# ---- pwm_ramp_ctrl_flat ----
pwm_ramp_ctrl_flat/final_clocks.png
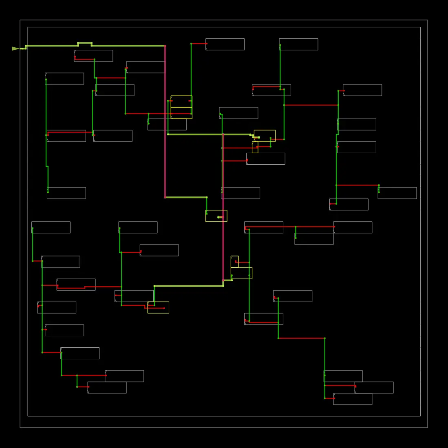

## src/rtl/pwm_ramp_ctrl_if.sv

```systemverilog
// Requester handshakes and PWM command outputs of pwm_ramp_ctrl.
// master = requesters/PWM side, slave = the controller.
interface pwm_ramp_ctrl_if;
  logic       req0_valid;
  logic [7:0] req0_code;
  logic       req0_ack;
  logic       req1_valid;
  logic [7:0] req1_code;
  logic       req1_ack;
  logic [7:0] duty_code;
  logic [3:0] level;
  logic       busy;
  logic       done;
  logic       err;

  modport master (
    output req0_valid, req0_code, req1_valid, req1_code,
    input  req0_ack, req1_ack, duty_code, level, busy, done, err
  );

  modport slave (
    input  req0_valid, req0_code, req1_valid, req1_code,
    output req0_ack, req1_ack, duty_code, level, busy, done, err
  );
endinterface

```

## src/rtl/pwm_ramp_ctrl.sv

```systemverilog
// Round-robin arbiter for two ASCII duty requests, ramping the PWM duty code
// one 10 % level per STEP_TICKS cycles toward the accepted target.
module pwm_ramp_ctrl #(
  parameter int STEP_TICKS = 5_000_000
) (
  input  logic            clk,
  input  logic            rst_n,
  pwm_ramp_ctrl_if.slave  bus
);
  localparam int CW = $clog2(STEP_TICKS + 1);
  localparam logic [CW-1:0] LAST = CW'(STEP_TICKS - 1);

  typedef enum logic {IDLE, RAMP} state_t;

  state_t          state, state_n;
  logic            rr, rr_n;
  logic [CW-1:0]   cnt, cnt_n;
  logic [3:0]      lvl, lvl_n, tgt, tgt_n, lvl_step;
  logic [1:0]      ack, ack_n;
  logic            busy_q, busy_n, done_q, done_n, err_q, err_n;
  logic [7:0]      duty_q;
  logic [1:0]      valid;
  logic [1:0][7:0] code;
  logic            gnt;
  logic [7:0]      gcode;

  assign valid = {bus.req1_valid, bus.req0_valid};
  assign code  = {bus.req1_code, bus.req0_code};

  always_comb begin
    state_n  = state;
    rr_n     = rr;
    cnt_n    = cnt;
    lvl_n    = lvl;
    tgt_n    = tgt;
    ack_n    = '0;
    busy_n   = busy_q;
    done_n   = 1'b0;
    err_n    = 1'b0;
    gnt      = 1'b0;
    gcode    = 8'h00;
    lvl_step = lvl;
    case (state)
      IDLE: begin
        // a still-high ack means that requester has not dropped valid yet
        if ((|valid) && !(|ack)) begin
          gnt        = (&valid) ? rr : valid[1];
          rr_n       = ~gnt;
          ack_n[gnt] = 1'b1;
          gcode      = code[gnt];
          if (gcode < 8'h30 || gcode > 8'h39) begin
            err_n = 1'b1;
          end else if (gcode[3:0] == lvl) begin
            done_n = 1'b1;
          end else begin
            state_n = RAMP;
            busy_n  = 1'b1;
            cnt_n   = '0;
            tgt_n   = gcode[3:0];
          end
        end
      end
      RAMP: begin
        if (cnt == LAST) begin
          cnt_n    = '0;
          lvl_step = (tgt > lvl) ? lvl + 4'd1 : lvl - 4'd1;
          lvl_n    = lvl_step;
          if (lvl_step == tgt) begin
            done_n  = 1'b1;
            busy_n  = 1'b0;
            state_n = IDLE;
          end
        end else begin
          cnt_n = cnt + CW'(1);
        end
      end
      default: state_n = IDLE;
    endcase
  end

  always_ff @(posedge clk or negedge rst_n) begin
    if (!rst_n) begin
      state  <= IDLE;
      rr     <= 1'b0;
      cnt    <= '0;
      lvl    <= 4'd0;
      tgt    <= 4'd0;
      ack    <= '0;
      busy_q <= 1'b0;
      done_q <= 1'b0;
      err_q  <= 1'b0;
      duty_q <= 8'h30;
    end else begin
      state  <= state_n;
      rr     <= rr_n;
      cnt    <= cnt_n;
      lvl    <= lvl_n;
      tgt    <= tgt_n;
      ack    <= ack_n;
      busy_q <= busy_n;
      done_q <= done_n;
      err_q  <= err_n;
      duty_q <= {4'h3, lvl_n};
    end
  end

  assign bus.req0_ack  = ack[0];
  assign bus.req1_ack  = ack[1];
  assign bus.duty_code = duty_q;
  assign bus.level     = lvl;
  assign bus.busy      = busy_q;
  assign bus.done      = done_q;
  assign bus.err       = err_q;
endmodule

```

## src/flat_wrapper.sv

```systemverilog
// flat-port wrapper written by rule: the top's interface ports become plain ports
module pwm_ramp_ctrl_flat 
#(
  parameter int STEP_TICKS = 5_000_000
)
  (clk, rst_n, bus_req0_valid, bus_req0_code, bus_req1_valid, bus_req1_code, bus_req0_ack, bus_req1_ack, bus_duty_code, bus_level, bus_busy, bus_done, bus_err);
  pwm_ramp_ctrl_if bus_i ();
  input  logic clk;
  input  logic rst_n;
  input wire logic [$bits(bus_i.req0_valid)-1:0] bus_req0_valid;
  input wire logic [$bits(bus_i.req0_code)-1:0] bus_req0_code;
  input wire logic [$bits(bus_i.req1_valid)-1:0] bus_req1_valid;
  input wire logic [$bits(bus_i.req1_code)-1:0] bus_req1_code;
  output wire logic [$bits(bus_i.req0_ack)-1:0] bus_req0_ack;
  output wire logic [$bits(bus_i.req1_ack)-1:0] bus_req1_ack;
  output wire logic [$bits(bus_i.duty_code)-1:0] bus_duty_code;
  output wire logic [$bits(bus_i.level)-1:0] bus_level;
  output wire logic [$bits(bus_i.busy)-1:0] bus_busy;
  output wire logic [$bits(bus_i.done)-1:0] bus_done;
  output wire logic [$bits(bus_i.err)-1:0] bus_err;
  assign bus_i.req0_valid = bus_req0_valid;
  assign bus_i.req0_code = bus_req0_code;
  assign bus_i.req1_valid = bus_req1_valid;
  assign bus_i.req1_code = bus_req1_code;
  assign bus_req0_ack = bus_i.req0_ack;
  assign bus_req1_ack = bus_i.req1_ack;
  assign bus_duty_code = bus_i.duty_code;
  assign bus_level = bus_i.level;
  assign bus_busy = bus_i.busy;
  assign bus_done = bus_i.done;
  assign bus_err = bus_i.err;
  pwm_ramp_ctrl #(.STEP_TICKS(STEP_TICKS)) u_core (.clk(clk), .rst_n(rst_n), .bus(bus_i));
endmodule
```

## config.mk

```make
export PLATFORM = sky130hd
export DESIGN_NAME = pwm_ramp_ctrl_flat
export DESIGN_NICKNAME = d
export VERILOG_FILES = /design/src/rtl/pwm_ramp_ctrl_if.sv /design/src/rtl/pwm_ramp_ctrl.sv /design/src/flat_wrapper.sv
export SDC_FILE = /design/constraint.sdc
export NUM_CORES = 1
export LEC_CHECK = 0
export CELL_PAD_IN_SITES_DETAIL_PLACEMENT = 0
export CELL_PAD_IN_SITES_GLOBAL_PLACEMENT = 2
export CORE_MARGIN = 1.5
export CORE_UTILIZATION = 31
export DETAILED_ROUTE_END_ITERATION = 8
export PLACE_DENSITY_LB_ADDON = 0.1
export SLEW_MARGIN = 15
export SYNTH_ARGS = -nofsm -noshare
export SYNTH_HDL_FRONTEND = slang
export SYNTH_SLANG_ARGS = --single-unit
```

## constraint.sdc

```tcl
create_clock -name clk -period 2.9 [get_ports clk]
set_input_delay 0.58 -clock clk [delete_from_list [all_inputs] [get_ports clk]]
set_output_delay 0.58 -clock clk [all_outputs]
set_load 0.01 [all_outputs]
```

# ---- dmem_arbiter ----
--- src/rtl/dmem_arb_pkg.sv ---
// Shared types and defaults for the two-port data-memory arbiter.
package dmem_arb_pkg;

  localparam int DMEM_WORDS = 16;

  typedef enum logic [1:0] {
    ST_IDLE   = 2'd0,
    ST_ACCESS = 2'd1,
    ST_RESP   = 2'd2
  } arb_state_t;

  typedef enum logic {
    RID_0 = 1'b0,
    RID_1 = 1'b1
  } req_id_t;

endpackage

--- src/rtl/dmem_arb_pick.sv ---
// Winner selection between the two requesters.
// DMEM_ARB_RR_EN defined: round-robin on ties; undefined: R0 fixed priority.
module dmem_arb_pick
  import dmem_arb_pkg::*;
(
  input  logic    i_req0,
  input  logic    i_req1,
  input  req_id_t i_last,
  output req_id_t o_win
);

`ifdef DMEM_ARB_RR_EN
  always_comb begin
    o_win = RID_0;
    if (i_req0 && i_req1) o_win = (i_last == RID_0) ? RID_1 : RID_0;
    else if (i_req1)      o_win = RID_1;
  end
`else
  logic w_unused_last;
  assign w_unused_last = i_last;
  assign o_win = (i_req0 || !i_req1) ? RID_0 : RID_1;
`endif

endmodule

--- src/rtl/dmem_arbiter.sv ---
// Two-port arbiter/sequencer in front of a single-port data memory.
// DMEM_ARB_RR_EN selects round-robin tie breaking (default: R0 fixed priority).
module dmem_arbiter
  import dmem_arb_pkg::*;
#(
  parameter int WORDS = DMEM_WORDS
) (
  input  logic        SYS_clk,
  input  logic        SYS_reset,
  input  logic        R0_req,
  input  logic        R0_write,
  input  logic [31:0] R0_address,
  input  logic [31:0] R0_wdata,
  input  logic        R1_req,
  input  logic        R1_write,
  input  logic [31:0] R1_address,
  input  logic [31:0] R1_wdata,
  output logic        R0_ack,
  output logic [31:0] R0_rdata,
  output logic        R0_err,
  output logic        R1_ack,
  output logic [31:0] R1_rdata,
  output logic        R1_err,
  output logic        DARB_busy,
  output logic [31:0] DMEM_address,
  output logic [31:0] DMEM_data_in,
  output logic        DMEM_mem_write,
  output logic        DMEM_mem_read,
  input  logic [31:0] DMEM_data_out
);

  arb_state_t  r_state, w_next;
  req_id_t     r_gnt, w_win, w_last;
  logic        r_wr, r_oob;
  logic [31:0] r_addr, r_wdata, r_rdata;
  logic        w_any, w_grant, w_wr;
  logic [31:0] w_addr, w_wdata;

  assign w_any   = R0_req | R1_req;
  assign w_grant = (r_state == ST_IDLE) && w_any;
  assign w_wr    = (w_win == RID_0) ? R0_write   : R1_write;
  assign w_addr  = (w_win == RID_0) ? R0_address : R1_address;
  assign w_wdata = (w_win == RID_0) ? R0_wdata   : R1_wdata;

`ifdef DMEM_ARB_RR_EN
  req_id_t r_last;
  // Reset to "last granted R1" so R0 wins the first tie.
  always_ff @(posedge SYS_clk) begin
    if (SYS_reset)    r_last <= RID_1;
    else if (w_grant) r_last <= w_win;
  end
  assign w_last = r_last;
`else
  assign w_last = RID_1;
`endif

  dmem_arb_pick u_pick (
    .i_req0 (R0_req),
    .i_req1 (R1_req),
    .i_last (w_last),
    .o_win  (w_win)
  );

  always_ff @(posedge SYS_clk) begin
    if (SYS_reset) r_state <= ST_IDLE;
    else           r_state <= w_next;
  end

  always_comb begin
    w_next = r_state;
    case (r_state)
      ST_IDLE:   if (w_any) w_next = ST_ACCESS;
      ST_ACCESS: w_next = ST_RESP;
      ST_RESP:   w_next = ST_IDLE;
      default:   w_next = ST_IDLE;
    endcase
  end

  // Payload is captured only at the grant edge.
  always_ff @(posedge SYS_clk) begin
    if (SYS_reset) begin
      r_gnt   <= RID_0;
      r_wr    <= 1'b0;
      r_oob   <= 1'b0;
      r_addr  <= '0;
      r_wdata <= '0;
      r_rdata <= '0;
    end else begin
      if (w_grant) begin
        r_gnt   <= w_win;
        r_wr    <= w_wr;
        r_oob   <= (w_addr >= 32'(WORDS));
        r_addr  <= w_addr;
        r_wdata <= w_wdata;
      end
      if (r_state == ST_ACCESS)
        r_rdata <= (!r_oob && !r_wr) ? DMEM_data_out : '0;
    end
  end

  always_comb begin
    DMEM_address   = '0;
    DMEM_data_in   = '0;
    DMEM_mem_write = 1'b0;
    DMEM_mem_read  = 1'b0;
    if (r_state == ST_ACCESS && !r_oob) begin
      DMEM_address = r_addr;
      if (r_wr) begin
        DMEM_data_in   = r_wdata;
        DMEM_mem_write = ~SYS_reset;
      end else begin
        DMEM_mem_read  = 1'b1;
      end
    end
  end

  assign DARB_busy = (r_state != ST_IDLE);
  assign R0_ack    = (r_state == ST_RESP) && (r_gnt == RID_0);
  assign R1_ack    = (r_state == ST_RESP) && (r_gnt == RID_1);
  assign R0_err    = R0_ack & r_oob;
  assign R1_err    = R1_ack & r_oob;
  assign R0_rdata  = R0_ack ? r_rdata : '0;
  assign R1_rdata  = R1_ack ? r_rdata : '0;

endmodule
--- config.mk ---
export PLATFORM = sky130hd
export DESIGN_NAME = dmem_arbiter
export DESIGN_NICKNAME = d
export VERILOG_FILES = /design/src/rtl/dmem_arb_pkg.sv /design/src/rtl/dmem_arb_pick.sv /design/src/rtl/dmem_arbiter.sv
export SDC_FILE = /design/constraint.sdc
export NUM_CORES = 1
export LEC_CHECK = 0
export ABC_AREA = 1
export CAP_MARGIN = 20
export CORE_UTILIZATION = 40
export CTS_BUF_LIST = sky130_fd_sc_hd__clkbuf_4 sky130_fd_sc_hd__clkbuf_8
export DETAILED_ROUTE_END_ITERATION = 6
export HOLD_SLACK_MARGIN = 0.08
export PLACE_DENSITY = 0.83
export RECOVER_POWER = 100
export SETUP_SLACK_MARGIN = 0.02
export SYNTH_ARGS = -nofsm -noshare
export SYNTH_HDL_FRONTEND = slang
export SYNTH_SLANG_ARGS = --single-unit
--- constraint.sdc ---
create_clock -name SYS_clk -period 1.85 [get_ports SYS_clk]
set_clock_uncertainty 0.15 [all_clocks]
set_input_delay 0.37 -clock SYS_clk [delete_from_list [all_inputs] [get_ports SYS_clk]]
set_output_delay 0.37 -clock SYS_clk [all_outputs]
set_load 0.005 [all_outputs]

==> notes/layouts.md <==
Pictures saved along the way, in no particular order.

M1 wires.
image #1
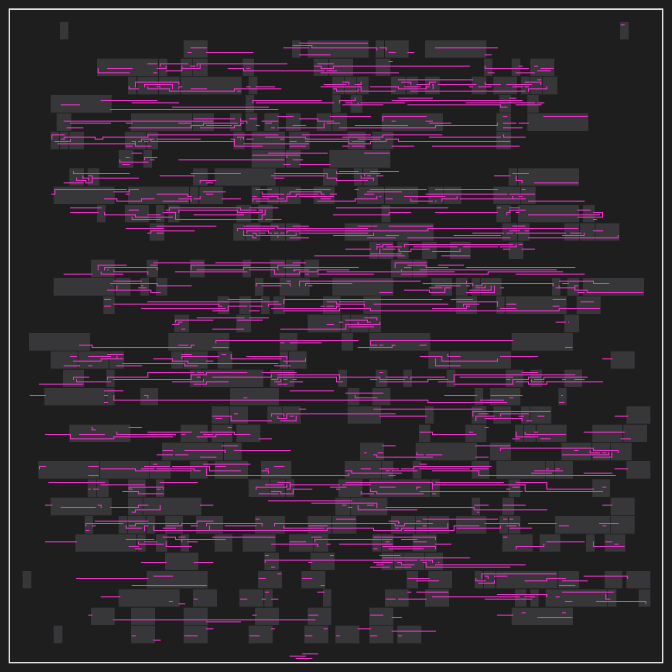
image #2
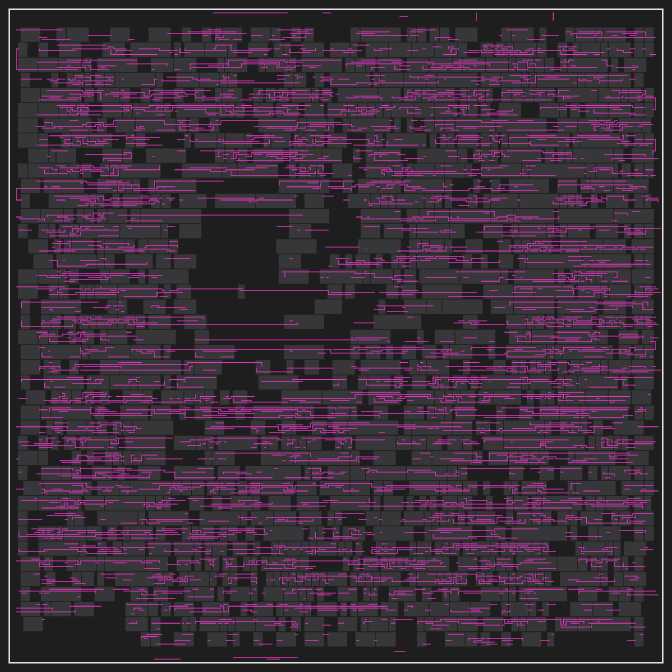
dmem_arbiter: image #2
pwm_ramp_ctrl_flat: image #1

Key to image #1:
- nets with wire on the layer: 337
- longest straight run: 46.7 um
- main direction: horizontal

dmem_arbiter/met3.png
Bar = 20 um.
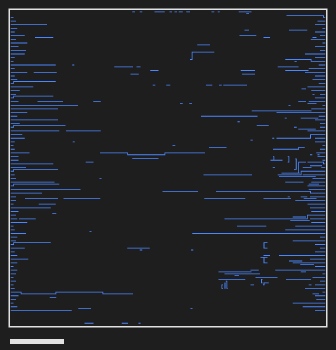
- share of all routed wire: 7.3%
- nets with wire on the layer: 229
- wire length on this layer: 1660 um
- main direction: horizontal
GRT met3 Usage: 7.685%
via count: 6992
Routed WL: 22680 um

==> impl_metrics.json, dmem_arbiter <==
{
  "status": "complete, but fails checks",
  "violations": "setup timing",
  "final_area_um2": 9881,
  "synthCells": 859,
  "taps": 172,
  "crit_family": "buffers and inverters",
  "coreArea_um2": 12770,
  "min_path_cells": 2,
  "max_freq_mhz": 453.9,
  "critPathMaxStageDelay_ns": 0.35,
  "synth_seq_share_pct": 38.01,
  "grt_max_degree": 57,
  "synth_cell_types": 21,
  "antenna_found_initial": 1,
  "use_met1_pct": 32.84,
  "die_w_um": 117.3,
  "initCoreUtil_pct": 41.64,
  "clk_root_buffer_cell": "clkbuf_8",
  "hp-class": "reg2reg",
  "crit_type": "reg2out",
  "finalSetupViolCount": 132,
  "crit_path_end": "R0_rdata[20]",
  "ys_dominant_reg_cell": "dfxtp_1",
  "setup_ws_ns": -0.3529,
  "p_clk_share_pct": 27.8,
  "cp_max_fo": 7,
  "core.rowCount": 41
}
dmem_arbiter: worst min-delay path, delay by kind of cell, from the launching register on:
family           cells  cell delay [ns]
flip-flops           1             0.32
AND/OR/NAND/NOR      1             0.06
AND-OR/OR-AND        1             0.05
dmem_arbiter: metrics by stage:
step	std cells	TNS (ns)	utilization, %	hold WS (ns)
2_1_floorplan	859	0	-	0.2861
3_5_place_dp	1337	-48.30	68.88	0.3027
3_3_place_gp	1337	-45.11	68.88	0.3000
4_1_cts	1385	-38.62	73.45	0.3216
6_report	1386	-31.91	77.35	0.3228
5_1_grt	1386	-44.20	77.35	0.3382
dmem_arbiter: power groups by stage:
stage / Sequential (mW) / Clock (mW) / Combinational [mW]
2_1_floorplan: 2.49 / 0 / 0.711
3_3_place_gp: 2.51 / 0 / 1.44
3_5_place_dp: 2.51 / 0 / 1.46
4_1_cts: 2.47 / 1.67 / 1.65
5_1_grt: 2.50 / 1.77 / 1.95
6_report: 2.48 / 1.65 / 1.81
dmem_arbiter: timing repair:
| item | in CTS | in global routing |
|---|---|---|
| gates cloned | 8 | 2 |
| pin swaps | 11 | 9 |
| gates resized | 672 | 145 |
| buffers inserted | 25 | 2 |
| setup endpoints to repair | 168 | 181 |
pwm_ramp_ctrl_flat/met3.png
Bar = 20 um.
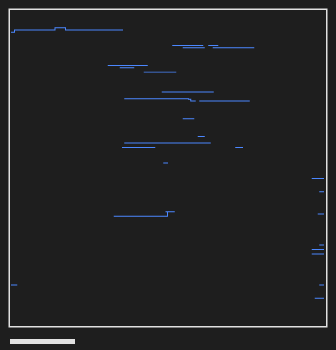
- nets with wire on the layer: 22
- longest straight run: 26.2 um
- main direction: horizontal
- wire length on this layer: 230 um
- share of all routed wire: 3.0%
Routed WL: 7759 um
GRT met3 Usage: 2.601%
via count: 2405

pwm_ramp_ctrl_flat/met2.png
Bar = 20 um.
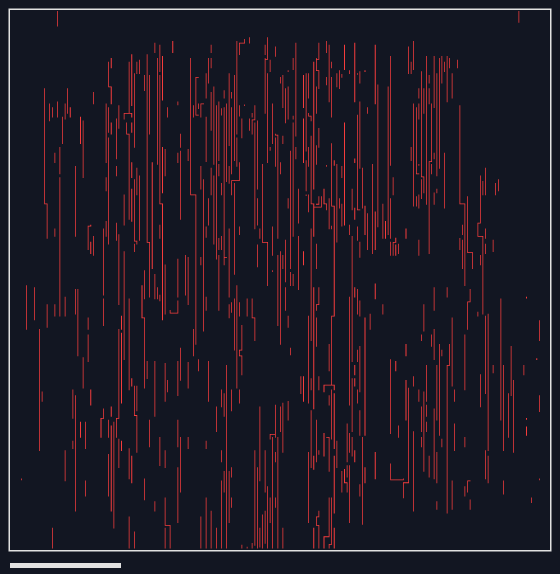
- longest straight run: 33.7 um
- share of all routed wire: 45%
- nets with wire on the layer: 299
- wire length on this layer: 3530 um
met2 Usage GRT: 26.36%

Notes on pwm_ramp_ctrl_flat/final_clocks.png above:
registers: 38
CTS Sinks: 38
clock buf count: 7

==> impl_metrics.json, pwm_ramp_ctrl_flat <==
{
  "ys.warnings.count": 0,
  "max_cap_viol_count": 0,
  "drive_above_1_share_pct": 12.57,
  "synth.avg_cell_area_um2": 8.876,
  "drc_errors": 0,
  "leakage_nw": 1.405,
  "worst-slew-pin-transition_ns": 0.9401,
  "seq_power_share_pct": 42.2,
  "layout_top_cells": "dfrtp_1, nand2_1, clkdlybuf4s50_1, nand3_1",
  "pg_clk_mw": 0.394,
  "synthArstFlopShare_pct": 100.0,
  "reg2reg_slack_ns": 0.21,
  "ios": 37,
  "yosys_cells": 308,
  "hold_violations": 0,
  "status": "completed",
  "drt-wirelength-per-cell_um": 17.24,
  "worstRegToRegCells": 10,
  "cp_cell_sequence": "ha_1 > a21oi_1 > o21ai_0 > o21ai_1 > ha_1 > a21o_1 > a21oi_2 > xnor3_1 > and2_2 > a31o_2",
  "tritoncts": "yes",
  "p_clk_share_pct": 17.8,
  "rsz0062_at_grt": "no",
  "required_ns": 3.09,
  "hp-class": "in2async",
  "htreeDepth": 2,
  "sh_comb_area_pct": 48.49,
  "seqCellArea_um2": 950.9,
  "critPathMaxStageDelay_ns": 0.42,
  "grt_max_degree": 39,
  "diodes": 0,
  "drtIter0Drc": 113,
  "buffer_area_share_pct": 14.49,
  "layout.cells.most_common": "dfrtp_1",
  "ys_sh_simple_pct": 27.09,
  "routabilityCongestion": 0.7667,
  "top_cell_area_share_pct": 34.78,
  "synth_seq_share_pct": 34.78,
  "syn2layout_area_growth_pct": 20.05,
  "route.met2.wl_um": 3526,
  "crit_type": "reg2reg",
  "inv_count": 10,
  "cp.arrival_ns": 2.88,
  "synthAdderAreaFrac_pct": 3.936,
  "crit_path_end": "u_core.bus.done$_DFF_PN0_",
  "n_fill_cell": 910
}
==> pwm_ramp_ctrl_flat: worst reg2reg max path, delay by kind of cell, from the launching register on <==
family | cells | cell delay [ns]
DFF | 1 | 0.42
xor gates and xnor gates | 1 | 0.34
adders and majority gates | 2 | 0.58
and+or+nand+nor | 1 | 0.24
AOI/OAI and AO/OA | 6 | 1.01
==> pwm_ramp_ctrl_flat: stage by stage <==
step	worst slack (ns)	utilization, %	cell area (um^2)	total power [mW]
final	0.2104	38.00	3282	2.217
after global routing	0.005634	38.00	3282	2.415
after CTS	0.04361	37.95	3277	2.244
after detailed placement	0.03927	36.89	3186	1.836
after global placement	0.08241	36.89	3186	1.819
after floorplan	0.01334	-	2741	1.531
==> pwm_ramp_ctrl_flat: registers in the layout (all words and copies together) (netlist names) <==
| signal | cells |
|---|---|
| u_core.state | 1 |
| u_core.tgt | 4 |
| u_core.bus.done | 1 |
| u_core.rr | 1 |
| u_core.cnt | 23 |
| u_core.ack | 2 |
| u_core.bus.busy | 1 |
| u_core.bus.err | 1 |
| u_core.bus.duty_code | 4 |
==> pwm_ramp_ctrl_flat: timing repair <==
action / CTS / global route
setup endpoints to repair: 0 / 3
gates resized: 0 / 4
hold buffers: 0 / 0

# ---- fetch_stage_flat ----
fetch_stage_flat/met1.png
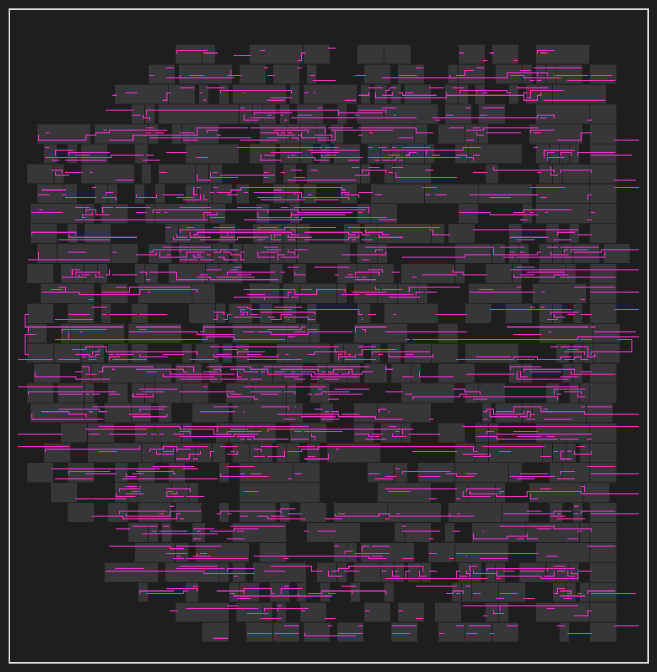

## config.mk

```make
export PLATFORM = sky130hd
export DESIGN_NAME = fetch_stage_flat
export DESIGN_NICKNAME = d
export VERILOG_FILES = /design/src/rtl/riscv_pkg.sv /design/src/rtl/fetch_stage_if.sv /design/src/rtl/fetch_stage_if_id_reg.sv /design/src/rtl/fetch_stage.sv /design/src/flat_wrapper.sv
export SDC_FILE = /design/constraint.sdc
export NUM_CORES = 1
export LEC_CHECK = 0
export CORE_AREA = 2 2 85 87
export CTS_BUF_LIST = sky130_fd_sc_hd__clkbuf_4 sky130_fd_sc_hd__clkbuf_8
export CTS_CLUSTER_DIAMETER = 80
export DETAILED_ROUTE_END_ITERATION = 6
export DIE_AREA = 0 0 87 89
export GPL_TIMING_DRIVEN = 0
export PLACE_DENSITY_LB_ADDON = 0.3
export SLEW_MARGIN = 20
export SYNTH_ARGS = -nofsm -noshare
export SYNTH_HDL_FRONTEND = slang
export SYNTH_SLANG_ARGS = --single-unit
```

## constraint.sdc

```tcl
create_clock -name clk -period 2.6 [get_ports clk]
set_clock_uncertainty 0.2 [all_clocks]
set_input_delay 0.78 -clock clk [delete_from_list [all_inputs] [get_ports clk]]
set_output_delay 0.78 -clock clk [all_outputs]
set_load 0.005 [all_outputs]
```

## src/rtl/riscv_pkg.sv

```systemverilog
// Shared fetch-stage types and constants for the RISC-V core.
package riscv_pkg;

   typedef enum logic [1:0] {
      BOOT,
      RUN,
      HALT
   } fetch_state_t;

   localparam logic [31:0] NOP_INSTR   = 32'h0000_0013;
   localparam int unsigned INSTR_BYTES = 4;

endpackage

```

## src/rtl/fetch_stage_if.sv

```systemverilog
// IF/ID handshake bundle between fetch (master) and decode (slave).
interface fetch_stage_if #(
   parameter int ADDRESS_WIDTH = 12
) ();

   logic                     id_valid;
   logic                     id_ready;
   logic [31:0]              id_instr;
   logic [ADDRESS_WIDTH-1:0] id_pc;
   logic [ADDRESS_WIDTH-1:0] id_pc_plus4;

   modport master (
      output id_valid, id_instr, id_pc, id_pc_plus4,
      input  id_ready
   );

   modport slave (
      input  id_valid, id_instr, id_pc, id_pc_plus4,
      output id_ready
   );

endinterface

```

## src/rtl/fetch_stage_if_id_reg.sv

```systemverilog
// IF/ID pipeline register: load captures a new word, flush only clears valid.
module if_id_reg
   import riscv_pkg::*;
#(
   parameter int ADDRESS_WIDTH = 12
) (
   input  logic                     clk,
   input  logic                     rst,
   input  logic                     load,
   input  logic                     flush,
   input  logic [31:0]              instr_d,
   input  logic [ADDRESS_WIDTH-1:0] pc_d,
   input  logic [ADDRESS_WIDTH-1:0] pc_plus4_d,
   output logic                     valid,
   output logic [31:0]              instr,
   output logic [ADDRESS_WIDTH-1:0] pc,
   output logic [ADDRESS_WIDTH-1:0] pc_plus4
);

   always_ff @(posedge clk) begin
      if (rst) begin
         valid    <= 1'b0;
         instr    <= NOP_INSTR;
         pc       <= '0;
         pc_plus4 <= '0;
      end else if (load) begin
         valid    <= 1'b1;
         instr    <= instr_d;
         pc       <= pc_d;
         pc_plus4 <= pc_plus4_d;
      end else if (flush) begin
         valid    <= 1'b0;
      end
   end

endmodule

```

## src/rtl/fetch_stage.sv

```systemverilog
// Instruction-fetch front end: PC, BOOT/RUN/HALT control and IF/ID register.
module fetch_stage
   import riscv_pkg::*;
#(
   parameter int                       ADDRESS_WIDTH = 12,
   parameter logic [ADDRESS_WIDTH-1:0] RESET_PC      = '0
) (
   input  logic                     clk,
   input  logic                     rst,
   output logic [ADDRESS_WIDTH-1:0] rom_addr,
   input  logic [31:0]              rom_instr,
   input  logic                     redirect_valid,
   input  logic [ADDRESS_WIDTH-1:0] redirect_target,
   input  logic                     halt_req,
   fetch_stage_if.master            id,
   output logic                     halted,
   output logic                     misaligned
);

   fetch_state_t             state_q, state_d;
   logic [ADDRESS_WIDTH-1:0] pc_q, pc_d, pc_plus4;
   logic                     misaligned_q, misaligned_d;
   logic                     load, flush;

   assign pc_plus4   = pc_q + ADDRESS_WIDTH'(INSTR_BYTES);
   assign rom_addr   = pc_q;
   assign halted     = (state_q == HALT);
   assign misaligned = misaligned_q;

   always_ff @(posedge clk) begin
      if (rst) begin
         state_q      <= BOOT;
         pc_q         <= RESET_PC;
         misaligned_q <= 1'b0;
      end else begin
         state_q      <= state_d;
         pc_q         <= pc_d;
         misaligned_q <= misaligned_d;
      end
   end

   // Redirect outranks stall and halt; a halting cycle may still drain an accepted word.
   always_comb begin
      state_d      = state_q;
      pc_d         = pc_q;
      misaligned_d = misaligned_q;
      load         = 1'b0;
      flush        = 1'b0;
      case (state_q)
         BOOT: state_d = RUN;
         RUN: begin
            if (redirect_valid) begin
               flush = 1'b1;
               if (redirect_target[1:0] == 2'b00) begin
                  pc_d = redirect_target;
                  if (halt_req) state_d = HALT;
               end else begin
                  misaligned_d = 1'b1;
                  state_d      = HALT;
               end
            end else if (halt_req) begin
               state_d = HALT;
               flush   = id.id_valid && id.id_ready;
            end else if (!id.id_valid || id.id_ready) begin
               load = 1'b1;
               pc_d = pc_plus4;
            end else begin
               flush = id.id_valid && id.id_ready;
            end
         end
         HALT: flush = id.id_valid && id.id_ready;
         default: state_d = BOOT;
      endcase
   end

   if_id_reg #(
      .ADDRESS_WIDTH(ADDRESS_WIDTH)
   ) u_if_id_reg (
      .clk        (clk),
      .rst        (rst),
      .load       (load),
      .flush      (flush),
      .instr_d    (rom_instr),
      .pc_d       (pc_q),
      .pc_plus4_d (pc_plus4),
      .valid      (id.id_valid),
      .instr      (id.id_instr),
      .pc         (id.id_pc),
      .pc_plus4   (id.id_pc_plus4)
   );

endmodule

```

## src/flat_wrapper.sv

```systemverilog
// flat-port wrapper written by rule: the top's interface ports become plain ports
module fetch_stage_flat import riscv_pkg::*;
#(
   parameter int                       ADDRESS_WIDTH = 12,
   parameter logic [ADDRESS_WIDTH-1:0] RESET_PC      = '0
)
  (clk, rst, rom_addr, rom_instr, redirect_valid, redirect_target, halt_req, halted, misaligned, id_id_valid, id_id_instr, id_id_pc, id_id_pc_plus4, id_id_ready);
  fetch_stage_if #(.ADDRESS_WIDTH(ADDRESS_WIDTH)) id_i ();
  input  logic clk;
  input  logic rst;
  output logic [ADDRESS_WIDTH-1:0] rom_addr;
  input  logic [31:0] rom_instr;
  input  logic redirect_valid;
  input  logic [ADDRESS_WIDTH-1:0] redirect_target;
  input  logic halt_req;
  output logic halted;
  output logic misaligned;
  output wire logic [$bits(id_i.id_valid)-1:0] id_id_valid;
  output wire logic [$bits(id_i.id_instr)-1:0] id_id_instr;
  output wire logic [$bits(id_i.id_pc)-1:0] id_id_pc;
  output wire logic [$bits(id_i.id_pc_plus4)-1:0] id_id_pc_plus4;
  input wire logic [$bits(id_i.id_ready)-1:0] id_id_ready;
  assign id_id_valid = id_i.id_valid;
  assign id_id_instr = id_i.id_instr;
  assign id_id_pc = id_i.id_pc;
  assign id_id_pc_plus4 = id_i.id_pc_plus4;
  assign id_i.id_ready = id_id_ready;
  fetch_stage #(.ADDRESS_WIDTH(ADDRESS_WIDTH), .RESET_PC(RESET_PC)) u_core (.clk(clk), .rst(rst), .rom_addr(rom_addr), .rom_instr(rom_instr), .redirect_valid(redirect_valid), .redirect_target(redirect_target), .halt_req(halt_req), .id(id_i), .halted(halted), .misaligned(misaligned));
endmodule
```

# ---- fetch_sequencer_flat ----
[config.mk]
export PLATFORM = sky130hd
export DESIGN_NAME = fetch_sequencer_flat
export DESIGN_NICKNAME = d
export VERILOG_FILES = /design/src/rtl/fetch_sequencer_if.sv /design/src/rtl/fetch_sequencer.sv /design/src/flat_wrapper.sv
export SDC_FILE = /design/constraint.sdc
export NUM_CORES = 1
export LEC_CHECK = 0
export CAP_MARGIN = 20
export CORE_MARGIN = 2
export CORE_UTILIZATION = 53
export DETAILED_ROUTE_END_ITERATION = 8
export PLACE_DENSITY = 0.86
export SYNTH_ARGS = -nofsm -noshare
export SYNTH_HDL_FRONTEND = slang
export SYNTH_SLANG_ARGS = --single-unit
[constraint.sdc]
create_clock -name clk -period 14.3 [get_ports clk]
set_input_delay 3.575 -clock clk [delete_from_list [all_inputs] [get_ports clk]]
set_output_delay 3.575 -clock clk [all_outputs]
set_load 0.02 [all_outputs]
[src/rtl/fetch_sequencer_if.sv]
// Fetch-side bundle: byte-wide memory read port, branch redirect and the decode handshake.
// master = fetch_sequencer, slave = memory/front-end/decode side.
interface fetch_sequencer_if #(
    parameter int ADDR_W = 64
);
    logic              mem_req;
    logic [ADDR_W-1:0] mem_addr;
    logic [7:0]        mem_data;
    logic              redirect;
    logic [ADDR_W-1:0] redirect_pc;
    logic              inst_valid;
    logic [31:0]       inst;
    logic [ADDR_W-1:0] inst_pc;
    logic              inst_ready;
    logic              fetch_fault;

    modport master (
        output mem_req, mem_addr, inst_valid, inst, inst_pc, fetch_fault,
        input  mem_data, redirect, redirect_pc, inst_ready
    );

    modport slave (
        input  mem_req, mem_addr, inst_valid, inst, inst_pc, fetch_fault,
        output mem_data, redirect, redirect_pc, inst_ready
    );
endinterface

[src/rtl/fetch_sequencer.sv]
// Instruction fetch: owns the PC, reads each word as 4 pipelined big-endian byte reads into an in-order queue.
// Latency: 5 cycles from byte-0 issue to inst_valid; steady state 1 word per 4 cycles.
// Backpressure: a new word starts only while queued + in-flight words < QUEUE_DEPTH; redirect flushes.
module fetch_sequencer #(
    parameter int                ADDR_W      = 64,
    parameter int                MEM_BYTES   = 64,
    parameter int                QUEUE_DEPTH = 2,
    parameter logic [ADDR_W-1:0] RESET_PC    = '0
) (
    input  logic              clk,
    input  logic              rst_n,
    fetch_sequencer_if.master bus
);
    localparam int                PTR_W     = (QUEUE_DEPTH > 1) ? $clog2(QUEUE_DEPTH) : 1;
    localparam int                CNT_W     = $clog2(QUEUE_DEPTH + 1);
    localparam logic [PTR_W-1:0]  LAST_SLOT = PTR_W'(QUEUE_DEPTH - 1);
    localparam logic [ADDR_W-1:0] PC_LIMIT  = ADDR_W'(MEM_BYTES - 3);

    localparam logic [0:0] S_FETCH = 1'b0;
    localparam logic [0:0] S_FAULT = 1'b1;

    logic [0:0]        state;
    logic [ADDR_W-1:0] pc;
    logic              mem_req;
    logic [ADDR_W-1:0] mem_addr;
    logic [1:0]        byte_idx;
    logic              rd_vld;
    logic [1:0]        rd_idx;
    logic [ADDR_W-1:0] rd_pc;
    logic [23:0]       asm_bytes;

    logic [31:0]       q_word [QUEUE_DEPTH];
    logic [ADDR_W-1:0] q_pc   [QUEUE_DEPTH];
    logic [PTR_W-1:0]  wr_ptr;
    logic [PTR_W-1:0]  rd_ptr;
    logic [CNT_W-1:0]  q_cnt;
    logic [31:0]       last_word;
    logic [ADDR_W-1:0] last_pc;

    logic              push;
    logic              pop;
    logic              mid_word;
    logic              last_in_flight;
    logic              can_start;
    logic [CNT_W:0]    demand;
    logic              head_vld;

    function automatic logic pc_legal(input logic [ADDR_W-1:0] a);
        return (a[1:0] == 2'b00) && (a < PC_LIMIT);
    endfunction

    function automatic logic [PTR_W-1:0] ptr_inc(input logic [PTR_W-1:0] p);
        return (p == LAST_SLOT) ? '0 : p + PTR_W'(1);
    endfunction

    // The word whose last byte issues this cycle still counts as in flight at this edge.
    always_comb begin
        head_vld       = (q_cnt != '0);
        push           = rd_vld && (rd_idx == 2'd3) && !bus.redirect;
        pop            = head_vld && bus.inst_ready && !bus.redirect;
        mid_word       = mem_req && (byte_idx != 2'd3);
        last_in_flight = mem_req && (byte_idx == 2'd3);
        demand         = {1'b0, q_cnt} + (CNT_W+1)'(push) - (CNT_W+1)'(pop)
                         + (CNT_W+1)'(last_in_flight);
        can_start      = demand < (CNT_W+1)'(QUEUE_DEPTH);
    end

    always_ff @(posedge clk or negedge rst_n) begin
        if (!rst_n) begin
            state     <= S_FETCH;
            pc        <= RESET_PC;
            mem_req   <= 1'b0;
            mem_addr  <= '0;
            byte_idx  <= '0;
            rd_vld    <= 1'b0;
            rd_idx    <= '0;
            rd_pc     <= '0;
            asm_bytes <= '0;
        end else if (bus.redirect) begin
            rd_vld   <= 1'b0;
            byte_idx <= '0;
            if (pc_legal(bus.redirect_pc)) begin
                state    <= S_FETCH;
                mem_req  <= 1'b1;
                mem_addr <= bus.redirect_pc;
                pc       <= bus.redirect_pc + ADDR_W'(4);
            end else begin
                state   <= S_FAULT;
                mem_req <= 1'b0;
                pc      <= bus.redirect_pc;
            end
        end else begin
            rd_vld <= mem_req;
            rd_idx <= byte_idx;
            rd_pc  <= {mem_addr[ADDR_W-1:2], 2'b00};
            if (rd_vld)
                asm_bytes <= {asm_bytes[15:0], bus.mem_data};
            // pc already points at the word after the one being issued
            if (mid_word) begin
                mem_req  <= 1'b1;
                mem_addr <= mem_addr + ADDR_W'(1);
                byte_idx <= byte_idx + 2'd1;
            end else if ((state == S_FETCH) && !pc_legal(pc)) begin
                state   <= S_FAULT;
                mem_req <= 1'b0;
            end else if ((state == S_FETCH) && can_start) begin
                mem_req  <= 1'b1;
                mem_addr <= pc;
                byte_idx <= '0;
                pc       <= pc + ADDR_W'(4);
            end else begin
                mem_req <= 1'b0;
            end
        end
    end

    always_ff @(posedge clk or negedge rst_n) begin
        if (!rst_n) begin
            wr_ptr    <= '0;
            rd_ptr    <= '0;
            q_cnt     <= '0;
            last_word <= '0;
            last_pc   <= '0;
        end else if (bus.redirect) begin
            wr_ptr <= '0;
            rd_ptr <= '0;
            q_cnt  <= '0;
        end else begin
            if (push)
                wr_ptr <= ptr_inc(wr_ptr);
            if (pop) begin
                rd_ptr    <= ptr_inc(rd_ptr);
                last_word <= q_word[rd_ptr];
                last_pc   <= q_pc[rd_ptr];
            end
            q_cnt <= q_cnt + CNT_W'(push) - CNT_W'(pop);
        end
    end

    always_ff @(posedge clk) begin
        if (push) begin
            q_word[wr_ptr] <= {asm_bytes, bus.mem_data};
            q_pc[wr_ptr]   <= rd_pc;
        end
    end

    assign bus.mem_req     = mem_req;
    assign bus.mem_addr    = mem_addr;
    assign bus.inst_valid  = head_vld;
    assign bus.inst        = head_vld ? q_word[rd_ptr] : last_word;
    assign bus.inst_pc     = head_vld ? q_pc[rd_ptr] : last_pc;
    assign bus.fetch_fault = (state == S_FAULT);
endmodule

[src/flat_wrapper.sv]
// flat-port wrapper written by rule: the top's interface ports become plain ports
module fetch_sequencer_flat 
#(
    parameter int                ADDR_W      = 64,
    parameter int                MEM_BYTES   = 64,
    parameter int                QUEUE_DEPTH = 2,
    parameter logic [ADDR_W-1:0] RESET_PC    = '0
)
  (clk, rst_n, bus_mem_req, bus_mem_addr, bus_inst_valid, bus_inst, bus_inst_pc, bus_fetch_fault, bus_mem_data, bus_redirect, bus_redirect_pc, bus_inst_ready);
  fetch_sequencer_if #(.ADDR_W(ADDR_W)) bus_i ();
  input  logic clk;
  input  logic rst_n;
  output wire logic [$bits(bus_i.mem_req)-1:0] bus_mem_req;
  output wire logic [$bits(bus_i.mem_addr)-1:0] bus_mem_addr;
  output wire logic [$bits(bus_i.inst_valid)-1:0] bus_inst_valid;
  output wire logic [$bits(bus_i.inst)-1:0] bus_inst;
  output wire logic [$bits(bus_i.inst_pc)-1:0] bus_inst_pc;
  output wire logic [$bits(bus_i.fetch_fault)-1:0] bus_fetch_fault;
  input wire logic [$bits(bus_i.mem_data)-1:0] bus_mem_data;
  input wire logic [$bits(bus_i.redirect)-1:0] bus_redirect;
  input wire logic [$bits(bus_i.redirect_pc)-1:0] bus_redirect_pc;
  input wire logic [$bits(bus_i.inst_ready)-1:0] bus_inst_ready;
  assign bus_mem_req = bus_i.mem_req;
  assign bus_mem_addr = bus_i.mem_addr;
  assign bus_inst_valid = bus_i.inst_valid;
  assign bus_inst = bus_i.inst;
  assign bus_inst_pc = bus_i.inst_pc;
  assign bus_fetch_fault = bus_i.fetch_fault;
  assign bus_i.mem_data = bus_mem_data;
  assign bus_i.redirect = bus_redirect;
  assign bus_i.redirect_pc = bus_redirect_pc;
  assign bus_i.inst_ready = bus_inst_ready;
  fetch_sequencer #(.ADDR_W(ADDR_W), .MEM_BYTES(MEM_BYTES), .QUEUE_DEPTH(QUEUE_DEPTH), .RESET_PC(RESET_PC)) u_core (.clk(clk), .rst_n(rst_n), .bus(bus_i));
endmodule
# ---- narrow_and_sync_pulse ----
--- config.mk ---
export PLATFORM = sky130hd
export DESIGN_NAME = narrow_and_sync_pulse
export DESIGN_NICKNAME = d
export VERILOG_FILES = /design/src/rtl/narrow_pulse_pkg.sv /design/src/rtl/cross_clk_sync_bit.sv /design/src/rtl/narrow_and_sync_pulse.sv
export SDC_FILE = /design/constraint.sdc
export NUM_CORES = 1
export LEC_CHECK = 0
export CAP_MARGIN = 0
export CORE_ASPECT_RATIO = 1.2
export CORE_MARGIN = 2
export CORE_UTILIZATION = 31
export DETAILED_ROUTE_END_ITERATION = 12
export HOLD_SLACK_MARGIN = 0.12
export PLACE_DENSITY = 0.46
export SLEW_MARGIN = 20
export SYNTH_ARGS = -nofsm -noshare
export SYNTH_HDL_FRONTEND = slang
export SYNTH_SLANG_ARGS = --single-unit
--- constraint.sdc ---
create_clock -name clock -period 2.87 [get_ports clock]
set_clock_uncertainty 0.2 [all_clocks]
set_input_delay 0.287 -clock clock [delete_from_list [all_inputs] [get_ports clock]]
set_output_delay 0.287 -clock clock [all_outputs]
set_load 0.05 [all_outputs]
--- src/rtl/narrow_pulse_pkg.sv ---
// Shared types and helpers for the narrow-and-sync pulse receiver.
package narrow_pulse_pkg;

  typedef enum logic [1:0] {IDLE, QUAL, HOLD} npulse_state_t;

  // Width of the PHASE parameter: eight ASCII characters.
  localparam int PHASE_W = 64;

  // Level the event line rests at when no event is present.
  function automatic logic lvl_inactive(input logic [PHASE_W-1:0] phase);
    return (phase == "NEGATIVE");
  endfunction

endpackage

--- src/rtl/cross_clk_sync_bit.sv ---
// Single-bit synchronizer: a chain of LAT flops, or a wire when LAT is 0.
module cross_clk_sync_bit #(
  parameter int   LAT     = 2,
  parameter logic RST_VAL = 1'b0
) (
  input  logic clock,
  input  logic rst_n,
  input  logic d,
  output logic q
);

  if (LAT == 0) begin : g_bypass
    // Clock and reset have no job in the bypass case.
    logic unused_clk_rst;
    assign unused_clk_rst = clock ^ rst_n;
    assign q = d;
  end else begin : g_chain
    logic [LAT-1:0] sync_q;

    // Shift the line through the chain; reset loads the idle level so no false edge appears.
    always_ff @(posedge clock or negedge rst_n) begin
      if (!rst_n) begin
        sync_q <= {LAT{RST_VAL}};
      end else begin
        sync_q[0] <= d;
        for (int i = 1; i < LAT; i++) begin
          sync_q[i] <= sync_q[i-1];
        end
      end
    end

    assign q = sync_q[LAT-1];
  end

endmodule

--- src/rtl/narrow_and_sync_pulse.sv ---
// Receive side of a broadened event link: synchronize, qualify the run
// length, and emit one single-cycle pulse per event (plus a glitch flag).
module narrow_and_sync_pulse
  import narrow_pulse_pkg::*;
#(
  parameter logic [PHASE_W-1:0] PHASE   = "POSITIVE",
  parameter int                 LEN     = 4,
  parameter int                 MIN_LEN = 2,
  parameter int                 LAT     = 2
) (
  input  logic clock,
  input  logic rst_n,
  input  logic d,
  output logic q,
  output logic glitch,
  output logic busy
);

  localparam logic INACT = lvl_inactive(PHASE);
  localparam int   RC_W  = (LEN < 1) ? 1 : $clog2(LEN + 1);

  localparam logic [RC_W-1:0] ONE     = RC_W'(1);
  localparam logic [RC_W-1:0] MIN_RC  = RC_W'(MIN_LEN);
  localparam logic [RC_W-1:0] LAST_PH = RC_W'(LEN - 1);

  if (LEN < 1 || MIN_LEN < 1 || MIN_LEN > LEN) begin : g_bad_params
    $error("narrow_and_sync_pulse: illegal LEN=%0d MIN_LEN=%0d", LEN, MIN_LEN);
  end

  logic          s_raw;
  logic          s;
  npulse_state_t state_q;
  logic [RC_W-1:0] rc_q;
  logic [RC_W-1:0] phase_q;
  logic          q_q;
  logic          glitch_q;
  logic          busy_q;

  cross_clk_sync_bit #(
    .LAT     (LAT),
    .RST_VAL (INACT)
  ) u_sync (
    .clock (clock),
    .rst_n (rst_n),
    .d     (d),
    .q     (s_raw)
  );

  // Active level mapped to 1 regardless of PHASE.
  assign s = s_raw ^ INACT;

  // Run qualification FSM; q/glitch/busy are registered alongside the state.
  always_ff @(posedge clock or negedge rst_n) begin
    if (!rst_n) begin
      state_q  <= IDLE;
      rc_q     <= '0;
      phase_q  <= '0;
      q_q      <= 1'b0;
      glitch_q <= 1'b0;
      busy_q   <= 1'b0;
    end else begin
      q_q      <= 1'b0;
      glitch_q <= 1'b0;
      unique case (state_q)
        IDLE: begin
          if (s) begin
            rc_q    <= ONE;
            phase_q <= '0;
            busy_q  <= 1'b1;
            if (MIN_LEN == 1) begin
              state_q <= HOLD;
              q_q     <= 1'b1;
            end else begin
              state_q <= QUAL;
            end
          end else begin
            rc_q   <= '0;
            busy_q <= 1'b0;
          end
        end
        QUAL: begin
          if (s) begin
            rc_q <= rc_q + ONE;
            if (rc_q + ONE == MIN_RC) begin
              state_q <= HOLD;
              phase_q <= '0;
              q_q     <= 1'b1;
            end
          end else begin
            // Run ended before it qualified.
            state_q  <= IDLE;
            rc_q     <= '0;
            glitch_q <= 1'b1;
            busy_q   <= 1'b0;
          end
        end
        HOLD: begin
          if (s) begin
            // Every further LEN cycles of the same run is another merged event.
            if (phase_q == LAST_PH) begin
              phase_q <= '0;
              q_q     <= 1'b1;
            end else begin
              phase_q <= phase_q + ONE;
            end
          end else begin
            state_q <= IDLE;
            rc_q    <= '0;
            busy_q  <= 1'b0;
          end
        end
        default: begin
          state_q <= IDLE;
          rc_q    <= '0;
          busy_q  <= 1'b0;
        end
      endcase
    end
  end

  assign q      = q_q;
  assign glitch = glitch_q;
  assign busy   = busy_q;

endmodule

# ---- mem_access_stage ----
===== config.mk =====
export PLATFORM = sky130hd
export DESIGN_NAME = mem_access_stage
export DESIGN_NICKNAME = d
export VERILOG_FILES = /design/src/rtl/mem_access_stage.sv
export SDC_FILE = /design/constraint.sdc
export NUM_CORES = 2
export LEC_CHECK = 0
export ABC_AREA = 1
export CAP_MARGIN = 30
export CORE_ASPECT_RATIO = 0.5
export CORE_MARGIN = 3
export CORE_UTILIZATION = 40
export CTS_CLUSTER_SIZE = 28
export DETAILED_ROUTE_END_ITERATION = 6
export PLACE_DENSITY = 0.52
export SETUP_SLACK_MARGIN = 0.15
export SKIP_LAST_GASP = 1
export SLEW_MARGIN = 20
export SYNTH_ARGS = -nofsm -noshare
export SYNTH_HDL_FRONTEND = slang
export SYNTH_SLANG_ARGS = --single-unit

===== constraint.sdc =====
create_clock -name clk -period 9.4 [get_ports clk]
set_input_delay 1.41 -clock clk [delete_from_list [all_inputs] [get_ports clk]]
set_output_delay 1.41 -clock clk [all_outputs]
set_load 0.03 [all_outputs]

===== src/rtl/mem_access_stage.sv =====
// rtl/mem_access_stage.sv - pipeline memory stage with multi-cycle synchronous data RAM
//
// Purpose: sits between EX/MEM and MEM/WB. Non-memory instructions pass straight
// through combinationally; loads/stores occupy the stage for MEM_LAT cycles, during
// which upstream is stalled and a bubble is driven into MEM/WB.
//
// Optional feature macro: DMEM_BYTE_ACCESS_EN (funct_in == 3'b100 selects byte access).
//
// Parameters: ADDR_W (word-address bits), MEM_LAT (cycles per memory op, 2..8)
// Ports:
//   clk, rst                      clock, synchronous active-high reset
//   in_valid                      EX/MEM holds a valid instruction
//   alu_result_in[15:0]           ALU result / byte address for memory ops
//   store_data_in[15:0]           store data
//   mem_read_in, mem_write_in     load / store request
//   rd_in[2:0], mem_to_reg_in, reg_write_in, funct_in[2:0]   control carried to WB
//   stall                         hold EX/MEM and earlier stages
//   alu_result_out, mem_data_out, rd_out, mem_to_reg_out, reg_write_out, funct_out
//                                 MEM/WB register inputs

module mem_access_stage #(
  parameter int ADDR_W  = 8,
  parameter int MEM_LAT = 2
) (
  input  logic        clk,
  input  logic        rst,
  input  logic        in_valid,
  input  logic [15:0] alu_result_in,
  input  logic [15:0] store_data_in,
  input  logic        mem_read_in,
  input  logic        mem_write_in,
  input  logic [2:0]  rd_in,
  input  logic        mem_to_reg_in,
  input  logic        reg_write_in,
  input  logic [2:0]  funct_in,
  output logic        stall,
  output logic [15:0] alu_result_out,
  output logic [15:0] mem_data_out,
  output logic [2:0]  rd_out,
  output logic        mem_to_reg_out,
  output logic        reg_write_out,
  output logic [2:0]  funct_out
);

  typedef enum logic [1:0] {IDLE, WAIT, DONE} state_t;

  localparam logic [2:0] CNT_INIT = 3'(MEM_LAT - 2);

  state_t state, state_nxt;
  logic [2:0] cnt;

  logic [15:0] ram [0:(1 << ADDR_W) - 1];

  // Holding registers for the instruction in flight
  logic [15:0] h_alu;
  logic [15:0] h_wdata;
  logic [15:0] rd_word;
  logic        h_read;
  logic        h_write;
  logic        h_byte;
  logic [2:0]  h_rd;
  logic        h_mem_to_reg;
  logic        h_reg_write;
  logic [2:0]  h_funct;

  logic        mem_op;
  logic        byte_in;
  logic [15:0] load_word;
  logic [15:0] store_word;

  assign mem_op = in_valid & (mem_read_in | mem_write_in);

`ifdef DMEM_BYTE_ACCESS_EN
  assign byte_in = (funct_in == 3'b100);
`else
  assign byte_in = 1'b0;
`endif

  // Byte lanes: alu bit 0 picks the upper (1) or lower (0) byte of the word
  always_comb begin
    load_word  = rd_word;
    store_word = h_wdata;
    if (h_byte) begin
      load_word  = h_alu[0] ? {8'h00, rd_word[15:8]} : {8'h00, rd_word[7:0]};
      store_word = h_alu[0] ? {h_wdata[7:0], rd_word[7:0]}
                            : {rd_word[15:8], h_wdata[7:0]};
    end
  end

  always_ff @(posedge clk) begin
    if (rst) begin
      state        <= IDLE;
      cnt          <= 3'd0;
      h_alu        <= 16'h0000;
      h_wdata      <= 16'h0000;
      rd_word      <= 16'h0000;
      h_read       <= 1'b0;
      h_write      <= 1'b0;
      h_byte       <= 1'b0;
      h_rd         <= 3'd0;
      h_mem_to_reg <= 1'b0;
      h_reg_write  <= 1'b0;
      h_funct      <= 3'd0;
    end else begin
      state <= state_nxt;
      case (state)
        IDLE: begin
          if (mem_op) begin
            h_alu        <= alu_result_in;
            h_wdata      <= store_data_in;
            h_read       <= mem_read_in;
            // a simultaneous read+write is treated as a load only
            h_write      <= mem_write_in & ~mem_read_in;
            h_byte       <= byte_in;
            h_rd         <= rd_in;
            h_mem_to_reg <= mem_to_reg_in;
            h_reg_write  <= reg_write_in;
            h_funct      <= funct_in;
            cnt          <= CNT_INIT;
            // read issued for stores too: byte stores merge into this word
            rd_word      <= ram[alu_result_in[ADDR_W:1]];
          end
        end
        WAIT:    cnt <= cnt - 3'd1;
        default: ;
      endcase
    end
  end

  // Stores commit on the DONE edge only; a reset arriving earlier discards them
  always_ff @(posedge clk) begin
    if (!rst && state == DONE && h_write) begin
      ram[h_alu[ADDR_W:1]] <= store_word;
    end
  end

  always_comb begin
    state_nxt      = state;
    stall          = 1'b0;
    alu_result_out = 16'h0000;
    mem_data_out   = 16'h0000;
    rd_out         = 3'd0;
    mem_to_reg_out = 1'b0;
    reg_write_out  = 1'b0;
    funct_out      = 3'd0;

    case (state)
      IDLE: begin
        if (mem_op) begin
          state_nxt = (MEM_LAT > 2) ? WAIT : DONE;
          stall     = 1'b1;
        end else if (in_valid) begin
          alu_result_out = alu_result_in;
          rd_out         = rd_in;
          mem_to_reg_out = mem_to_reg_in;
          reg_write_out  = reg_write_in;
          funct_out      = funct_in;
        end
      end
      WAIT: begin
        stall = 1'b1;
        if (cnt <= 3'd1) state_nxt = DONE;
      end
      DONE: begin
        state_nxt      = IDLE;
        alu_result_out = h_alu;
        mem_data_out   = h_read ? load_word : 16'h0000;
        rd_out         = h_rd;
        mem_to_reg_out = h_mem_to_reg;
        reg_write_out  = h_reg_write;
        funct_out      = h_funct;
      end
      default: state_nxt = IDLE;
    endcase

    // reset forces a bubble with no stall
    if (rst) begin
      stall          = 1'b0;
      alu_result_out = 16'h0000;
      mem_data_out   = 16'h0000;
      rd_out         = 3'd0;
      mem_to_reg_out = 1'b0;
      reg_write_out  = 1'b0;
      funct_out      = 3'd0;
    end
  end

endmodule


narrow_and_sync_pulse/cell_classes.png
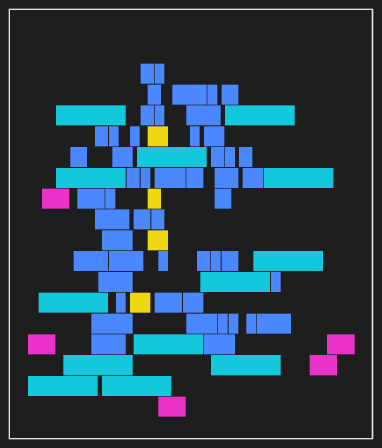
- cyan: flip-flops (cells 13; share of their area 43%)
- blue: all other logic (cells 51; share of their area 47%)
- magenta: other buffers and delay cells (cells 5; share of their area 6.5%)
- yellow: clock drivers and dummy loads (cells 4; share of their area 3.6%)
post-layout util: 38.29%
final instance area: 802.0 um^2
core outline area: 2095 um^2
site row count: 18

==> impl_metrics.json, narrow_and_sync_pulse <==
{
  "status": "completed",
  "fp_nets": 77,
  "max_cap_viol_count": 0,
  "grt_pass1_wl_um": 2139,
  "cp-startpoint": "state_q[0]$_DFFE_PN0P_",
  "dp_slack_ns": 0.8595,
  "gr-total-overflow": 0,
  "grt_max_degree": 14,
  "hp-class": "reg2reg",
  "slew_violations": 0,
  "met2_usage_pct": 17.95,
  "synth_cell_types": 23,
  "crit_path_end": "phase_q[0]$_DFFE_PN0P_",
  "max_freq_mhz": 492.2,
  "yosys_cells": 66,
  "setup_ws_ns": 0.8383,
  "layout_top_cells": "dfrtp_1, ha_1, inv_1, nor2_1, clkdlybuf4s50_1",
  "pg_seq_mw": 0.276,
  "synthAdderAreaFrac_pct": 14.36,
  "antenna_found_initial": 0,
  "initCoreUtil_pct": 33.27,
  "tritoncts": "yes",
  "yosys.area_share.aoi_pct": 13.46,
  "seqCellArea_um2": 325.3,
  "antenna_left": 0,
  "clk_pin_slew_ns": 0.09,
  "worstSkewPairLatency_ns": 0.28,
  "cp_cell_sequence": "inv_1 > ha_1 > nor3_1 > nor2_1 > nor3_2 > mux2_1",
  "drt-wirelength-per-cell_um": 12.21,
  "crit_family": "simple AND/OR/NAND/NOR gates",
  "crit_type": "reg2reg",
  "topCombFamilyByArea": "adder cells",
  "dp_hpwl_um": 908.8,
  "ys.warnings.count": 0,
  "power_leader": "combinational cells",
  "top_layer": "met4",
  "hold_start": "u_sync.g_chain.sync_q[0]$_DFF_PN0_",
  "worst-slew-pin-transition_ns": 0.6167,
  "fin_cells": 103,
  "layout.cells.most_common": "dfrtp_1",
  "dp_cells": 99,
  "p_int_mw": 0.4654,
  "min_path_cells": 0,
  "cts_resized": 0
}
==> narrow_and_sync_pulse: area by class of cell <==
type / instances / share of cell area [%]
clock buffer: 3 / 2.808
clock inverter: 1 / 0.6240
inverter: 7 / 3.276
multi-input combinational: 44 / 41.81
sequential: 13 / 40.56
tap: 30 / 4.680
timing repair buffer: 5 / 6.240
==> narrow_and_sync_pulse: synthesized netlist by cell type (all sizes together) (2+ instances only) <==
cell	count	area [um^2]
nor2b	4	25.02
a21oi	3	15.01
mux2	3	37.53
buf	2	10.01
nand2	3	11.26
nor2	6	22.52
ha	8	100.1
a21boi	3	26.27
o21ai	4	20.02
inv	7	26.28
dfrtp	13	325.3
nor3	2	15.01
==> narrow_and_sync_pulse: through the flow <==
step / total power [mW] / hold WS, ns
finish: 0.8166 / 0.1546
global route: 0.8886 / 0.1716
CTS: 0.8244 / 0.1568
detailed placement: 0.7048 / 0.1355
global placement: 0.7039 / 0.1396
floorplan: 0.6027 / -0.2086
==> narrow_and_sync_pulse: worst reg2reg max path, cell delays in order, from the launching register on <==
cell and delay (ns):
dfrtp_1 0.40, inv_1 0.10, ha_1 0.33, nor3_1 0.23, nor2_1 0.07, nor3_2 0.24
mux2_1 0.35
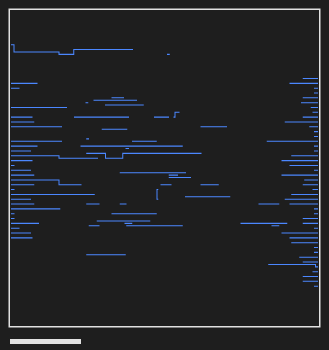
fetch_stage_flat/met3.png
Bar = 20 um.
- longest straight run: 28.5 um
- share of all routed wire: 8.7%
- wire length on this layer: 720 um
- nets with wire on the layer: 93
Routed WL: 8283 um
via count: 3048
GRT met3 Usage: 5.725%

fetch_stage_flat/met4.png
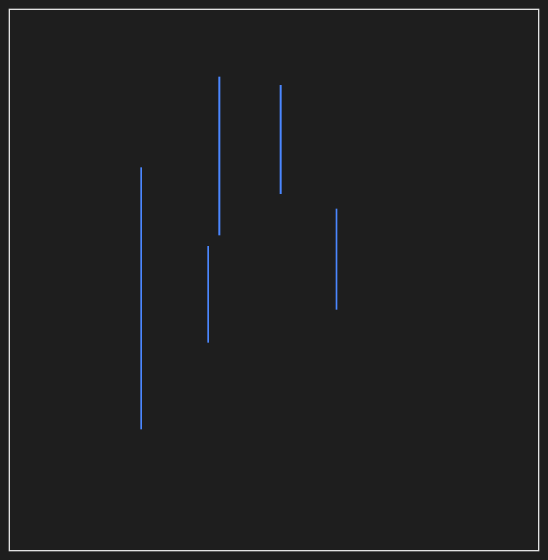
- nets with wire on the layer: 4
- share of all routed wire: 1.4%
- wire length on this layer: 118 um
- longest straight run: 42.8 um
- main direction: vertical

Notes on fetch_stage_flat/met1.png above:
- wire length on this layer: 3580 um
- main direction: horizontal
- share of all routed wire: 43%
grt met1 use: 26.65%

==> impl_metrics.json, fetch_stage_flat <==
{
  "drc_errors": 0,
  "synth.avg_cell_area_um2": 7.908,
  "status": "completed",
  "min_path_cells": 2,
  "period_minus_slack_ns": 2.511,
  "leakage_nw": 1.567,
  "required_ns": 1.62,
  "synth_cell_types": 41,
  "max_cap_viol_count": 0,
  "start_kind": "register",
  "layout.cells.most_common": "clkdlybuf4s50_1",
  "ys.warnings.count": 0,
  "finalPower_mw": 2.566,
  "met2_usage_pct": 36.64,
  "gr-usage-all-layers_pct": 21.85,
  "coreArea_um2": 6719,
  "crit_type": "reg2out",
  "first_pass_iters": 4,
  "cts_buffers": 9,
  "antenna_found_initial": 0,
  "drtIter0Drc": 115,
  "synthCells": 375,
  "synthAdderAreaFrac_pct": 1.688,
  "dp_hpwl_um": 6050,
  "p_clk_share_pct": 37.7,
  "yosys_cells": 375,
  "crit_family": "buffers and inverters",
  "ys_ff": 70,
  "slew_violations": 0,
  "top_layer": "met4",
  "comb_power_share_pct": 17.0,
  "netlist_area_um2": 2965,
  "ys_sh_simple_pct": 24.35,
  "pg_seq_mw": 1.16,
  "hold_start": "u_core.u_if_id_reg.instr[14]$_SDFFE_PP0P_",
  "gr-total-overflow": 0,
  "yosys_area_um2": 2965,
  "seq_power_share_pct": 45.3,
  "top_usage_layer": "met2",
  "crit_path_end": "halted",
  "grt_pass1_vias": 2892,
  "cp_max_fo": 6
}
==> fetch_stage_flat: area by class of cell <==
| type | instances | area [um^2] | area share (%) |
|---|---|---|---|
| clock buffers | 9 | 123.9 | 2.771 |
| plain buffers | 33 | 175.2 | 3.918 |
| clock inverters | 7 | 97.59 | 2.183 |
| well taps | 80 | 100.1 | 2.239 |
| flip-flops and latches | 70 | 1401 | 31.35 |
| multi-input cells | 265 | 1365 | 30.53 |
| inverters | 7 | 26.28 | 0.5877 |
| repair buffers | 118 | 1181 | 26.42 |
==> fetch_stage_flat: cell usage after synthesis (all sizes together), types with 5 or more instances <==
library cell / number / area (um^2)
nor2b: 5 / 31.28
nor2: 16 / 60.06
dfxtp: 70 / 1401
clkbuf: 10 / 37.54
buf: 23 / 137.6
o21ai: 11 / 55.05
nor3: 15 / 95.09
a21oi: 55 / 275.3
o31ai: 5 / 37.54
nand2: 98 / 367.9
nand3: 12 / 60.06
inv: 7 / 26.28
a211oi: 5 / 37.54
==> fetch_stage_flat: timing repair <==
| item | in CTS | in global routing |
|---|---|---|
| buffers inserted | 0 | 0 |
| resized | 0 | 1 |
| hold buffers | 0 | 0 |
| endpoints found under the hold margin | 0 | 0 |
| setup endpoints to repair | 0 | 1 |
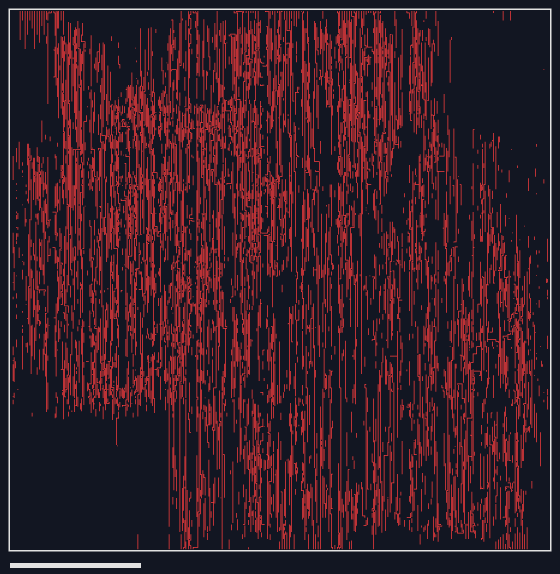
fetch_sequencer_flat/met2.png
Bar = 50 um.
- longest straight run: 90.8 um
- main direction: vertical
met2 Usage GRT: 40.34%
Routed WL: 56790 um
via count: 15830

fetch_sequencer_flat/met3.png
Bar = 50 um.
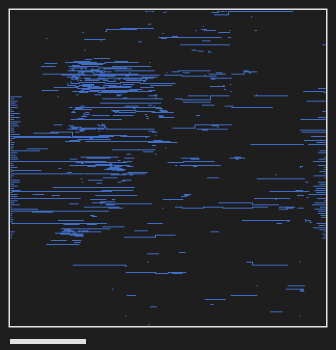
- wire length on this layer: 4660 um
- nets with wire on the layer: 325
- longest straight run: 65.1 um
GRT met3 Usage: 5.447%

==> impl_metrics.json, fetch_sequencer_flat <==
{
  "layout_top_cells": "dfrtp_1, nor2_1, clkdlybuf4s50_1, a21oi_1, edfxtp_1",
  "taps": 532,
  "hold_violations": 0,
  "yosys_cells": 1841,
  "max_cap_viol_count": 0,
  "leakage_nw": 10.07,
  "worst-slew-pin-transition_ns": 1.071,
  "start_kind": "primary input",
  "whs_endpoint": "u_core.q_pc[0][58]$_DFFE_PP_",
  "ys_ff": 507,
  "period_minus_slack_ns": 7.421,
  "buffer_area_share_pct": 9.833,
  "drtIter0Drc": 1781,
  "end_kind": "register",
  "antenna_left": 0,
  "grt_pass1_wl_um": 86690,
  "drt-wirelength-per-cell_um": 21.85,
  "ios": 239,
  "nClkBuffers": 70,
  "htreeDepth": 2,
  "fp.dieH_um": 206.8,
  "status": "completed",
  "finClkSkew_ns": 0.02386,
  "reg2reg_from": "u_core.q_cnt[1]$_DFF_PN0_",
  "hp-class": "reg2reg"
}
## fetch_sequencer_flat: through the flow
step | instances | hold WS [ns] | utilization (%)
global placement | 2504 | 0.4438 | 60.20
finish | 2599 | 0.4640 | 64.43
detailed placement | 2504 | 0.4505 | 60.20
floorplan | 1842 | 0.4366 | -
CTS | 2596 | 0.4569 | 64.29
global route | 2598 | 0.4704 | 64.43
## fetch_sequencer_flat: power groups by stage
stage | combinational [mW] | sequential (mW) | clock (mW)
2_1_floorplan | 0.326 | 1.82 | 0
3_3_place_gp | 0.593 | 1.84 | 0
3_5_place_dp | 0.614 | 1.86 | 0
4_1_cts | 0.619 | 1.83 | 1.36
5_1_grt | 0.666 | 1.85 | 1.42
6_report | 0.617 | 1.84 | 1.34
## fetch_sequencer_flat: routing by layer
| metal | GRT usage [%] | up-vias | share of wire, % |
|---|---|---|---|
| li1 | - | 7131 | - |
| met2 | 40.34 | 780 | 46 |
| met1 | 37.57 | 7776 | 42 |
| met5 | 0 | - | 0 |
| met4 | 10.21 | 0 | 3.9 |
| met3 | 5.447 | 141 | 8.2 |
mem_access_stage/met2.png
Bar = 200 um.
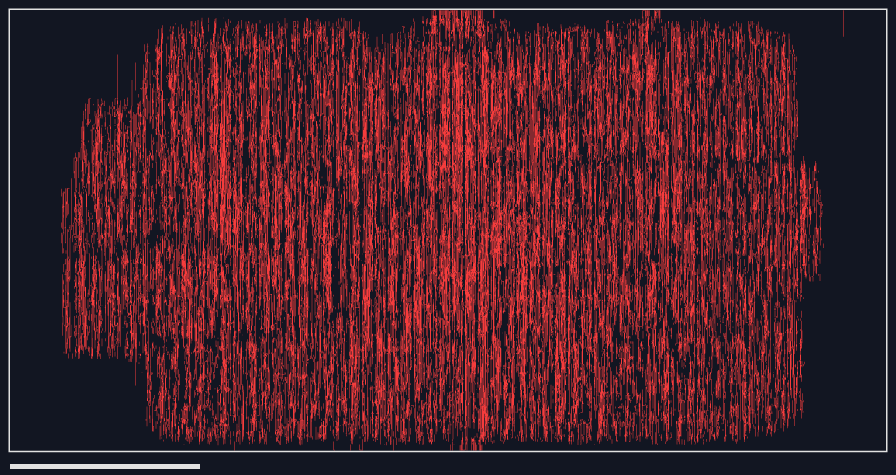
- longest straight run: 218 um
- share of all routed wire: 44%
- wire length on this layer: 230 mm
Routed WL: 517600 um
met2 Usage GRT: 34.93%

==> impl_metrics.json, mem_access_stage <==
{
  "top_cell": "nand2_1",
  "finalClockPeriodUsage_pct": 65.99,
  "final_area_um2": 187100,
  "gr-usage-all-layers_pct": 23.35,
  "fp_nets": 13950,
  "reg2reg_from": "state[1]$_SDFFE_PP0P_",
  "ys_ff": 4155,
  "synth.avg_cell_area_um2": 12.08,
  "violations": "antenna rules",
  "drtIter0Drc": 13390,
  "status": "complete, but fails checks",
  "reg2reg_slack_ns": 5.48,
  "drt-wirelength-per-cell_um": 26.21,
  "final.setup.tns_ns": 0,
  "dp_cells": 19030,
  "die_area_um2": 428400,
  "reg2reg_to": "ram[188][0]$_DFFE_PP_",
  "antenna_left": 1,
  "die_w_um": 922.7,
  "top_usage_layer": "met1",
  "coreArea_um2": 416200,
  "leakage_nw": 65.47,
  "tool_warnings": 288,
  "fp.dieH_um": 464.3,
  "p_per_area_nw_per_um2": 205.2,
  "use_met1_pct": 35.39,
  "n_fill_cell": 37800,
  "hold_violations": 0,
  "clk_root_buffer_cell": "clkbuf_16",
  "area_leaders": "edfxtp_1, nand3_1, nand2_1, buf_2, nor2_1",
  "slew_violations": 0,
  "fin_util_pct": 44.94,
  "post_cts_buffers": 0,
  "cp-startpoint": "in_valid"
}
==> mem_access_stage: metal layers <==
metal	part of all wire, %	wire length [um]
met1	45	233000
met2	44	229700
met3	7.7	39810
met4	2.9	15030
met5	0.0025	13
==> mem_access_stage: power breakdown <==
| part | switching, mW | internal, mW | total [mW] | leakage (nW) |
|---|---|---|---|---|
| Clock | 7.00 | 8.55 | 15.6 | 5.94 |
| Combinational | 1.87 | 0.522 | 2.40 | 20.5 |
| Sequential | 0.0630 | 20.4 | 20.4 | 39.0 |
==> mem_access_stage: critical path: stages <==
cell and delay [ns]:
clkdlybuf4s50_1 0.86, o21ai_1 0.26, nor2_2 0.73, clkinv_2 0.61
nor2_1 0.21, clkdlybuf4s50_1 0.69
==> mem_access_stage: cell type report <==
class | count | share of cell area, %
well taps | 5577 | 3.730
clock buffers | 480 | 5.517
flip-flops and latches | 4155 | 66.42
inverters | 65 | 0.1645
diodes | 18 | 0.02408
multi-input cells | 8728 | 20.57
clock inverters | 213 | 0.9545
repair buffers | 514 | 2.625
==> mem_access_stage: logic make-up after synthesis <==
| group | synth area share, % |
|---|---|
| compound gates | 0.7415 |
| buf+inv | 3.446 |
| simple gates | 21.92 |
| flops | 73.89 |

# ---- pgm_ram_arb ----
pgm_ram_arb/met1.png
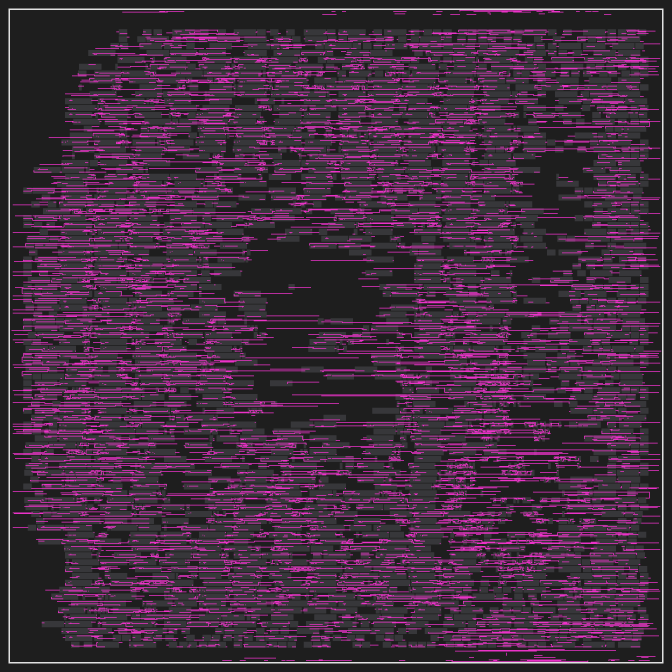

**src/rtl/pgm_pkg.sv**
```systemverilog
// pgm_pkg: shared widths and enums for the PGM program-RAM arbiter
package pgm_pkg;
  localparam int ADDR_W = 7;
  localparam int DATA_W = 144;
  typedef enum logic [1:0] {TAG_NONE, TAG_RD, TAG_CFG} tag_e;
  typedef enum logic [1:0] {SRC_NONE, SRC_WR, SRC_RD, SRC_CFG} src_e;
endpackage

```
**src/rtl/pgm_wr_fifo.sv**
```systemverilog
// pgm_wr_fifo: posted-write FIFO with occupancy count and per-entry address match
// Ports: i_push/i_addr/i_data enqueue, i_pop dequeues the head (o_head_addr/o_head_data),
// o_count occupancy, o_match[i] = entry i valid and holding i_cmp_addr, o_ovf sticky drop flag.
module pgm_wr_fifo #(
  parameter int ADDR_W = 7,
  parameter int DATA_W = 144,
  parameter int DEPTH = 4
) (
  input  logic                    clk,
  input  logic                    rst,
  input  logic                    i_push,
  input  logic [ADDR_W-1:0]       i_addr,
  input  logic [DATA_W-1:0]       i_data,
  input  logic                    i_pop,
  input  logic [ADDR_W-1:0]       i_cmp_addr,
  output logic [ADDR_W-1:0]       o_head_addr,
  output logic [DATA_W-1:0]       o_head_data,
  output logic [$clog2(DEPTH):0]  o_count,
  output logic [DEPTH-1:0]        o_match,
  output logic                    o_ovf
);
  localparam int PW = $clog2(DEPTH);
  logic [ADDR_W-1:0] r_addr [DEPTH];
  logic [DATA_W-1:0] r_data [DEPTH];
  logic [PW-1:0] r_rd, r_wr;
  logic [PW:0] r_count;
  logic w_full, w_push, w_pop;
  assign w_full = r_count == (PW+1)'(DEPTH);
  assign w_push = i_push && (!w_full || i_pop);
  assign w_pop = i_pop && r_count != '0;
  assign o_head_addr = r_addr[r_rd];
  assign o_head_data = r_data[r_rd];
  assign o_count = r_count;
  for (genvar g = 0; g < DEPTH; g++) begin : g_match
    logic [PW-1:0] w_off;
    assign w_off = PW'(g) - r_rd;
    assign o_match[g] = ({1'b0, w_off} < r_count) && r_addr[g] == i_cmp_addr;
  end
  always_ff @(posedge clk or posedge rst)
    if (rst) begin
      r_rd <= '0;
      r_wr <= '0;
      r_count <= '0;
      o_ovf <= 1'b0;
    end else begin
      if (w_push) r_wr <= r_wr + PW'(1);
      if (w_pop) r_rd <= r_rd + PW'(1);
      r_count <= r_count + (PW+1)'(w_push) - (PW+1)'(w_pop);
      if (i_push && !w_push) o_ovf <= 1'b1;
    end
  always_ff @(posedge clk)
    if (w_push) begin
      r_addr[r_wr] <= i_addr;
      r_data[r_wr] <= i_data;
    end
endmodule

```
**src/rtl/pgm_ram_arb.sv**
```systemverilog
// pgm_ram_arb: arbiter/sequencer sharing the single-port PGM RAM between writes, fetch and cfg readback
// Ports: wr_in_* posted writes (wr_alf, wr_ovf_err), rd_req/rd_addr -> rd_gnt/rd_rvalid,
// cfg_rd_req/cfg_rd_addr -> cfg_rd_gnt/cfg_rvalid, shared rdata, registered ram_* interface.
// Optional: define PGM_ARB_STAT_EN to add stat_wr_cnt/stat_rd_cnt/stat_cfg_cnt counters.
module pgm_ram_arb #(
  parameter int ADDR_W = pgm_pkg::ADDR_W,
  parameter int DATA_W = pgm_pkg::DATA_W,
  parameter int RAM_RD_LAT = 2,
  parameter int WR_FIFO_DEPTH = 4,
  parameter int STARVE_LIMIT = 15
) (
  input  logic              clk,
  input  logic              rst,
  input  logic              wr_in_en,
  input  logic [ADDR_W-1:0] wr_in_addr,
  input  logic [DATA_W-1:0] wr_in_data,
  output logic              wr_alf,
  output logic              wr_ovf_err,
  input  logic              rd_req,
  input  logic [ADDR_W-1:0] rd_addr,
  output logic              rd_gnt,
  output logic              rd_rvalid,
  input  logic              cfg_rd_req,
  input  logic [ADDR_W-1:0] cfg_rd_addr,
  output logic              cfg_rd_gnt,
  output logic              cfg_rvalid,
  output logic [DATA_W-1:0] rdata,
  output logic              ram_en,
  output logic              ram_we,
  output logic [ADDR_W-1:0] ram_addr,
  output logic [DATA_W-1:0] ram_wdata,
  input  logic [DATA_W-1:0] ram_rdata
`ifdef PGM_ARB_STAT_EN
  ,
  output logic [31:0]       stat_wr_cnt,
  output logic [31:0]       stat_rd_cnt,
  output logic [31:0]       stat_cfg_cnt
`endif
);
  import pgm_pkg::*;
  localparam int CW = $clog2(WR_FIFO_DEPTH) + 1;
  localparam int SW = $clog2(STARVE_LIMIT + 1);
  logic [ADDR_W-1:0] w_head_addr;
  logic [DATA_W-1:0] w_head_data;
  logic [CW-1:0] w_count;
  logic [WR_FIFO_DEPTH-1:0] w_match;
  logic w_force, w_pop;
  logic [SW-1:0] r_starve;
  logic [DATA_W-1:0] r_rdata;
  tag_e r_tag [RAM_RD_LAT+1];
  src_e w_src;
  tag_e w_tag;
  pgm_wr_fifo #(.ADDR_W(ADDR_W), .DATA_W(DATA_W), .DEPTH(WR_FIFO_DEPTH)) u_fifo (
    .clk(clk),
    .rst(rst),
    .i_push(wr_in_en),
    .i_addr(wr_in_addr),
    .i_data(wr_in_data),
    .i_pop(w_pop),
    .i_cmp_addr(rd_addr),
    .o_head_addr(w_head_addr),
    .o_head_data(w_head_data),
    .o_count(w_count),
    .o_match(w_match),
    .o_ovf(wr_ovf_err)
  );
  assign wr_alf = w_count >= CW'(WR_FIFO_DEPTH - 1);
  assign w_force = cfg_rd_req && r_starve == SW'(STARVE_LIMIT);
  // a fetch hitting a pending write falls through to the FIFO-drain rule until the hazard clears
  always_comb begin
    w_src = rst ? SRC_NONE : wr_alf ? SRC_WR : w_force ? SRC_CFG :
            (rd_req && ~|w_match) ? SRC_RD : (w_count != '0) ? SRC_WR :
            cfg_rd_req ? SRC_CFG : SRC_NONE;
    w_tag = w_src == SRC_RD ? TAG_RD : w_src == SRC_CFG ? TAG_CFG : TAG_NONE;
  end
  assign w_pop = w_src == SRC_WR;
  assign rd_gnt = w_src == SRC_RD;
  assign cfg_rd_gnt = w_src == SRC_CFG;
  assign rd_rvalid = r_tag[RAM_RD_LAT] == TAG_RD;
  assign cfg_rvalid = r_tag[RAM_RD_LAT] == TAG_CFG;
  assign rdata = r_rdata;
  // r_rdata captures ram_rdata one cycle before the tag reaches the last stage
  always_ff @(posedge clk or posedge rst)
    if (rst) begin
      ram_en <= 1'b0;
      ram_we <= 1'b0;
      ram_addr <= '0;
      ram_wdata <= '0;
      r_rdata <= '0;
      r_starve <= '0;
      for (int i = 0; i <= RAM_RD_LAT; i++) r_tag[i] <= TAG_NONE;
    end else begin
      ram_en <= w_src != SRC_NONE;
      ram_we <= w_pop;
      ram_addr <= rd_gnt ? rd_addr : cfg_rd_gnt ? cfg_rd_addr : w_head_addr;
      ram_wdata <= w_head_data;
      r_rdata <= ram_rdata;
      r_starve <= (!cfg_rd_req || cfg_rd_gnt) ? '0 : r_starve + SW'(r_starve != SW'(STARVE_LIMIT));
      r_tag[0] <= w_tag;
      for (int i = 1; i <= RAM_RD_LAT; i++) r_tag[i] <= r_tag[i-1];
    end
`ifdef PGM_ARB_STAT_EN
  always_ff @(posedge clk or posedge rst)
    if (rst) begin
      stat_wr_cnt <= '0;
      stat_rd_cnt <= '0;
      stat_cfg_cnt <= '0;
    end else begin
      stat_wr_cnt <= stat_wr_cnt + 32'(w_pop);
      stat_rd_cnt <= stat_rd_cnt + 32'(rd_gnt);
      stat_cfg_cnt <= stat_cfg_cnt + 32'(cfg_rd_gnt);
    end
`endif
endmodule
```
**config.mk**
```make
export PLATFORM = sky130hd
export DESIGN_NAME = pgm_ram_arb
export DESIGN_NICKNAME = d
export VERILOG_FILES = /design/src/rtl/pgm_pkg.sv /design/src/rtl/pgm_wr_fifo.sv /design/src/rtl/pgm_ram_arb.sv
export SDC_FILE = /design/constraint.sdc
export NUM_CORES = 1
export LEC_CHECK = 0
export ABC_AREA = 1
export CORE_MARGIN = 5
export CORE_UTILIZATION = 50
export CTS_CLUSTER_SIZE = 8
export DETAILED_ROUTE_END_ITERATION = 7
export PLACE_DENSITY = 0.78
export SETUP_SLACK_MARGIN = 0.5
export SLEW_MARGIN = 20
export SYNTH_ARGS = -nofsm -noshare
export SYNTH_HDL_FRONTEND = slang
export SYNTH_HIERARCHICAL = 1
export SYNTH_SLANG_ARGS = --single-unit
```
**constraint.sdc**
```tcl
create_clock -name clk -period 13.57 [get_ports clk]
set_clock_uncertainty 0.05 [all_clocks]
set_input_delay 2.0355 -clock clk [delete_from_list [all_inputs] [get_ports clk]]
set_output_delay 2.0355 -clock clk [all_outputs]
set_load 0.01 [all_outputs]
```
# ---- pe_operand_feeder ----
$ cat config.mk
export PLATFORM = sky130hd
export DESIGN_NAME = pe_operand_feeder
export DESIGN_NICKNAME = d
export VERILOG_FILES = /design/src/rtl/pe_operand_feeder_pkg.sv /design/src/rtl/pe_operand_feeder_op_fifo.sv /design/src/rtl/pe_operand_feeder.sv
export SDC_FILE = /design/constraint.sdc
export NUM_CORES = 1
export LEC_CHECK = 0
export CORE_UTILIZATION = 56
export CTS_BUF_LIST = sky130_fd_sc_hd__clkbuf_16
export CTS_CLUSTER_DIAMETER = 150
export DETAILED_ROUTE_END_ITERATION = 10
export GPL_TIMING_DRIVEN = 1
export PLACE_DENSITY = 0.78
export SYNTH_ARGS = -nofsm -noshare
export SYNTH_HDL_FRONTEND = slang
export SYNTH_SLANG_ARGS = --single-unit
$ cat constraint.sdc
create_clock -name clk -period 2.15 [get_ports clk]
set_input_delay 0.645 -clock clk [delete_from_list [all_inputs] [get_ports clk]]
set_output_delay 0.645 -clock clk [all_outputs]
set_load 0.02 [all_outputs]
$ cat src/rtl/pe_operand_feeder_pkg.sv
// Shared types and constants for the PE operand feeder.
// Holds the FSM state enum, the operand width and parameter defaults.
package pe_operand_feeder_pkg;

    localparam int DATA_W    = 16;
    localparam int DEPTH_DEF = 4;
    localparam int LEN_W_DEF = 8;

    typedef enum logic [2:0] {
        ST_IDLE,
        ST_CLEAR,
        ST_RUN,
        ST_FLUSH,
        ST_DONE
    } state_t;

endpackage

$ cat src/rtl/pe_operand_feeder_op_fifo.sv
// op_fifo: synchronous FIFO, no bypass (a push is poppable next cycle).
// Ports: clk, rst (sync, active-low), push/din, pop/dout, full, empty.
module op_fifo
    import pe_operand_feeder_pkg::*;
#(
    parameter int DEPTH = DEPTH_DEF,
    parameter int WIDTH = DATA_W
) (
    input  logic             clk,
    input  logic             rst,
    input  logic             push,
    input  logic [WIDTH-1:0] din,
    input  logic             pop,
    output logic [WIDTH-1:0] dout,
    output logic             full,
    output logic             empty
);

    localparam int AW = $clog2(DEPTH);

    logic [WIDTH-1:0] r_mem [DEPTH];
    logic [AW:0]      r_wptr;
    logic [AW:0]      r_rptr;
    logic             w_do_push;
    logic             w_do_pop;

    // Extra pointer bit distinguishes full from empty.
    assign empty = (r_wptr == r_rptr);
    assign full  = (r_wptr[AW] != r_rptr[AW]) &&
                   (r_wptr[AW-1:0] == r_rptr[AW-1:0]);

    assign w_do_push = push && !full;
    assign w_do_pop  = pop && !empty;

    assign dout = r_mem[r_rptr[AW-1:0]];

    always_ff @(posedge clk) begin
        if (!rst) begin
            r_wptr <= '0;
            r_rptr <= '0;
        end else begin
            if (w_do_push)
                r_wptr <= r_wptr + (AW+1)'(1);
            if (w_do_pop)
                r_rptr <= r_rptr + (AW+1)'(1);
        end
    end

    always_ff @(posedge clk) begin
        if (rst && w_do_push)
            r_mem[r_wptr[AW-1:0]] <= din;
    end

endmodule

$ cat src/rtl/pe_operand_feeder.sv
// Feeds paired ifmap/filter operands from two FIFOs into a MAC PE.
// Ports: clk, rst, ifmap/filter write ports, start/cfg_len, pe_* and status.
module pe_operand_feeder
    import pe_operand_feeder_pkg::*;
#(
    parameter int DEPTH = DEPTH_DEF,
    parameter int LEN_W = LEN_W_DEF
) (
    input  logic              clk,
    input  logic              rst,
    input  logic              ifmap_valid,
    input  logic [DATA_W-1:0] ifmap_data,
    output logic              ifmap_ready,
    input  logic              filter_valid,
    input  logic [DATA_W-1:0] filter_data,
    output logic              filter_ready,
    input  logic              start,
    input  logic [LEN_W-1:0]  cfg_len,
    output logic [DATA_W-1:0] pe_ifmap,
    output logic [DATA_W-1:0] pe_filter,
    output logic              pe_en,
    output logic              pe_clr,
    output logic              busy,
    output logic              done
);

    state_t             r_state;
    state_t             w_state_nxt;
    logic [LEN_W-1:0]   r_cnt;
    logic [LEN_W-1:0]   w_cnt_nxt;
    logic               w_pop;
    logic               r_pe_en;
    logic [DATA_W-1:0]  r_pe_ifmap;
    logic [DATA_W-1:0]  r_pe_filter;

    logic               w_if_full;
    logic               w_if_empty;
    logic [DATA_W-1:0]  w_if_dout;
    logic               w_fl_full;
    logic               w_fl_empty;
    logic [DATA_W-1:0]  w_fl_dout;

    op_fifo #(.DEPTH(DEPTH), .WIDTH(DATA_W)) u_if_fifo (
        .clk   (clk),
        .rst   (rst),
        .push  (ifmap_valid),
        .din   (ifmap_data),
        .pop   (w_pop),
        .dout  (w_if_dout),
        .full  (w_if_full),
        .empty (w_if_empty)
    );

    op_fifo #(.DEPTH(DEPTH), .WIDTH(DATA_W)) u_fl_fifo (
        .clk   (clk),
        .rst   (rst),
        .push  (filter_valid),
        .din   (filter_data),
        .pop   (w_pop),
        .dout  (w_fl_dout),
        .full  (w_fl_full),
        .empty (w_fl_empty)
    );

    assign ifmap_ready  = !w_if_full;
    assign filter_ready = !w_fl_full;

    always_comb begin
        w_state_nxt = r_state;
        w_cnt_nxt   = r_cnt;
        w_pop       = 1'b0;
        unique case (r_state)
            ST_IDLE: begin
                if (start) begin
                    if (cfg_len != '0) begin
                        w_cnt_nxt   = cfg_len;
                        w_state_nxt = ST_CLEAR;
                    end else begin
                        w_state_nxt = ST_DONE;
                    end
                end
            end
            ST_CLEAR: w_state_nxt = ST_RUN;
            ST_RUN: begin
                // Pairs move together; a lone operand waits.
                if (!w_if_empty && !w_fl_empty) begin
                    w_pop     = 1'b1;
                    w_cnt_nxt = r_cnt - LEN_W'(1);
                    if (r_cnt == LEN_W'(1))
                        w_state_nxt = ST_FLUSH;
                end
            end
            ST_FLUSH: w_state_nxt = ST_DONE;
            ST_DONE:  w_state_nxt = ST_IDLE;
            default:  w_state_nxt = ST_IDLE;
        endcase
    end

    always_ff @(posedge clk) begin
        if (!rst) begin
            r_state     <= ST_IDLE;
            r_cnt       <= '0;
            r_pe_en     <= 1'b0;
            r_pe_ifmap  <= '0;
            r_pe_filter <= '0;
        end else begin
            r_state <= w_state_nxt;
            r_cnt   <= w_cnt_nxt;
            r_pe_en <= w_pop;
            if (w_pop) begin
                r_pe_ifmap  <= w_if_dout;
                r_pe_filter <= w_fl_dout;
            end
        end
    end

    // Clearing during reset keeps the PE accumulator in step with us.
    assign pe_clr    = !rst || (r_state == ST_CLEAR);
    assign pe_en     = r_pe_en;
    assign pe_ifmap  = r_pe_ifmap;
    assign pe_filter = r_pe_filter;
    assign busy      = (r_state != ST_IDLE);
    assign done      = (r_state == ST_DONE);

endmodule

# ---- rr_arb_2to1 ----
===== src/rtl/rr_arb_2to1_pkg.sv =====
// Shared types and constants for the 2:1 packet-locking round-robin arbiter.
// The source encoding doubles as the y_sel_out value.
package rr_arb_2to1_pkg;

  typedef enum logic [1:0] {
    IDLE   = 2'd0,
    LOCK_A = 2'd1,
    LOCK_B = 2'd2
  } arb_state_e;

  localparam logic SRC_A = 1'b0;
  localparam logic SRC_B = 1'b1;

  function automatic logic other_src(input logic src);
    return (src == SRC_A) ? SRC_B : SRC_A;
  endfunction

endpackage


===== src/rtl/mux_2to1_data.sv =====
// Grant-driven select of one source word ({last, data}) for the output register.
module mux_2to1_data
  import rr_arb_2to1_pkg::*;
#(
  parameter int W = 9
) (
  input  logic         sel,
  input  logic [W-1:0] a_word,
  input  logic [W-1:0] b_word,
  output logic [W-1:0] y_word
);

  // word select; an unknown select yields zeros rather than propagating either source
  always_comb begin
    y_word = '0;
    case (sel)
      SRC_A:   y_word = a_word;
      SRC_B:   y_word = b_word;
      default: y_word = '0;
    endcase
  end

endmodule


===== src/rtl/rr_arb_2to1.sv =====
// Two-source round-robin arbiter with packet locking and a single registered
// output stage (valid/ready on every channel, one beat per cycle sustained).
module rr_arb_2to1
  import rr_arb_2to1_pkg::*;
#(
  parameter int DATA_W = 8
) (
  input  logic              clk_in,
  input  logic              rst_n_in,
  input  logic              a_valid_in,
  input  logic [DATA_W-1:0] a_data_in,
  input  logic              a_last_in,
  output logic              a_ready_out,
  input  logic              b_valid_in,
  input  logic [DATA_W-1:0] b_data_in,
  input  logic              b_last_in,
  output logic              b_ready_out,
  output logic              y_valid_out,
  output logic [DATA_W-1:0] y_data_out,
  output logic              y_last_out,
  output logic              y_sel_out,
  input  logic              y_ready_in
);

  arb_state_e        state_r;
  arb_state_e        state_nxt_s;
  logic              prio_r;
  logic              prio_nxt_s;
  logic              y_valid_r;
  logic [DATA_W-1:0] y_data_r;
  logic              y_last_r;
  logic              y_sel_r;

  logic              free_s;
  logic              gnt_vld_s;
  logic              gnt_sel_s;
  logic              acc_s;
  logic [DATA_W:0]   mux_word_s;
  logic              mux_last_s;
  logic [DATA_W-1:0] mux_data_s;

  // grant: open packet owns the channel, otherwise prio breaks a tie
  always_comb begin
    gnt_vld_s = 1'b0;
    gnt_sel_s = SRC_A;
    case (state_r)
      IDLE: begin
        if (a_valid_in && (!b_valid_in || (prio_r == SRC_A))) begin
          gnt_vld_s = 1'b1;
          gnt_sel_s = SRC_A;
        end else if (b_valid_in) begin
          gnt_vld_s = 1'b1;
          gnt_sel_s = SRC_B;
        end else begin
          gnt_vld_s = 1'b0;
          gnt_sel_s = SRC_A;
        end
      end
      LOCK_A: begin
        gnt_vld_s = 1'b1;
        gnt_sel_s = SRC_A;
      end
      LOCK_B: begin
        gnt_vld_s = 1'b1;
        gnt_sel_s = SRC_B;
      end
      default: begin
        gnt_vld_s = 1'b0;
        gnt_sel_s = SRC_A;
      end
    endcase
  end

  // rst_n_in gating keeps both readies low for the whole reset window
  assign free_s      = !y_valid_r || y_ready_in;
  assign a_ready_out = rst_n_in && free_s && gnt_vld_s && (gnt_sel_s == SRC_A);
  assign b_ready_out = rst_n_in && free_s && gnt_vld_s && (gnt_sel_s == SRC_B);
  assign acc_s       = (a_valid_in && a_ready_out) || (b_valid_in && b_ready_out);

  mux_2to1_data #(
    .W (DATA_W + 1)
  ) u_mux (
    .sel    (gnt_sel_s),
    .a_word ({a_last_in, a_data_in}),
    .b_word ({b_last_in, b_data_in}),
    .y_word (mux_word_s)
  );

  assign mux_last_s = mux_word_s[DATA_W];
  assign mux_data_s = mux_word_s[DATA_W-1:0];

  // next state and priority; only an accepted beat moves either
  always_comb begin
    state_nxt_s = state_r;
    prio_nxt_s  = prio_r;
    case (state_r)
      IDLE, LOCK_A, LOCK_B: begin
        if (acc_s) begin
          if (mux_last_s) begin
            state_nxt_s = IDLE;
            prio_nxt_s  = other_src(gnt_sel_s);
          end else begin
            state_nxt_s = (gnt_sel_s == SRC_B) ? LOCK_B : LOCK_A;
            prio_nxt_s  = prio_r;
          end
        end else begin
          state_nxt_s = state_r;
          prio_nxt_s  = prio_r;
        end
      end
      default: begin
        state_nxt_s = IDLE;
        prio_nxt_s  = SRC_A;
      end
    endcase
  end

  // arbitration state register
  always_ff @(posedge clk_in or negedge rst_n_in) begin
    if (!rst_n_in) begin
      state_r <= IDLE;
      prio_r  <= SRC_A;
    end else begin
      state_r <= state_nxt_s;
      prio_r  <= prio_nxt_s;
    end
  end

  // output register: load on accept (even while draining), else clear on drain, else hold
  always_ff @(posedge clk_in or negedge rst_n_in) begin
    if (!rst_n_in) begin
      y_valid_r <= 1'b0;
      y_data_r  <= '0;
      y_last_r  <= 1'b0;
      y_sel_r   <= 1'b0;
    end else if (acc_s) begin
      y_valid_r <= 1'b1;
      y_data_r  <= mux_data_s;
      y_last_r  <= mux_last_s;
      y_sel_r   <= gnt_sel_s;
    end else if (y_ready_in) begin
      y_valid_r <= 1'b0;
    end else begin
      y_valid_r <= y_valid_r;
    end
  end

  assign y_valid_out = y_valid_r;
  assign y_data_out  = y_data_r;
  assign y_last_out  = y_last_r;
  assign y_sel_out   = y_sel_r;

endmodule


===== config.mk =====
export PLATFORM = sky130hd
export DESIGN_NAME = rr_arb_2to1
export DESIGN_NICKNAME = d
export VERILOG_FILES = /design/src/rtl/rr_arb_2to1_pkg.sv /design/src/rtl/mux_2to1_data.sv /design/src/rtl/rr_arb_2to1.sv
export SDC_FILE = /design/constraint.sdc
export NUM_CORES = 1
export LEC_CHECK = 0
export CAP_MARGIN = 20
export CORE_AREA = 5 5 53 55
export DETAILED_ROUTE_END_ITERATION = 8
export DIE_AREA = 0 0 58 60
export GPL_ROUTABILITY_DRIVEN = 0
export PLACE_DENSITY = 0.82
export REMOVE_ABC_BUFFERS = 1
export SLEW_MARGIN = 20
export SYNTH_ARGS = -nofsm -noshare
export SYNTH_HDL_FRONTEND = slang
export SYNTH_SLANG_ARGS = --single-unit
export TNS_END_PERCENT = 50

===== constraint.sdc =====
create_clock -name clk_in -period 1.7 [get_ports clk_in]
set_clock_uncertainty 0.2 [all_clocks]
set_input_delay 0.255 -clock clk_in [delete_from_list [all_inputs] [get_ports clk_in]]
set_output_delay 0.255 -clock clk_in [all_outputs]
set_load 0.02 [all_outputs]

# ---- seq_alu_flat ----
===== src/rtl/seq_alu_pkg.sv =====
// Shared definitions for the sequential ALU: opcodes, FSM states, flag bit positions.
package seq_alu_pkg;

    localparam logic [3:0] OP_ADD   = 4'd7;
    localparam logic [3:0] OP_ADD1  = 4'd8;
    localparam logic [3:0] OP_MUL   = 4'd9;
    localparam logic [3:0] OP_FLOOR = 4'd10;
    localparam logic [3:0] OP_SUB   = 4'd11;
    localparam logic [3:0] OP_SUB1  = 4'd12;
    localparam logic [3:0] OP_ROOF  = 4'd13;
    localparam logic [3:0] OP_MOD   = 4'd14;

    typedef enum logic [1:0] {
        IDLE,
        DIV,
        DONE
    } state_t;

    localparam int ZERO   = 0;
    localparam int CARRY  = 1;
    localparam int BORROW = 2;
    localparam int ERR    = 3;

    // Opcodes that use the iterative divider when the divisor is nonzero.
    function automatic logic is_div_op(input logic [3:0] op);
        return (op == OP_FLOOR) || (op == OP_ROOF) || (op == OP_MOD);
    endfunction

endpackage


===== src/rtl/seq_alu_if.sv =====
// Operand/result handshake bundle between the register-read stage and the ALU.
interface seq_alu_if #(
    parameter int WIDTH = 16
);
    logic             in_valid;
    logic             in_ready;
    logic [3:0]       alu_op;
    logic [WIDTH-1:0] in_1;
    logic [WIDTH-1:0] in_2;
    logic             out_valid;
    logic             out_ready;
    logic [WIDTH-1:0] alu_out;
    logic [3:0]       flags;

    modport master (
        output in_valid, alu_op, in_1, in_2, out_ready,
        input  in_ready, out_valid, alu_out, flags
    );

    modport slave (
        input  in_valid, alu_op, in_1, in_2, out_ready,
        output in_ready, out_valid, alu_out, flags
    );
endinterface


===== src/rtl/div_iter.sv =====
// Restoring unsigned divider, one quotient bit per cycle. The first step runs on
// the start edge directly from the inputs, so WIDTH steps end WIDTH-1 edges later.
module div_iter #(
    parameter int WIDTH = 16
) (
    input  logic             clock,
    input  logic             reset_n,
    input  logic             start,
    input  logic [WIDTH-1:0] dividend,
    input  logic [WIDTH-1:0] divisor,
    output logic             busy,
    output logic             done,
    output logic [WIDTH-1:0] quotient,
    output logic [WIDTH-1:0] remainder
);
    localparam int CNT_W = $clog2(WIDTH + 1);

    logic             busy_q;
    logic [CNT_W-1:0] cnt_q;
    logic [WIDTH-1:0] rem_q, quo_q, dvs_q;
    logic [WIDTH-1:0] src_rem, src_quo, src_dvs;
    logic [WIDTH-1:0] rem_d, quo_d;
    logic [WIDTH:0]   shifted, diff;

    // One restoring step; on start it operates on the fresh operands.
    always_comb begin
        src_rem = start ? '0 : rem_q;
        src_quo = start ? dividend : quo_q;
        src_dvs = start ? divisor : dvs_q;
        shifted = {src_rem, src_quo[WIDTH-1]};
        diff    = shifted - {1'b0, src_dvs};
        // Partial remainder stays below the divisor, so bit WIDTH of diff is its sign.
        rem_d   = diff[WIDTH] ? shifted[WIDTH-1:0] : diff[WIDTH-1:0];
        quo_d   = {src_quo[WIDTH-2:0], ~diff[WIDTH]};
    end

    // Step counter and busy flag; reset discards any in-flight divide.
    always_ff @(posedge clock) begin
        if (!reset_n) begin
            busy_q <= 1'b0;
            cnt_q  <= '0;
        end else if (start) begin
            busy_q <= 1'b1;
            cnt_q  <= CNT_W'(WIDTH - 1);
        end else if (busy_q) begin
            if (cnt_q != '0) begin
                cnt_q <= cnt_q - 1'b1;
            end else begin
                busy_q <= 1'b0;
            end
        end
    end

    // Remainder/quotient shift registers advance only while steps remain.
    always_ff @(posedge clock) begin
        if (start || (busy_q && (cnt_q != '0))) begin
            rem_q <= rem_d;
            quo_q <= quo_d;
            dvs_q <= src_dvs;
        end
    end

    assign busy      = busy_q;
    assign done      = busy_q && (cnt_q == '0);
    assign quotient  = quo_q;
    assign remainder = rem_q;

endmodule


===== src/rtl/seq_alu.sv =====
// Multi-cycle ALU: single-cycle arithmetic plus an iterative divider, behind
// valid/ready handshakes on both sides, with registered result and flags.
module seq_alu
    import seq_alu_pkg::*;
#(
    parameter int WIDTH = 16
) (
    input  logic     clock,
    input  logic     reset_n,
    seq_alu_if.slave bus
);
    state_t           state_q;
    logic [3:0]       op_q;
    logic [WIDTH-1:0] alu_out_q;
    logic [3:0]       flags_q;

    logic               div_start;
    logic               div_busy, div_done;
    logic [WIDTH-1:0]   div_quo, div_rem;
    logic [WIDTH-1:0]   sc_res_d, div_res_d;
    logic [3:0]         sc_flags_d, div_flags_d;
    logic [WIDTH:0]     sum, inc;
    logic [2*WIDTH-1:0] prod;

    assign div_start = (state_q == IDLE) && bus.in_valid
                       && is_div_op(bus.alu_op) && (bus.in_2 != '0);

    div_iter #(.WIDTH(WIDTH)) u_div (
        .clock     (clock),
        .reset_n   (reset_n),
        .start     (div_start),
        .dividend  (bus.in_1),
        .divisor   (bus.in_2),
        .busy      (div_busy),
        .done      (div_done),
        .quotient  (div_quo),
        .remainder (div_rem)
    );

    // Single-cycle datapath, including the divide-by-zero results.
    always_comb begin
        sum        = {1'b0, bus.in_1} + {1'b0, bus.in_2};
        inc        = {1'b0, bus.in_1} + {{WIDTH{1'b0}}, 1'b1};
        prod       = {{WIDTH{1'b0}}, bus.in_1} * {{WIDTH{1'b0}}, bus.in_2};
        sc_res_d   = '0;
        sc_flags_d = '0;
        case (bus.alu_op)
            OP_ADD: begin
                sc_res_d          = sum[WIDTH-1:0];
                sc_flags_d[CARRY] = sum[WIDTH];
            end
            OP_ADD1: begin
                sc_res_d          = inc[WIDTH-1:0];
                sc_flags_d[CARRY] = inc[WIDTH];
            end
            OP_MUL: begin
                sc_res_d          = prod[WIDTH-1:0];
                sc_flags_d[CARRY] = |prod[2*WIDTH-1:WIDTH];
            end
            OP_SUB: begin
                sc_res_d           = bus.in_1 - bus.in_2;
                sc_flags_d[BORROW] = bus.in_1 < bus.in_2;
            end
            OP_SUB1: begin
                sc_res_d           = bus.in_1 - {{(WIDTH-1){1'b0}}, 1'b1};
                sc_flags_d[BORROW] = bus.in_1 == '0;
            end
            OP_FLOOR, OP_ROOF: begin
                sc_res_d        = '1;
                sc_flags_d[ERR] = 1'b1;
            end
            OP_MOD: begin
                sc_res_d        = bus.in_1;
                sc_flags_d[ERR] = 1'b1;
            end
            default: begin
                sc_res_d        = '0;
                sc_flags_d[ERR] = 1'b1;
            end
        endcase
        sc_flags_d[ZERO] = sc_res_d == '0;
    end

    // Divider post-processing: ceiling adjust for ROOF, remainder for MOD.
    always_comb begin
        div_flags_d = '0;
        case (op_q)
            OP_ROOF: div_res_d = div_quo + {{(WIDTH-1){1'b0}}, |div_rem};
            OP_MOD:  div_res_d = div_rem;
            default: div_res_d = div_quo;
        endcase
        div_flags_d[ZERO] = div_res_d == '0;
    end

    // Control FSM with the result and flag registers.
    always_ff @(posedge clock) begin
        if (!reset_n) begin
            state_q   <= IDLE;
            op_q      <= '0;
            alu_out_q <= '0;
            flags_q   <= '0;
        end else begin
            case (state_q)
                IDLE: begin
                    if (bus.in_valid) begin
                        op_q <= bus.alu_op;
                        if (div_start) begin
                            state_q <= DIV;
                        end else begin
                            state_q   <= DONE;
                            alu_out_q <= sc_res_d;
                            flags_q   <= sc_flags_d;
                        end
                    end
                end
                DIV: begin
                    if (div_done) begin
                        state_q   <= DONE;
                        alu_out_q <= div_res_d;
                        flags_q   <= div_flags_d;
                    end else if (!div_busy) begin
                        state_q <= IDLE;
                    end
                end
                DONE: begin
                    if (bus.out_ready) begin
                        state_q <= IDLE;
                    end
                end
                default: state_q <= IDLE;
            endcase
        end
    end

    assign bus.in_ready  = state_q == IDLE;
    assign bus.out_valid = state_q == DONE;
    assign bus.alu_out   = alu_out_q;
    assign bus.flags     = flags_q;

endmodule


===== src/flat_wrapper.sv =====
// flat-port wrapper written by rule: the top's interface ports become plain ports
module seq_alu_flat import seq_alu_pkg::*;
#(
    parameter int WIDTH = 16
)
  (clock, reset_n, bus_in_valid, bus_alu_op, bus_in_1, bus_in_2, bus_out_ready, bus_in_ready, bus_out_valid, bus_alu_out, bus_flags);
  seq_alu_if #(.WIDTH(WIDTH)) bus_i ();
  input  logic clock;
  input  logic reset_n;
  input wire logic [$bits(bus_i.in_valid)-1:0] bus_in_valid;
  input wire logic [$bits(bus_i.alu_op)-1:0] bus_alu_op;
  input wire logic [$bits(bus_i.in_1)-1:0] bus_in_1;
  input wire logic [$bits(bus_i.in_2)-1:0] bus_in_2;
  input wire logic [$bits(bus_i.out_ready)-1:0] bus_out_ready;
  output wire logic [$bits(bus_i.in_ready)-1:0] bus_in_ready;
  output wire logic [$bits(bus_i.out_valid)-1:0] bus_out_valid;
  output wire logic [$bits(bus_i.alu_out)-1:0] bus_alu_out;
  output wire logic [$bits(bus_i.flags)-1:0] bus_flags;
  assign bus_i.in_valid = bus_in_valid;
  assign bus_i.alu_op = bus_alu_op;
  assign bus_i.in_1 = bus_in_1;
  assign bus_i.in_2 = bus_in_2;
  assign bus_i.out_ready = bus_out_ready;
  assign bus_in_ready = bus_i.in_ready;
  assign bus_out_valid = bus_i.out_valid;
  assign bus_alu_out = bus_i.alu_out;
  assign bus_flags = bus_i.flags;
  seq_alu #(.WIDTH(WIDTH)) u_core (.clock(clock), .reset_n(reset_n), .bus(bus_i));
endmodule

===== config.mk =====
export PLATFORM = sky130hd
export DESIGN_NAME = seq_alu_flat
export DESIGN_NICKNAME = d
export VERILOG_FILES = /design/src/rtl/seq_alu_pkg.sv /design/src/rtl/seq_alu_if.sv /design/src/rtl/div_iter.sv /design/src/rtl/seq_alu.sv /design/src/flat_wrapper.sv
export SDC_FILE = /design/constraint.sdc
export NUM_CORES = 1
export LEC_CHECK = 0
export ABC_AREA = 1
export CAP_MARGIN = 20
export CORE_ASPECT_RATIO = 0.75
export CORE_MARGIN = 3
export CORE_UTILIZATION = 60
export CTS_BUF_LIST = sky130_fd_sc_hd__clkbuf_4
export CTS_CLUSTER_DIAMETER = 200
export DETAILED_ROUTE_END_ITERATION = 6
export PLACE_DENSITY_LB_ADDON = 0.12
export SYNTH_ARGS = -nofsm -noshare
export SYNTH_HDL_FRONTEND = slang
export SYNTH_SLANG_ARGS = --single-unit

===== constraint.sdc =====
create_clock -name clock -period 20.7 [get_ports clock]
set_clock_uncertainty 0.15 [all_clocks]
set_input_delay 6.21 -clock clock [delete_from_list [all_inputs] [get_ports clock]]
set_output_delay 6.21 -clock clock [all_outputs]
set_load 0.02 [all_outputs]

pe_operand_feeder/met2.png
Bar = 20 um.
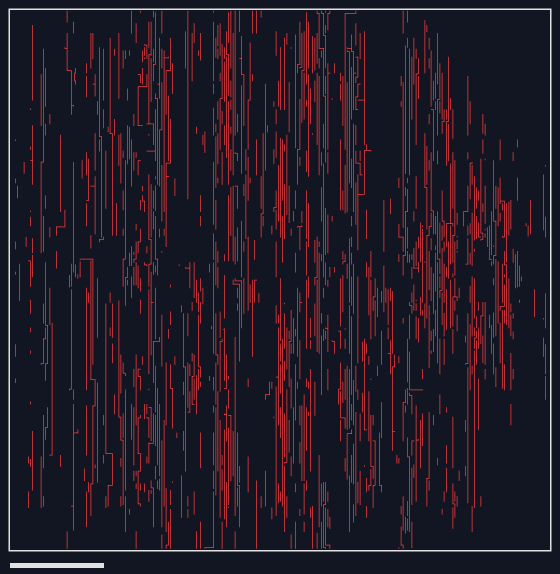
- longest straight run: 40.1 um
- wire length on this layer: 6780 um
met2 Usage GRT: 36.39%
Routed WL: 13840 um
via count: 4288

==> impl_metrics.json, pe_operand_feeder <==
{
  "tool_warnings": 34,
  "dpl_cell_area_um2": 8467,
  "min_path_cells": 2,
  "initCoreUtil_pct": 57.18,
  "drc_errors": 0,
  "rsz0062_at_grt": "yes",
  "post_cts_buffers": 0,
  "htreeDepth": 4,
  "status": "completed",
  "worst-slew-pin-transition_ns": 0.5760,
  "grt_max_degree": 51,
  "hold_ws_ns": 0.4539,
  "reg2reg_from": "r_cnt[0]$_SDFFE_PN0P_",
  "hold_start": "pe_ifmap[4]$_SDFFE_PN0N_",
  "synthArstFlopShare_pct": 0,
  "fin_cells": 779,
  "crit_family": "flip-flops",
  "fin_util_pct": 72.37,
  "finalSetupViolCount": 0,
  "tritoncts": "yes",
  "drtIter0Drc": 353
}
pe_operand_feeder: where the power goes:
group	switching (mW)	internal, mW	total [mW]
Combinational	0.425	0.386	0.811
Sequential	0.0783	3.92	4.00
Clock	1.21	1.67	2.88
pe_operand_feeder: final cells by class:
class	count	area, um^2	area share [%]
Clock buffer	17	425.4	4.677
Timing Repair Buffer	117	1204	13.23
Inverter	10	37.54	0.4127
Sequential cell	184	4970	54.64
Tap cell	172	215.2	2.366
Clock inverter	15	117.6	1.293
Multi-Input combinational cell	264	2127	23.38
pe_operand_feeder: cell families (layout without fill, tap and decap cells):
family	count (synthesis)	in the layout	share of synthesized area, %
AOI/OAI and AO/OA	71	72	6.198
xor gates and xnor gates	13	13	1.898
adders and majority gates	12	12	2.089
buffers and inverters	35	159	2.159
DFF	184	184	69.08
muxes	33	33	10.17
and+or+nand+nor	134	134	8.409
pe_operand_feeder: sequential cells by signal (all words and copies together) (netlist names), 8 cells and up:
| register | count |
|---|---|
| pe_filter | 16 |
| pe_ifmap | 16 |
| r_cnt | 8 |
| u_fl_fifo.r_mem | 64 |
| u_if_fifo.r_mem | 64 |
rr_arb_2to1/wire_density.png
Bar = 20 um. The die is cut into 12 by 12 equal tiles; dark purple is low, yellow is high, scaled to the fullest tile. Values are wire area over tile area, all layers added.
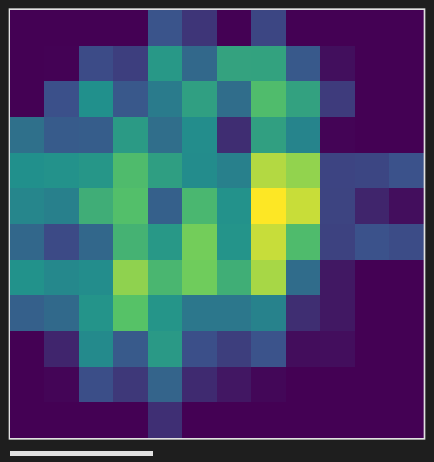
- tiles over half the peak: 25%
- mean over tiles: 0.12
- densest ninth of the die: centre
- emptiest ninth of the die: lower right
- fullest tile: 0.41
Routed WL: 2572 um
all-layer global routing usage: 16.22%
via count: 845
drt wl/cell: 15.22 um

rr_arb_2to1/met2.png
Bar = 20 um.
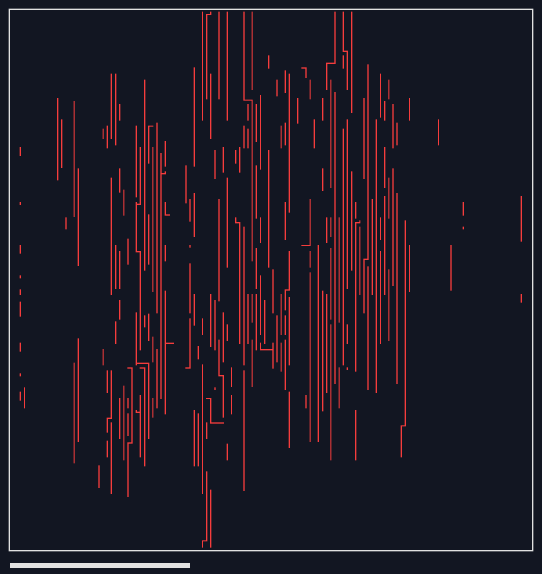
- main direction: vertical
- nets with wire on the layer: 150
- share of all routed wire: 52%
- wire length on this layer: 1340 um
met2 Usage GRT: 28.71%

==> impl_metrics.json, rr_arb_2to1 <==
{
  "ff_count": 14,
  "largest_cell_class": "buffers",
  "ys_sh_simple_pct": 10.57,
  "required_ns": 1.24,
  "finalSetupViolCount": 15,
  "dpl_cell_area_um2": 1294,
  "yosys_cells": 80,
  "setup_ws_ns": -0.3434,
  "yosys.area_share.aoi_pct": 26.19,
  "antenna_found_initial": 0,
  "drc_errors": 0,
  "wl_met1_um": 1037,
  "hold_ws_ns": 0.1359,
  "swShare_pct": 42.89,
  "initCoreUtil_pct": 34.88,
  "p_int_mw": 1.233,
  "status": "complete, but fails checks",
  "cp_common_cell": "buf_4",
  "switchingPower_mw": 0.9255,
  "avgViaCountPerCell": 5.000,
  "top_usage_layer": "met2",
  "top_cell": "a21oi_1",
  "synthArstFlopShare_pct": 100.0,
  "violations": "setup timing",
  "fin_cells": 169,
  "n_fill_cell": 209,
  "clock_cell_area_share_pct": 1.528,
  "top_cell_area_share_pct": 42.88,
  "dp_cells": 157,
  "p_per_area_nw_per_um2": 1464,
  "max_slew_margin_pct": 81.21,
  "cp_max_fo": 3,
  "hp-class": "in2async",
  "topCombFamilyByArea": "AND-OR/OR-AND gates",
  "cp_cell_sequence": "inv_2 > buf_4 > ha_4 > a31oi_4 > nor2b_1 > buf_4"
}
[rr_arb_2to1: through the flow]
step	util, %	total power [mW]	setup TNS (ns)	setup WS, ns
global route	62.93	2.295	-3.882	-0.3975
floorplan	-	1.195	-0.5465	-0.2387
finish	62.93	2.158	-2.612	-0.3434
detailed placement	55.24	1.804	-6.239	-0.6834
global placement	55.24	1.768	-5.603	-0.6216
CTS	58.65	2.012	-1.694	-0.2732
[rr_arb_2to1: worst paths after layout]
path | startpoint | end | slack (ns) | cells after the start
max | state_r[0]$_DFFE_PN0P_ | a_ready_out | -0.34 | 6
min | rst_n_in | state_r[0]$_DFFE_PN0P_ | 0.14 | 2
max reg2reg | state_r[0]$_DFFE_PN0P_ | prio_r$_DFFE_PN0P_ | -0.20 | 7
min reg2reg | y_data_out[6]$_DFFE_PN0P_ | y_data_out[6]$_DFFE_PN0P_ | 0.33 | 2
max in group asynchronous | rst_n_in | y_sel_out$_DFFE_PN0P_ | 1.00 | 2
min in group clk_in | y_data_out[6]$_DFFE_PN0P_ | y_data_out[6]$_DFFE_PN0P_ | 0.33 | 2
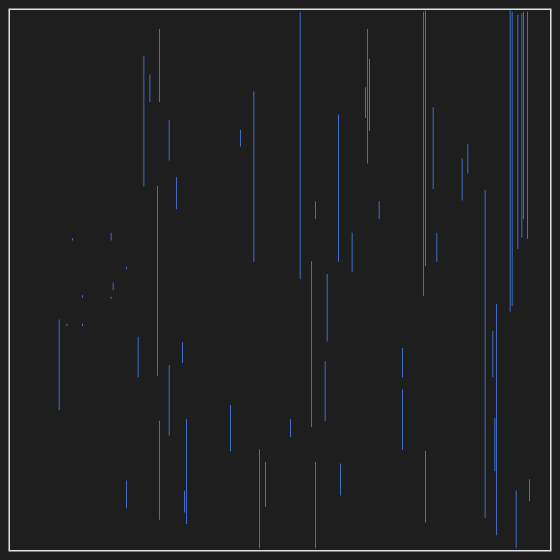
pgm_ram_arb/met4.png
- share of all routed wire: 3.2%
- longest straight run: 156 um
- wire length on this layer: 2670 um
- nets with wire on the layer: 46
Routed WL: 83240 um
via count: 18200

## Picture notes: pgm_ram_arb/met1.png
- main direction: horizontal
- wire length on this layer: 30.2 mm
- longest straight run: 75.0 um
grt met1 use: 29.22%

==> impl_metrics.json, pgm_ram_arb <==
{
  "period_minus_slack_ns": 6.604,
  "synthCells": 1846,
  "avgViaCountPerCell": 5.292,
  "crit_family": "buffers and inverters",
  "slew_violations": 0,
  "port_buffers": 616,
  "gr-total-overflow": 0,
  "grt_pass1_vias": 19250,
  "netlist_area_um2": 30680,
  "status": "completed",
  "hold_ws_ns": 0.2992,
  "drc_errors": 0,
  "rsz0062_at_grt": "no",
  "start_kind": "primary input",
  "max_slew_margin_pct": 29.17,
  "hp-class": "reg2reg",
  "reg2reg_slack_ns": 8.01,
  "comb_power_share_pct": 23.8,
  "topCombFamilyByArea": "simple AND/OR/NAND/NOR gates",
  "xor_share_pct": 0.4282,
  "crit_cells": 14,
  "antenna_left": 0,
  "tritoncts": "yes",
  "wl_met1_um": 30170,
  "final_area_um2": 41640,
  "grt_max_degree": 84,
  "worstSkewPairLatency_ns": 0.69,
  "pg_seq_mw": 3.91,
  "fp_nets": 2173,
  "synthArstFlopShare_pct": 34.28,
  "swShare_pct": 29.83,
  "cts_buffers": 132,
  "top_cell_area_share_pct": 59.11,
  "max_cap_viol_count": 0,
  "yosys_cells": 1846,
  "antenna_found_initial": 23,
  "comb-power_mw": 2.16,
  "min_path_cells": 0,
  "coreArea_um2": 60580,
  "initCoreUtil_pct": 50.64,
  "dr_wl_met3_um": 6050
}
## pgm_ram_arb: layout make-up
| class | instances | area, um^2 | share of cell area [%] |
|---|---|---|---|
| antenna | 13 | 32.53 | 0.07813 |
| clock buffer | 211 | 3642 | 8.748 |
| clock inverter | 13 | 227.7 | 0.5469 |
| inverter | 57 | 220.2 | 0.5289 |
| multi-input combinational | 804 | 4174 | 10.02 |
| sequential | 919 | 26020 | 62.49 |
| tap | 782 | 978.4 | 2.350 |
| timing repair buffer | 639 | 6342 | 15.23 |
## pgm_ram_arb: worst paths after layout
kind | start | endpoint
worst max-delay path | rd_addr[4] | cfg_rd_gnt
worst min-delay path | r_tag[2]$_DFF_PP0_ | r_tag[0]$_DFF_PP0_
worst max register to register | u_fifo/r_rd[1]$_DFFE_PP0P_ | u_fifo/r_data[1][68]$_DFFE_PP_
worst min register to register | r_tag[2]$_DFF_PP0_ | r_tag[0]$_DFF_PP0_
max in group asynchronous | rst | rdata[59]$_DFF_PP0_
min in group asynchronous | rst | u_fifo/o_count[1]$_DFF_PP0_
seq_alu_flat/met4.png
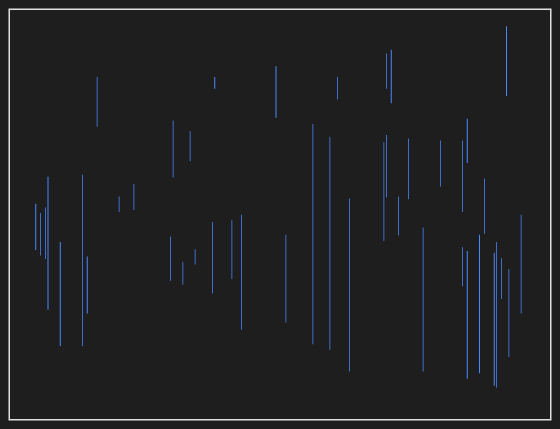
- nets with wire on the layer: 36
- main direction: vertical
- wire length on this layer: 1290 um
via count: 16840
Routed WL: 54830 um

seq_alu_flat/met2.png
Bar = 50 um.
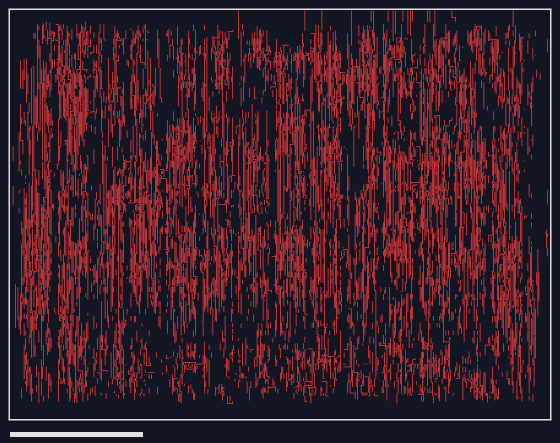
- longest straight run: 62.2 um
- share of all routed wire: 41%
- main direction: vertical
met2 Usage GRT: 50.66%

==> impl_metrics.json, seq_alu_flat <==
{
  "peakVddDrop_mv": 0.2031,
  "area_leaders": "fa_1, nand2_1, inv_1, ha_1, edfxtp_1",
  "antenna_left": 0,
  "yosys_area_um2": 17400,
  "cts_buffers": 9,
  "grt_pass1_wl_um": 86880,
  "end_kind": "register",
  "core.rowCount": 53,
  "ys_sh_simple_pct": 27.34,
  "hold_start": "u_core.bus.alu_out[15]$_SDFFE_PN0P_",
  "htreeDepth": 3,
  "dp_cells": 2973,
  "common_cells": "nand2_1, inv_1, fa_1, ha_1, nor2_1",
  "hp-class": "reg2reg",
  "die_area_um2": 31100,
  "start_kind": "primary input",
  "crit_path_end": "u_core.bus.flags[1]$_SDFFE_PN0P_",
  "synth_cell_types": 54,
  "required_ns": 20.90,
  "avgViaCountPerCell": 5.633,
  "yosysTopAreaCell": "fa_1",
  "edf_count": 48,
  "gr-usage-all-layers_pct": 35.33,
  "grt_pass1_vias": 16210,
  "final.setup.tns_ns": 0,
  "cp.arrival_ns": 13.36,
  "fp_nets": 2994,
  "status": "completed",
  "dpl_cell_area_um2": 18250,
  "clk_root_buffer_cell": "clkbuf_4",
  "crit_type": "in2reg",
  "cts_sinks": 80,
  "cp_common_cell": "nand2_1",
  "finalSetupViolCount": 0
}
[seq_alu_flat: logic make-up after synthesis]
group                      count (synthesis)
DFF                                       80
muxes                                      1
adders and majority gates                354
AOI/OAI and AO/OA                        313
and+or+nand+nor                         1122
xor gates and xnor gates                  22
buffers and inverters                    708
[seq_alu_flat: layout make-up]
type | count | area, um^2 | area share (%)
tap | 385 | 481.7 | 2.622
clock inverter | 7 | 55.05 | 0.2997
antenna | 1 | 2.502 | 0.01362
inverter | 610 | 2291 | 12.47
timing repair buffer | 86 | 798.3 | 4.345
sequential | 80 | 2082 | 11.33
clock buffer | 9 | 67.56 | 0.3678
multi-input combinational | 1812 | 12590 | 68.55
[seq_alu_flat: power by group]
part | internal (mW) | switching, mW
logic | 0.781 | 1.54
clock network | 0.0258 | 0.0619
registers | 0.181 | 0.00672
[seq_alu_flat: routing by layer]
layer	global-route usage, %	share of wire [%]	vias to the layer above
met5	0	0	-
met4	8.144	2.4	0
met3	11.39	14	96
met2	50.66	41	990
met1	52.11	42	7839
li1	-	-	7918
[seq_alu_flat: critical path: cells and delay by family]
kind,cells,cell delay (ns)
fa+ha+maj,8,3.64
buf+inv,7,1.72
simple gates,14,1.69
compound gates,1,0.06

==> notes/layouts.md <==
Pictures saved along the way, in no particular order.

Signal wires on met3.
panel A
Bar = 50 um.
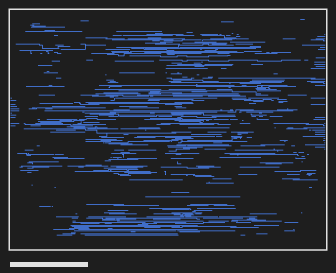
panel B
Bar = 100 um.
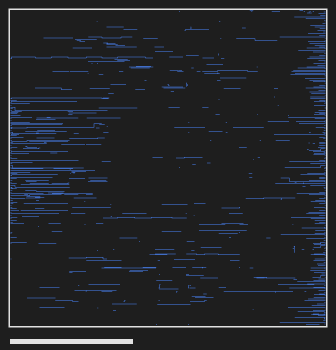
panel C
Bar = 20 um.
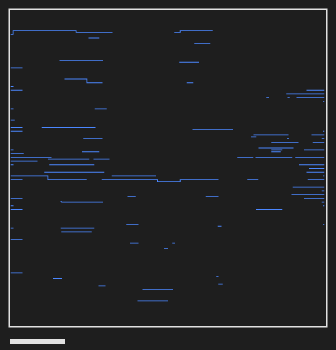
panel D
Bar = 20 um.
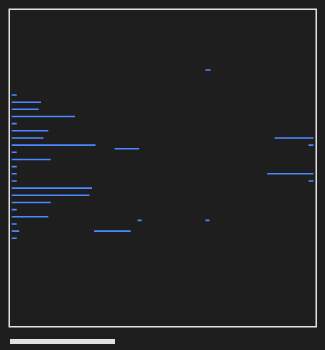
pe_operand_feeder: panel C
seq_alu_flat: panel A
rr_arb_2to1: panel D
pgm_ram_arb: panel B
Of these, largest die: panel B
Of these, smallest die: panel D

Key to panel C:
- wire length on this layer: 642 um
- nets with wire on the layer: 71
- longest straight run: 23.0 um
- main direction: horizontal


# ---- a_reg_loader ----
a_reg_loader/met1.png
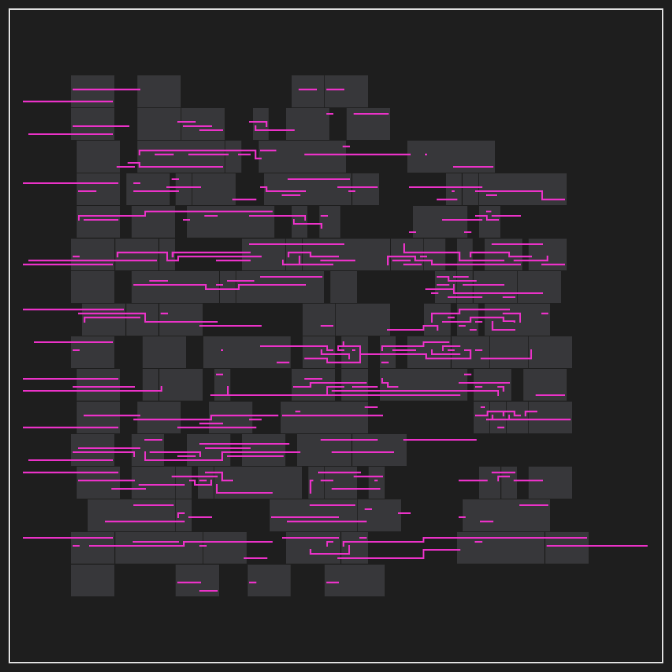

### src/rtl/a_reg_loader.sv
// rtl/a_reg_loader.sv - accumulator A loader: selects Amux source, waits for settle, captures, publishes
module a_reg_loader #(
    parameter int WIDTH         = 8,
    parameter int SETTLE_CYCLES = 1
) (
    input  logic             clk,
    input  logic             rst,
    input  logic             load_req,
    input  logic             load_src,
    output logic             A_select,
    input  logic [WIDTH-1:0] mux_op,
    output logic             load_ack,
    output logic             busy,
    output logic [WIDTH-1:0] a_q,
    output logic             a_zero,
    output logic             a_neg,
    output logic             rd_valid,
    input  logic             rd_ready,
    output logic [WIDTH-1:0] rd_data,
    output logic             rd_overrun
);

    typedef enum logic [1:0] {
        IDLE    = 2'd0,
        SETTLE  = 2'd1,
        CAPTURE = 2'd2,
        DONE    = 2'd3
    } state_t;

    state_t     state;
    state_t     state_next;
    logic [3:0] settle_cnt;

    // State register.
    always_ff @(posedge clk) begin
        if (rst) begin
            state <= IDLE;
        end else begin
            state <= state_next;
        end
    end

    // Next-state logic; requests are only looked at while idle.
    always_comb begin
        state_next = state;
        case (state)
            IDLE:    if (load_req) state_next = SETTLE;
            SETTLE:  if (settle_cnt == 4'd0) state_next = CAPTURE;
            CAPTURE: state_next = DONE;
            DONE:    state_next = IDLE;
            default: state_next = IDLE;
        endcase
    end

    // Latch the mux select on acceptance and count down the settle window.
    always_ff @(posedge clk) begin
        if (rst) begin
            A_select   <= 1'b0;
            settle_cnt <= 4'd0;
        end else if (state == IDLE && load_req) begin
            A_select   <= load_src;
            settle_cnt <= 4'(SETTLE_CYCLES - 1);
        end else if (state == SETTLE && settle_cnt != 4'd0) begin
            settle_cnt <= settle_cnt - 4'd1;
        end
    end

    // Capture the settled mux output into A; ack is high exactly while in DONE.
    always_ff @(posedge clk) begin
        if (rst) begin
            a_q      <= '0;
            load_ack <= 1'b0;
        end else begin
            load_ack <= (state == CAPTURE);
            if (state == CAPTURE) begin
                a_q <= mux_op;
            end
        end
    end

    // Downstream copy of A; a capture over an unconsumed value sets the sticky overrun.
    always_ff @(posedge clk) begin
        if (rst) begin
            rd_valid   <= 1'b0;
            rd_data    <= '0;
            rd_overrun <= 1'b0;
        end else if (state == CAPTURE) begin
            rd_data  <= mux_op;
            rd_valid <= 1'b1;
            if (rd_valid && !rd_ready) begin
                rd_overrun <= 1'b1;
            end
        end else if (rd_valid && rd_ready) begin
            rd_valid <= 1'b0;
        end
    end

    assign busy   = (state != IDLE);
    assign a_zero = (a_q == '0);
    assign a_neg  = a_q[WIDTH-1];

endmodule

### config.mk
export PLATFORM = sky130hd
export DESIGN_NAME = a_reg_loader
export DESIGN_NICKNAME = d
export VERILOG_FILES = /design/src/rtl/a_reg_loader.sv
export SDC_FILE = /design/constraint.sdc
export NUM_CORES = 1
export LEC_CHECK = 0
export CAP_MARGIN = 20
export CORE_MARGIN = 5
export CORE_UTILIZATION = 44
export DETAILED_ROUTE_END_ITERATION = 12
export PLACE_DENSITY = 0.82
export SKIP_LAST_GASP = 1
export SLEW_MARGIN = 20
export SYNTH_ARGS = -nofsm -noshare
export SYNTH_HDL_FRONTEND = slang
export SYNTH_SLANG_ARGS = --single-unit
### constraint.sdc
create_clock -name clk -period 4.5 [get_ports clk]
set_input_delay 1.35 -clock clk [delete_from_list [all_inputs] [get_ports clk]]
set_output_delay 1.35 -clock clk [all_outputs]
set_load 0.005 [all_outputs]
# ---- axis_512to256_downsizer ----
File: config.mk
export PLATFORM = sky130hd
export DESIGN_NAME = axis_512to256_downsizer
export DESIGN_NICKNAME = d
export VERILOG_FILES = /design/src/rtl/axis_ds_pkg.sv /design/src/rtl/axis_ds_stats.sv /design/src/rtl/axis_512to256_downsizer.sv
export SDC_FILE = /design/constraint.sdc
export NUM_CORES = 1
export LEC_CHECK = 0
export CAP_MARGIN = 10
export CORE_AREA = 2 2 370 372
export CTS_CLUSTER_SIZE = 10
export DETAILED_ROUTE_END_ITERATION = 10
export DIE_AREA = 0 0 372 374
export HOLD_SLACK_MARGIN = 0.03
export SLEW_MARGIN = 20
export SYNTH_ARGS = -nofsm -noshare
export SYNTH_HDL_FRONTEND = slang
export SYNTH_SLANG_ARGS = --single-unit
File: constraint.sdc
create_clock -name clk -period 2.35 [get_ports clk]
set_clock_uncertainty 0.1 [all_clocks]
set_input_delay 0.47 -clock clk [delete_from_list [all_inputs] [get_ports clk]]
set_output_delay 0.47 -clock clk [all_outputs]
set_load 0.005 [all_outputs]
File: src/rtl/axis_ds_pkg.sv
// Shared constants, FSM state type and keep helper for the 512->256 AXIS downsizer.
// Latency: n/a (declarations only).
// Backpressure: n/a.
package axis_ds_pkg;

  localparam int TDATA_IN_L   = 512;
  localparam int TDATA_OUT_L  = TDATA_IN_L / 2;
  localparam int TUSER_L      = 81;
  localparam int TKEEP_IN_L   = 16;
  localparam int TKEEP_OUT_L  = TKEEP_IN_L / 2;

  typedef enum logic [1:0] {
    EMPTY = 2'd0,
    LO    = 2'd1,
    HI    = 2'd2
  } ds_state_t;

  // A legal keep is a run of ones starting at dword 0 (2^n - 1), so keep & (keep + 1) is zero.
  function automatic logic keep_contiguous(input logic [15:0] keep);
    logic [15:0] inc;
    inc = keep + 16'd1;
    return ((keep & inc) == 16'd0);
  endfunction

endpackage

File: src/rtl/axis_ds_stats.sv
// Optional statistics counters: completed packets (wrapping) and keep errors (saturating).
// Latency: counters update on the edge that completes the counted handshake.
// Backpressure: none; observes handshakes only.
module axis_ds_stats (
  input  logic        clk,
  input  logic        rst_n,
  input  logic        pkt_done_i,
  input  logic        keep_err_i,
  output logic [31:0] pkt_cnt_o,
  output logic [15:0] err_cnt_o
);

  logic [31:0] pkt_cnt_q;
  logic [15:0] err_cnt_q;

  // Packet counter wraps; error counter sticks at all-ones.
  always_ff @(posedge clk) begin
    if (!rst_n) begin
      pkt_cnt_q <= 32'd0;
      err_cnt_q <= 16'd0;
    end else begin
      if (pkt_done_i) begin
        pkt_cnt_q <= pkt_cnt_q + 32'd1;
      end
      if (keep_err_i && (err_cnt_q != 16'hFFFF)) begin
        err_cnt_q <= err_cnt_q + 16'd1;
      end
    end
  end

  assign pkt_cnt_o = pkt_cnt_q;
  assign err_cnt_o = err_cnt_q;

endmodule

File: src/rtl/axis_512to256_downsizer.sv
// Splits each 512-bit AXIS beat into one or two 256-bit beats; empty upper halves are skipped.
// Latency: beat accepted at edge N is valid on m after edge N (one register stage).
// Backpressure: s_tready opens only when the held beat's last output half is leaving; optional
// counters enabled by defining AXIS_DS_STATS_EN.
module axis_512to256_downsizer
  import axis_ds_pkg::*;
(
  input  logic                   clk,
  input  logic                   rst_n,
  input  logic [TDATA_IN_L-1:0]  s_tdata,
  input  logic [TKEEP_IN_L-1:0]  s_tkeep,
  input  logic [TUSER_L-1:0]     s_tuser,
  input  logic                   s_tlast,
  input  logic                   s_tvalid,
  output logic                   s_tready,
  output logic [TDATA_OUT_L-1:0] m_tdata,
  output logic [TKEEP_OUT_L-1:0] m_tkeep,
  output logic [TUSER_L-1:0]     m_tuser,
  output logic                   m_tlast,
  output logic                   m_tvalid,
  input  logic                   m_tready
`ifdef AXIS_DS_STATS_EN
  ,
  output logic [31:0]            pkt_cnt_o,
  output logic [15:0]            err_cnt_o
`endif
);

  ds_state_t                state_q;
  logic [TDATA_OUT_L-1:0]   m_tdata_q;
  logic [TKEEP_OUT_L-1:0]   m_tkeep_q;
  logic [TUSER_L-1:0]       m_tuser_q;
  logic                     m_tlast_q;
  // Upper half parked while the lower half is on the bus.
  logic [TDATA_OUT_L-1:0]   hi_dat_q;
  logic [TKEEP_OUT_L-1:0]   hi_keep_q;
  logic                     last_q;
  logic                     hi_used_q;

  logic hi_used_d;
  logic s_hs;
  logic m_hs;

  assign hi_used_d = |s_tkeep[TKEEP_IN_L-1:TKEEP_OUT_L];
  // The register frees when empty, or when the final half of the held beat is being taken.
  assign s_tready  = (state_q == EMPTY) |
                     (m_tready & ((state_q == HI) | ((state_q == LO) & ~hi_used_q)));
  assign s_hs      = s_tvalid & s_tready;
  assign m_hs      = m_tvalid & m_tready;

  // FSM: load on input handshake, swap in upper half after LO, drop to EMPTY when drained.
  always_ff @(posedge clk) begin
    if (!rst_n) begin
      state_q   <= EMPTY;
      m_tdata_q <= '0;
      m_tkeep_q <= '0;
      m_tuser_q <= '0;
      m_tlast_q <= 1'b0;
      hi_dat_q  <= '0;
      hi_keep_q <= '0;
      last_q    <= 1'b0;
      hi_used_q <= 1'b0;
    end else if (s_hs) begin
      state_q   <= LO;
      m_tdata_q <= s_tdata[TDATA_OUT_L-1:0];
      m_tkeep_q <= s_tkeep[TKEEP_OUT_L-1:0];
      m_tuser_q <= s_tuser;
      m_tlast_q <= s_tlast & ~hi_used_d;
      hi_dat_q  <= s_tdata[TDATA_IN_L-1:TDATA_OUT_L];
      hi_keep_q <= s_tkeep[TKEEP_IN_L-1:TKEEP_OUT_L];
      last_q    <= s_tlast;
      hi_used_q <= hi_used_d;
    end else if ((state_q == LO) && m_tready && hi_used_q) begin
      state_q   <= HI;
      m_tdata_q <= hi_dat_q;
      m_tkeep_q <= hi_keep_q;
      m_tlast_q <= last_q;
    end else if ((state_q != EMPTY) && s_tready) begin
      state_q   <= EMPTY;
    end
  end

  assign m_tvalid = (state_q != EMPTY);
  assign m_tdata  = m_tdata_q;
  assign m_tkeep  = m_tkeep_q;
  assign m_tuser  = m_tuser_q;
  assign m_tlast  = m_tlast_q;

`ifdef AXIS_DS_STATS_EN
  axis_ds_stats u_stats (
    .clk        (clk),
    .rst_n      (rst_n),
    .pkt_done_i (m_hs & m_tlast),
    .keep_err_i (s_hs & ~keep_contiguous(s_tkeep)),
    .pkt_cnt_o  (pkt_cnt_o),
    .err_cnt_o  (err_cnt_o)
  );
`else
  logic unused_m_hs;
  assign unused_m_hs = m_hs;
`endif

endmodule

# ---- riscv_regfile ----
==> config.mk <==
export PLATFORM = sky130hd
export DESIGN_NAME = riscv_regfile
export DESIGN_NICKNAME = d
export VERILOG_FILES = /design/src/rtl/riscv_regfile.sv
export SDC_FILE = /design/constraint.sdc
export NUM_CORES = 2
export LEC_CHECK = 0
export ABC_AREA = 1
export CAP_MARGIN = 20
export CORE_AREA = 2 2 452 454
export DETAILED_ROUTE_END_ITERATION = 7
export DIE_AREA = 0 0 454 456
export HOLD_SLACK_MARGIN = 0.06
export PLACE_DENSITY = 0.55
export SYNTH_ARGS = -nofsm -noshare
export SYNTH_HDL_FRONTEND = slang
export SYNTH_SLANG_ARGS = --single-unit
export TNS_END_PERCENT = 100
==> constraint.sdc <==
create_clock -name clock -period 4.1 [get_ports clock]
set_input_delay 0.615 -clock clock [delete_from_list [all_inputs] [get_ports clock]]
set_output_delay 0.615 -clock clock [all_outputs]
set_load 0.05 [all_outputs]
==> src/rtl/riscv_regfile.sv <==
// riscv_regfile: 32x32 register file with per-register outstanding-writer counters (scoreboard locks).
// Define RISCV_REGFILE_BYPASS_EN to forward same-cycle writeback data and lock release to the outputs.
package riscv_pkg;
    parameter int REGISTER_PORTS = 2;
endpackage

module riscv_regfile #(
    parameter int REGISTER_PORTS = riscv_pkg::REGISTER_PORTS
) (
    input  logic                                 clock,
    input  logic                                 reset,
    input  logic [REGISTER_PORTS-1:0]            register_lock_en,
    input  logic [REGISTER_PORTS-1:0][4:0]       register_lock,
    input  logic [REGISTER_PORTS-1:0]            register_write_en,
    input  logic [REGISTER_PORTS-1:0][4:0]       register_write,
    input  logic [REGISTER_PORTS-1:0][31:0]      register_write_data,
    output logic [31:0][31:0]                    register,
    output logic [31:0]                          register_locked,
    output logic                                 lock_error,
    output logic                                 write_error
);
    logic [31:0][31:0] data_q, data_d;
    logic [31:0][1:0]  pend_q, pend_d;
    logic signed [3:0] nxt;
    logic              lock_err_d, write_err_d;

    // Port order gives highest-numbered writer priority on data; counts net lock minus write.
    always_comb begin
        data_d      = data_q;
        pend_d      = pend_q;
        nxt         = '0;
        lock_err_d  = lock_error;
        write_err_d = write_error;
        for (int r = 1; r < 32; r++) begin
            nxt = $signed({2'b00, pend_q[r]});
            for (int p = 0; p < REGISTER_PORTS; p++) begin
                if (register_lock_en[p] && register_lock[p] == 5'(r))
                    nxt = nxt + 4'sd1;
                if (register_write_en[p] && register_write[p] == 5'(r)) begin
                    nxt       = nxt - 4'sd1;
                    data_d[r] = register_write_data[p];
                end
            end
            pend_d[r]   = nxt > 4'sd3 ? 2'd3 : nxt < 4'sd0 ? 2'd0 : nxt[1:0];
            lock_err_d  = lock_err_d | (nxt > 4'sd3);
            write_err_d = write_err_d | (nxt < 4'sd0);
        end
    end

    always_ff @(posedge clock or negedge reset) begin
        if (!reset) begin
            data_q      <= '0;
            pend_q      <= '0;
            lock_error  <= 1'b0;
            write_error <= 1'b0;
        end else begin
            data_q      <= data_d;
            pend_q      <= pend_d;
            lock_error  <= lock_err_d;
            write_error <= write_err_d;
        end
    end

`ifdef RISCV_REGFILE_BYPASS_EN
    logic [31:0][3:0] w_cnt;

    // Only writebacks are forwarded; new locks become visible a cycle later.
    always_comb begin
        register        = data_d;
        register_locked = '0;
        w_cnt           = '0;
        for (int r = 1; r < 32; r++) begin
            for (int p = 0; p < REGISTER_PORTS; p++)
                if (register_write_en[p] && register_write[p] == 5'(r))
                    w_cnt[r] = w_cnt[r] + 4'd1;
            register_locked[r] = ($signed({2'b00, pend_q[r]}) - $signed(w_cnt[r])) > 4'sd0;
        end
    end
`else
    always_comb begin
        register        = data_q;
        register_locked = '0;
        for (int r = 1; r < 32; r++)
            register_locked[r] = pend_q[r] != 2'd0;
    end
`endif
endmodule

# ---- mac_pack ----
### config.mk
export PLATFORM = sky130hd
export DESIGN_NAME = mac_pack
export DESIGN_NICKNAME = d
export VERILOG_FILES = /design/src/rtl/mac_pack.sv
export SDC_FILE = /design/constraint.sdc
export NUM_CORES = 1
export LEC_CHECK = 0
export CAP_MARGIN = 20
export CORE_ASPECT_RATIO = 0.9
export CORE_MARGIN = 2
export CORE_UTILIZATION = 40
export CTS_CLUSTER_DIAMETER = 200
export DETAILED_ROUTE_END_ITERATION = 8
export PLACE_DENSITY_LB_ADDON = 0.1
export SLEW_MARGIN = 25
export SYNTH_ARGS = -nofsm -noshare
export SYNTH_HDL_FRONTEND = slang
export SYNTH_SLANG_ARGS = --single-unit
export TNS_END_PERCENT = 50
### constraint.sdc
create_clock -name rx_clk -period 8.5 [get_ports rx_clk]
set_clock_uncertainty 0.2 [all_clocks]
set_input_delay 1.7 -clock rx_clk [delete_from_list [all_inputs] [get_ports rx_clk]]
set_output_delay 1.7 -clock rx_clk [all_outputs]
set_load 0.05 [all_outputs]
### src/rtl/mac_pack.sv
// GMII transmit framer: preamble/SFD, MAC header, payload, zero pad, CRC-32 FCS, IFG.
// One-cycle registered output latency; no backpressure, payload pulled via pkt_rd, pkt_start ignored while busy.
module mac_pack #(
  parameter logic [47:0] LOCAL_MAC   = 48'h00_0A_35_01_02_03,
  parameter int          IFG_BYTES   = 12,
  parameter int          MIN_PAYLOAD = 46
) (
  input  logic        rx_clk,
  input  logic        rst_n,
  input  logic        pkt_start,
  input  logic [10:0] pkt_len,
  input  logic [47:0] des_mac,
  input  logic [15:0] prot_type,
  input  logic [7:0]  pkt_dat,
  output logic        pkt_rd,
  output logic        busy,
  output logic        tx_en,
  output logic        tx_er,
  output logic [7:0]  txd
);

  typedef enum logic [3:0] {
    S_IDLE, S_PREAMBLE, S_SFD, S_DES_MAC, S_SRC_MAC,
    S_PROT_TYPE, S_PAYLOAD, S_PAD, S_FCS, S_IFG
  } state_t;

  localparam logic [10:0] W_MIN    = 11'(MIN_PAYLOAD);
  localparam logic [10:0] W_IFG_M1 = 11'(IFG_BYTES - 1);

  state_t      r_state;
  state_t      w_state_nxt;
  logic [10:0] r_byte_cnt;
  logic [10:0] r_len;
  logic [47:0] r_des_mac;
  logic [15:0] r_prot;
  logic [31:0] r_crc;
  logic [31:0] w_fcs;
  logic [7:0]  w_byte;
  logic        w_tx_en;
  logic        w_crc_en;

  function automatic logic [7:0] mac_byte(input logic [47:0] m, input logic [2:0] i);
    case (i)
      3'd0:    return m[47:40];
      3'd1:    return m[39:32];
      3'd2:    return m[31:24];
      3'd3:    return m[23:16];
      3'd4:    return m[15:8];
      default: return m[7:0];
    endcase
  endfunction

  // Reflected CRC-32, data consumed LSB first.
  function automatic logic [31:0] crc_byte(input logic [31:0] c, input logic [7:0] d);
    logic [31:0] r;
    r = c;
    for (int i = 0; i < 8; i++) begin
      r = (r[0] ^ d[i]) ? ((r >> 1) ^ 32'hEDB8_8320) : (r >> 1);
    end
    return r;
  endfunction

  assign w_fcs = ~r_crc;

  always_comb begin
    w_state_nxt = r_state;
    w_byte      = 8'h00;
    w_tx_en     = 1'b0;
    w_crc_en    = 1'b0;
    case (r_state)
      S_IDLE: begin
        if (pkt_start) w_state_nxt = S_PREAMBLE;
      end
      S_PREAMBLE: begin
        w_byte  = 8'h55;
        w_tx_en = 1'b1;
        if (r_byte_cnt == 11'd6) w_state_nxt = S_SFD;
      end
      S_SFD: begin
        w_byte      = 8'hD5;
        w_tx_en     = 1'b1;
        w_state_nxt = S_DES_MAC;
      end
      S_DES_MAC: begin
        w_byte   = mac_byte(r_des_mac, r_byte_cnt[2:0]);
        w_tx_en  = 1'b1;
        w_crc_en = 1'b1;
        if (r_byte_cnt == 11'd5) w_state_nxt = S_SRC_MAC;
      end
      S_SRC_MAC: begin
        w_byte   = mac_byte(LOCAL_MAC, r_byte_cnt[2:0]);
        w_tx_en  = 1'b1;
        w_crc_en = 1'b1;
        if (r_byte_cnt == 11'd5) w_state_nxt = S_PROT_TYPE;
      end
      S_PROT_TYPE: begin
        w_byte   = r_byte_cnt[0] ? r_prot[7:0] : r_prot[15:8];
        w_tx_en  = 1'b1;
        w_crc_en = 1'b1;
        if (r_byte_cnt == 11'd1) w_state_nxt = (r_len != 11'd0) ? S_PAYLOAD : S_PAD;
      end
      S_PAYLOAD: begin
        w_byte   = pkt_dat;
        w_tx_en  = 1'b1;
        w_crc_en = 1'b1;
        if (r_byte_cnt == r_len - 11'd1) w_state_nxt = (r_len < W_MIN) ? S_PAD : S_FCS;
      end
      S_PAD: begin
        w_tx_en  = 1'b1;
        w_crc_en = 1'b1;
        if (r_byte_cnt == W_MIN - r_len - 11'd1) w_state_nxt = S_FCS;
      end
      S_FCS: begin
        w_tx_en = 1'b1;
        case (r_byte_cnt[1:0])
          2'd0:    w_byte = w_fcs[7:0];
          2'd1:    w_byte = w_fcs[15:8];
          2'd2:    w_byte = w_fcs[23:16];
          default: w_byte = w_fcs[31:24];
        endcase
        if (r_byte_cnt == 11'd3) w_state_nxt = S_IFG;
      end
      S_IFG: begin
        if (r_byte_cnt == W_IFG_M1) w_state_nxt = S_IDLE;
      end
      default: w_state_nxt = S_IDLE;
    endcase
  end

  always_ff @(posedge rx_clk or negedge rst_n) begin
    if (!rst_n) begin
      r_state    <= S_IDLE;
      r_byte_cnt <= 11'd0;
      r_len      <= 11'd0;
      r_des_mac  <= 48'd0;
      r_prot     <= 16'd0;
      r_crc      <= 32'hFFFF_FFFF;
      tx_en      <= 1'b0;
      txd        <= 8'h00;
    end else begin
      r_state <= w_state_nxt;
      if (r_state == S_IDLE || w_state_nxt != r_state) r_byte_cnt <= 11'd0;
      else                                             r_byte_cnt <= r_byte_cnt + 11'd1;
      if (r_state == S_IDLE && pkt_start) begin
        r_len     <= pkt_len;
        r_des_mac <= des_mac;
        r_prot    <= prot_type;
      end
      if (r_state == S_SFD) r_crc <= 32'hFFFF_FFFF;
      else if (w_crc_en)    r_crc <= crc_byte(r_crc, w_byte);
      tx_en <= w_tx_en;
      txd   <= w_byte;
    end
  end

  assign pkt_rd = (r_state == S_PAYLOAD);
  assign busy   = (r_state != S_IDLE);
  assign tx_er  = 1'b0;

endmodule

==> screenshots <==
Signal wires on met3.
Plate I
Bar = 100 um.
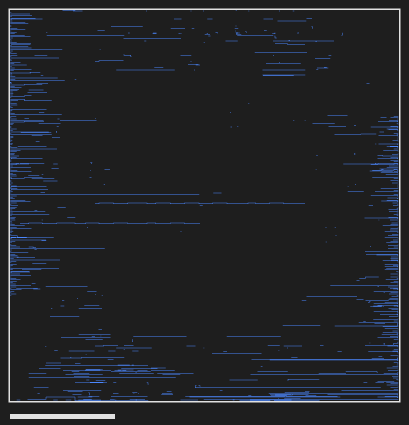
Plate II
Bar = 50 um.
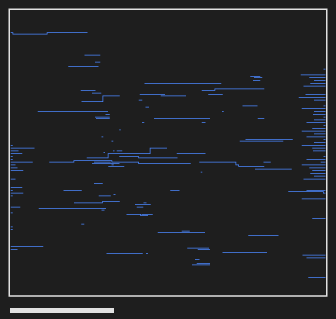
Plate III
Bar = 20 um.
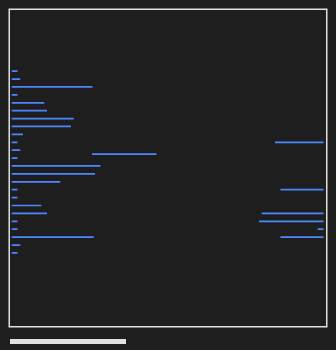
Plate IV
Bar = 100 um.
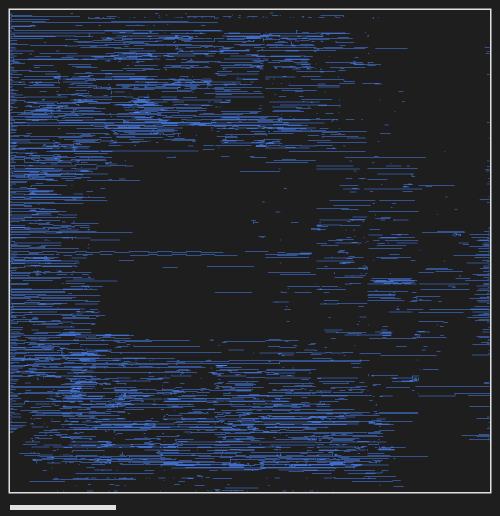
- Plate II = mac_pack
- Plate I = axis_512to256_downsizer
- Plate III = a_reg_loader
- Plate IV = riscv_regfile
- smallest die: Plate III

Key to Plate III:
- longest straight run: 14.9 um
- wire length on this layer: 173 um
- main direction: horizontal
- share of all routed wire: 9.4%
- nets with wire on the layer: 30

mac_pack/final_clocks.png
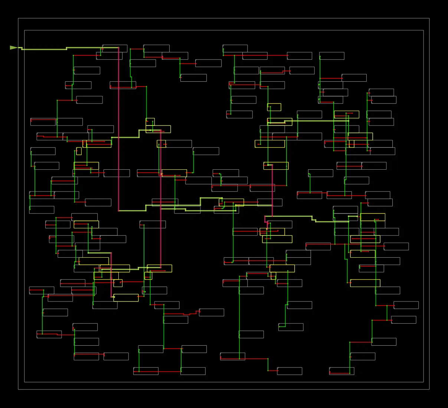
registers: 131
cts bufs inserted: 17

mac_pack/met1.png
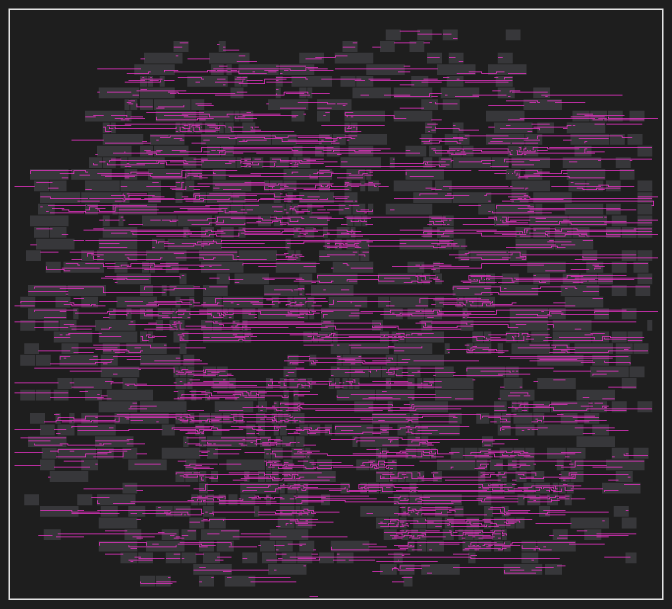
- nets with wire on the layer: 809
- main direction: horizontal
- share of all routed wire: 50%
- longest straight run: 54.3 um
- wire length on this layer: 10700 um
Routed WL: 21540 um
via count: 5904
grt met1 use: 30.55%

==> impl_metrics.json, mac_pack <==
{
  "largest_cell_class": "multi-input combinational cells",
  "drtIter0Drc": 461,
  "tool_warnings": 33,
  "clock_cell_area_share_pct": 6.885,
  "reg2reg_to": "r_crc[22]$_DFFE_PN1P_",
  "setup_ws_ns": 3.577,
  "dp_slack_ns": 3.333,
  "ios": 98,
  "slew_violations": 0,
  "drc_errors": 0,
  "nonClockBufferCount": 102,
  "final.setup.tns_ns": 0,
  "status": "completed",
  "ys_dominant_reg_cell": "dfrtp_1",
  "htreeDepth": 4,
  "seqCellArea_um2": 3318,
  "final_area_um2": 9758,
  "cts_buffer_depth": 2,
  "cp_max_fo": 13,
  "drt-wirelength-per-cell_um": 20.28,
  "synth_seq_share_pct": 41.74,
  "antenna_left": 0,
  "area_leaders": "dfrtp_1, mux2_2, dfstp_2, xnor3_1, xnor2_1",
  "finalSetupViolCount": 0,
  "post_cts_buffers": 0,
  "critPathMaxStageDelay_ns": 0.82,
  "cts_sinks": 131,
  "cts_resized": 0,
  "n_fill_cell": 1730,
  "routabilityCongestion": 0.8595,
  "max_cap_viol_count": 0,
  "dp_hpwl_um": 15050
}
mac_pack: power by group:
| group | leakage [nW] | switching [mW] | internal [mW] |
|---|---|---|---|
| sequential | 1.68 | 0 | 0.625 |
| clock | 0.328 | 0.284 | 0.557 |
| combinational | 2.52 | 0.0211 | 0.0348 |
| total | 4.52 | 0.306 | 1.22 |
mac_pack: cell families (layout without fill, tap and decap cells):
kind of cell / count (synthesis) / count (layout) / synth area share (%)
buffers and inverters: 71 / 158 / 3.636
XOR/XNOR: 91 / 91 / 15.25
AND-OR/OR-AND: 152 / 152 / 13.73
flip-flops: 131 / 131 / 41.74
multiplexers: 85 / 85 / 11.95
AND/OR/NAND/NOR: 183 / 183 / 11.92
other: 1 / 1 / 0.04718
adder cells (fa/ha/maj): 11 / 11 / 1.731
mac_pack: layer usage:
metal / track usage [%] / vias up / wire [um]
met4: 6.687 / 0 / 331
met1: 30.55 / 2913 / 10660
met3: 4.907 / 28 / 1181
met2: 31.12 / 183 / 9363
li1: - / 2780 / -
met5: 0 / - / 0
mac_pack: worst max-delay path: cells and delay by family, from the launching register on:
kind | cells | cell delay (ns)
buffers and inverters | 2 | 0.98
and+or+nand+nor | 2 | 1.03
DFF | 1 | 0.60
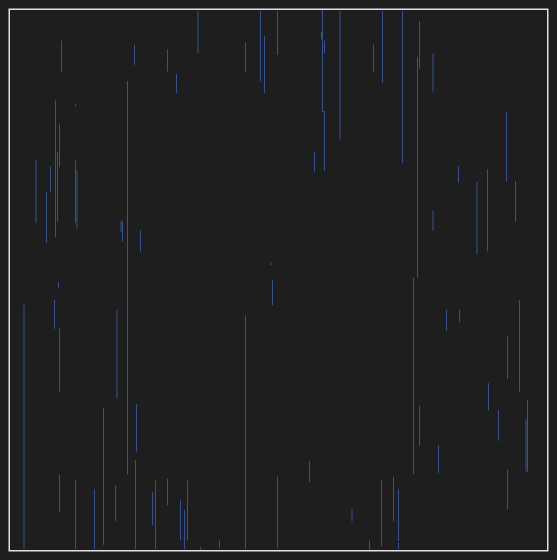
axis_512to256_downsizer/met4.png
- main direction: vertical
- share of all routed wire: 3.0%
- nets with wire on the layer: 54
via count: 24660
Routed WL: 110300 um

axis_512to256_downsizer/met1.png
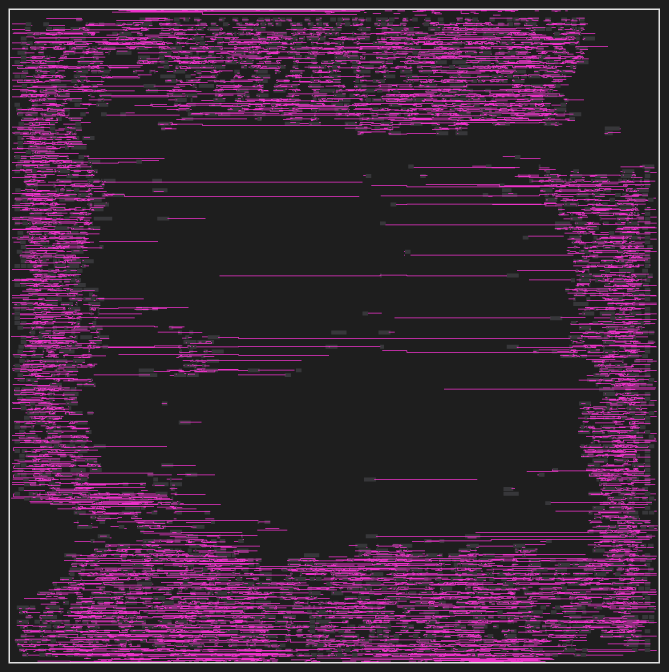
- main direction: horizontal
- nets with wire on the layer: 4205
grt met1 use: 18.41%

==> impl_metrics.json, axis_512to256_downsizer <==
{
  "common_cells": "nand2_1, dfxtp_1, a21oi_1, a21boi_1, o21ai_0",
  "core.rowCount": 135,
  "finalSetupViolCount": 0,
  "avgViaCountPerCell": 4.266,
  "max_freq_mhz": 439.2,
  "diodes": 22,
  "wl_met1_um": 46060,
  "use_met3_pct": 4.686,
  "synthArstFlopShare_pct": 0,
  "yosys_area_um2": 23760,
  "buffer_area_share_pct": 29.87,
  "comb_area_um2": 10340,
  "ios": 962,
  "hold_ws_ns": 0.09654,
  "crit_cells": 1,
  "tool_warnings": 26,
  "top_cell_area_share_pct": 51.74,
  "slew_violations": 0,
  "clk_pin_slew_ns": 0.05,
  "finalPower_mw": 28.85,
  "grt_max_degree": 65,
  "largest_cell_class": "flip-flops and latches",
  "fin_util_pct": 28.70,
  "cts_resized": 19,
  "top_layer": "met5",
  "fin_cells": 5780,
  "gr-usage-all-layers_pct": 15.10,
  "top_cell": "nand2_1",
  "rsz0062_at_grt": "no",
  "antenna_found_initial": 43,
  "cts_sinks": 614,
  "crit_slowest_cell": "clkdlybuf4s50_1",
  "sh_comb_area_pct": 26.70,
  "dp_slack_ns": -0.3085,
  "post_cts_buffers": 0,
  "nClkBuffers": 99,
  "status": "completed",
  "cp-startpoint": "m_tdata[232]$_SDFFE_PN0P_",
  "dp_cells": 5650
}
[axis_512to256_downsizer: cell usage in the layout (no fill, tap or decap), drive strengths merged]
cell           netlist  routed
o32a                 1       1
o21ai              265     265
dfxtp              614     614
nor2                 2       2
dlymetal6s2s         0       3
or2                  2       2
nand2              961     961
o32ai                1       1
o211a                1       1
mux2i                1       1
clkdlybuf4s50        0     952
a21boi             347     347
buf                126     177
diode                0      22
a21oi              527     527
clkdlybuf4s15        0       1
inv                  2       4
nand3                1       1
clkbuf             136      99
nor2b                1       1
nor4                 2       2
dlygate4sd2          0       3
a31oi                1       1
nand2b               2       2
bufinv               0       2
clkinv               0       5
o22ai                2       2
[axis_512to256_downsizer: where the power goes]
| group | internal [mW] | switching (mW) | total (mW) |
|---|---|---|---|
| Sequential | 11.4 | 0.633 | 12.0 |
| Clock | 6.39 | 4.59 | 11.0 |
| Combinational | 3.16 | 2.67 | 5.83 |
| Total | 21.0 | 7.89 | 28.9 |
[axis_512to256_downsizer: cell families (layout without fill, tap and decap cells)]
group	after synthesis	after routing	share of synthesized area, %
flops	614	614	51.74
compound gates	1145	1145	27.93
mux	1	1	0.04213
other cells	0	22	0
simple gates	971	971	15.44
buf+inv	264	1246	4.850
a_reg_loader/wire_density.png
Bar = 20 um. The die is cut into 11 by 11 equal tiles; dark purple is low, yellow is high, scaled to the fullest tile. Values are wire area over tile area, all layers added.
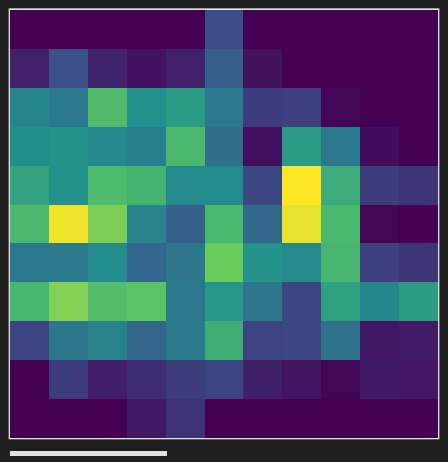
- nearly empty tiles: 26%
- emptiest ninth of the die: upper right
- tiles over half the peak: 23%
all-layer global routing usage: 14.12%
Routed WL: 1827 um
drt wl/cell: 12.51 um
via count: 714

a_reg_loader/met2.png
Bar = 20 um.
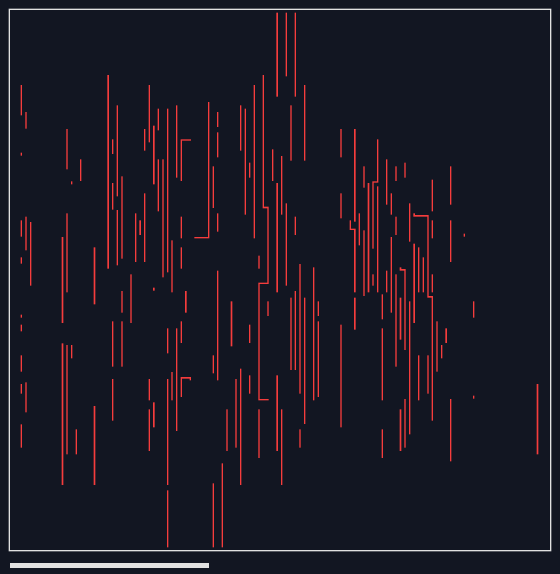
- longest straight run: 19.4 um
- wire length on this layer: 829 um
- nets with wire on the layer: 122
- main direction: vertical
- share of all routed wire: 45%
met2 Usage GRT: 21.91%

Notes on a_reg_loader/met1.png above:
- wire length on this layer: 812 um
- share of all routed wire: 44%
grt met1 use: 17.00%

==> impl_metrics.json, a_reg_loader <==
{
  "status": "completed",
  "cp.arrival_ns": 1.76,
  "die_w_um": 54.39,
  "drtIter0Drc": 7,
  "final_area_um2": 1207,
  "fin_util_pct": 62.83,
  "diodes": 0,
  "ys_sh_mux_pct": 11.54,
  "comb_power_share_pct": 46.5,
  "yosys_cells": 92,
  "finalPower_mw": 0.5730,
  "hp-class": "reg2reg",
  "finalClockPeriodUsage_pct": 69.17,
  "sh_comb_area_pct": 33.78,
  "edf_count": 0,
  "nClkBuffers": 4,
  "synth.avg_cell_area_um2": 9.425,
  "clk_pin_slew_ns": 0.10,
  "synthArstFlopShare_pct": 0,
  "max_freq_mhz": 321.3,
  "min_path_cells": 2,
  "first_pass_iters": 2,
  "area_leaders": "dfxtp_1, mux2i_1, buf_4, ha_1, nor2_1",
  "routabilityCongestion": 0.7118,
  "end_kind": "output pin",
  "synth_seq_share_pct": 41.56,
  "yosys_area_um2": 867.1,
  "n_fill_cell": 188,
  "dp_cells": 142,
  "peakVddDrop_mv": 0.3101
}
-- a_reg_loader: cells in the final DEF, fill, tap and decap left out, types with 2 or more instances in the layout --
| master | instances |
|---|---|
| nand2_1 | 5 |
| inv_1 | 5 |
| nand2b_1 | 3 |
| ha_1 | 5 |
| mux2i_1 | 10 |
| nor2_1 | 12 |
| or4_1 | 2 |
| nor2b_1 | 2 |
| clkbuf_4 | 3 |
| a21oi_1 | 5 |
| dfxtp_1 | 18 |
| clkdlybuf4s50_1 | 35 |
-- a_reg_loader: critical path, delay by kind of cell (launching register included) --
kind / cells / cell delay (ns)
buffers and inverters: 1 / 0.51
flip-flops: 1 / 0.34
AND/OR/NAND/NOR: 2 / 0.63
-- a_reg_loader: routing by layer --
layer	vias to the layer above	wire length [um]	part of all wire, %	track usage, %
li1	355	-	-	-
met1	327	812	44	17.00
met2	30	828	45	21.91
met3	2	172	9.4	4.905
met4	0	14	0.77	7.469
met5	-	0	0	0
-- a_reg_loader: power by group through the flow --
stage                     sequential [mW]  combinational (mW)  clock (mW)
after floorplan                     0.210               0.158           0
after global placement              0.210               0.263           0
after detailed placement            0.212               0.268           0
after CTS                           0.209               0.272       0.103
after global routing                0.213               0.296       0.110
final                               0.208               0.267      0.0980
riscv_regfile/met2.png
Bar = 100 um.
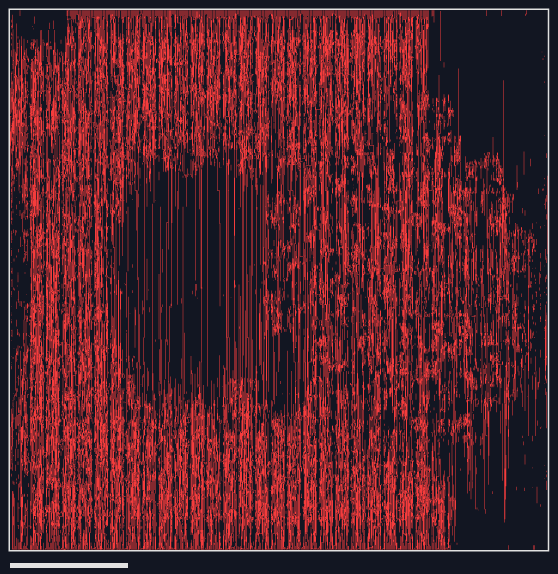
- share of all routed wire: 42%
- wire length on this layer: 158 mm
- main direction: vertical
- longest straight run: 253 um
- nets with wire on the layer: 7628
via count: 68030
Routed WL: 372200 um
met2 Usage GRT: 51.35%

==> impl_metrics.json, riscv_regfile <==
{
  "status": "completed",
  "use_met3_pct": 10.85,
  "yosys_area_um2": 59040,
  "synth.avg_cell_area_um2": 7.123,
  "hold_ws_ns": 0.2079,
  "ys_dominant_reg_cell": "dfrtp_1",
  "layout_top_cells": "nand2_1, o21ai_0, clkdlybuf4s50_1, dfrtp_1, buf_4",
  "finalPower_mw": 54.21,
  "xor_share_pct": 0.7375,
  "grt_max_degree": 74,
  "crit_slowest_cell": "clkdlybuf4s50_1",
  "crit_family": "simple AND/OR/NAND/NOR gates",
  "drc_errors": 0,
  "initCoreUtil_pct": 29.27,
  "dp_hpwl_um": 267000,
  "seq_power_share_pct": 29.7,
  "max_freq_mhz": 263.8,
  "period_minus_slack_ns": 3.791,
  "dpl_cell_area_um2": 77200,
  "switchingPower_mw": 25.54,
  "common_cells": "nand2_1, o21ai_0, dfrtp_1, inv_1, clkbuf_1",
  "crit_type": "in2reg",
  "swShare_pct": 47.11,
  "coreArea_um2": 201700,
  "routabilityCongestion": 0.9814,
  "p_int_mw": 28.67,
  "wl_met1_um": 138900,
  "gr-usage-all-layers_pct": 34.88,
  "tool_warnings": 58,
  "cts_resized": 0,
  "htreeDepth": 4,
  "top_cell": "nand2_1",
  "start_kind": "primary input",
  "finClkSkew_ns": 0.03326,
  "comb_power_share_pct": 47.6,
  "yosys.area_share.aoi_pct": 17.33
}
[riscv_regfile: sequential cells by signal (all words and copies together) (netlist names)]
register and cells:
register 992, write_error 1, lock_error 1, pend_q 62
[riscv_regfile: path summary, 6_finish.rpt]
| check | slack (ns) | from | cells past startpoint | end |
|---|---|---|---|---|
| worst max-delay path | 0.31 | register_lock[1] | 25 | write_error$_DFF_PN0_ |
| worst min-delay path | 0.21 | register_write_data[47] | 3 | register[111]$_DFFE_PN0P_ |
| worst max register to register | 0.60 | pend_q[32]$_DFF_PN0_ | 23 | lock_error$_DFF_PN0_ |
| worst min register to register | 0.48 | register[659]$_DFFE_PN0P_ | 2 | register[659]$_DFFE_PN0P_ |
| max in group asynchronous | 2.48 | reset | 3 | register[392]$_DFFE_PN0P_ |
| min in group asynchronous | 0.37 | reset | 2 | register[915]$_DFFE_PN0P_ |
[riscv_regfile: cell type report]
class | instances | area [um^2]
fillers | 20470 | 120000
multi-input cells | 5991 | 27910
flip-flops and latches | 1056 | 26430
repair buffers | 1863 | 17110
clock buffers | 184 | 3812
well taps | 2672 | 3343
inverters | 652 | 2447
clock inverters | 40 | 575.6
diodes | 32 | 80.08

# ---- fifo_rd_stream_adapter_flat ----
fifo_rd_stream_adapter_flat/met3.png
Bar = 50 um.
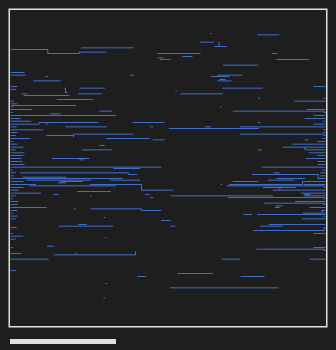

==> src/rtl/fifo_rd_stream_adapter_if.sv <==
// Handshake bundle shared by the FIFO read port, the adapter and the
// downstream beat consumer. The adapter takes the master view; the
// environment (FIFO plus stream sink) takes the slave view.
interface fifo_rd_stream_adapter_if #(
    parameter int IN_W  = 128,
    parameter int OUT_W = 32
);
    logic             fifo_rden;
    logic             fifo_empty;
    logic [IN_W-1:0]  fifo_rddata;
    logic             m_valid;
    logic             m_ready;
    logic [OUT_W-1:0] m_data;
    logic             m_last;

    // Adapter side: pops the FIFO and sources the beat stream.
    modport master (
        output fifo_rden,
        input  fifo_empty,
        input  fifo_rddata,
        output m_valid,
        input  m_ready,
        output m_data,
        output m_last
    );

    // Environment side: the FIFO read port and the stream sink.
    modport slave (
        input  fifo_rden,
        output fifo_empty,
        output fifo_rddata,
        input  m_valid,
        output m_ready,
        input  m_data,
        input  m_last
    );
endinterface

==> src/rtl/fifo_rd_stream_adapter.sv <==
// Drains a sync FIFO read port into a small circular word buffer and
// serializes each IN_W word into IN_W/OUT_W beats, LSB slice first.
// Reads are only issued when a buffer slot is guaranteed for the word,
// counting words already in flight through the FIFO read latency, so a
// popped word can never be dropped under downstream back-pressure.
module fifo_rd_stream_adapter #(
    parameter int IN_W      = 128,
    parameter int OUT_W     = 32,
    parameter int RD_LAT    = 1,
    parameter int BUF_DEPTH = 2
) (
    input  logic                      clk,
    input  logic                      reset,
    fifo_rd_stream_adapter_if.master  bus,
    output logic                      idle
);
    localparam int RATIO  = IN_W / OUT_W;
    localparam int BEAT_W = (RATIO > 1) ? $clog2(RATIO) : 1;
    localparam int PTR_W  = (BUF_DEPTH > 1) ? $clog2(BUF_DEPTH) : 1;
    // Wide enough to hold occ + inflight without wrapping.
    localparam int CNT_W  = $clog2(BUF_DEPTH + RD_LAT + 1);

    // Word storage; validity of each slot is implied by occ/pointers.
    logic [IN_W-1:0]   buf_mem [BUF_DEPTH];

    logic [PTR_W-1:0]  wr_ptr_reg, wr_ptr_next;
    logic [PTR_W-1:0]  rd_ptr_reg, rd_ptr_next;
    logic [CNT_W-1:0]  occ_reg, occ_next;
    logic [CNT_W-1:0]  inflight_reg, inflight_next;
    logic [RD_LAT-1:0] rden_sr_reg, rden_sr_next;
    logic [BEAT_W-1:0] beat_cnt_reg, beat_cnt_next;

    logic              rden;
    logic              tap;
    logic              push;
    logic              valid;
    logic              last_beat;
    logic              beat_acc;
    logic              pop;
    logic [IN_W-1:0]   head_word;
    logic [OUT_W-1:0]  head_slice;

    // The read-strobe history: stage 0 takes this cycle's rden, later
    // stages age it until it lines up with fifo_rddata at the tap.
    assign rden_sr_next[0] = rden;
    generate
        for (genvar gi = 1; gi < RD_LAT; gi++) begin : g_rden_sr
            assign rden_sr_next[gi] = rden_sr_reg[gi-1];
        end
    endgenerate

    // Head word and its current beat slice.
    assign head_word = buf_mem[rd_ptr_reg];

    generate
        if (RATIO == 1) begin : g_single_beat
            assign head_slice = head_word;
        end else begin : g_multi_beat
            logic [OUT_W-1:0] slices [RATIO];
            for (genvar gi = 0; gi < RATIO; gi++) begin : g_slice
                assign slices[gi] = head_word[gi*OUT_W +: OUT_W];
            end
            assign head_slice = slices[beat_cnt_reg];
        end
    endgenerate

    // Read issue, credit accounting and serializer next-state. rden only
    // looks at registered counts, so m_ready never reaches fifo_rden.
    always_comb begin
        rden          = !reset && !bus.fifo_empty
                        && ((occ_reg + inflight_reg) < CNT_W'(BUF_DEPTH));
        tap           = rden_sr_reg[RD_LAT-1];
        push          = tap;
        valid         = (occ_reg != '0);
        last_beat     = (beat_cnt_reg == BEAT_W'(RATIO - 1));
        beat_acc      = valid && bus.m_ready;
        pop           = beat_acc && last_beat;

        occ_next      = occ_reg + CNT_W'(push) - CNT_W'(pop);
        inflight_next = inflight_reg + CNT_W'(rden) - CNT_W'(tap);

        wr_ptr_next   = wr_ptr_reg;
        if (push) begin
            wr_ptr_next = (wr_ptr_reg == PTR_W'(BUF_DEPTH - 1)) ? '0 : wr_ptr_reg + 1'b1;
        end

        rd_ptr_next   = rd_ptr_reg;
        if (pop) begin
            rd_ptr_next = (rd_ptr_reg == PTR_W'(BUF_DEPTH - 1)) ? '0 : rd_ptr_reg + 1'b1;
        end

        beat_cnt_next = beat_cnt_reg;
        if (beat_acc) begin
            beat_cnt_next = last_beat ? '0 : beat_cnt_reg + 1'b1;
        end
    end

    // Outputs are pure functions of registered state, so they hold while
    // the sink stalls. m_data is forced to zero when nothing is buffered.
    always_comb begin
        bus.fifo_rden = rden;
        bus.m_valid   = valid;
        bus.m_data    = valid ? head_slice : '0;
        bus.m_last    = valid && last_beat;
        idle          = (occ_reg == '0) && (inflight_reg == '0);
    end

    // Control state; reset discards buffered and in-flight words.
    always_ff @(posedge clk) begin
        if (reset) begin
            wr_ptr_reg   <= '0;
            rd_ptr_reg   <= '0;
            occ_reg      <= '0;
            inflight_reg <= '0;
            rden_sr_reg  <= '0;
            beat_cnt_reg <= '0;
        end else begin
            wr_ptr_reg   <= wr_ptr_next;
            rd_ptr_reg   <= rd_ptr_next;
            occ_reg      <= occ_next;
            inflight_reg <= inflight_next;
            rden_sr_reg  <= rden_sr_next;
            beat_cnt_reg <= beat_cnt_next;
        end
    end

    // Capture the returning FIFO word when its read strobe reaches the tap.
    always_ff @(posedge clk) begin
        if (push) begin
            buf_mem[wr_ptr_reg] <= bus.fifo_rddata;
        end
    end
endmodule

==> src/flat_wrapper.sv <==
// flat-port wrapper written by rule: the top's interface ports become plain ports
module fifo_rd_stream_adapter_flat 
#(
    parameter int IN_W      = 128,
    parameter int OUT_W     = 32,
    parameter int RD_LAT    = 1,
    parameter int BUF_DEPTH = 2
)
  (clk, reset, idle, bus_fifo_rden, bus_fifo_empty, bus_fifo_rddata, bus_m_valid, bus_m_ready, bus_m_data, bus_m_last);
  fifo_rd_stream_adapter_if #(.IN_W(IN_W), .OUT_W(OUT_W)) bus_i ();
  input  logic clk;
  input  logic reset;
  output logic idle;
  output wire logic [$bits(bus_i.fifo_rden)-1:0] bus_fifo_rden;
  input wire logic [$bits(bus_i.fifo_empty)-1:0] bus_fifo_empty;
  input wire logic [$bits(bus_i.fifo_rddata)-1:0] bus_fifo_rddata;
  output wire logic [$bits(bus_i.m_valid)-1:0] bus_m_valid;
  input wire logic [$bits(bus_i.m_ready)-1:0] bus_m_ready;
  output wire logic [$bits(bus_i.m_data)-1:0] bus_m_data;
  output wire logic [$bits(bus_i.m_last)-1:0] bus_m_last;
  assign bus_fifo_rden = bus_i.fifo_rden;
  assign bus_i.fifo_empty = bus_fifo_empty;
  assign bus_i.fifo_rddata = bus_fifo_rddata;
  assign bus_m_valid = bus_i.m_valid;
  assign bus_i.m_ready = bus_m_ready;
  assign bus_m_data = bus_i.m_data;
  assign bus_m_last = bus_i.m_last;
  fifo_rd_stream_adapter #(.IN_W(IN_W), .OUT_W(OUT_W), .RD_LAT(RD_LAT), .BUF_DEPTH(BUF_DEPTH)) u_core (.clk(clk), .reset(reset), .bus(bus_i), .idle(idle));
endmodule
==> config.mk <==
export PLATFORM = sky130hd
export DESIGN_NAME = fifo_rd_stream_adapter_flat
export DESIGN_NICKNAME = d
export VERILOG_FILES = /design/src/rtl/fifo_rd_stream_adapter_if.sv /design/src/rtl/fifo_rd_stream_adapter.sv /design/src/flat_wrapper.sv
export SDC_FILE = /design/constraint.sdc
export NUM_CORES = 1
export LEC_CHECK = 0
export ABC_AREA = 1
export CORE_MARGIN = 2
export CORE_UTILIZATION = 55
export DETAILED_ROUTE_END_ITERATION = 10
export PLACE_DENSITY = 0.81
export SKIP_LAST_GASP = 1
export SLEW_MARGIN = 10
export SYNTH_ARGS = -nofsm -noshare
export SYNTH_HDL_FRONTEND = slang
export SYNTH_SLANG_ARGS = --single-unit
==> constraint.sdc <==
create_clock -name clk -period 9.2 [get_ports clk]
set_clock_uncertainty 0.15 [all_clocks]
set_input_delay 1.84 -clock clk [delete_from_list [all_inputs] [get_ports clk]]
set_output_delay 1.84 -clock clk [all_outputs]
set_load 0.05 [all_outputs]
# ---- rcs_pipe_sub ----
`src/rtl/rcs_pkg.sv`:
```
// Shared helpers for the pipelined ripple-borrow subtractor: stage count and per-stage control record.
package rcs_pkg;

    function automatic int rcs_stages(input int n, input int chunk);
        return (n + chunk - 1) / chunk;
    endfunction

    typedef struct packed {
        logic valid;
        logic borrow;
    } stage_ctl_t;

endpackage

```
`src/rtl/rcs_chunk.sv`:
```
// Combinational W-bit ripple-borrow slice: {bo, diff} = x - y - bi.
module rcs_chunk #(
    parameter int W = 8
) (
    input  logic [W-1:0] x,
    input  logic [W-1:0] y,
    input  logic         bi,
    output logic [W-1:0] diff,
    output logic         bo
);

    logic [W:0] br;

    assign br[0] = bi;

    for (genvar gi = 0; gi < W; gi++) begin : g_bit
        assign diff[gi]  = x[gi] ^ y[gi] ^ br[gi];
        // borrow when x<y, or when x==y and a borrow is already pending
        assign br[gi+1]  = (~x[gi] & y[gi]) | (~(x[gi] ^ y[gi]) & br[gi]);
    end

    assign bo = br[W];

endmodule

```
`src/rtl/rcs_pipe_sub.sv`:
```
// Pipelined subtractor d = a - b - bin, one CHUNK-bit slice resolved per stage, valid/ready both sides.
// Optional SUB_CMP_EN macro adds registered compare outputs eq, lt_u, lt_s.
module rcs_pipe_sub
    import rcs_pkg::*;
#(
    parameter int N     = 34,
    parameter int CHUNK = 8
) (
    input  logic         clk,
    input  logic         rst,
    input  logic         in_valid,
    output logic         in_ready,
    input  logic [N-1:0] a,
    input  logic [N-1:0] b,
    input  logic         bin,
    output logic         out_valid,
    input  logic         out_ready,
    output logic [N-1:0] d,
    output logic         bout,
`ifdef SUB_CMP_EN
    output logic         eq,
    output logic         lt_u,
    output logic         lt_s,
`endif
    output logic         ovf
);

    localparam int STAGES = rcs_stages(N, CHUNK);
    localparam int LAST_W = N - (STAGES - 1) * CHUNK;

    stage_ctl_t   ctl_src [STAGES];
    stage_ctl_t   ctl_reg [STAGES];
    logic [N-1:0] a_src   [STAGES];
    logic [N-1:0] b_src   [STAGES];
    logic [N-1:0] d_src   [STAGES];
    logic [N-1:0] a_reg   [STAGES];
    logic [N-1:0] b_reg   [STAGES];
    logic [N-1:0] d_reg   [STAGES];
    logic [N-1:0] d_next  [STAGES];
    logic         bo_next [STAGES];
    logic         en;

    assign en       = !ctl_reg[STAGES-1].valid || out_ready;
    assign in_ready = en;

    for (genvar gi = 0; gi < STAGES; gi++) begin : g_stage
        localparam int LO = gi * CHUNK;
        localparam int W  = (gi == STAGES - 1) ? LAST_W : CHUNK;

        logic [W-1:0] diff_s;

        if (gi == 0) begin : g_head
            assign a_src[gi]   = a;
            assign b_src[gi]   = b;
            assign d_src[gi]   = '0;
            assign ctl_src[gi] = '{valid: in_valid, borrow: bin};
        end else begin : g_body
            assign a_src[gi]   = a_reg[gi-1];
            assign b_src[gi]   = b_reg[gi-1];
            assign d_src[gi]   = d_reg[gi-1];
            assign ctl_src[gi] = ctl_reg[gi-1];
        end

        rcs_chunk #(.W(W)) u_chunk (
            .x    (a_src[gi][LO +: W]),
            .y    (b_src[gi][LO +: W]),
            .bi   (ctl_src[gi].borrow),
            .diff (diff_s),
            .bo   (bo_next[gi])
        );

        // bits at and above LO are still zero in d_src, so OR merges the new slice
        assign d_next[gi] = d_src[gi] | (N'(diff_s) << LO);

        always_ff @(posedge clk) begin
            if (rst) begin
                ctl_reg[gi] <= '0;
                a_reg[gi]   <= '0;
                b_reg[gi]   <= '0;
                d_reg[gi]   <= '0;
            end else if (en) begin
                ctl_reg[gi] <= '{valid: ctl_src[gi].valid, borrow: bo_next[gi]};
                a_reg[gi]   <= a_src[gi];
                b_reg[gi]   <= b_src[gi];
                d_reg[gi]   <= d_next[gi];
            end
        end
    end

    assign out_valid = ctl_reg[STAGES-1].valid;
    assign d         = d_reg[STAGES-1];
    assign bout      = ctl_reg[STAGES-1].borrow;
    assign ovf       = (a_reg[STAGES-1][N-1] ^ b_reg[STAGES-1][N-1]) &
                       (d_reg[STAGES-1][N-1] ^ a_reg[STAGES-1][N-1]);

`ifdef SUB_CMP_EN
    logic eq_reg, lt_u_reg, lt_s_reg;
    logic ovf_fin;

    assign ovf_fin = (a_src[STAGES-1][N-1] ^ b_src[STAGES-1][N-1]) &
                     (d_next[STAGES-1][N-1] ^ a_src[STAGES-1][N-1]);

    always_ff @(posedge clk) begin
        if (rst) begin
            eq_reg   <= 1'b0;
            lt_u_reg <= 1'b0;
            lt_s_reg <= 1'b0;
        end else if (en) begin
            eq_reg   <= (d_next[STAGES-1] == '0) && !bo_next[STAGES-1];
            lt_u_reg <= bo_next[STAGES-1];
            lt_s_reg <= d_next[STAGES-1][N-1] ^ ovf_fin;
        end
    end

    assign eq   = eq_reg;
    assign lt_u = lt_u_reg;
    assign lt_s = lt_s_reg;
`endif

endmodule

```
`config.mk`:
```
export PLATFORM = sky130hd
export DESIGN_NAME = rcs_pipe_sub
export DESIGN_NICKNAME = d
export VERILOG_FILES = /design/src/rtl/rcs_pkg.sv /design/src/rtl/rcs_chunk.sv /design/src/rtl/rcs_pipe_sub.sv
export SDC_FILE = /design/constraint.sdc
export NUM_CORES = 1
export LEC_CHECK = 0
export ABC_AREA = 1
export ABC_CLOCK_PERIOD_IN_PS = 9950
export CAP_MARGIN = 20
export CORE_ASPECT_RATIO = 0.5
export CORE_MARGIN = 8
export CORE_UTILIZATION = 50
export CTS_BUF_LIST = sky130_fd_sc_hd__clkbuf_8 sky130_fd_sc_hd__clkbuf_16
export DETAILED_ROUTE_END_ITERATION = 10
export HOLD_SLACK_MARGIN = 0.1
export MAX_ROUTING_LAYER = met4
export PLACE_DENSITY = 0.85
export SKIP_LAST_GASP = 1
export SYNTH_ARGS = -nofsm -noshare
export SYNTH_HDL_FRONTEND = slang
export SYNTH_SLANG_ARGS = --single-unit
export TNS_END_PERCENT = 30
```
`constraint.sdc`:
```
create_clock -name clk -period 9.95 [get_ports clk]
set_clock_uncertainty 0.05 [all_clocks]
set_input_delay 1.99 -clock clk [delete_from_list [all_inputs] [get_ports clk]]
set_output_delay 1.99 -clock clk [all_outputs]
set_load 0.1 [all_outputs]
```
# ---- nibble_serial_adder_flat ----
--- src/rtl/nibble_serial_adder_if.sv ---
`default_nettype none
// ============================================================================
// Module      : nibble_serial_adder_if
// Description : Operand/result handshake and external 4-bit adder bus for
//               nibble_serial_adder. Adds the sub signal when
//               NIBBLE_SERIAL_ADDER_SUB_EN is defined.
// Revision    : 1.0 - initial release
// ============================================================================
interface nibble_serial_adder_if #(
    parameter int NIBBLES = 4
);
    logic                   in_valid;
    logic                   in_ready;
    logic [4*NIBBLES-1:0]   a;
    logic [4*NIBBLES-1:0]   b;
    logic                   c_in;
`ifdef NIBBLE_SERIAL_ADDER_SUB_EN
    logic                   sub;
`endif
    logic [3:0]             add_a;
    logic [3:0]             add_b;
    logic                   add_cin;
    logic [3:0]             add_sum;
    logic                   add_cout;
    logic                   out_valid;
    logic                   out_ready;
    logic [4*NIBBLES-1:0]   sum;
    logic                   c_out;
    logic                   busy;

`ifdef NIBBLE_SERIAL_ADDER_SUB_EN
    modport slave (
        input  in_valid, a, b, c_in, sub, add_sum, add_cout, out_ready,
        output in_ready, add_a, add_b, add_cin, out_valid, sum, c_out, busy
    );
    modport master (
        output in_valid, a, b, c_in, sub, add_sum, add_cout, out_ready,
        input  in_ready, add_a, add_b, add_cin, out_valid, sum, c_out, busy
    );
`else
    modport slave (
        input  in_valid, a, b, c_in, add_sum, add_cout, out_ready,
        output in_ready, add_a, add_b, add_cin, out_valid, sum, c_out, busy
    );
    modport master (
        output in_valid, a, b, c_in, add_sum, add_cout, out_ready,
        input  in_ready, add_a, add_b, add_cin, out_valid, sum, c_out, busy
    );
`endif
endinterface
`default_nettype wire

--- src/rtl/nibble_serial_adder.sv ---
`default_nettype none
// ============================================================================
// Module      : nibble_serial_adder
// Description : Adds two NIBBLES*4-bit operands one nibble per cycle through an
//               external combinational 4-bit adder. Optional subtract mode is
//               enabled by the NIBBLE_SERIAL_ADDER_SUB_EN macro.
// Revision    : 1.0 - initial release
// ============================================================================
module nibble_serial_adder #(
    parameter int NIBBLES = 4
) (
    input  wire logic               clk,
    input  wire logic               rst_n,
    nibble_serial_adder_if.slave    bus
);
    localparam int W  = 4 * NIBBLES;
    localparam int IW = (NIBBLES > 1) ? $clog2(NIBBLES) : 1;

    typedef enum logic [1:0] {
        IDLE = 2'd0,
        RUN  = 2'd1,
        DONE = 2'd2
    } state_t;

    state_t         r_state;
    logic [IW-1:0]  r_idx;
    logic [W-1:0]   r_a_sh;
    logic [W-1:0]   r_b_sh;
    logic [W-1:0]   r_sum;
    logic [3:0]     r_add_a;
    logic [3:0]     r_add_b;
    logic           r_carry;
    logic           r_c_out;
    logic           r_in_ready;
    logic           r_out_valid;
    logic           r_busy;

    logic [W-1:0]   w_b_cap;
    logic           w_cin_cap;

`ifdef NIBBLE_SERIAL_ADDER_SUB_EN
    // Two's-complement subtract: a + ~b + 1
    assign w_b_cap   = bus.sub ? ~bus.b : bus.b;
    assign w_cin_cap = bus.sub ? 1'b1   : bus.c_in;
`else
    assign w_b_cap   = bus.b;
    assign w_cin_cap = bus.c_in;
`endif

    // Adder operands are pre-loaded one cycle ahead from shift registers so the
    // slice for index i is already on add_a/add_b when RUN is at index i.
    always_ff @(posedge clk or negedge rst_n) begin
        if (!rst_n) begin
            r_state     <= IDLE;
            r_idx       <= '0;
            r_a_sh      <= '0;
            r_b_sh      <= '0;
            r_sum       <= '0;
            r_add_a     <= 4'h0;
            r_add_b     <= 4'h0;
            r_carry     <= 1'b0;
            r_c_out     <= 1'b0;
            r_in_ready  <= 1'b1;
            r_out_valid <= 1'b0;
            r_busy      <= 1'b0;
        end else begin
            case (r_state)
                IDLE: begin
                    if (bus.in_valid) begin
                        r_a_sh     <= bus.a >> 4;
                        r_b_sh     <= w_b_cap >> 4;
                        r_add_a    <= bus.a[3:0];
                        r_add_b    <= w_b_cap[3:0];
                        r_carry    <= w_cin_cap;
                        r_idx      <= '0;
                        r_in_ready <= 1'b0;
                        r_busy     <= 1'b1;
                        r_state    <= RUN;
                    end
                end
                RUN: begin
                    r_sum[{r_idx, 2'b00} +: 4] <= bus.add_sum;
                    if (r_idx == IW'(NIBBLES - 1)) begin
                        r_c_out     <= bus.add_cout;
                        r_add_a     <= 4'h0;
                        r_add_b     <= 4'h0;
                        r_carry     <= 1'b0;
                        r_out_valid <= 1'b1;
                        r_state     <= DONE;
                    end else begin
                        r_add_a <= r_a_sh[3:0];
                        r_add_b <= r_b_sh[3:0];
                        r_a_sh  <= r_a_sh >> 4;
                        r_b_sh  <= r_b_sh >> 4;
                        r_carry <= bus.add_cout;
                        r_idx   <= r_idx + 1'b1;
                    end
                end
                DONE: begin
                    if (bus.out_ready) begin
                        r_out_valid <= 1'b0;
                        r_in_ready  <= 1'b1;
                        r_busy      <= 1'b0;
                        r_state     <= IDLE;
                    end
                end
                default: begin
                    r_out_valid <= 1'b0;
                    r_in_ready  <= 1'b1;
                    r_busy      <= 1'b0;
                    r_state     <= IDLE;
                end
            endcase
        end
    end

    assign bus.in_ready  = r_in_ready;
    assign bus.out_valid = r_out_valid;
    assign bus.busy      = r_busy;
    assign bus.sum       = r_sum;
    assign bus.c_out     = r_c_out;
    assign bus.add_a     = r_add_a;
    assign bus.add_b     = r_add_b;
    assign bus.add_cin   = r_carry;

endmodule
`default_nettype wire

--- src/flat_wrapper.sv ---
// flat-port wrapper written by rule: the top's interface ports become plain ports
module nibble_serial_adder_flat 
#(
    parameter int NIBBLES = 4
)
  (clk, rst_n, bus_in_valid, bus_a, bus_b, bus_c_in, bus_add_sum, bus_add_cout, bus_out_ready, bus_in_ready, bus_add_a, bus_add_b, bus_add_cin, bus_out_valid, bus_sum, bus_c_out, bus_busy);
  nibble_serial_adder_if #(.NIBBLES(NIBBLES)) bus_i ();
  input  wire logic clk;
  input  wire logic rst_n;
  input wire logic [$bits(bus_i.in_valid)-1:0] bus_in_valid;
  input wire logic [$bits(bus_i.a)-1:0] bus_a;
  input wire logic [$bits(bus_i.b)-1:0] bus_b;
  input wire logic [$bits(bus_i.c_in)-1:0] bus_c_in;
  input wire logic [$bits(bus_i.add_sum)-1:0] bus_add_sum;
  input wire logic [$bits(bus_i.add_cout)-1:0] bus_add_cout;
  input wire logic [$bits(bus_i.out_ready)-1:0] bus_out_ready;
  output wire logic [$bits(bus_i.in_ready)-1:0] bus_in_ready;
  output wire logic [$bits(bus_i.add_a)-1:0] bus_add_a;
  output wire logic [$bits(bus_i.add_b)-1:0] bus_add_b;
  output wire logic [$bits(bus_i.add_cin)-1:0] bus_add_cin;
  output wire logic [$bits(bus_i.out_valid)-1:0] bus_out_valid;
  output wire logic [$bits(bus_i.sum)-1:0] bus_sum;
  output wire logic [$bits(bus_i.c_out)-1:0] bus_c_out;
  output wire logic [$bits(bus_i.busy)-1:0] bus_busy;
  assign bus_i.in_valid = bus_in_valid;
  assign bus_i.a = bus_a;
  assign bus_i.b = bus_b;
  assign bus_i.c_in = bus_c_in;
  assign bus_i.add_sum = bus_add_sum;
  assign bus_i.add_cout = bus_add_cout;
  assign bus_i.out_ready = bus_out_ready;
  assign bus_in_ready = bus_i.in_ready;
  assign bus_add_a = bus_i.add_a;
  assign bus_add_b = bus_i.add_b;
  assign bus_add_cin = bus_i.add_cin;
  assign bus_out_valid = bus_i.out_valid;
  assign bus_sum = bus_i.sum;
  assign bus_c_out = bus_i.c_out;
  assign bus_busy = bus_i.busy;
  nibble_serial_adder #(.NIBBLES(NIBBLES)) u_core (.clk(clk), .rst_n(rst_n), .bus(bus_i));
endmodule
--- config.mk ---
export PLATFORM = sky130hd
export DESIGN_NAME = nibble_serial_adder_flat
export DESIGN_NICKNAME = d
export VERILOG_FILES = /design/src/rtl/nibble_serial_adder_if.sv /design/src/rtl/nibble_serial_adder.sv /design/src/flat_wrapper.sv
export SDC_FILE = /design/constraint.sdc
export NUM_CORES = 1
export LEC_CHECK = 0
export ABC_AREA = 1
export CAP_MARGIN = 25
export CORE_AREA = 2 2 75 77
export CTS_BUF_LIST = sky130_fd_sc_hd__clkbuf_8
export DETAILED_ROUTE_END_ITERATION = 6
export DIE_AREA = 0 0 77 79
export PLACE_DENSITY = 0.87
export SYNTH_ARGS = -nofsm -noshare
export SYNTH_HDL_FRONTEND = slang
export SYNTH_SLANG_ARGS = --single-unit
--- constraint.sdc ---
create_clock -name clk -period 3.1 [get_ports clk]
set_input_delay 0.31 -clock clk [delete_from_list [all_inputs] [get_ports clk]]
set_output_delay 0.31 -clock clk [all_outputs]
set_load 0.01 [all_outputs]
# ---- result_store ----
--- src/rtl/alu_io_pkg.sv ---
// Shared constants for the ALU operand/result path: word width, result memory
// geometry, the expected-result table and the status register layout.
package alu_io_pkg;

    localparam int DATA_W = 32;
    localparam int DEPTH  = 16;
    localparam int ADDR_W = $clog2(DEPTH);

    // Expected ALU results, one per result entry. The operand feeder's
    // operand table is built from the same index order.
    localparam logic [DATA_W-1:0] EXPECTED [DEPTH] = '{
        32'h40224dd3, 32'h3f800000, 32'h40000000, 32'h40400000,
        32'h40800000, 32'h40a00000, 32'h40c00000, 32'h40e00000,
        32'h41000000, 32'h41100000, 32'h41200000, 32'h41300000,
        32'h41400000, 32'h41500000, 32'h41600000, 32'h41700000
    };

    // Progress status of the result memory.
    typedef struct packed {
        logic [ADDR_W-1:0] wr_index;
        logic [ADDR_W:0]   count;
        logic              wrapped;
    } status_t;

    // Increment that holds at the given limit.
    function automatic logic [ADDR_W:0] sat_inc(input logic [ADDR_W:0] value,
                                                input logic [ADDR_W:0] limit);
        return (value == limit) ? value : value + (ADDR_W + 1)'(1);
    endfunction

endpackage

--- src/rtl/rise_detect.sv ---
// Rising-edge detector for a level strobe: a rise seen in one cycle becomes a
// one-cycle registered pending pulse in the next cycle. Reused by the operand
// feeder so both paths share the same strobe-to-action timing.
module rise_detect (
    input  logic clk,
    input  logic rst_n,
    input  logic level_i,
    output logic pending_o
);

    logic prev_q;
    logic pending_q;
    logic rise;

    assign rise = level_i & ~prev_q;

    // Remember the previous strobe level and register a rise as pending.
    // A rise in the pending cycle simply keeps pending high for one more cycle.
    always_ff @(posedge clk or negedge rst_n) begin
        if (!rst_n) begin
            prev_q    <= 1'b0;
            pending_q <= 1'b0;
        end else begin
            // NOTE: non-blocking so every flop samples pre-edge values, no
            // matter the order of statements or always blocks.
            prev_q    <= level_i;
            pending_q <= rise;
        end
    end

    assign pending_o = pending_q;

endmodule

--- src/rtl/result_store.sv ---
// Result capture memory: writes the ALU result into a DEPTH-entry memory one
// cycle after each rising edge of storeData, offers a registered read port and
// reports write progress. Optional feature macro: RESULT_CHECK_EN adds a
// comparison of each stored result against the expected-result table.
module result_store
    import alu_io_pkg::*;
(
    input  logic              clk,
    input  logic              rst_n,
    input  logic              storeData,
    input  logic [DATA_W-1:0] result,
    input  logic [ADDR_W-1:0] rd_addr,
    output logic [DATA_W-1:0] rd_data,
    output logic [ADDR_W-1:0] wr_index,
    output logic [ADDR_W:0]   count,
    output logic              done,
    output logic              wrapped
`ifdef RESULT_CHECK_EN
    ,
    output logic [ADDR_W:0]   mismatch_cnt,
    output logic              mismatch
`endif
);

    localparam logic [ADDR_W:0]   COUNT_MAX = (ADDR_W + 1)'(DEPTH);
    localparam logic [ADDR_W-1:0] LAST_IDX  = ADDR_W'(DEPTH - 1);

    logic              store_pending;
    status_t           status_q;
    status_t           status_d;
    logic [DATA_W-1:0] rd_data_q;
    logic [DATA_W-1:0] mem_q [DEPTH];

    rise_detect u_rise_detect (
        .clk       (clk),
        .rst_n     (rst_n),
        .level_i   (storeData),
        .pending_o (store_pending)
    );

    // Next status: advance index, saturate count and latch wrap on each write.
    always_comb begin
        // NOTE: default first so every path assigns status_d and no latch forms.
        status_d = status_q;
        if (store_pending) begin
            status_d.wr_index = status_q.wr_index + ADDR_W'(1);
            status_d.count    = sat_inc(status_q.count, COUNT_MAX);
            if (status_q.wr_index == LAST_IDX) begin
                status_d.wrapped = 1'b1;
            end
        end
    end

    // Status register.
    always_ff @(posedge clk or negedge rst_n) begin
        if (!rst_n) begin
            status_q <= '0;
        end else begin
            status_q <= status_d;
        end
    end

    // Result memory write port.
    // NOTE: no reset on the storage array; it keeps stale contents across reset
    // and maps onto plain RAM.
    always_ff @(posedge clk) begin
        if (store_pending) begin
            mem_q[status_q.wr_index] <= result;
        end
    end

    // Registered read port; a same-edge write to the same address shows old data.
    always_ff @(posedge clk or negedge rst_n) begin
        if (!rst_n) begin
            rd_data_q <= '0;
        end else begin
            rd_data_q <= mem_q[rd_addr];
        end
    end

`ifdef RESULT_CHECK_EN
    logic [ADDR_W:0] mismatch_cnt_q;
    logic            mismatch_q;

    // Compare each stored word with the expected table entry at its index.
    always_ff @(posedge clk or negedge rst_n) begin
        if (!rst_n) begin
            mismatch_cnt_q <= '0;
            mismatch_q     <= 1'b0;
        end else if (store_pending && (result != EXPECTED[status_q.wr_index])) begin
            mismatch_cnt_q <= sat_inc(mismatch_cnt_q, '1);
            mismatch_q     <= 1'b1;
        end
    end

    assign mismatch_cnt = mismatch_cnt_q;
    assign mismatch     = mismatch_q;
`endif

    assign rd_data  = rd_data_q;
    assign wr_index = status_q.wr_index;
    assign count    = status_q.count;
    assign wrapped  = status_q.wrapped;
    assign done     = store_pending;

endmodule

--- config.mk ---
export PLATFORM = sky130hd
export DESIGN_NAME = result_store
export DESIGN_NICKNAME = d
export VERILOG_FILES = /design/src/rtl/alu_io_pkg.sv /design/src/rtl/rise_detect.sv /design/src/rtl/result_store.sv
export SDC_FILE = /design/constraint.sdc
export NUM_CORES = 1
export LEC_CHECK = 0
export CAP_MARGIN = 20
export CORE_ASPECT_RATIO = 0.8
export CORE_UTILIZATION = 45
export CTS_CLUSTER_DIAMETER = 80
export DETAILED_ROUTE_END_ITERATION = 10
export GPL_ROUTABILITY_DRIVEN = 0
export PLACE_DENSITY = 0.59
export RECOVER_POWER = 50
export SYNTH_ARGS = -nofsm -noshare
export SYNTH_HDL_FRONTEND = slang
export SYNTH_SLANG_ARGS = --single-unit
--- constraint.sdc ---
create_clock -name clk -period 4.8 [get_ports clk]
set_clock_uncertainty 0.2 [all_clocks]
set_input_delay 1.44 -clock clk [delete_from_list [all_inputs] [get_ports clk]]
set_output_delay 1.44 -clock clk [all_outputs]
set_load 0.02 [all_outputs]
fifo_rd_stream_adapter_flat/met2.png
Bar = 50 um.
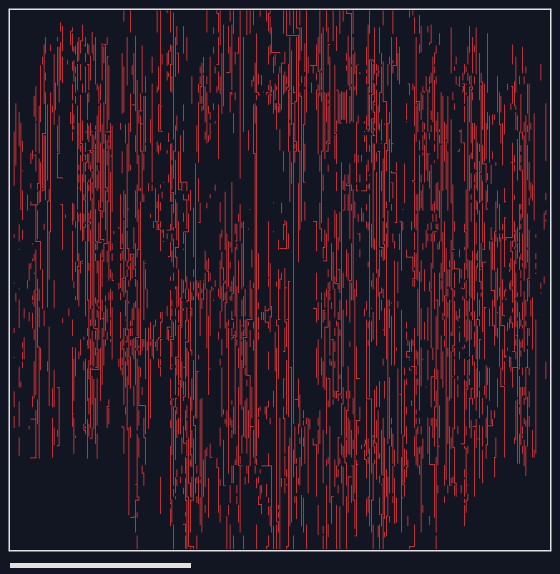
- share of all routed wire: 52%
- main direction: vertical
- nets with wire on the layer: 1175
- longest straight run: 96.9 um
- wire length on this layer: 13800 um
Routed WL: 26510 um
met2 Usage GRT: 43.78%
via count: 8238

## Picture notes: fifo_rd_stream_adapter_flat/met3.png
- share of all routed wire: 8.7%
- wire length on this layer: 2310 um
- nets with wire on the layer: 144
GRT met3 Usage: 4.512%

==> impl_metrics.json, fifo_rd_stream_adapter_flat <==
{
  "status": "completed",
  "power_leader": "registers",
  "drt-wirelength-per-cell_um": 16.29,
  "first_pass_iters": 5,
  "syn2layout_area_growth_pct": 23.80,
  "layout_top_cells": "nand2_1, inv_1, edfxtp_1, clkdlybuf4s50_1, nand3_1",
  "synthCells": 1180,
  "ys.warnings.count": 0,
  "hold_start": "u_core.wr_ptr_reg$_SDFFE_PP0P_",
  "tool_warnings": 26,
  "buffer_area_share_pct": 12.01,
  "gr-usage-all-layers_pct": 23.82,
  "rsz0062_at_grt": "no",
  "comb_power_share_pct": 13.0,
  "diodes": 1,
  "wl_met1_um": 9949,
  "sh_comb_area_pct": 17.26,
  "synth_seq_share_pct": 67.74,
  "die_area_um2": 22350,
  "coreArea_um2": 20890,
  "largest_cell_class": "flip-flops and latches",
  "taps": 275,
  "top_register": "u_core.buf_mem"
}
==> fifo_rd_stream_adapter_flat: final timing paths <==
kind,end,slack [ns],depth (start not counted)
max reg2reg,u_core.buf_mem[1][108]$_DFFE_PP_,6.60,3
min reg2reg,u_core.wr_ptr_reg$_SDFFE_PP0P_,0.40,2
min,u_core.wr_ptr_reg$_SDFFE_PP0P_,0.40,2
max,bus_m_data[16],2.77,8
==> fifo_rd_stream_adapter_flat: synth_stat cells, drive strengths merged <==
| library cell | count |
|---|---|
| ha | 5 |
| edfxtp | 256 |
| nand3 | 161 |
| nor2 | 79 |
| a21oi | 2 |
| xnor2 | 2 |
| inv | 273 |
| dfxtp | 10 |
| nor3 | 2 |
| buf | 47 |
| xor2 | 1 |
| clkbuf | 6 |
| nand2 | 334 |
| nor3b | 2 |
==> fifo_rd_stream_adapter_flat: logic make-up (layout without fill, tap and decap cells) <==
group,after synthesis,after routing,share of synthesized area (%)
simple gates,578,578,20.45
buf+inv,326,497,10.96
flops,266,266,67.74
fa+ha+maj,5,5,0.5373
xor+xnor,3,3,0.2257
compound gates,2,2,0.08597
other cells,0,1,0
result_store/met3.png
Bar = 50 um.
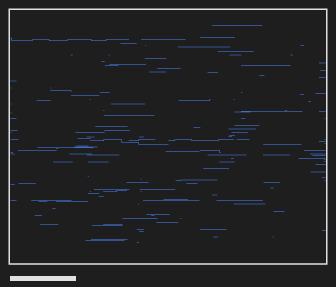
- main direction: horizontal
- nets with wire on the layer: 75
via count: 9349
Routed WL: 44370 um

==> impl_metrics.json, result_store <==
{
  "status": "complete, but fails checks",
  "violations": "capacitance limit, slew limit",
  "end_kind": "output pin",
  "max_freq_mhz": 284.3,
  "ys_sh_simple_pct": 1.547,
  "pg_seq_mw": 5.72,
  "common_cells": "edfxtp_1, mux4_2, a22oi_1, dfrtp_1, nand2_1",
  "cp_cell_sequence": "clkdlybuf4s50_1",
  "rsz0062_at_grt": "no",
  "drc_errors": 0,
  "leakage_nw": 7.720,
  "drive_above_1_share_pct": 24.17,
  "reg2reg_to": "mem_q[9][1]$_DFFE_PP_",
  "layout_top_cells": "edfxtp_1, mux4_2, a22oi_1, clkbuf_16, clkdlybuf4s50_1",
  "pg_clk_mw": 3.99,
  "cts_buffers": 53,
  "start_kind": "register",
  "fp_nets": 931,
  "max_cap_viol_count": 3,
  "top_cell_area_share_pct": 74.85,
  "antenna_left": 0,
  "cts_resized": 0,
  "topCombFamilyByArea": "multiplexers",
  "netlist_area_um2": 20540,
  "ys_sh_mux_pct": 14.09,
  "critPathMaxStageDelay_ns": 0.69,
  "slew_violations": 53,
  "p_per_area_nw_per_um2": 447.0,
  "yosys_area_um2": 20540,
  "switchingPower_mw": 2.475,
  "required_ns": 3.16,
  "min_path_cells": 1,
  "drt-wirelength-per-cell_um": 26.76,
  "area_leaders": "edfxtp_1, mux4_2, dfrtp_1, a22oi_1, nand2_1",
  "cp.arrival_ns": 1.88,
  "grt_pass1_vias": 9668,
  "worstRegToRegCells": 3,
  "worst-slew-pin-transition_ns": 1.915,
  "finalPower_mw": 10.73,
  "peakVddDrop_mv": 0.3099
}
## result_store: per-stage QoR
step	std cells	cell area, um^2	utilization [%]	hold slack (ns)	setup slack [ns]
4_1_cts	1657	24030	53.73	0.1991	1.233
3_3_place_gp	1557	22350	49.97	0.1833	1.227
3_5_place_dp	1558	22380	50.03	0.1896	1.228
2_1_floorplan	886	20540	-	0.1777	0.9788
5_1_grt	1658	24010	53.70	0.2221	1.180
6_report	1658	24010	53.70	0.1957	1.283
## result_store: area by class of cell
| class | count | area, um^2 |
|---|---|---|
| Multi-Input combinational cell | 280 | 3948 |
| Tap cell | 603 | 754.5 |
| Clock inverter | 26 | 177.7 |
| Timing Repair Buffer | 116 | 1170 |
| Inverter | 4 | 15.01 |
| Sequential cell | 556 | 16480 |
| Fill cell | 3498 | 20710 |
| Clock buffer | 73 | 1474 |
## result_store: registers in the layout, summed over array words and instances, names as in the netlist
name	flops
rd_data	32
u_rise_detect.pending_o	1
wrapped	1
mem_q	512
count	5
wr_index	4
u_rise_detect.prev_q	1
## result_store: layer usage
metal	vias to the layer above	GRT usage, %	part of all wire [%]
met5	-	0	0
met4	0	4.211	1.6
met3	61	3.032	4.5
met2	225	31.60	48
met1	5089	29.82	46
li1	3974	-	-
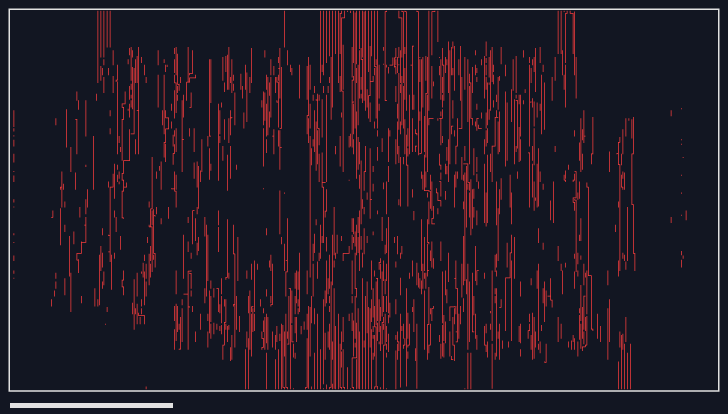
rcs_pipe_sub/met2.png
Bar = 50 um.
- wire length on this layer: 8050 um
- nets with wire on the layer: 730
- longest straight run: 43.9 um
- share of all routed wire: 55%
met2 Usage GRT: 23.23%
Routed WL: 14610 um
via count: 4990

==> impl_metrics.json, rcs_pipe_sub <==
{
  "status": "completed",
  "first_pass_iters": 4,
  "diodes": 0,
  "nonClockBufferCount": 113,
  "fin_cells": 1190,
  "gr-usage-all-layers_pct": 11.99,
  "crit_type": "in2out",
  "gr-total-overflow": 0,
  "switchingPower_mw": 0.5254,
  "end_kind": "output pin",
  "coreArea_um2": 19590,
  "cp-startpoint": "out_ready",
  "largest_register_ffs": 114,
  "whs_endpoint": "d_reg[3][12]$_SDFFCE_PN0P_",
  "cp.arrival_ns": 3.80,
  "netlist_area_um2": 10050,
  "dp_cells": 1157,
  "cts_buffer_depth": 3,
  "largest_cell_class": "flip-flops and latches",
  "synthCells": 804,
  "seqCellArea_um2": 7147,
  "grt_pass1_vias": 5249,
  "comb_power_share_pct": 12.1,
  "drc_errors": 0,
  "inv_count": 260,
  "hold_ws_ns": 0.4924,
  "layout_top_cells": "inv_1, nor2_1, edfxtp_1, clkdlybuf4s50_1, fa_1",
  "synth_seq_share_pct": 71.08,
  "finalSetupViolCount": 0,
  "worstSkewPairLatency_ns": 0.49,
  "synth.avg_cell_area_um2": 12.51,
  "routabilityCongestion": 0.7397,
  "finalClockPeriodUsage_pct": 58.73,
  "hold_violations": 0,
  "slew_violations": 0,
  "cts_buffers": 21,
  "min_path_cells": 2,
  "ys.warnings.count": 0,
  "hp-class": "reg2reg",
  "n_fill_cell": 1512,
  "syn2layout_area_growth_pct": 17.53,
  "seq_power_share_pct": 54.6,
  "clk_pin_slew_ns": 0.06,
  "ys_ff": 238,
  "reg2reg_to": "d_reg[2][23]$_SDFFCE_PN0P_",
  "die_area_um2": 25180,
  "hold_start": "d_reg[2][12]$_SDFFCE_PN0P_",
  "use_met1_pct": 12.16,
  "yosys_area_um2": 10050,
  "clk_root_buffer_cell": "clkbuf_16",
  "dp_hpwl_um": 9245,
  "top_usage_layer": "met2"
}
rcs_pipe_sub: synthesized netlist by cell type (all sizes together):
master | instances | area share [%]
inv | 260 | 9.7
edfxtp | 238 | 71
nor2 | 238 | 8.9
fa | 34 | 6.8
buf | 14 | 1.5
clkbuf | 12 | 1.6
nand2 | 7 | 0.36
nand3 | 1 | 0.050
rcs_pipe_sub: worst max-delay path: stages:
cell	delay, ns
clkdlybuf4s50_1	0.46
inv_1	0.08
nand2_2	0.12
clkdlybuf4s50_1	1.16
rcs_pipe_sub: kinds of logic (layout without fill, tap and decap cells):
family	Yosys count	count (layout)	share of synthesized area [%]
fa+ha+maj	34	34	6.770
buf+inv	286	406	12.85
flops	238	238	71.08
simple gates	246	246	9.296
rcs_pipe_sub: power groups by stage:
stage | registers (mW) | logic, mW | clock network, mW
final | 1.21 | 0.268 | 0.736
after global routing | 1.22 | 0.300 | 0.794
after CTS | 1.21 | 0.273 | 0.757
after detailed placement | 1.23 | 0.271 | 0
after global placement | 1.23 | 0.261 | 0
after floorplan | 1.30 | 0.127 | 0
nibble_serial_adder_flat/met2.png
Bar = 20 um.
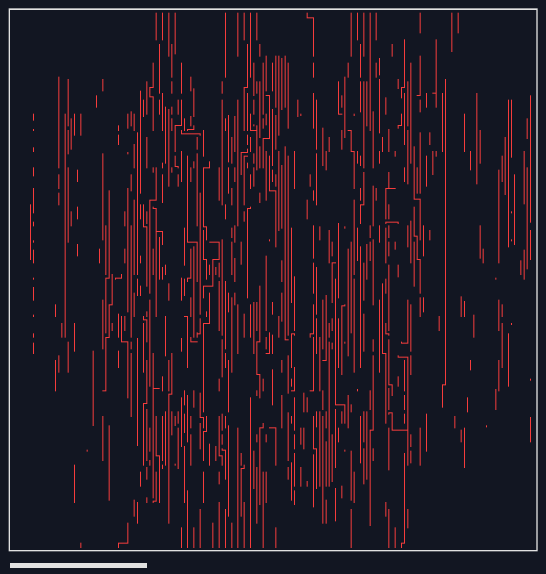
- main direction: vertical
- wire length on this layer: 3020 um
via count: 2524
met2 Usage GRT: 36.49%
Routed WL: 6134 um

==> impl_metrics.json, nibble_serial_adder_flat <==
{
  "crit_cells": 6,
  "htreeDepth": 3,
  "hold_ws_ns": 0.03748,
  "cp_cell_sequence": "ha_1 > inv_1 > nand2_4 > nand2_4 > nand2_1 > nand2_1",
  "worstRegToRegCells": 6,
  "clk_pin_slew_ns": 0.06,
  "crit_slowest_cell": "dfrtp_1",
  "synth_cell_types": 22,
  "end_kind": "register",
  "dp_cells": 503,
  "status": "completed",
  "drive_above_1_share_pct": 6.054,
  "finalSetupViolCount": 0,
  "core.rowCount": 27,
  "start_kind": "register",
  "seqCellArea_um2": 1428,
  "ys_dominant_reg_cell": "dfrtp_1",
  "grt_pass1_vias": 2356,
  "diodes": 0
}
nibble_serial_adder_flat: cells by family (layout without fill, tap and decap cells):
group	after synthesis	count (layout)	share of synthesized area (%)
DFF	57	57	50.29
buffers and inverters	37	110	6.434
adders and majority gates	6	6	2.644
and+or+nand+nor	264	264	38.74
AOI/OAI and AO/OA	9	9	1.895
nibble_serial_adder_flat: power breakdown:
part	leakage, nW	internal (mW)	switching [mW]
Combinational	1.16	0.673	0.989
Clock	0.106	0.404	0.274
Sequential	0.733	1.08	0.209
nibble_serial_adder_flat: sequential cells by signal, indices dropped and copies added, names as in the netlist:
signal / cells
u_core.bus.add_a: 4
u_core.bus.add_b: 4
u_core.bus.add_cin: 1
u_core.bus.busy: 1
u_core.bus.c_out: 1
u_core.bus.in_ready: 1
u_core.bus.out_valid: 1
u_core.bus.sum: 16
u_core.r_a_sh: 12
u_core.r_b_sh: 12
u_core.r_idx: 2
u_core.r_state: 2
nibble_serial_adder_flat: area by class of cell:
class / count / share of cell area [%]
clock buffers: 11 / 4.054
clock inverters: 4 / 1.173
inverters: 24 / 2.412
multi-input cells: 279 / 32.90
flip-flops and latches: 57 / 38.22
well taps: 72 / 2.412
repair buffers: 71 / 18.83

==> gallery <==
Signal wires on met4.
(a)
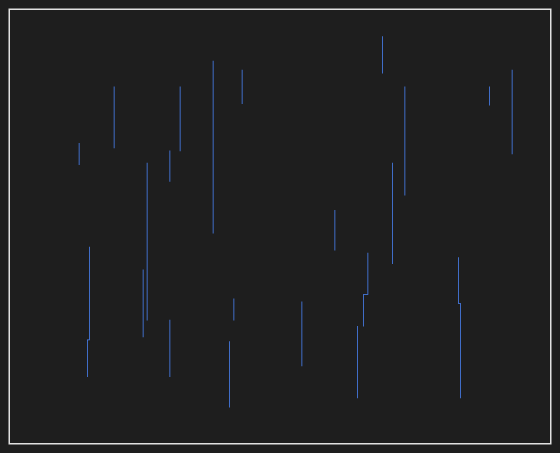
(b)
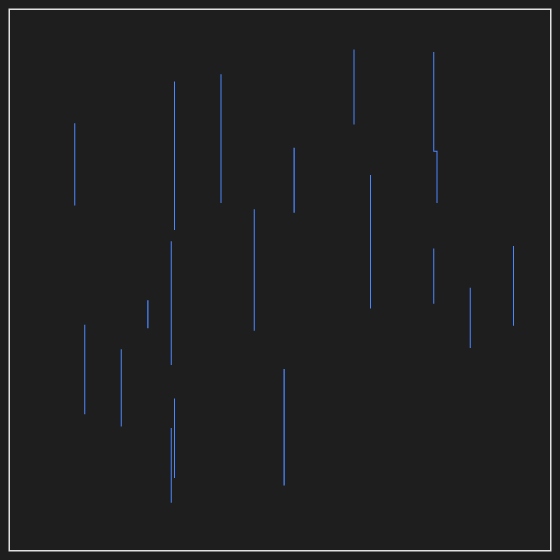
(c)
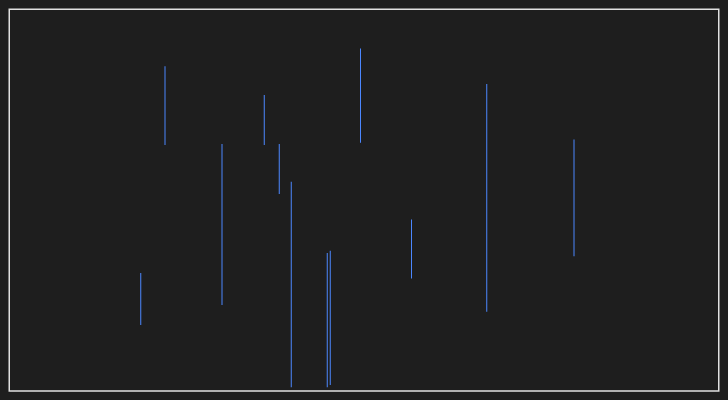
result_store: (a)
fifo_rd_stream_adapter_flat: (b)
rcs_pipe_sub: (c)


# ---- delay_meas_ctrl ----
### config.mk
export PLATFORM = sky130hd
export DESIGN_NAME = delay_meas_ctrl
export DESIGN_NICKNAME = d
export VERILOG_FILES = /design/src/rtl/delay_meas_ctrl.sv
export SDC_FILE = /design/constraint.sdc
export NUM_CORES = 1
export LEC_CHECK = 0
export CORE_MARGIN = 1.5
export CORE_UTILIZATION = 56
export DETAILED_ROUTE_END_ITERATION = 12
export PLACE_DENSITY = 0.79
export SLEW_MARGIN = 20
export SYNTH_ARGS = -nofsm -noshare
export SYNTH_HDL_FRONTEND = slang
export SYNTH_SLANG_ARGS = --single-unit
export TNS_END_PERCENT = 5
### constraint.sdc
create_clock -name clk -period 2.7 [get_ports clk]
set_clock_uncertainty 0.15 [all_clocks]
set_input_delay 0.54 -clock clk [delete_from_list [all_inputs] [get_ports clk]]
set_output_delay 0.54 -clock clk [all_outputs]
set_load 0.1 [all_outputs]
### src/rtl/delay_meas_ctrl.sv
// Gated edge-count frequency measurement sequencer for on-chip oscillators.
// Define DELAY_MEAS_AUTORUN_EN for back-to-back measurements without start.
module delay_meas_ctrl #(
  parameter int SETTLE_CYCLES = 16,
  parameter int GATE_CYCLES   = 1000,
  parameter int COUNT_W       = 16
) (
  input  logic               clk,
  input  logic               rst_n,
  input  logic               start,
  input  logic               abort,
  input  logic [2:0]         sel,
  input  logic               osc_in,
  output logic               osc_en,
  output logic [2:0]         osc_sel,
  output logic               busy,
  output logic               done,
  output logic [COUNT_W-1:0] result,
  output logic               overflow
);

  localparam int TMAX = (SETTLE_CYCLES > GATE_CYCLES) ?
                        SETTLE_CYCLES : GATE_CYCLES;
  localparam int TW = $clog2(TMAX + 1);
  localparam logic [TW-1:0] SET_LAST  = TW'(SETTLE_CYCLES - 1);
  localparam logic [TW-1:0] GATE_LAST = TW'(GATE_CYCLES - 1);
  localparam logic [COUNT_W-1:0] CNT_MAX = '1;

  typedef enum logic [1:0] {
    S_IDLE,
    S_SETTLE,
    S_MEASURE,
    S_DONE
  } state_t;

  state_t             state;
  logic               sync1;
  logic               sync2;
  logic               sync3;
  logic               rise;
  logic [TW-1:0]      timer;
  logic [COUNT_W-1:0] count;
  logic               sat;

  assign rise = sync2 & ~sync3;

  always_ff @(posedge clk or negedge rst_n) begin
    if (!rst_n) begin
      sync1 <= 1'b0;
      sync2 <= 1'b0;
      sync3 <= 1'b0;
    end else begin
      sync1 <= osc_in;
      sync2 <= sync1;
      sync3 <= sync2;
    end
  end

  always_ff @(posedge clk or negedge rst_n) begin
    if (!rst_n) begin
      state    <= S_IDLE;
      timer    <= '0;
      count    <= '0;
      sat      <= 1'b0;
      osc_en   <= 1'b0;
      osc_sel  <= 3'd0;
      busy     <= 1'b0;
      done     <= 1'b0;
      result   <= '0;
      overflow <= 1'b0;
    end else begin
      done <= 1'b0;
      unique case (state)
        S_IDLE: begin
          if (start && !abort) begin
            state   <= S_SETTLE;
            osc_sel <= sel;
            osc_en  <= 1'b1;
            busy    <= 1'b1;
            timer   <= '0;
          end
        end
        S_SETTLE: begin
          if (abort) begin
            state  <= S_IDLE;
            osc_en <= 1'b0;
            busy   <= 1'b0;
          end else if (timer == SET_LAST) begin
            state <= S_MEASURE;
            timer <= '0;
            count <= '0;
            sat   <= 1'b0;
          end else begin
            timer <= timer + 1'b1;
          end
        end
        S_MEASURE: begin
          if (abort) begin
            state  <= S_IDLE;
            osc_en <= 1'b0;
            busy   <= 1'b0;
          end else begin
            // an edge arriving at full scale is lost and flagged
            if (rise) begin
              if (count == CNT_MAX) sat <= 1'b1;
              else count <= count + 1'b1;
            end
            if (timer == GATE_LAST) begin
              state <= S_DONE;
              busy  <= 1'b0;
`ifndef DELAY_MEAS_AUTORUN_EN
              osc_en <= 1'b0;
`endif
            end else begin
              timer <= timer + 1'b1;
            end
          end
        end
        S_DONE: begin
          result   <= count;
          overflow <= sat;
          done     <= 1'b1;
`ifdef DELAY_MEAS_AUTORUN_EN
          state   <= S_SETTLE;
          osc_sel <= sel;
          osc_en  <= 1'b1;
          busy    <= 1'b1;
          timer   <= '0;
`else
          state <= S_IDLE;
`endif
        end
      endcase
    end
  end

endmodule

# ---- eth_header_filter_flat ----
`config.mk`:
```
export PLATFORM = sky130hd
export DESIGN_NAME = eth_header_filter_flat
export DESIGN_NICKNAME = d
export VERILOG_FILES = /design/src/rtl/eth_filter_pkg.sv /design/src/rtl/eth_header_filter_if.sv /design/src/rtl/eth_sat_counter.sv /design/src/rtl/eth_header_filter.sv /design/src/flat_wrapper.sv
export SDC_FILE = /design/constraint.sdc
export NUM_CORES = 1
export LEC_CHECK = 0
export CAP_MARGIN = 25
export CORE_MARGIN = 5
export CORE_UTILIZATION = 40
export CTS_CLUSTER_DIAMETER = 100
export CTS_CLUSTER_SIZE = 14
export DETAILED_ROUTE_END_ITERATION = 10
export GPL_TIMING_DRIVEN = 0
export PLACE_DENSITY = 0.7
export SETUP_SLACK_MARGIN = 0.05
export SLEW_MARGIN = 30
export SYNTH_ARGS = -nofsm -noshare
export SYNTH_HDL_FRONTEND = slang
export SYNTH_HIERARCHICAL = 1
export SYNTH_SLANG_ARGS = --single-unit
export TNS_END_PERCENT = 50
```
`constraint.sdc`:
```
create_clock -name clk -period 5.1 [get_ports clk]
set_input_delay 1.02 -clock clk [delete_from_list [all_inputs] [get_ports clk]]
set_output_delay 1.02 -clock clk [all_outputs]
set_load 0.03 [all_outputs]
```
`src/rtl/eth_filter_pkg.sv`:
```
// eth_filter_pkg
// Shared definitions for the Ethernet header filter:
//   - EtherType constants used by the type classifier
//   - address / type class enums
//   - statistics counter indices and the broadcast MAC
//   - pure classification helpers shared by the datapath
package eth_filter_pkg;

    localparam logic [15:0] IPV4    = 16'h0800;
    localparam logic [15:0] ARP     = 16'h0806;
    localparam logic [15:0] IPV6    = 16'h86DD;
    localparam logic [15:0] VLAN_C  = 16'h8100;
    localparam logic [15:0] VLAN_S  = 16'h88A8;
    // Values below this are an 802.3 length field, not an EtherType.
    localparam logic [15:0] LEN_MAX = 16'h0600;

    localparam logic [47:0] BCAST_MAC = 48'hFFFF_FFFF_FFFF;

    localparam int NUM_CNT      = 8;
    localparam int CNT_RX_TOTAL = 0;
    localparam int CNT_ACCEPTED = 1;
    localparam int CNT_FILTERED = 2;
    localparam int CNT_OVERRUN  = 3;
    localparam int CNT_IPV4     = 4;
    localparam int CNT_ARP      = 5;
    localparam int CNT_IPV6     = 6;
    localparam int CNT_VLAN     = 7;

    typedef enum logic [1:0] {
        ADDR_LOCAL = 2'd0,
        ADDR_BCAST = 2'd1,
        ADDR_MCAST = 2'd2,
        ADDR_OTHER = 2'd3
    } addr_class_t;

    typedef enum logic [2:0] {
        TYPE_OTHER = 3'd0,
        TYPE_IPV4  = 3'd1,
        TYPE_ARP   = 3'd2,
        TYPE_IPV6  = 3'd3,
        TYPE_VLAN  = 3'd4,
        TYPE_LEN   = 3'd5
    } type_class_t;

    // Priority order matters: a station MAC match wins over broadcast,
    // and broadcast wins over the generic group (I/G) bit test.
    function automatic addr_class_t classify_addr(input logic [47:0] dst,
                                                  input logic [47:0] station_mac);
        addr_class_t cls;
        if (dst == station_mac) begin
            cls = ADDR_LOCAL;
        end else if (dst == BCAST_MAC) begin
            cls = ADDR_BCAST;
        end else if (dst[40]) begin
            cls = ADDR_MCAST;
        end else begin
            cls = ADDR_OTHER;
        end
        return cls;
    endfunction

    function automatic type_class_t classify_type(input logic [15:0] etype);
        type_class_t cls;
        if (etype == IPV4) begin
            cls = TYPE_IPV4;
        end else if (etype == ARP) begin
            cls = TYPE_ARP;
        end else if (etype == IPV6) begin
            cls = TYPE_IPV6;
        end else if ((etype == VLAN_C) || (etype == VLAN_S)) begin
            cls = TYPE_VLAN;
        end else if (etype < LEN_MAX) begin
            cls = TYPE_LEN;
        end else begin
            cls = TYPE_OTHER;
        end
        return cls;
    endfunction

endpackage

```
`src/rtl/eth_header_filter_if.sv`:
```
// eth_header_filter_if
// Output stream of the header filter: one accepted, classified header per
// valid/ready transfer.
//   m_valid       accepted header available (source -> sink)
//   m_ready       sink accepts; transfer when m_valid & m_ready
//   m_addr_class  0 local, 1 broadcast, 2 multicast, 3 other unicast
//   m_type_class  0 other, 1 IPv4, 2 ARP, 3 IPv6, 4 VLAN, 5 802.3 length
//   m_src_mac     source MAC of the header
//   m_eth_type    raw EtherType of the header
interface eth_header_filter_if;
    logic        m_valid;
    logic        m_ready;
    logic [1:0]  m_addr_class;
    logic [2:0]  m_type_class;
    logic [47:0] m_src_mac;
    logic [15:0] m_eth_type;

    modport master (
        output m_valid, m_addr_class, m_type_class, m_src_mac, m_eth_type,
        input  m_ready
    );

    modport slave (
        input  m_valid, m_addr_class, m_type_class, m_src_mac, m_eth_type,
        output m_ready
    );
endinterface

```
`src/rtl/eth_sat_counter.sv`:
```
// eth_sat_counter
// Saturating up-counter. Sticks at all ones; clr wins over inc.
//   clk   clock
//   clr   synchronous zero (priority over inc)
//   inc   count enable
//   q     current count
module eth_sat_counter #(
    parameter int COUNT_W = 32
) (
    input  logic               clk,
    input  logic               clr,
    input  logic               inc,
    output logic [COUNT_W-1:0] q
);

    logic [COUNT_W-1:0] count_q;
    logic [COUNT_W-1:0] count_d;

    always_comb begin
        count_d = count_q;
        if (clr) begin
            count_d = '0;
        end else if (inc && (count_q != {COUNT_W{1'b1}})) begin
            count_d = count_q + COUNT_W'(1);
        end
    end

    always_ff @(posedge clk) begin
        count_q <= count_d;
    end

    assign q = count_q;

endmodule

```
`src/rtl/eth_header_filter.sv`:
```
// eth_header_filter
// Classifies parsed Ethernet headers, filters them against the station MAC
// and accept flags, and forwards accepted headers through a two-stage
// (S1 -> OUT) pipeline onto a valid/ready stream. Keeps saturating stats.
//   clk, clear          clock and synchronous active-high reset
//   hdr_valid, dst_mac, src_mac, eth_type   parser bundle (rising edge = event)
//   cfg_local_mac/cfg_we                    station MAC load
//   cfg_promisc, cfg_accept_bcast, cfg_accept_mcast   accept flags
//   cnt_sel, cnt_clear, cnt_value           statistics read / clear
//   m_if                                    accepted header stream
module eth_header_filter
    import eth_filter_pkg::*;
#(
    parameter int COUNT_W = 32
) (
    input  logic               clk,
    input  logic               clear,
    input  logic               hdr_valid,
    input  logic [47:0]        dst_mac,
    input  logic [47:0]        src_mac,
    input  logic [15:0]        eth_type,
    input  logic [47:0]        cfg_local_mac,
    input  logic               cfg_we,
    input  logic               cfg_promisc,
    input  logic               cfg_accept_bcast,
    input  logic               cfg_accept_mcast,
    input  logic [2:0]         cnt_sel,
    input  logic               cnt_clear,
    output logic [COUNT_W-1:0] cnt_value,
    eth_header_filter_if.master m_if
);

    logic               hdr_valid_prev_q, hdr_valid_prev_d;
    logic [47:0]        local_mac_q, local_mac_d;

    logic               s1_valid_q, s1_valid_d;
    addr_class_t        s1_addr_q, s1_addr_d;
    type_class_t        s1_type_q, s1_type_d;
    logic [47:0]        s1_src_q, s1_src_d;
    logic [15:0]        s1_etype_q, s1_etype_d;

    logic               out_valid_q, out_valid_d;
    addr_class_t        out_addr_q, out_addr_d;
    type_class_t        out_type_q, out_type_d;
    logic [47:0]        out_src_q, out_src_d;
    logic [15:0]        out_etype_q, out_etype_d;

    logic [COUNT_W-1:0] cnt_value_q, cnt_value_d;

    logic               hdr_event;
    addr_class_t        hdr_addr;
    type_class_t        hdr_type;
    logic               hdr_accept;
    logic               out_free;
    logic               s1_adv;
    logic               s1_free;
    logic               take;

    logic [NUM_CNT-1:0] cnt_inc;
    logic               cnt_clr;
    logic [COUNT_W-1:0] cnt_arr [NUM_CNT];

    always_comb begin
        hdr_valid_prev_d = hdr_valid;
        local_mac_d      = cfg_we ? cfg_local_mac : local_mac_q;

        hdr_event  = hdr_valid & ~hdr_valid_prev_q;
        // Classification uses the registered station MAC, so a write only
        // affects events sampled after the write cycle.
        hdr_addr   = classify_addr(dst_mac, local_mac_q);
        hdr_type   = classify_type(eth_type);
        hdr_accept = cfg_promisc
                   | (hdr_addr == ADDR_LOCAL)
                   | ((hdr_addr == ADDR_BCAST) & cfg_accept_bcast)
                   | ((hdr_addr == ADDR_MCAST) & cfg_accept_mcast);

        // OUT can take S1 when empty or when its current beat leaves now.
        out_free = ~out_valid_q | m_if.m_ready;
        s1_adv   = s1_valid_q & out_free;
        s1_free  = ~s1_valid_q | s1_adv;
        take     = hdr_event & hdr_accept & s1_free;

        out_valid_d = out_valid_q;
        out_addr_d  = out_addr_q;
        out_type_d  = out_type_q;
        out_src_d   = out_src_q;
        out_etype_d = out_etype_q;
        if (s1_adv) begin
            out_valid_d = 1'b1;
            out_addr_d  = s1_addr_q;
            out_type_d  = s1_type_q;
            out_src_d   = s1_src_q;
            out_etype_d = s1_etype_q;
        end else if (out_valid_q & m_if.m_ready) begin
            out_valid_d = 1'b0;
        end

        s1_valid_d = s1_valid_q;
        s1_addr_d  = s1_addr_q;
        s1_type_d  = s1_type_q;
        s1_src_d   = s1_src_q;
        s1_etype_d = s1_etype_q;
        if (take) begin
            s1_valid_d = 1'b1;
            s1_addr_d  = hdr_addr;
            s1_type_d  = hdr_type;
            s1_src_d   = src_mac;
            s1_etype_d = eth_type;
        end else if (s1_adv) begin
            s1_valid_d = 1'b0;
        end

        // A rejected header is counted as filtered even when S1 is blocked;
        // overrun only applies to headers that would otherwise be forwarded.
        cnt_inc               = '0;
        cnt_inc[CNT_RX_TOTAL] = hdr_event;
        cnt_inc[CNT_ACCEPTED] = take;
        cnt_inc[CNT_FILTERED] = hdr_event & ~hdr_accept;
        cnt_inc[CNT_OVERRUN]  = hdr_event & hdr_accept & ~s1_free;
        cnt_inc[CNT_IPV4]     = take & (hdr_type == TYPE_IPV4);
        cnt_inc[CNT_ARP]      = take & (hdr_type == TYPE_ARP);
        cnt_inc[CNT_IPV6]     = take & (hdr_type == TYPE_IPV6);
        cnt_inc[CNT_VLAN]     = take & (hdr_type == TYPE_VLAN);

        cnt_value_d = cnt_arr[cnt_sel];
    end

    always_ff @(posedge clk) begin
        if (clear) begin
            hdr_valid_prev_q <= 1'b0;
            local_mac_q      <= '0;
            s1_valid_q       <= 1'b0;
            s1_addr_q        <= ADDR_LOCAL;
            s1_type_q        <= TYPE_OTHER;
            s1_src_q         <= '0;
            s1_etype_q       <= '0;
            out_valid_q      <= 1'b0;
            out_addr_q       <= ADDR_LOCAL;
            out_type_q       <= TYPE_OTHER;
            out_src_q        <= '0;
            out_etype_q      <= '0;
            cnt_value_q      <= '0;
        end else begin
            hdr_valid_prev_q <= hdr_valid_prev_d;
            local_mac_q      <= local_mac_d;
            s1_valid_q       <= s1_valid_d;
            s1_addr_q        <= s1_addr_d;
            s1_type_q        <= s1_type_d;
            s1_src_q         <= s1_src_d;
            s1_etype_q       <= s1_etype_d;
            out_valid_q      <= out_valid_d;
            out_addr_q       <= out_addr_d;
            out_type_q       <= out_type_d;
            out_src_q        <= out_src_d;
            out_etype_q      <= out_etype_d;
            cnt_value_q      <= cnt_value_d;
        end
    end

    assign cnt_clr = clear | cnt_clear;

    generate
        for (genvar gi = 0; gi < NUM_CNT; gi++) begin : g_cnt
            eth_sat_counter #(
                .COUNT_W (COUNT_W)
            ) u_cnt (
                .clk (clk),
                .clr (cnt_clr),
                .inc (cnt_inc[gi]),
                .q   (cnt_arr[gi])
            );
        end
    endgenerate

    assign m_if.m_valid      = out_valid_q;
    assign m_if.m_addr_class = out_addr_q;
    assign m_if.m_type_class = out_type_q;
    assign m_if.m_src_mac    = out_src_q;
    assign m_if.m_eth_type   = out_etype_q;
    assign cnt_value         = cnt_value_q;

endmodule
```
`src/flat_wrapper.sv`:
```
// flat-port wrapper written by rule: the top's interface ports become plain ports
module eth_header_filter_flat import eth_filter_pkg::*;
#(
    parameter int COUNT_W = 32
)
  (clk, clear, hdr_valid, dst_mac, src_mac, eth_type, cfg_local_mac, cfg_we, cfg_promisc, cfg_accept_bcast, cfg_accept_mcast, cnt_sel, cnt_clear, cnt_value, m_if_m_valid, m_if_m_addr_class, m_if_m_type_class, m_if_m_src_mac, m_if_m_eth_type, m_if_m_ready);
  eth_header_filter_if m_if_i ();
  input  logic clk;
  input  logic clear;
  input  logic hdr_valid;
  input  logic [47:0] dst_mac;
  input  logic [47:0] src_mac;
  input  logic [15:0] eth_type;
  input  logic [47:0] cfg_local_mac;
  input  logic cfg_we;
  input  logic cfg_promisc;
  input  logic cfg_accept_bcast;
  input  logic cfg_accept_mcast;
  input  logic [2:0] cnt_sel;
  input  logic cnt_clear;
  output logic [COUNT_W-1:0] cnt_value;
  output wire logic [$bits(m_if_i.m_valid)-1:0] m_if_m_valid;
  output wire logic [$bits(m_if_i.m_addr_class)-1:0] m_if_m_addr_class;
  output wire logic [$bits(m_if_i.m_type_class)-1:0] m_if_m_type_class;
  output wire logic [$bits(m_if_i.m_src_mac)-1:0] m_if_m_src_mac;
  output wire logic [$bits(m_if_i.m_eth_type)-1:0] m_if_m_eth_type;
  input wire logic [$bits(m_if_i.m_ready)-1:0] m_if_m_ready;
  assign m_if_m_valid = m_if_i.m_valid;
  assign m_if_m_addr_class = m_if_i.m_addr_class;
  assign m_if_m_type_class = m_if_i.m_type_class;
  assign m_if_m_src_mac = m_if_i.m_src_mac;
  assign m_if_m_eth_type = m_if_i.m_eth_type;
  assign m_if_i.m_ready = m_if_m_ready;
  eth_header_filter #(.COUNT_W(COUNT_W)) u_core (.clk(clk), .clear(clear), .hdr_valid(hdr_valid), .dst_mac(dst_mac), .src_mac(src_mac), .eth_type(eth_type), .cfg_local_mac(cfg_local_mac), .cfg_we(cfg_we), .cfg_promisc(cfg_promisc), .cfg_accept_bcast(cfg_accept_bcast), .cfg_accept_mcast(cfg_accept_mcast), .cnt_sel(cnt_sel), .cnt_clear(cnt_clear), .cnt_value(cnt_value), .m_if(m_if_i));
endmodule
```
# ---- icmp_rx ----
File: src/rtl/icmp_rx.sv
// ICMP receive parser: checks length, type/code and the optional checksum (`ICMP_RX_CHECKSUM_EN`),
// then emits one verdict pulse per frame, four cycles after the last byte.
module icmp_rx #(
    parameter logic [15:0] P_MAX_LEN = 16'd1480,
    parameter logic [15:0] P_MIN_LEN = 16'd8
) (
    input  logic        i_clk,
    input  logic        i_rst_n,
    input  logic [7:0]  i_icmp_data,
    input  logic        i_icmp_valid,
    input  logic        i_icmp_last,
    output logic        o_trig_reply,
    output logic [15:0] o_trig_seq,
    output logic        o_reply_rcv,
    output logic [15:0] o_reply_seq,
    output logic        o_drop
);

    typedef enum logic [1:0] {IDLE, HDR, DATA, DROP} state_t;

    state_t      state, state_nxt;
    logic [15:0] r_cnt;
    logic [7:0]  typ, code, seq_hi, seq_lo;
    logic [7:0]  typ_cur, code_cur, seq_hi_cur, seq_lo_cur;
    logic        beat_last;
    logic        ovl;
    logic        short_len;
    logic        csum_ok;

    logic        vld_p0, vld_p1, vld_p2;
    logic [32:0] meta_p0, meta_p1, meta_p2;

    assign beat_last = i_icmp_valid & i_icmp_last;
    assign short_len = (r_cnt + 16'd1) < P_MIN_LEN;

    always_ff @(posedge i_clk or negedge i_rst_n) begin
        if (!i_rst_n) state <= IDLE;
        else          state <= state_nxt;
    end

    always_comb begin
        state_nxt = state;
        if (i_icmp_valid) begin
            case (state)
                IDLE: state_nxt = i_icmp_last ? IDLE : HDR;
                HDR: begin
                    if (i_icmp_last)         state_nxt = IDLE;
                    else if (r_cnt == 16'd7) state_nxt = DATA;
                end
                DATA: begin
                    if (i_icmp_last)                        state_nxt = IDLE;
                    else if (r_cnt == P_MAX_LEN - 16'd1)    state_nxt = DROP;
                end
                DROP: if (i_icmp_last) state_nxt = IDLE;
                default: state_nxt = IDLE;
            endcase
        end
    end

    always_comb begin
        ovl = (state == DROP);
    end

    always_ff @(posedge i_clk or negedge i_rst_n) begin
        if (!i_rst_n)          r_cnt <= 16'd0;
        else if (i_icmp_valid) r_cnt <= i_icmp_last ? 16'd0 : r_cnt + 16'd1;
    end

    // Header fields; the current byte is forwarded so an 8-byte frame sees its own seq low byte.
    always_ff @(posedge i_clk) begin
        if (i_icmp_valid) begin
            if (r_cnt == 16'd0) typ    <= i_icmp_data;
            if (r_cnt == 16'd1) code   <= i_icmp_data;
            if (r_cnt == 16'd6) seq_hi <= i_icmp_data;
            if (r_cnt == 16'd7) seq_lo <= i_icmp_data;
        end
    end

    assign typ_cur    = (r_cnt == 16'd0) ? i_icmp_data : typ;
    assign code_cur   = (r_cnt == 16'd1) ? i_icmp_data : code;
    assign seq_hi_cur = (r_cnt == 16'd6) ? i_icmp_data : seq_hi;
    assign seq_lo_cur = (r_cnt == 16'd7) ? i_icmp_data : seq_lo;

`ifdef ICMP_RX_CHECKSUM_EN
    logic [7:0]  hi_byte;
    logic [31:0] acc, acc_nxt;
    logic [31:0] sum_p0, sum_p1, sum_p2;

    function automatic logic [31:0] fold(input logic [31:0] s);
        return {16'h0000, s[31:16]} + {16'h0000, s[15:0]};
    endfunction

    always_comb begin
        acc_nxt = acc;
        if (r_cnt[0])         acc_nxt = acc + {16'h0000, hi_byte, i_icmp_data};
        else if (i_icmp_last) acc_nxt = acc + {16'h0000, i_icmp_data, 8'h00};
    end

    always_ff @(posedge i_clk or negedge i_rst_n) begin
        if (!i_rst_n) begin
            acc     <= 32'd0;
            hi_byte <= 8'd0;
        end else if (i_icmp_valid) begin
            if (!r_cnt[0]) hi_byte <= i_icmp_data;
            acc <= i_icmp_last ? 32'd0 : acc_nxt;
        end
    end

    always_ff @(posedge i_clk) begin
        if (beat_last) sum_p0 <= acc_nxt;
        sum_p1 <= fold(sum_p0);
        sum_p2 <= fold(sum_p1);
    end

    assign csum_ok = (sum_p2 == 32'h0000_FFFF);
`else
    assign csum_ok = 1'b1;
`endif

    // p0: frame summary captured on the last beat
    always_ff @(posedge i_clk) begin
        if (beat_last)
            meta_p0 <= {short_len | ovl, typ_cur, code_cur, seq_hi_cur, seq_lo_cur};
        meta_p1 <= meta_p0;
        meta_p2 <= meta_p1;
    end

    // p1/p2: fold stages; valid flushes on reset
    always_ff @(posedge i_clk or negedge i_rst_n) begin
        if (!i_rst_n) begin
            vld_p0 <= 1'b0;
            vld_p1 <= 1'b0;
            vld_p2 <= 1'b0;
        end else begin
            vld_p0 <= beat_last;
            vld_p1 <= vld_p0;
            vld_p2 <= vld_p1;
        end
    end

    // Verdict stage
    always_ff @(posedge i_clk or negedge i_rst_n) begin
        if (!i_rst_n) begin
            o_trig_reply <= 1'b0;
            o_reply_rcv  <= 1'b0;
            o_drop       <= 1'b0;
            o_trig_seq   <= 16'd0;
            o_reply_seq  <= 16'd0;
        end else begin
            o_trig_reply <= 1'b0;
            o_reply_rcv  <= 1'b0;
            o_drop       <= 1'b0;
            if (vld_p2) begin
                if (meta_p2[32] || !csum_ok) begin
                    o_drop <= 1'b1;
                end else if (meta_p2[31:16] == 16'h0800) begin
                    o_trig_reply <= 1'b1;
                    o_trig_seq   <= meta_p2[15:0];
                end else if (meta_p2[31:16] == 16'h0000) begin
                    o_reply_rcv  <= 1'b1;
                    o_reply_seq  <= meta_p2[15:0];
                end else begin
                    o_drop <= 1'b1;
                end
            end
        end
    end

endmodule

File: config.mk
export PLATFORM = sky130hd
export DESIGN_NAME = icmp_rx
export DESIGN_NICKNAME = d
export VERILOG_FILES = /design/src/rtl/icmp_rx.sv
export SDC_FILE = /design/constraint.sdc
export NUM_CORES = 1
export LEC_CHECK = 0
export ABC_AREA = 1
export CAP_MARGIN = 20
export CORE_MARGIN = 1
export CORE_UTILIZATION = 30
export DETAILED_ROUTE_END_ITERATION = 16
export PLACE_DENSITY = 0.52
export SLEW_MARGIN = 0
export SYNTH_ARGS = -nofsm -noshare
export SYNTH_HDL_FRONTEND = slang
export SYNTH_SLANG_ARGS = --single-unit
export TNS_END_PERCENT = 30
File: constraint.sdc
create_clock -name i_clk -period 1.7 [get_ports i_clk]
set_input_delay 0.17 -clock i_clk [delete_from_list [all_inputs] [get_ports i_clk]]
set_output_delay 0.17 -clock i_clk [all_outputs]
set_load 0.05 [all_outputs]
# ---- piso_tx ----
[src/rtl/piso_tx.sv]
// Parallel-in, serial-out transmitter: loads a word over valid/ready and shifts it out
// one bit per shift_en edge. Optional even-parity trailer bit under `PISO_PARITY_EN.
module piso_tx #(
    parameter int WIDTH     = 8,
    parameter bit LSB_FIRST = 1'b0
) (
    input  logic             clk,
    input  logic             rst_n,
    input  logic             load_valid,
    output logic             load_ready,
    input  logic [WIDTH-1:0] load_data,
    input  logic             shift_en,
    output logic             serial_out,
    output logic             serial_valid,
    output logic             busy,
    output logic             done,
    output logic [0:0]       o_dbg_state
);

`ifdef PISO_PARITY_EN
    localparam int NBITS = WIDTH + 1;
`else
    localparam int NBITS = WIDTH;
`endif
    localparam int CW = $clog2(NBITS);
    localparam logic [CW-1:0] LAST_IDX = CW'(NBITS - 1);

    localparam logic [0:0] IDLE  = 1'b0;
    localparam logic [0:0] SHIFT = 1'b1;

    logic [0:0]       r_state;
    logic [WIDTH-1:0] r_shift_reg;
    logic [CW-1:0]    r_bit_cnt;
    logic             r_serial_out;
    logic             r_serial_valid;
    logic             r_busy;
    logic             r_done;

    logic             w_load;
    logic             w_last;
    logic [WIDTH-1:0] w_shift_next;
    logic             w_next_bit;

    // Bit sitting at the output end of a word for the configured bit order.
    function automatic logic out_bit(input logic [WIDTH-1:0] word);
        return LSB_FIRST ? word[0] : word[WIDTH-1];
    endfunction

    assign load_ready   = (r_state == IDLE);
    assign w_load       = load_valid && load_ready;
    assign w_last       = (r_bit_cnt == '0);
    assign w_shift_next = LSB_FIRST ? (r_shift_reg >> 1) : (r_shift_reg << 1);

`ifdef PISO_PARITY_EN
    logic r_parity;

    always_ff @(posedge clk or negedge rst_n) begin
        if (!rst_n) begin
            r_parity <= 1'b0;
        end else if (w_load) begin
            r_parity <= ^load_data;
        end
    end

    // Once the last data bit leaves, the parity bit takes the final slot.
    assign w_next_bit = (r_bit_cnt == CW'(1)) ? r_parity : out_bit(w_shift_next);
`else
    assign w_next_bit = out_bit(w_shift_next);
`endif

    always_ff @(posedge clk or negedge rst_n) begin
        if (!rst_n) begin
            r_state        <= IDLE;
            r_shift_reg    <= '0;
            r_bit_cnt      <= '0;
            r_serial_out   <= 1'b0;
            r_serial_valid <= 1'b0;
            r_busy         <= 1'b0;
            r_done         <= 1'b0;
        end else begin
            r_done <= 1'b0;
            if (r_state == IDLE) begin
                // shift_en is ignored here, so a same-edge load only loads.
                if (w_load) begin
                    r_state        <= SHIFT;
                    r_shift_reg    <= load_data;
                    r_bit_cnt      <= LAST_IDX;
                    r_serial_out   <= out_bit(load_data);
                    r_serial_valid <= 1'b1;
                    r_busy         <= 1'b1;
                end
            end else if (shift_en) begin
                if (w_last) begin
                    r_state        <= IDLE;
                    r_serial_out   <= 1'b0;
                    r_serial_valid <= 1'b0;
                    r_busy         <= 1'b0;
                    r_done         <= 1'b1;
                end else begin
                    r_shift_reg  <= w_shift_next;
                    r_bit_cnt    <= r_bit_cnt - CW'(1);
                    r_serial_out <= w_next_bit;
                end
            end
        end
    end

    assign serial_out   = r_serial_out;
    assign serial_valid = r_serial_valid;
    assign busy         = r_busy;
    assign done         = r_done;
    assign o_dbg_state  = r_state;

endmodule

[config.mk]
export PLATFORM = sky130hd
export DESIGN_NAME = piso_tx
export DESIGN_NICKNAME = d
export VERILOG_FILES = /design/src/rtl/piso_tx.sv
export SDC_FILE = /design/constraint.sdc
export NUM_CORES = 1
export LEC_CHECK = 0
export ABC_AREA = 1
export CAP_MARGIN = 20
export CORE_UTILIZATION = 45
export DETAILED_ROUTE_END_ITERATION = 7
export PLACE_DENSITY = 0.85
export SLEW_MARGIN = 40
export SYNTH_ARGS = -nofsm -noshare
export SYNTH_HDL_FRONTEND = slang
export SYNTH_SLANG_ARGS = --single-unit
[constraint.sdc]
create_clock -name clk -period 1.4 [get_ports clk]
set_clock_uncertainty 0.05 [all_clocks]
set_input_delay 0.21 -clock clk [delete_from_list [all_inputs] [get_ports clk]]
set_output_delay 0.21 -clock clk [all_outputs]
set_load 0.05 [all_outputs]
eth_header_filter_flat/met4.png
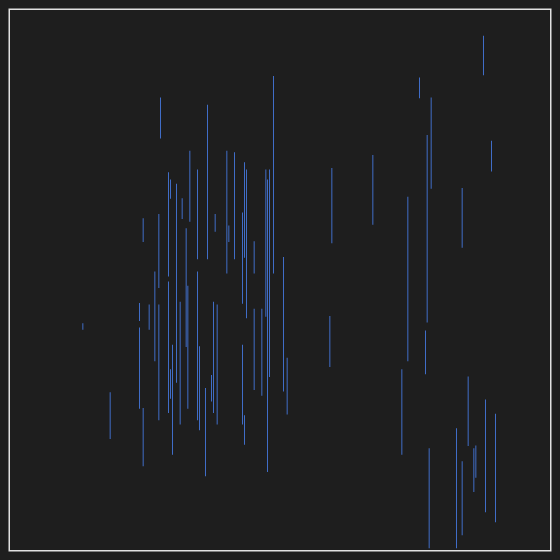
- nets with wire on the layer: 53
- wire length on this layer: 2810 um
Routed WL: 78690 um
via count: 22150

==> impl_metrics.json, eth_header_filter_flat <==
{
  "synthCells": 2663,
  "ys.warnings.count": 6,
  "htreeDepth": 2,
  "cts_sinks": 477,
  "slew_violations": 0,
  "comb_power_share_pct": 8.1,
  "hold_violations": 0,
  "start_kind": "primary input",
  "crit_family": "simple AND/OR/NAND/NOR gates",
  "ios": 274,
  "met2_usage_pct": 34.79,
  "core.rowCount": 90,
  "status": "completed",
  "max_slew_margin_pct": 42.05,
  "top_layer": "met5",
  "sh_comb_area_pct": 47.73,
  "dp_cells": 3713,
  "buffer_area_share_pct": 11.96,
  "pg_seq_mw": 3.82,
  "cp.arrival_ns": 5.34,
  "swShare_pct": 23.98,
  "gr-usage-all-layers_pct": 22.70,
  "p_int_mw": 5.499,
  "diodes": 4,
  "seq_power_share_pct": 52.8,
  "grt_pass1_wl_um": 119100,
  "min_path_cells": 2,
  "die_w_um": 255.4,
  "dr_wl_met3_um": 6811,
  "final_nets": 3161,
  "coreArea_um2": 60020,
  "comb-power_mw": 0.587,
  "clock_cell_area_share_pct": 3.628,
  "nMultiInputCombCells": 1998,
  "drc_errors": 0,
  "syn2layout_area_growth_pct": 20.12,
  "ys_sh_mux_pct": 13.31,
  "fp.dieH_um": 255.4,
  "period_minus_slack_ns": 4.898,
  "yosys_area_um2": 24090,
  "worstSkewPairLatency_ns": 0.57,
  "topCombFamilyByArea": "simple AND/OR/NAND/NOR gates",
  "power_leader": "registers",
  "finClkSkew_ns": 0.01878,
  "antenna_left": 0,
  "xor_share_pct": 3.781,
  "common_cells": "dfxtp_1, a21oi_1, nand2_1, nor2_1, mux2i_1",
  "rsz0062_at_grt": "no",
  "synth.avg_cell_area_um2": 9.046,
  "ff_count": 477,
  "crit_path_end": "u_core/g_cnt[3].u_cnt/q[31]$_SDFFE_PP0P_",
  "max_freq_mhz": 204.2,
  "antenna_found_initial": 5
}
eth_header_filter_flat: stage by stage:
stage	utilization [%]	cell area [um^2]	worst slack, ns	power, mW
final	48.21	28940	0.2022	7.233
after global routing	48.21	28930	0.05359	7.493
after CTS	48.04	28830	0.06083	7.310
after detailed placement	46.25	27760	-0.7740	4.489
after global placement	46.24	27750	-1.001	4.484
after floorplan	-	24090	1.011	4.220
eth_header_filter_flat: registers in the layout, summed over array words and instances (netlist names):
register and flops:
u_core/m_if.m_valid 1, u_core/m_if.m_addr_class 2, u_core/s1_src_q 48, u_core/m_if.m_src_mac 48, u_core/g_cnt.u_cnt/q 256, u_core/m_if.m_type_class 3, u_core/hdr_valid_prev_q 1, u_core/s1_type_q 3
u_core/m_if.m_eth_type 16, u_core/cnt_value 32, u_core/s1_etype_q 16, u_core/s1_addr_q 2, u_core/local_mac_q 48, u_core/s1_valid_q 1
eth_header_filter_flat: timing repair:
action | CTS | global route
setup buffers | 0 | 8
gates resized | 4 | 4
pin swaps | 0 | 4
gates cloned | 0 | 0
hold endpoints to repair | 0 | 0
endpoints found under the setup margin | 13 | 25
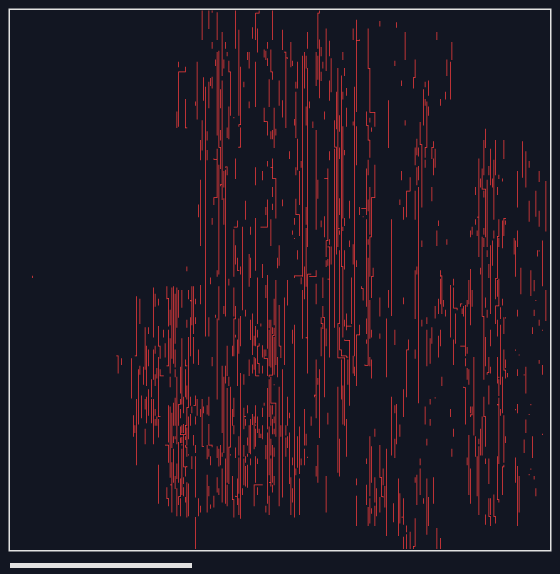
icmp_rx/met2.png
Bar = 50 um.
- wire length on this layer: 5700 um
- nets with wire on the layer: 497
- share of all routed wire: 49%
- longest straight run: 73.8 um
via count: 3861
Routed WL: 11540 um
met2 Usage GRT: 19.11%

icmp_rx/met3.png
Bar = 50 um.
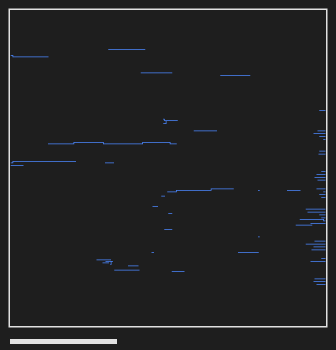
- main direction: horizontal
- longest straight run: 29.4 um
GRT met3 Usage: 3.374%

==> impl_metrics.json, icmp_rx <==
{
  "fp.dieH_um": 148.1,
  "layout.cells.most_common": "nand2_1",
  "final_area_um2": 7860,
  "slew_violations": 0,
  "grt_pass1_vias": 3760,
  "crit_slowest_cell": "dfrtp_2",
  "status": "completed",
  "die_w_um": 148.1,
  "comb_area_um2": 1493,
  "cp_cell_sequence": "inv_1 > ha_1 > nand3_1 > nor2_1 > nand2_4 > nand2_1 > o21ai_0",
  "reg2reg_from": "r_cnt[0]$_DFFE_PN0P_",
  "tool_warnings": 30,
  "comb_power_share_pct": 5.6,
  "start_kind": "register",
  "end_kind": "register",
  "ys_dominant_reg_cell": "dfxtp_1",
  "ys.warnings.count": 0,
  "netlist_area_um2": 6402,
  "use_met1_pct": 13.50,
  "seq_power_share_pct": 55.6,
  "ios": 47,
  "worstSkewPairLatency_ns": 0.42,
  "die_area_um2": 21930,
  "dpl_cell_area_um2": 7259,
  "cts_buffers": 17,
  "critPathMaxStageDelay_ns": 0.45,
  "edf_count": 65,
  "route.met2.wl_um": 5703,
  "peakVddDrop_mv": 0.4558,
  "cts_resized": 33,
  "syn2layout_area_growth_pct": 22.77,
  "rsz0062_at_grt": "yes",
  "drc_errors": 0,
  "leakage_nw": 3.438,
  "finalSetupViolCount": 0,
  "routabilityCongestion": 0.8001,
  "hold_violations": 0,
  "top_cell_area_share_pct": 30.49,
  "initCoreUtil_pct": 30.55,
  "hold_start": "i_icmp_valid"
}
==> icmp_rx: per-stage QoR <==
stage	power (mW)	hold slack (ns)
after floorplan	5.490	-0.1256
after global placement	5.673	0.1927
after detailed placement	5.705	0.1988
after CTS	9.312	0.1712
after global routing	9.647	0.2036
final	9.217	0.1878
==> icmp_rx: registers in the layout, indices dropped and copies added, names as in the netlist <==
name          cells
vld_p1            1
o_trig_reply      1
o_reply_rcv       1
state             2
vld_p0            1
meta_p2          33
meta_p1          33
o_drop            1
o_reply_seq      16
seq_hi            8
vld_p2            1
typ               8
seq_lo            8
r_cnt            16
meta_p0          33
code              8
o_trig_seq       16
==> icmp_rx: power groups by stage <==
stage	Combinational [mW]	Clock [mW]	Sequential (mW)
2_1_floorplan	0.305	0	5.18
3_3_place_gp	0.465	0	5.21
3_5_place_dp	0.489	0	5.22
4_1_cts	0.493	3.70	5.12
5_1_grt	0.592	3.90	5.16
6_report	0.516	3.57	5.13
==> icmp_rx: area by class of cell <==
class,count,share of cell area [%]
repair buffers,65,7.768
inverters,52,2.483
flip-flops and latches,187,59.52
clock inverters,10,0.8118
multi-input cells,297,18.99
well taps,275,4.378
clock buffers,22,6.049
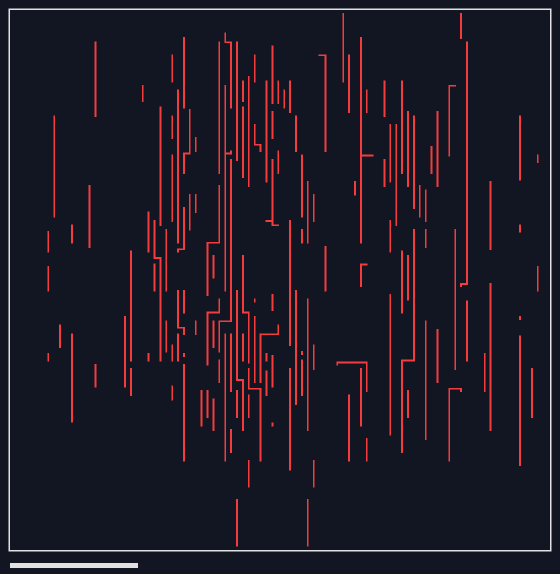
piso_tx/met2.png
Bar = 10 um.
- nets with wire on the layer: 93
- longest straight run: 18.9 um
via count: 679
Routed WL: 1548 um

piso_tx/final_clocks.png
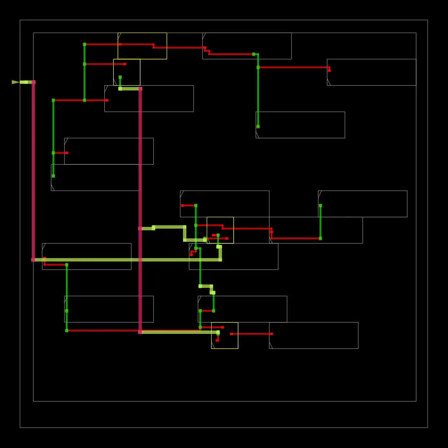
Clock net power: 0.298 mW
registers: 14
CTS Sinks: 14
cts bufs inserted: 3
clock buf count: 4

==> impl_metrics.json, piso_tx <==
{
  "worstRegToRegCells": 7,
  "yosys_cells": 96,
  "hp-class": "in2async",
  "synthArstFlopShare_pct": 100.0,
  "swShare_pct": 45.66,
  "p_int_mw": 1.339,
  "cp_cell_sequence": "buf_4 > buf_12",
  "die_w_um": 42.13,
  "leakage_nw": 0.5623,
  "fp_nets": 110,
  "synth_cell_types": 12,
  "max_slew_margin_pct": 79.15,
  "top_cell": "nand2_1",
  "tritoncts": "yes",
  "end_kind": "output pin",
  "ys_sh_mux_pct": 0,
  "fin_cells": 134,
  "drive_above_1_share_pct": 17.80,
  "cp-startpoint": "o_dbg_state$_DFF_PN0_",
  "reg2reg_to": "r_bit_cnt[1]$_DFFE_PN0P_",
  "grt_pass1_wl_um": 2697,
  "comb_power_share_pct": 58.7,
  "common_cells": "nand2_1, dfrtp_1, nand3_1, inv_1",
  "seq_power_share_pct": 29.2,
  "core.rowCount": 14,
  "final.setup.tns_ns": 0,
  "gr-usage-all-layers_pct": 20.58,
  "syn2layout_area_growth_pct": 41.62,
  "cts_buffer_depth": 2,
  "ys_dominant_reg_cell": "dfrtp_1",
  "status": "completed",
  "rsz0062_at_grt": "no",
  "power_leader": "combinational cells",
  "hold_ws_ns": 0.1138,
  "hold_violations": 0,
  "area_leaders": "dfrtp_1, nand2_1, nand3_1, nand2_4, ha_1",
  "post_cts_buffers": 0,
  "crit_cells": 2,
  "port_buffers": 17,
  "first_pass_iters": 4,
  "coreArea_um2": 1506,
  "hold_buffers": 0,
  "clk_root_buffer_cell": "clkbuf_4"
}
==> piso_tx: layer usage <==
layer  track usage (%)  up-vias  share of wire [%]
li1                  -      343                  -
met1             27.53      303                 48
met2             29.38       28                 43
met3             5.172        5                6.5
met4             13.75        0                2.8
met5                 0        -                  0
==> piso_tx: cells in the final DEF, fill, tap and decap left out <==
master	synthesis	routed
nand3_1	11	11
buf_4	2	3
nand2_2	0	2
nor2_1	3	3
inv_2	2	1
clkdlybuf4s50_1	0	11
nand2_1	50	49
buf_12	0	6
dfrtp_2	0	1
inv_1	5	5
ha_1	2	2
dfrtp_1	14	13
o21ai_0	2	2
nand2_4	3	3
clkbuf_8	0	1
inv_4	0	1
a21oi_1	1	1
clkbuf_4	0	3
==> piso_tx: through the flow <==
stage	power (mW)	instance area [um^2]
6_report	2.464	1026
3_5_place_dp	2.112	970.9
4_1_cts	2.419	1010
3_3_place_gp	2.077	970.9
5_1_grt	2.651	1026
2_1_floorplan	1.582	725.7
==> piso_tx: layout make-up <==
cell class / count / area [um^2]
sequential: 14 / 351.6
inverter: 7 / 28.78
timing repair buffer: 20 / 252.7
fill: 121 / 480.5
clock buffer: 4 / 36.28
tap: 16 / 20.02
multi-input combinational: 73 / 336.6
delay_meas_ctrl/met3.png
Bar = 20 um.
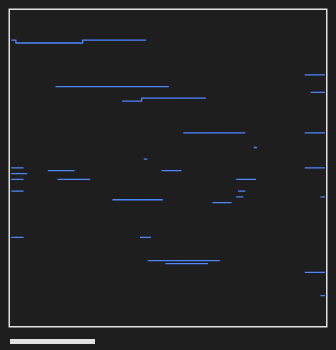
- longest straight run: 26.2 um
- main direction: horizontal
via count: 2112
Routed WL: 5317 um

==> impl_metrics.json, delay_meas_ctrl <==
{
  "synthCells": 259,
  "p_per_area_nw_per_um2": 944.3,
  "fin_util_pct": 67.32,
  "ios": 31,
  "ys_dominant_reg_cell": "dfrtp_1",
  "max_cap_viol_count": 0,
  "fin_cells": 361,
  "fp.dieH_um": 74.03,
  "start_kind": "register",
  "antenna_left": 0,
  "top_layer": "met4",
  "grt_max_degree": 41,
  "drtIter0Drc": 102,
  "common_cells": "dfrtp_1, mux2_2, nand2_1, nand3_1, o21ai_0",
  "cts_buffer_depth": 2,
  "crit_path_end": "timer[6]$_DFFE_PN0P_",
  "critPathMaxStageDelay_ns": 0.50,
  "initCoreUtil_pct": 59.03,
  "worstSkewPairLatency_ns": 0.30,
  "p_int_mw": 1.585,
  "clk_pin_slew_ns": 0.09,
  "dp_hpwl_um": 3795,
  "finalPower_mw": 3.042,
  "crit_family": "simple AND/OR/NAND/NOR gates",
  "synthArstFlopShare_pct": 100.0,
  "comb_power_share_pct": 51.1,
  "top_usage_layer": "met2",
  "cts_sinks": 54,
  "max_freq_mhz": 431.5,
  "crit_cells": 5,
  "cts_buffers": 5,
  "drive_above_1_share_pct": 26.87,
  "slew_violations": 0,
  "cp.arrival_ns": 2.33,
  "reg2reg_from": "timer[0]$_DFFE_PN0P_",
  "status": "completed",
  "area_leaders": "dfrtp_1, mux2_2, ha_1, nand2_1, nand3_1",
  "yosys_cells": 259,
  "end_kind": "register",
  "ys.warnings.count": 0,
  "met2_usage_pct": 35.71,
  "port_buffers": 30,
  "use_met1_pct": 27.03,
  "crit_type": "reg2reg"
}
==> delay_meas_ctrl: power groups by stage <==
stage	Clock (mW)	Sequential (mW)	Combinational (mW)
after global routing	0.501	1.06	1.65
after global placement	0	1.04	1.54
after detailed placement	0	1.05	1.56
final	0.456	1.03	1.55
after CTS	0.468	1.03	1.56
after floorplan	0	1.59	0.722
==> delay_meas_ctrl: cell families (layout without fill, tap and decap cells) <==
logic type / after synthesis / count (layout) / share of synthesized area [%]
fa+ha+maj: 7 / 7 / 3.100
mux: 23 / 23 / 9.079
flops: 54 / 54 / 47.83
simple gates: 87 / 87 / 16.79
buf+inv: 21 / 56 / 4.296
compound gates: 67 / 67 / 18.91
==> delay_meas_ctrl: final cells by class <==
| class | count | area, um^2 | share of cell area (%) |
|---|---|---|---|
| multi-input cells | 184 | 1353 | 41.98 |
| flip-flops and latches | 54 | 1351 | 41.94 |
| repair buffers | 40 | 312.8 | 9.709 |
| clock buffers | 7 | 86.33 | 2.680 |
| well taps | 67 | 83.83 | 2.602 |
| inverters | 8 | 30.03 | 0.9320 |
| clock inverters | 1 | 5.005 | 0.1553 |

## Gallery

Routed metal per tile.
shot_01.png
Bar = 10 um. The die is cut into 8 by 8 equal tiles; dark purple is low, yellow is high, scaled to the fullest tile. Values are wire area over tile area, all layers added.
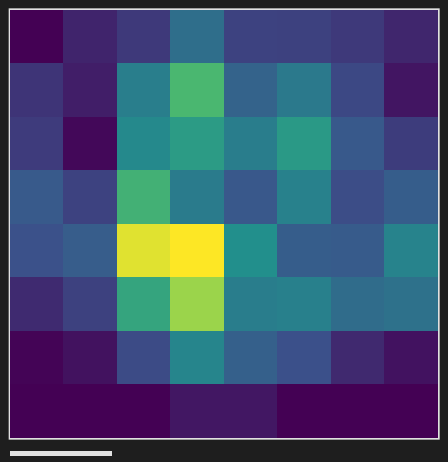
shot_02.png
Bar = 50 um. The die is cut into 30 by 30 equal tiles; dark purple is low, yellow is high, scaled to the fullest tile. Values are wire area over tile area, all layers added.
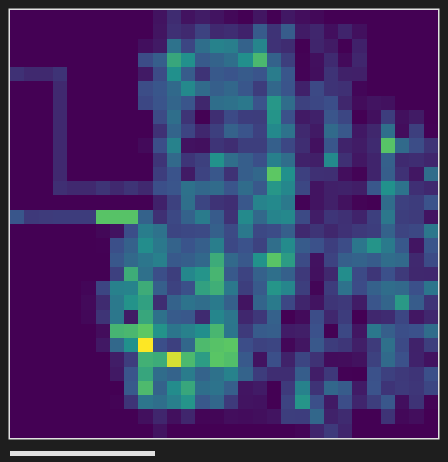
shot_03.png
Bar = 20 um. The die is cut into 15 by 15 equal tiles; dark purple is low, yellow is high, scaled to the fullest tile. Values are wire area over tile area, all layers added.
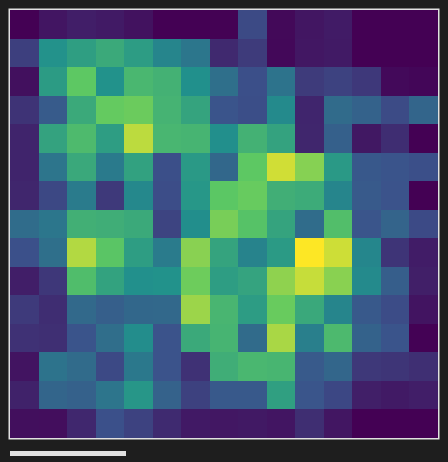
- shot_01.png = piso_tx
- shot_02.png = icmp_rx
- shot_03.png = delay_meas_ctrl

Key to shot_01.png:
- tiles over half the peak: 13%
- nearly empty tiles: 13%
- emptiest ninth of the die: lower left
- fullest tile: 0.51



==> notes/layouts.md <==
Pictures saved along the way, in no particular order.

M1 wires.
picture 1
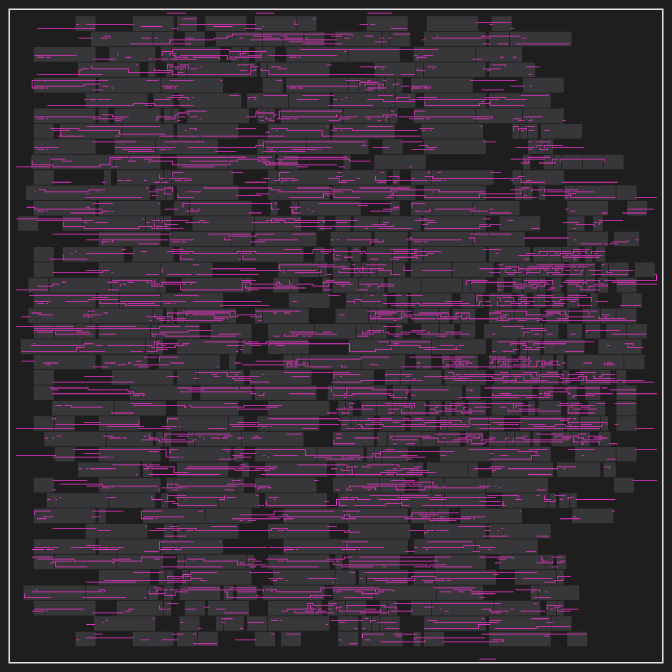
picture 2
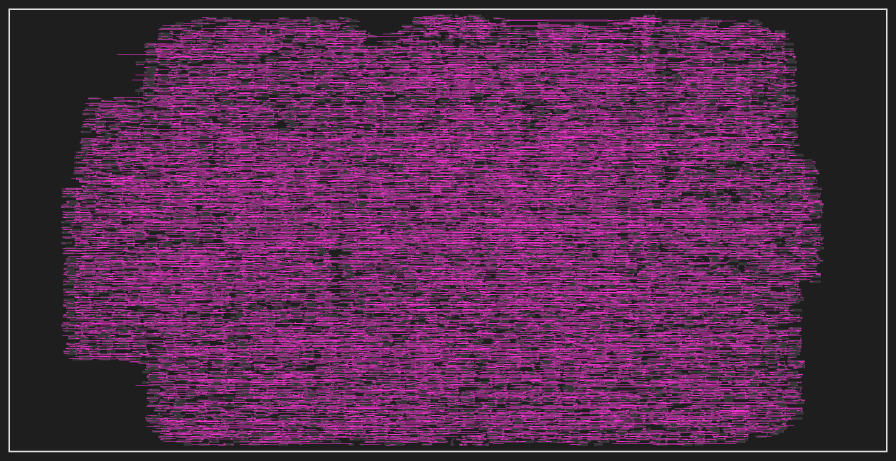
picture 3
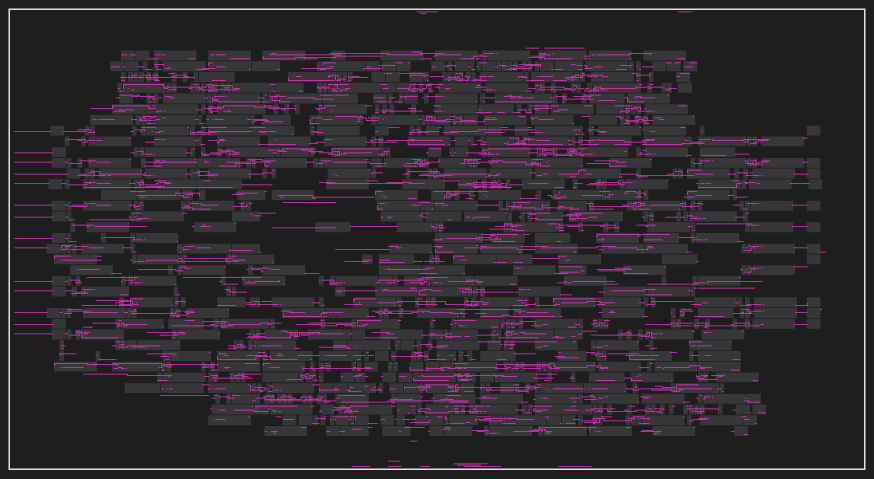
picture 4
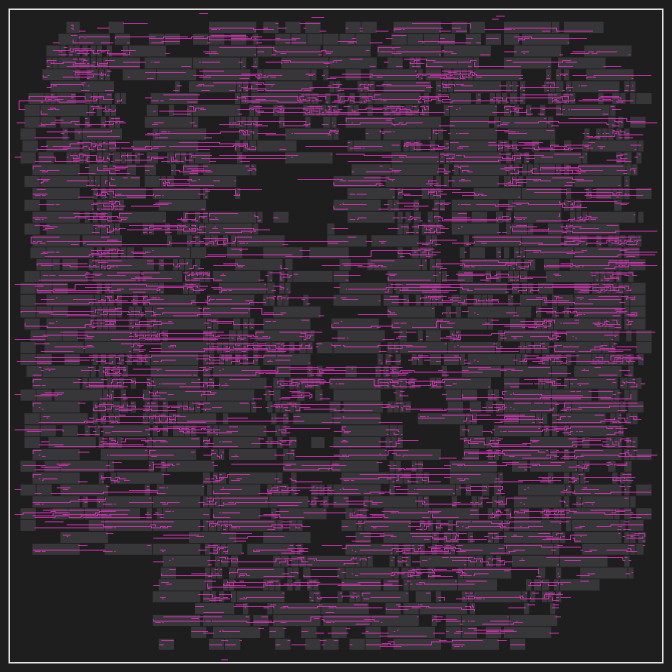
picture 5
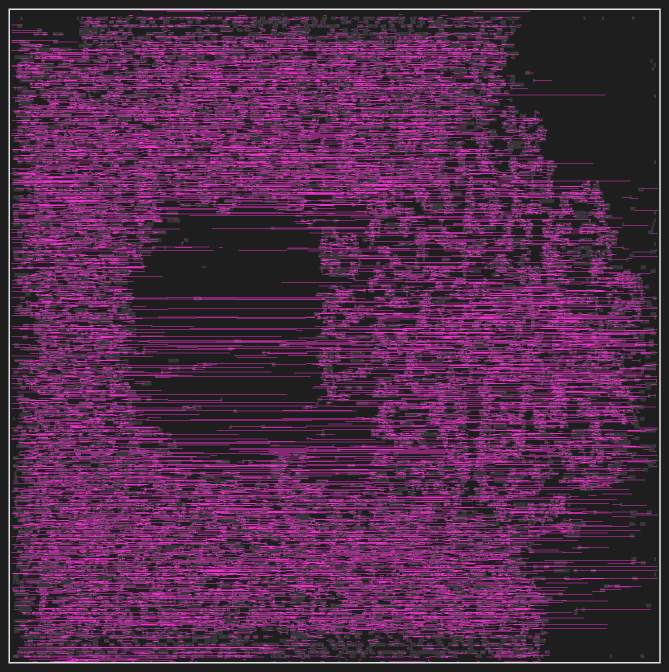
picture 6
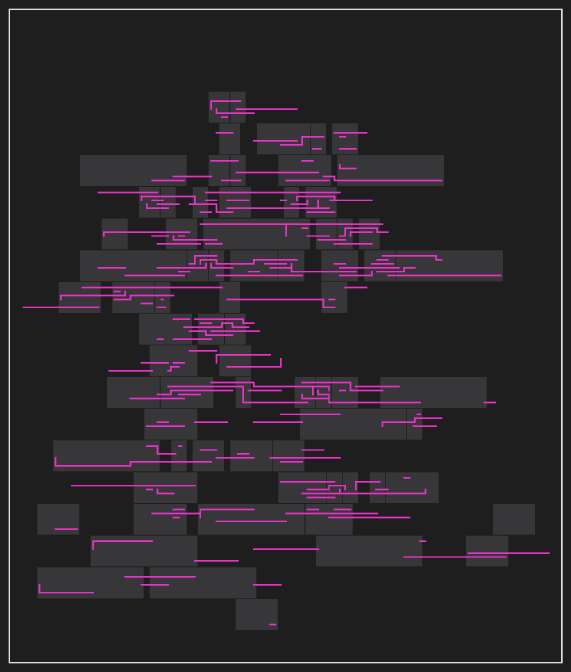
picture 3: rcs_pipe_sub
picture 1: pe_operand_feeder
picture 6: narrow_and_sync_pulse
picture 5: riscv_regfile
picture 2: mem_access_stage
picture 4: fifo_rd_stream_adapter_flat


## Gallery

M1 wires.
picture 1
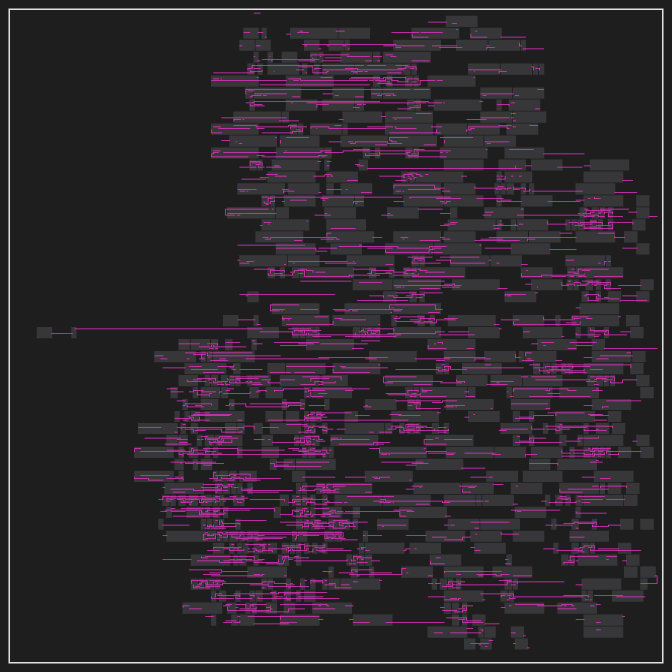
picture 2
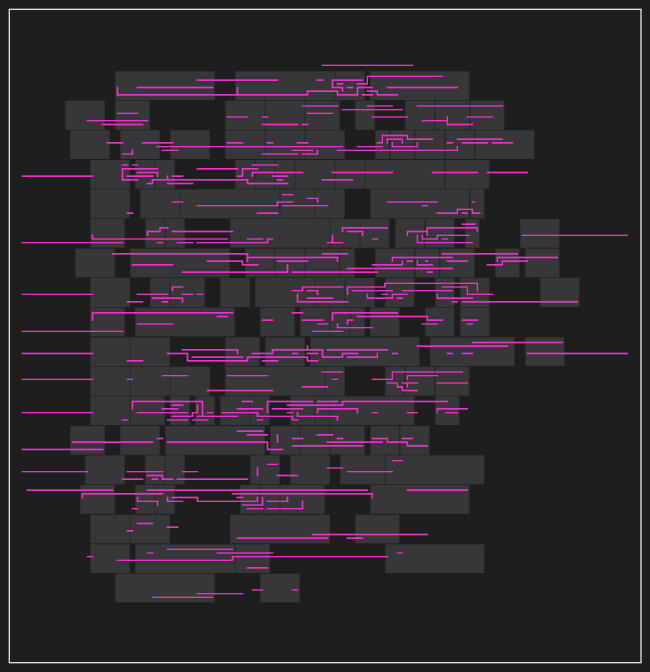
picture 3
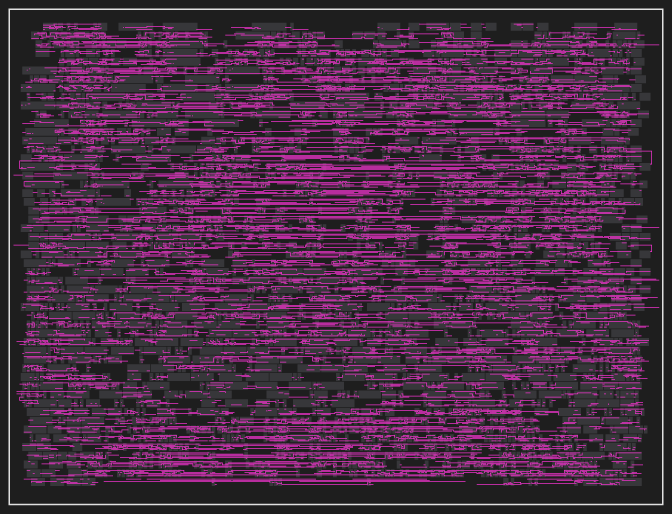
picture 4
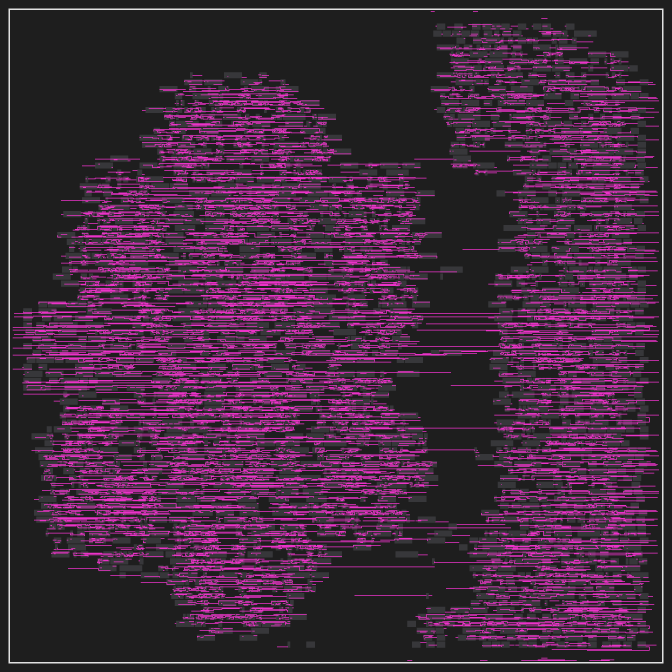
eth_header_filter_flat is picture 4.
seq_alu_flat is picture 3.
icmp_rx is picture 1.
rr_arb_2to1 is picture 2.

No activity file was given, so power comes from the tool's default toggle rates.
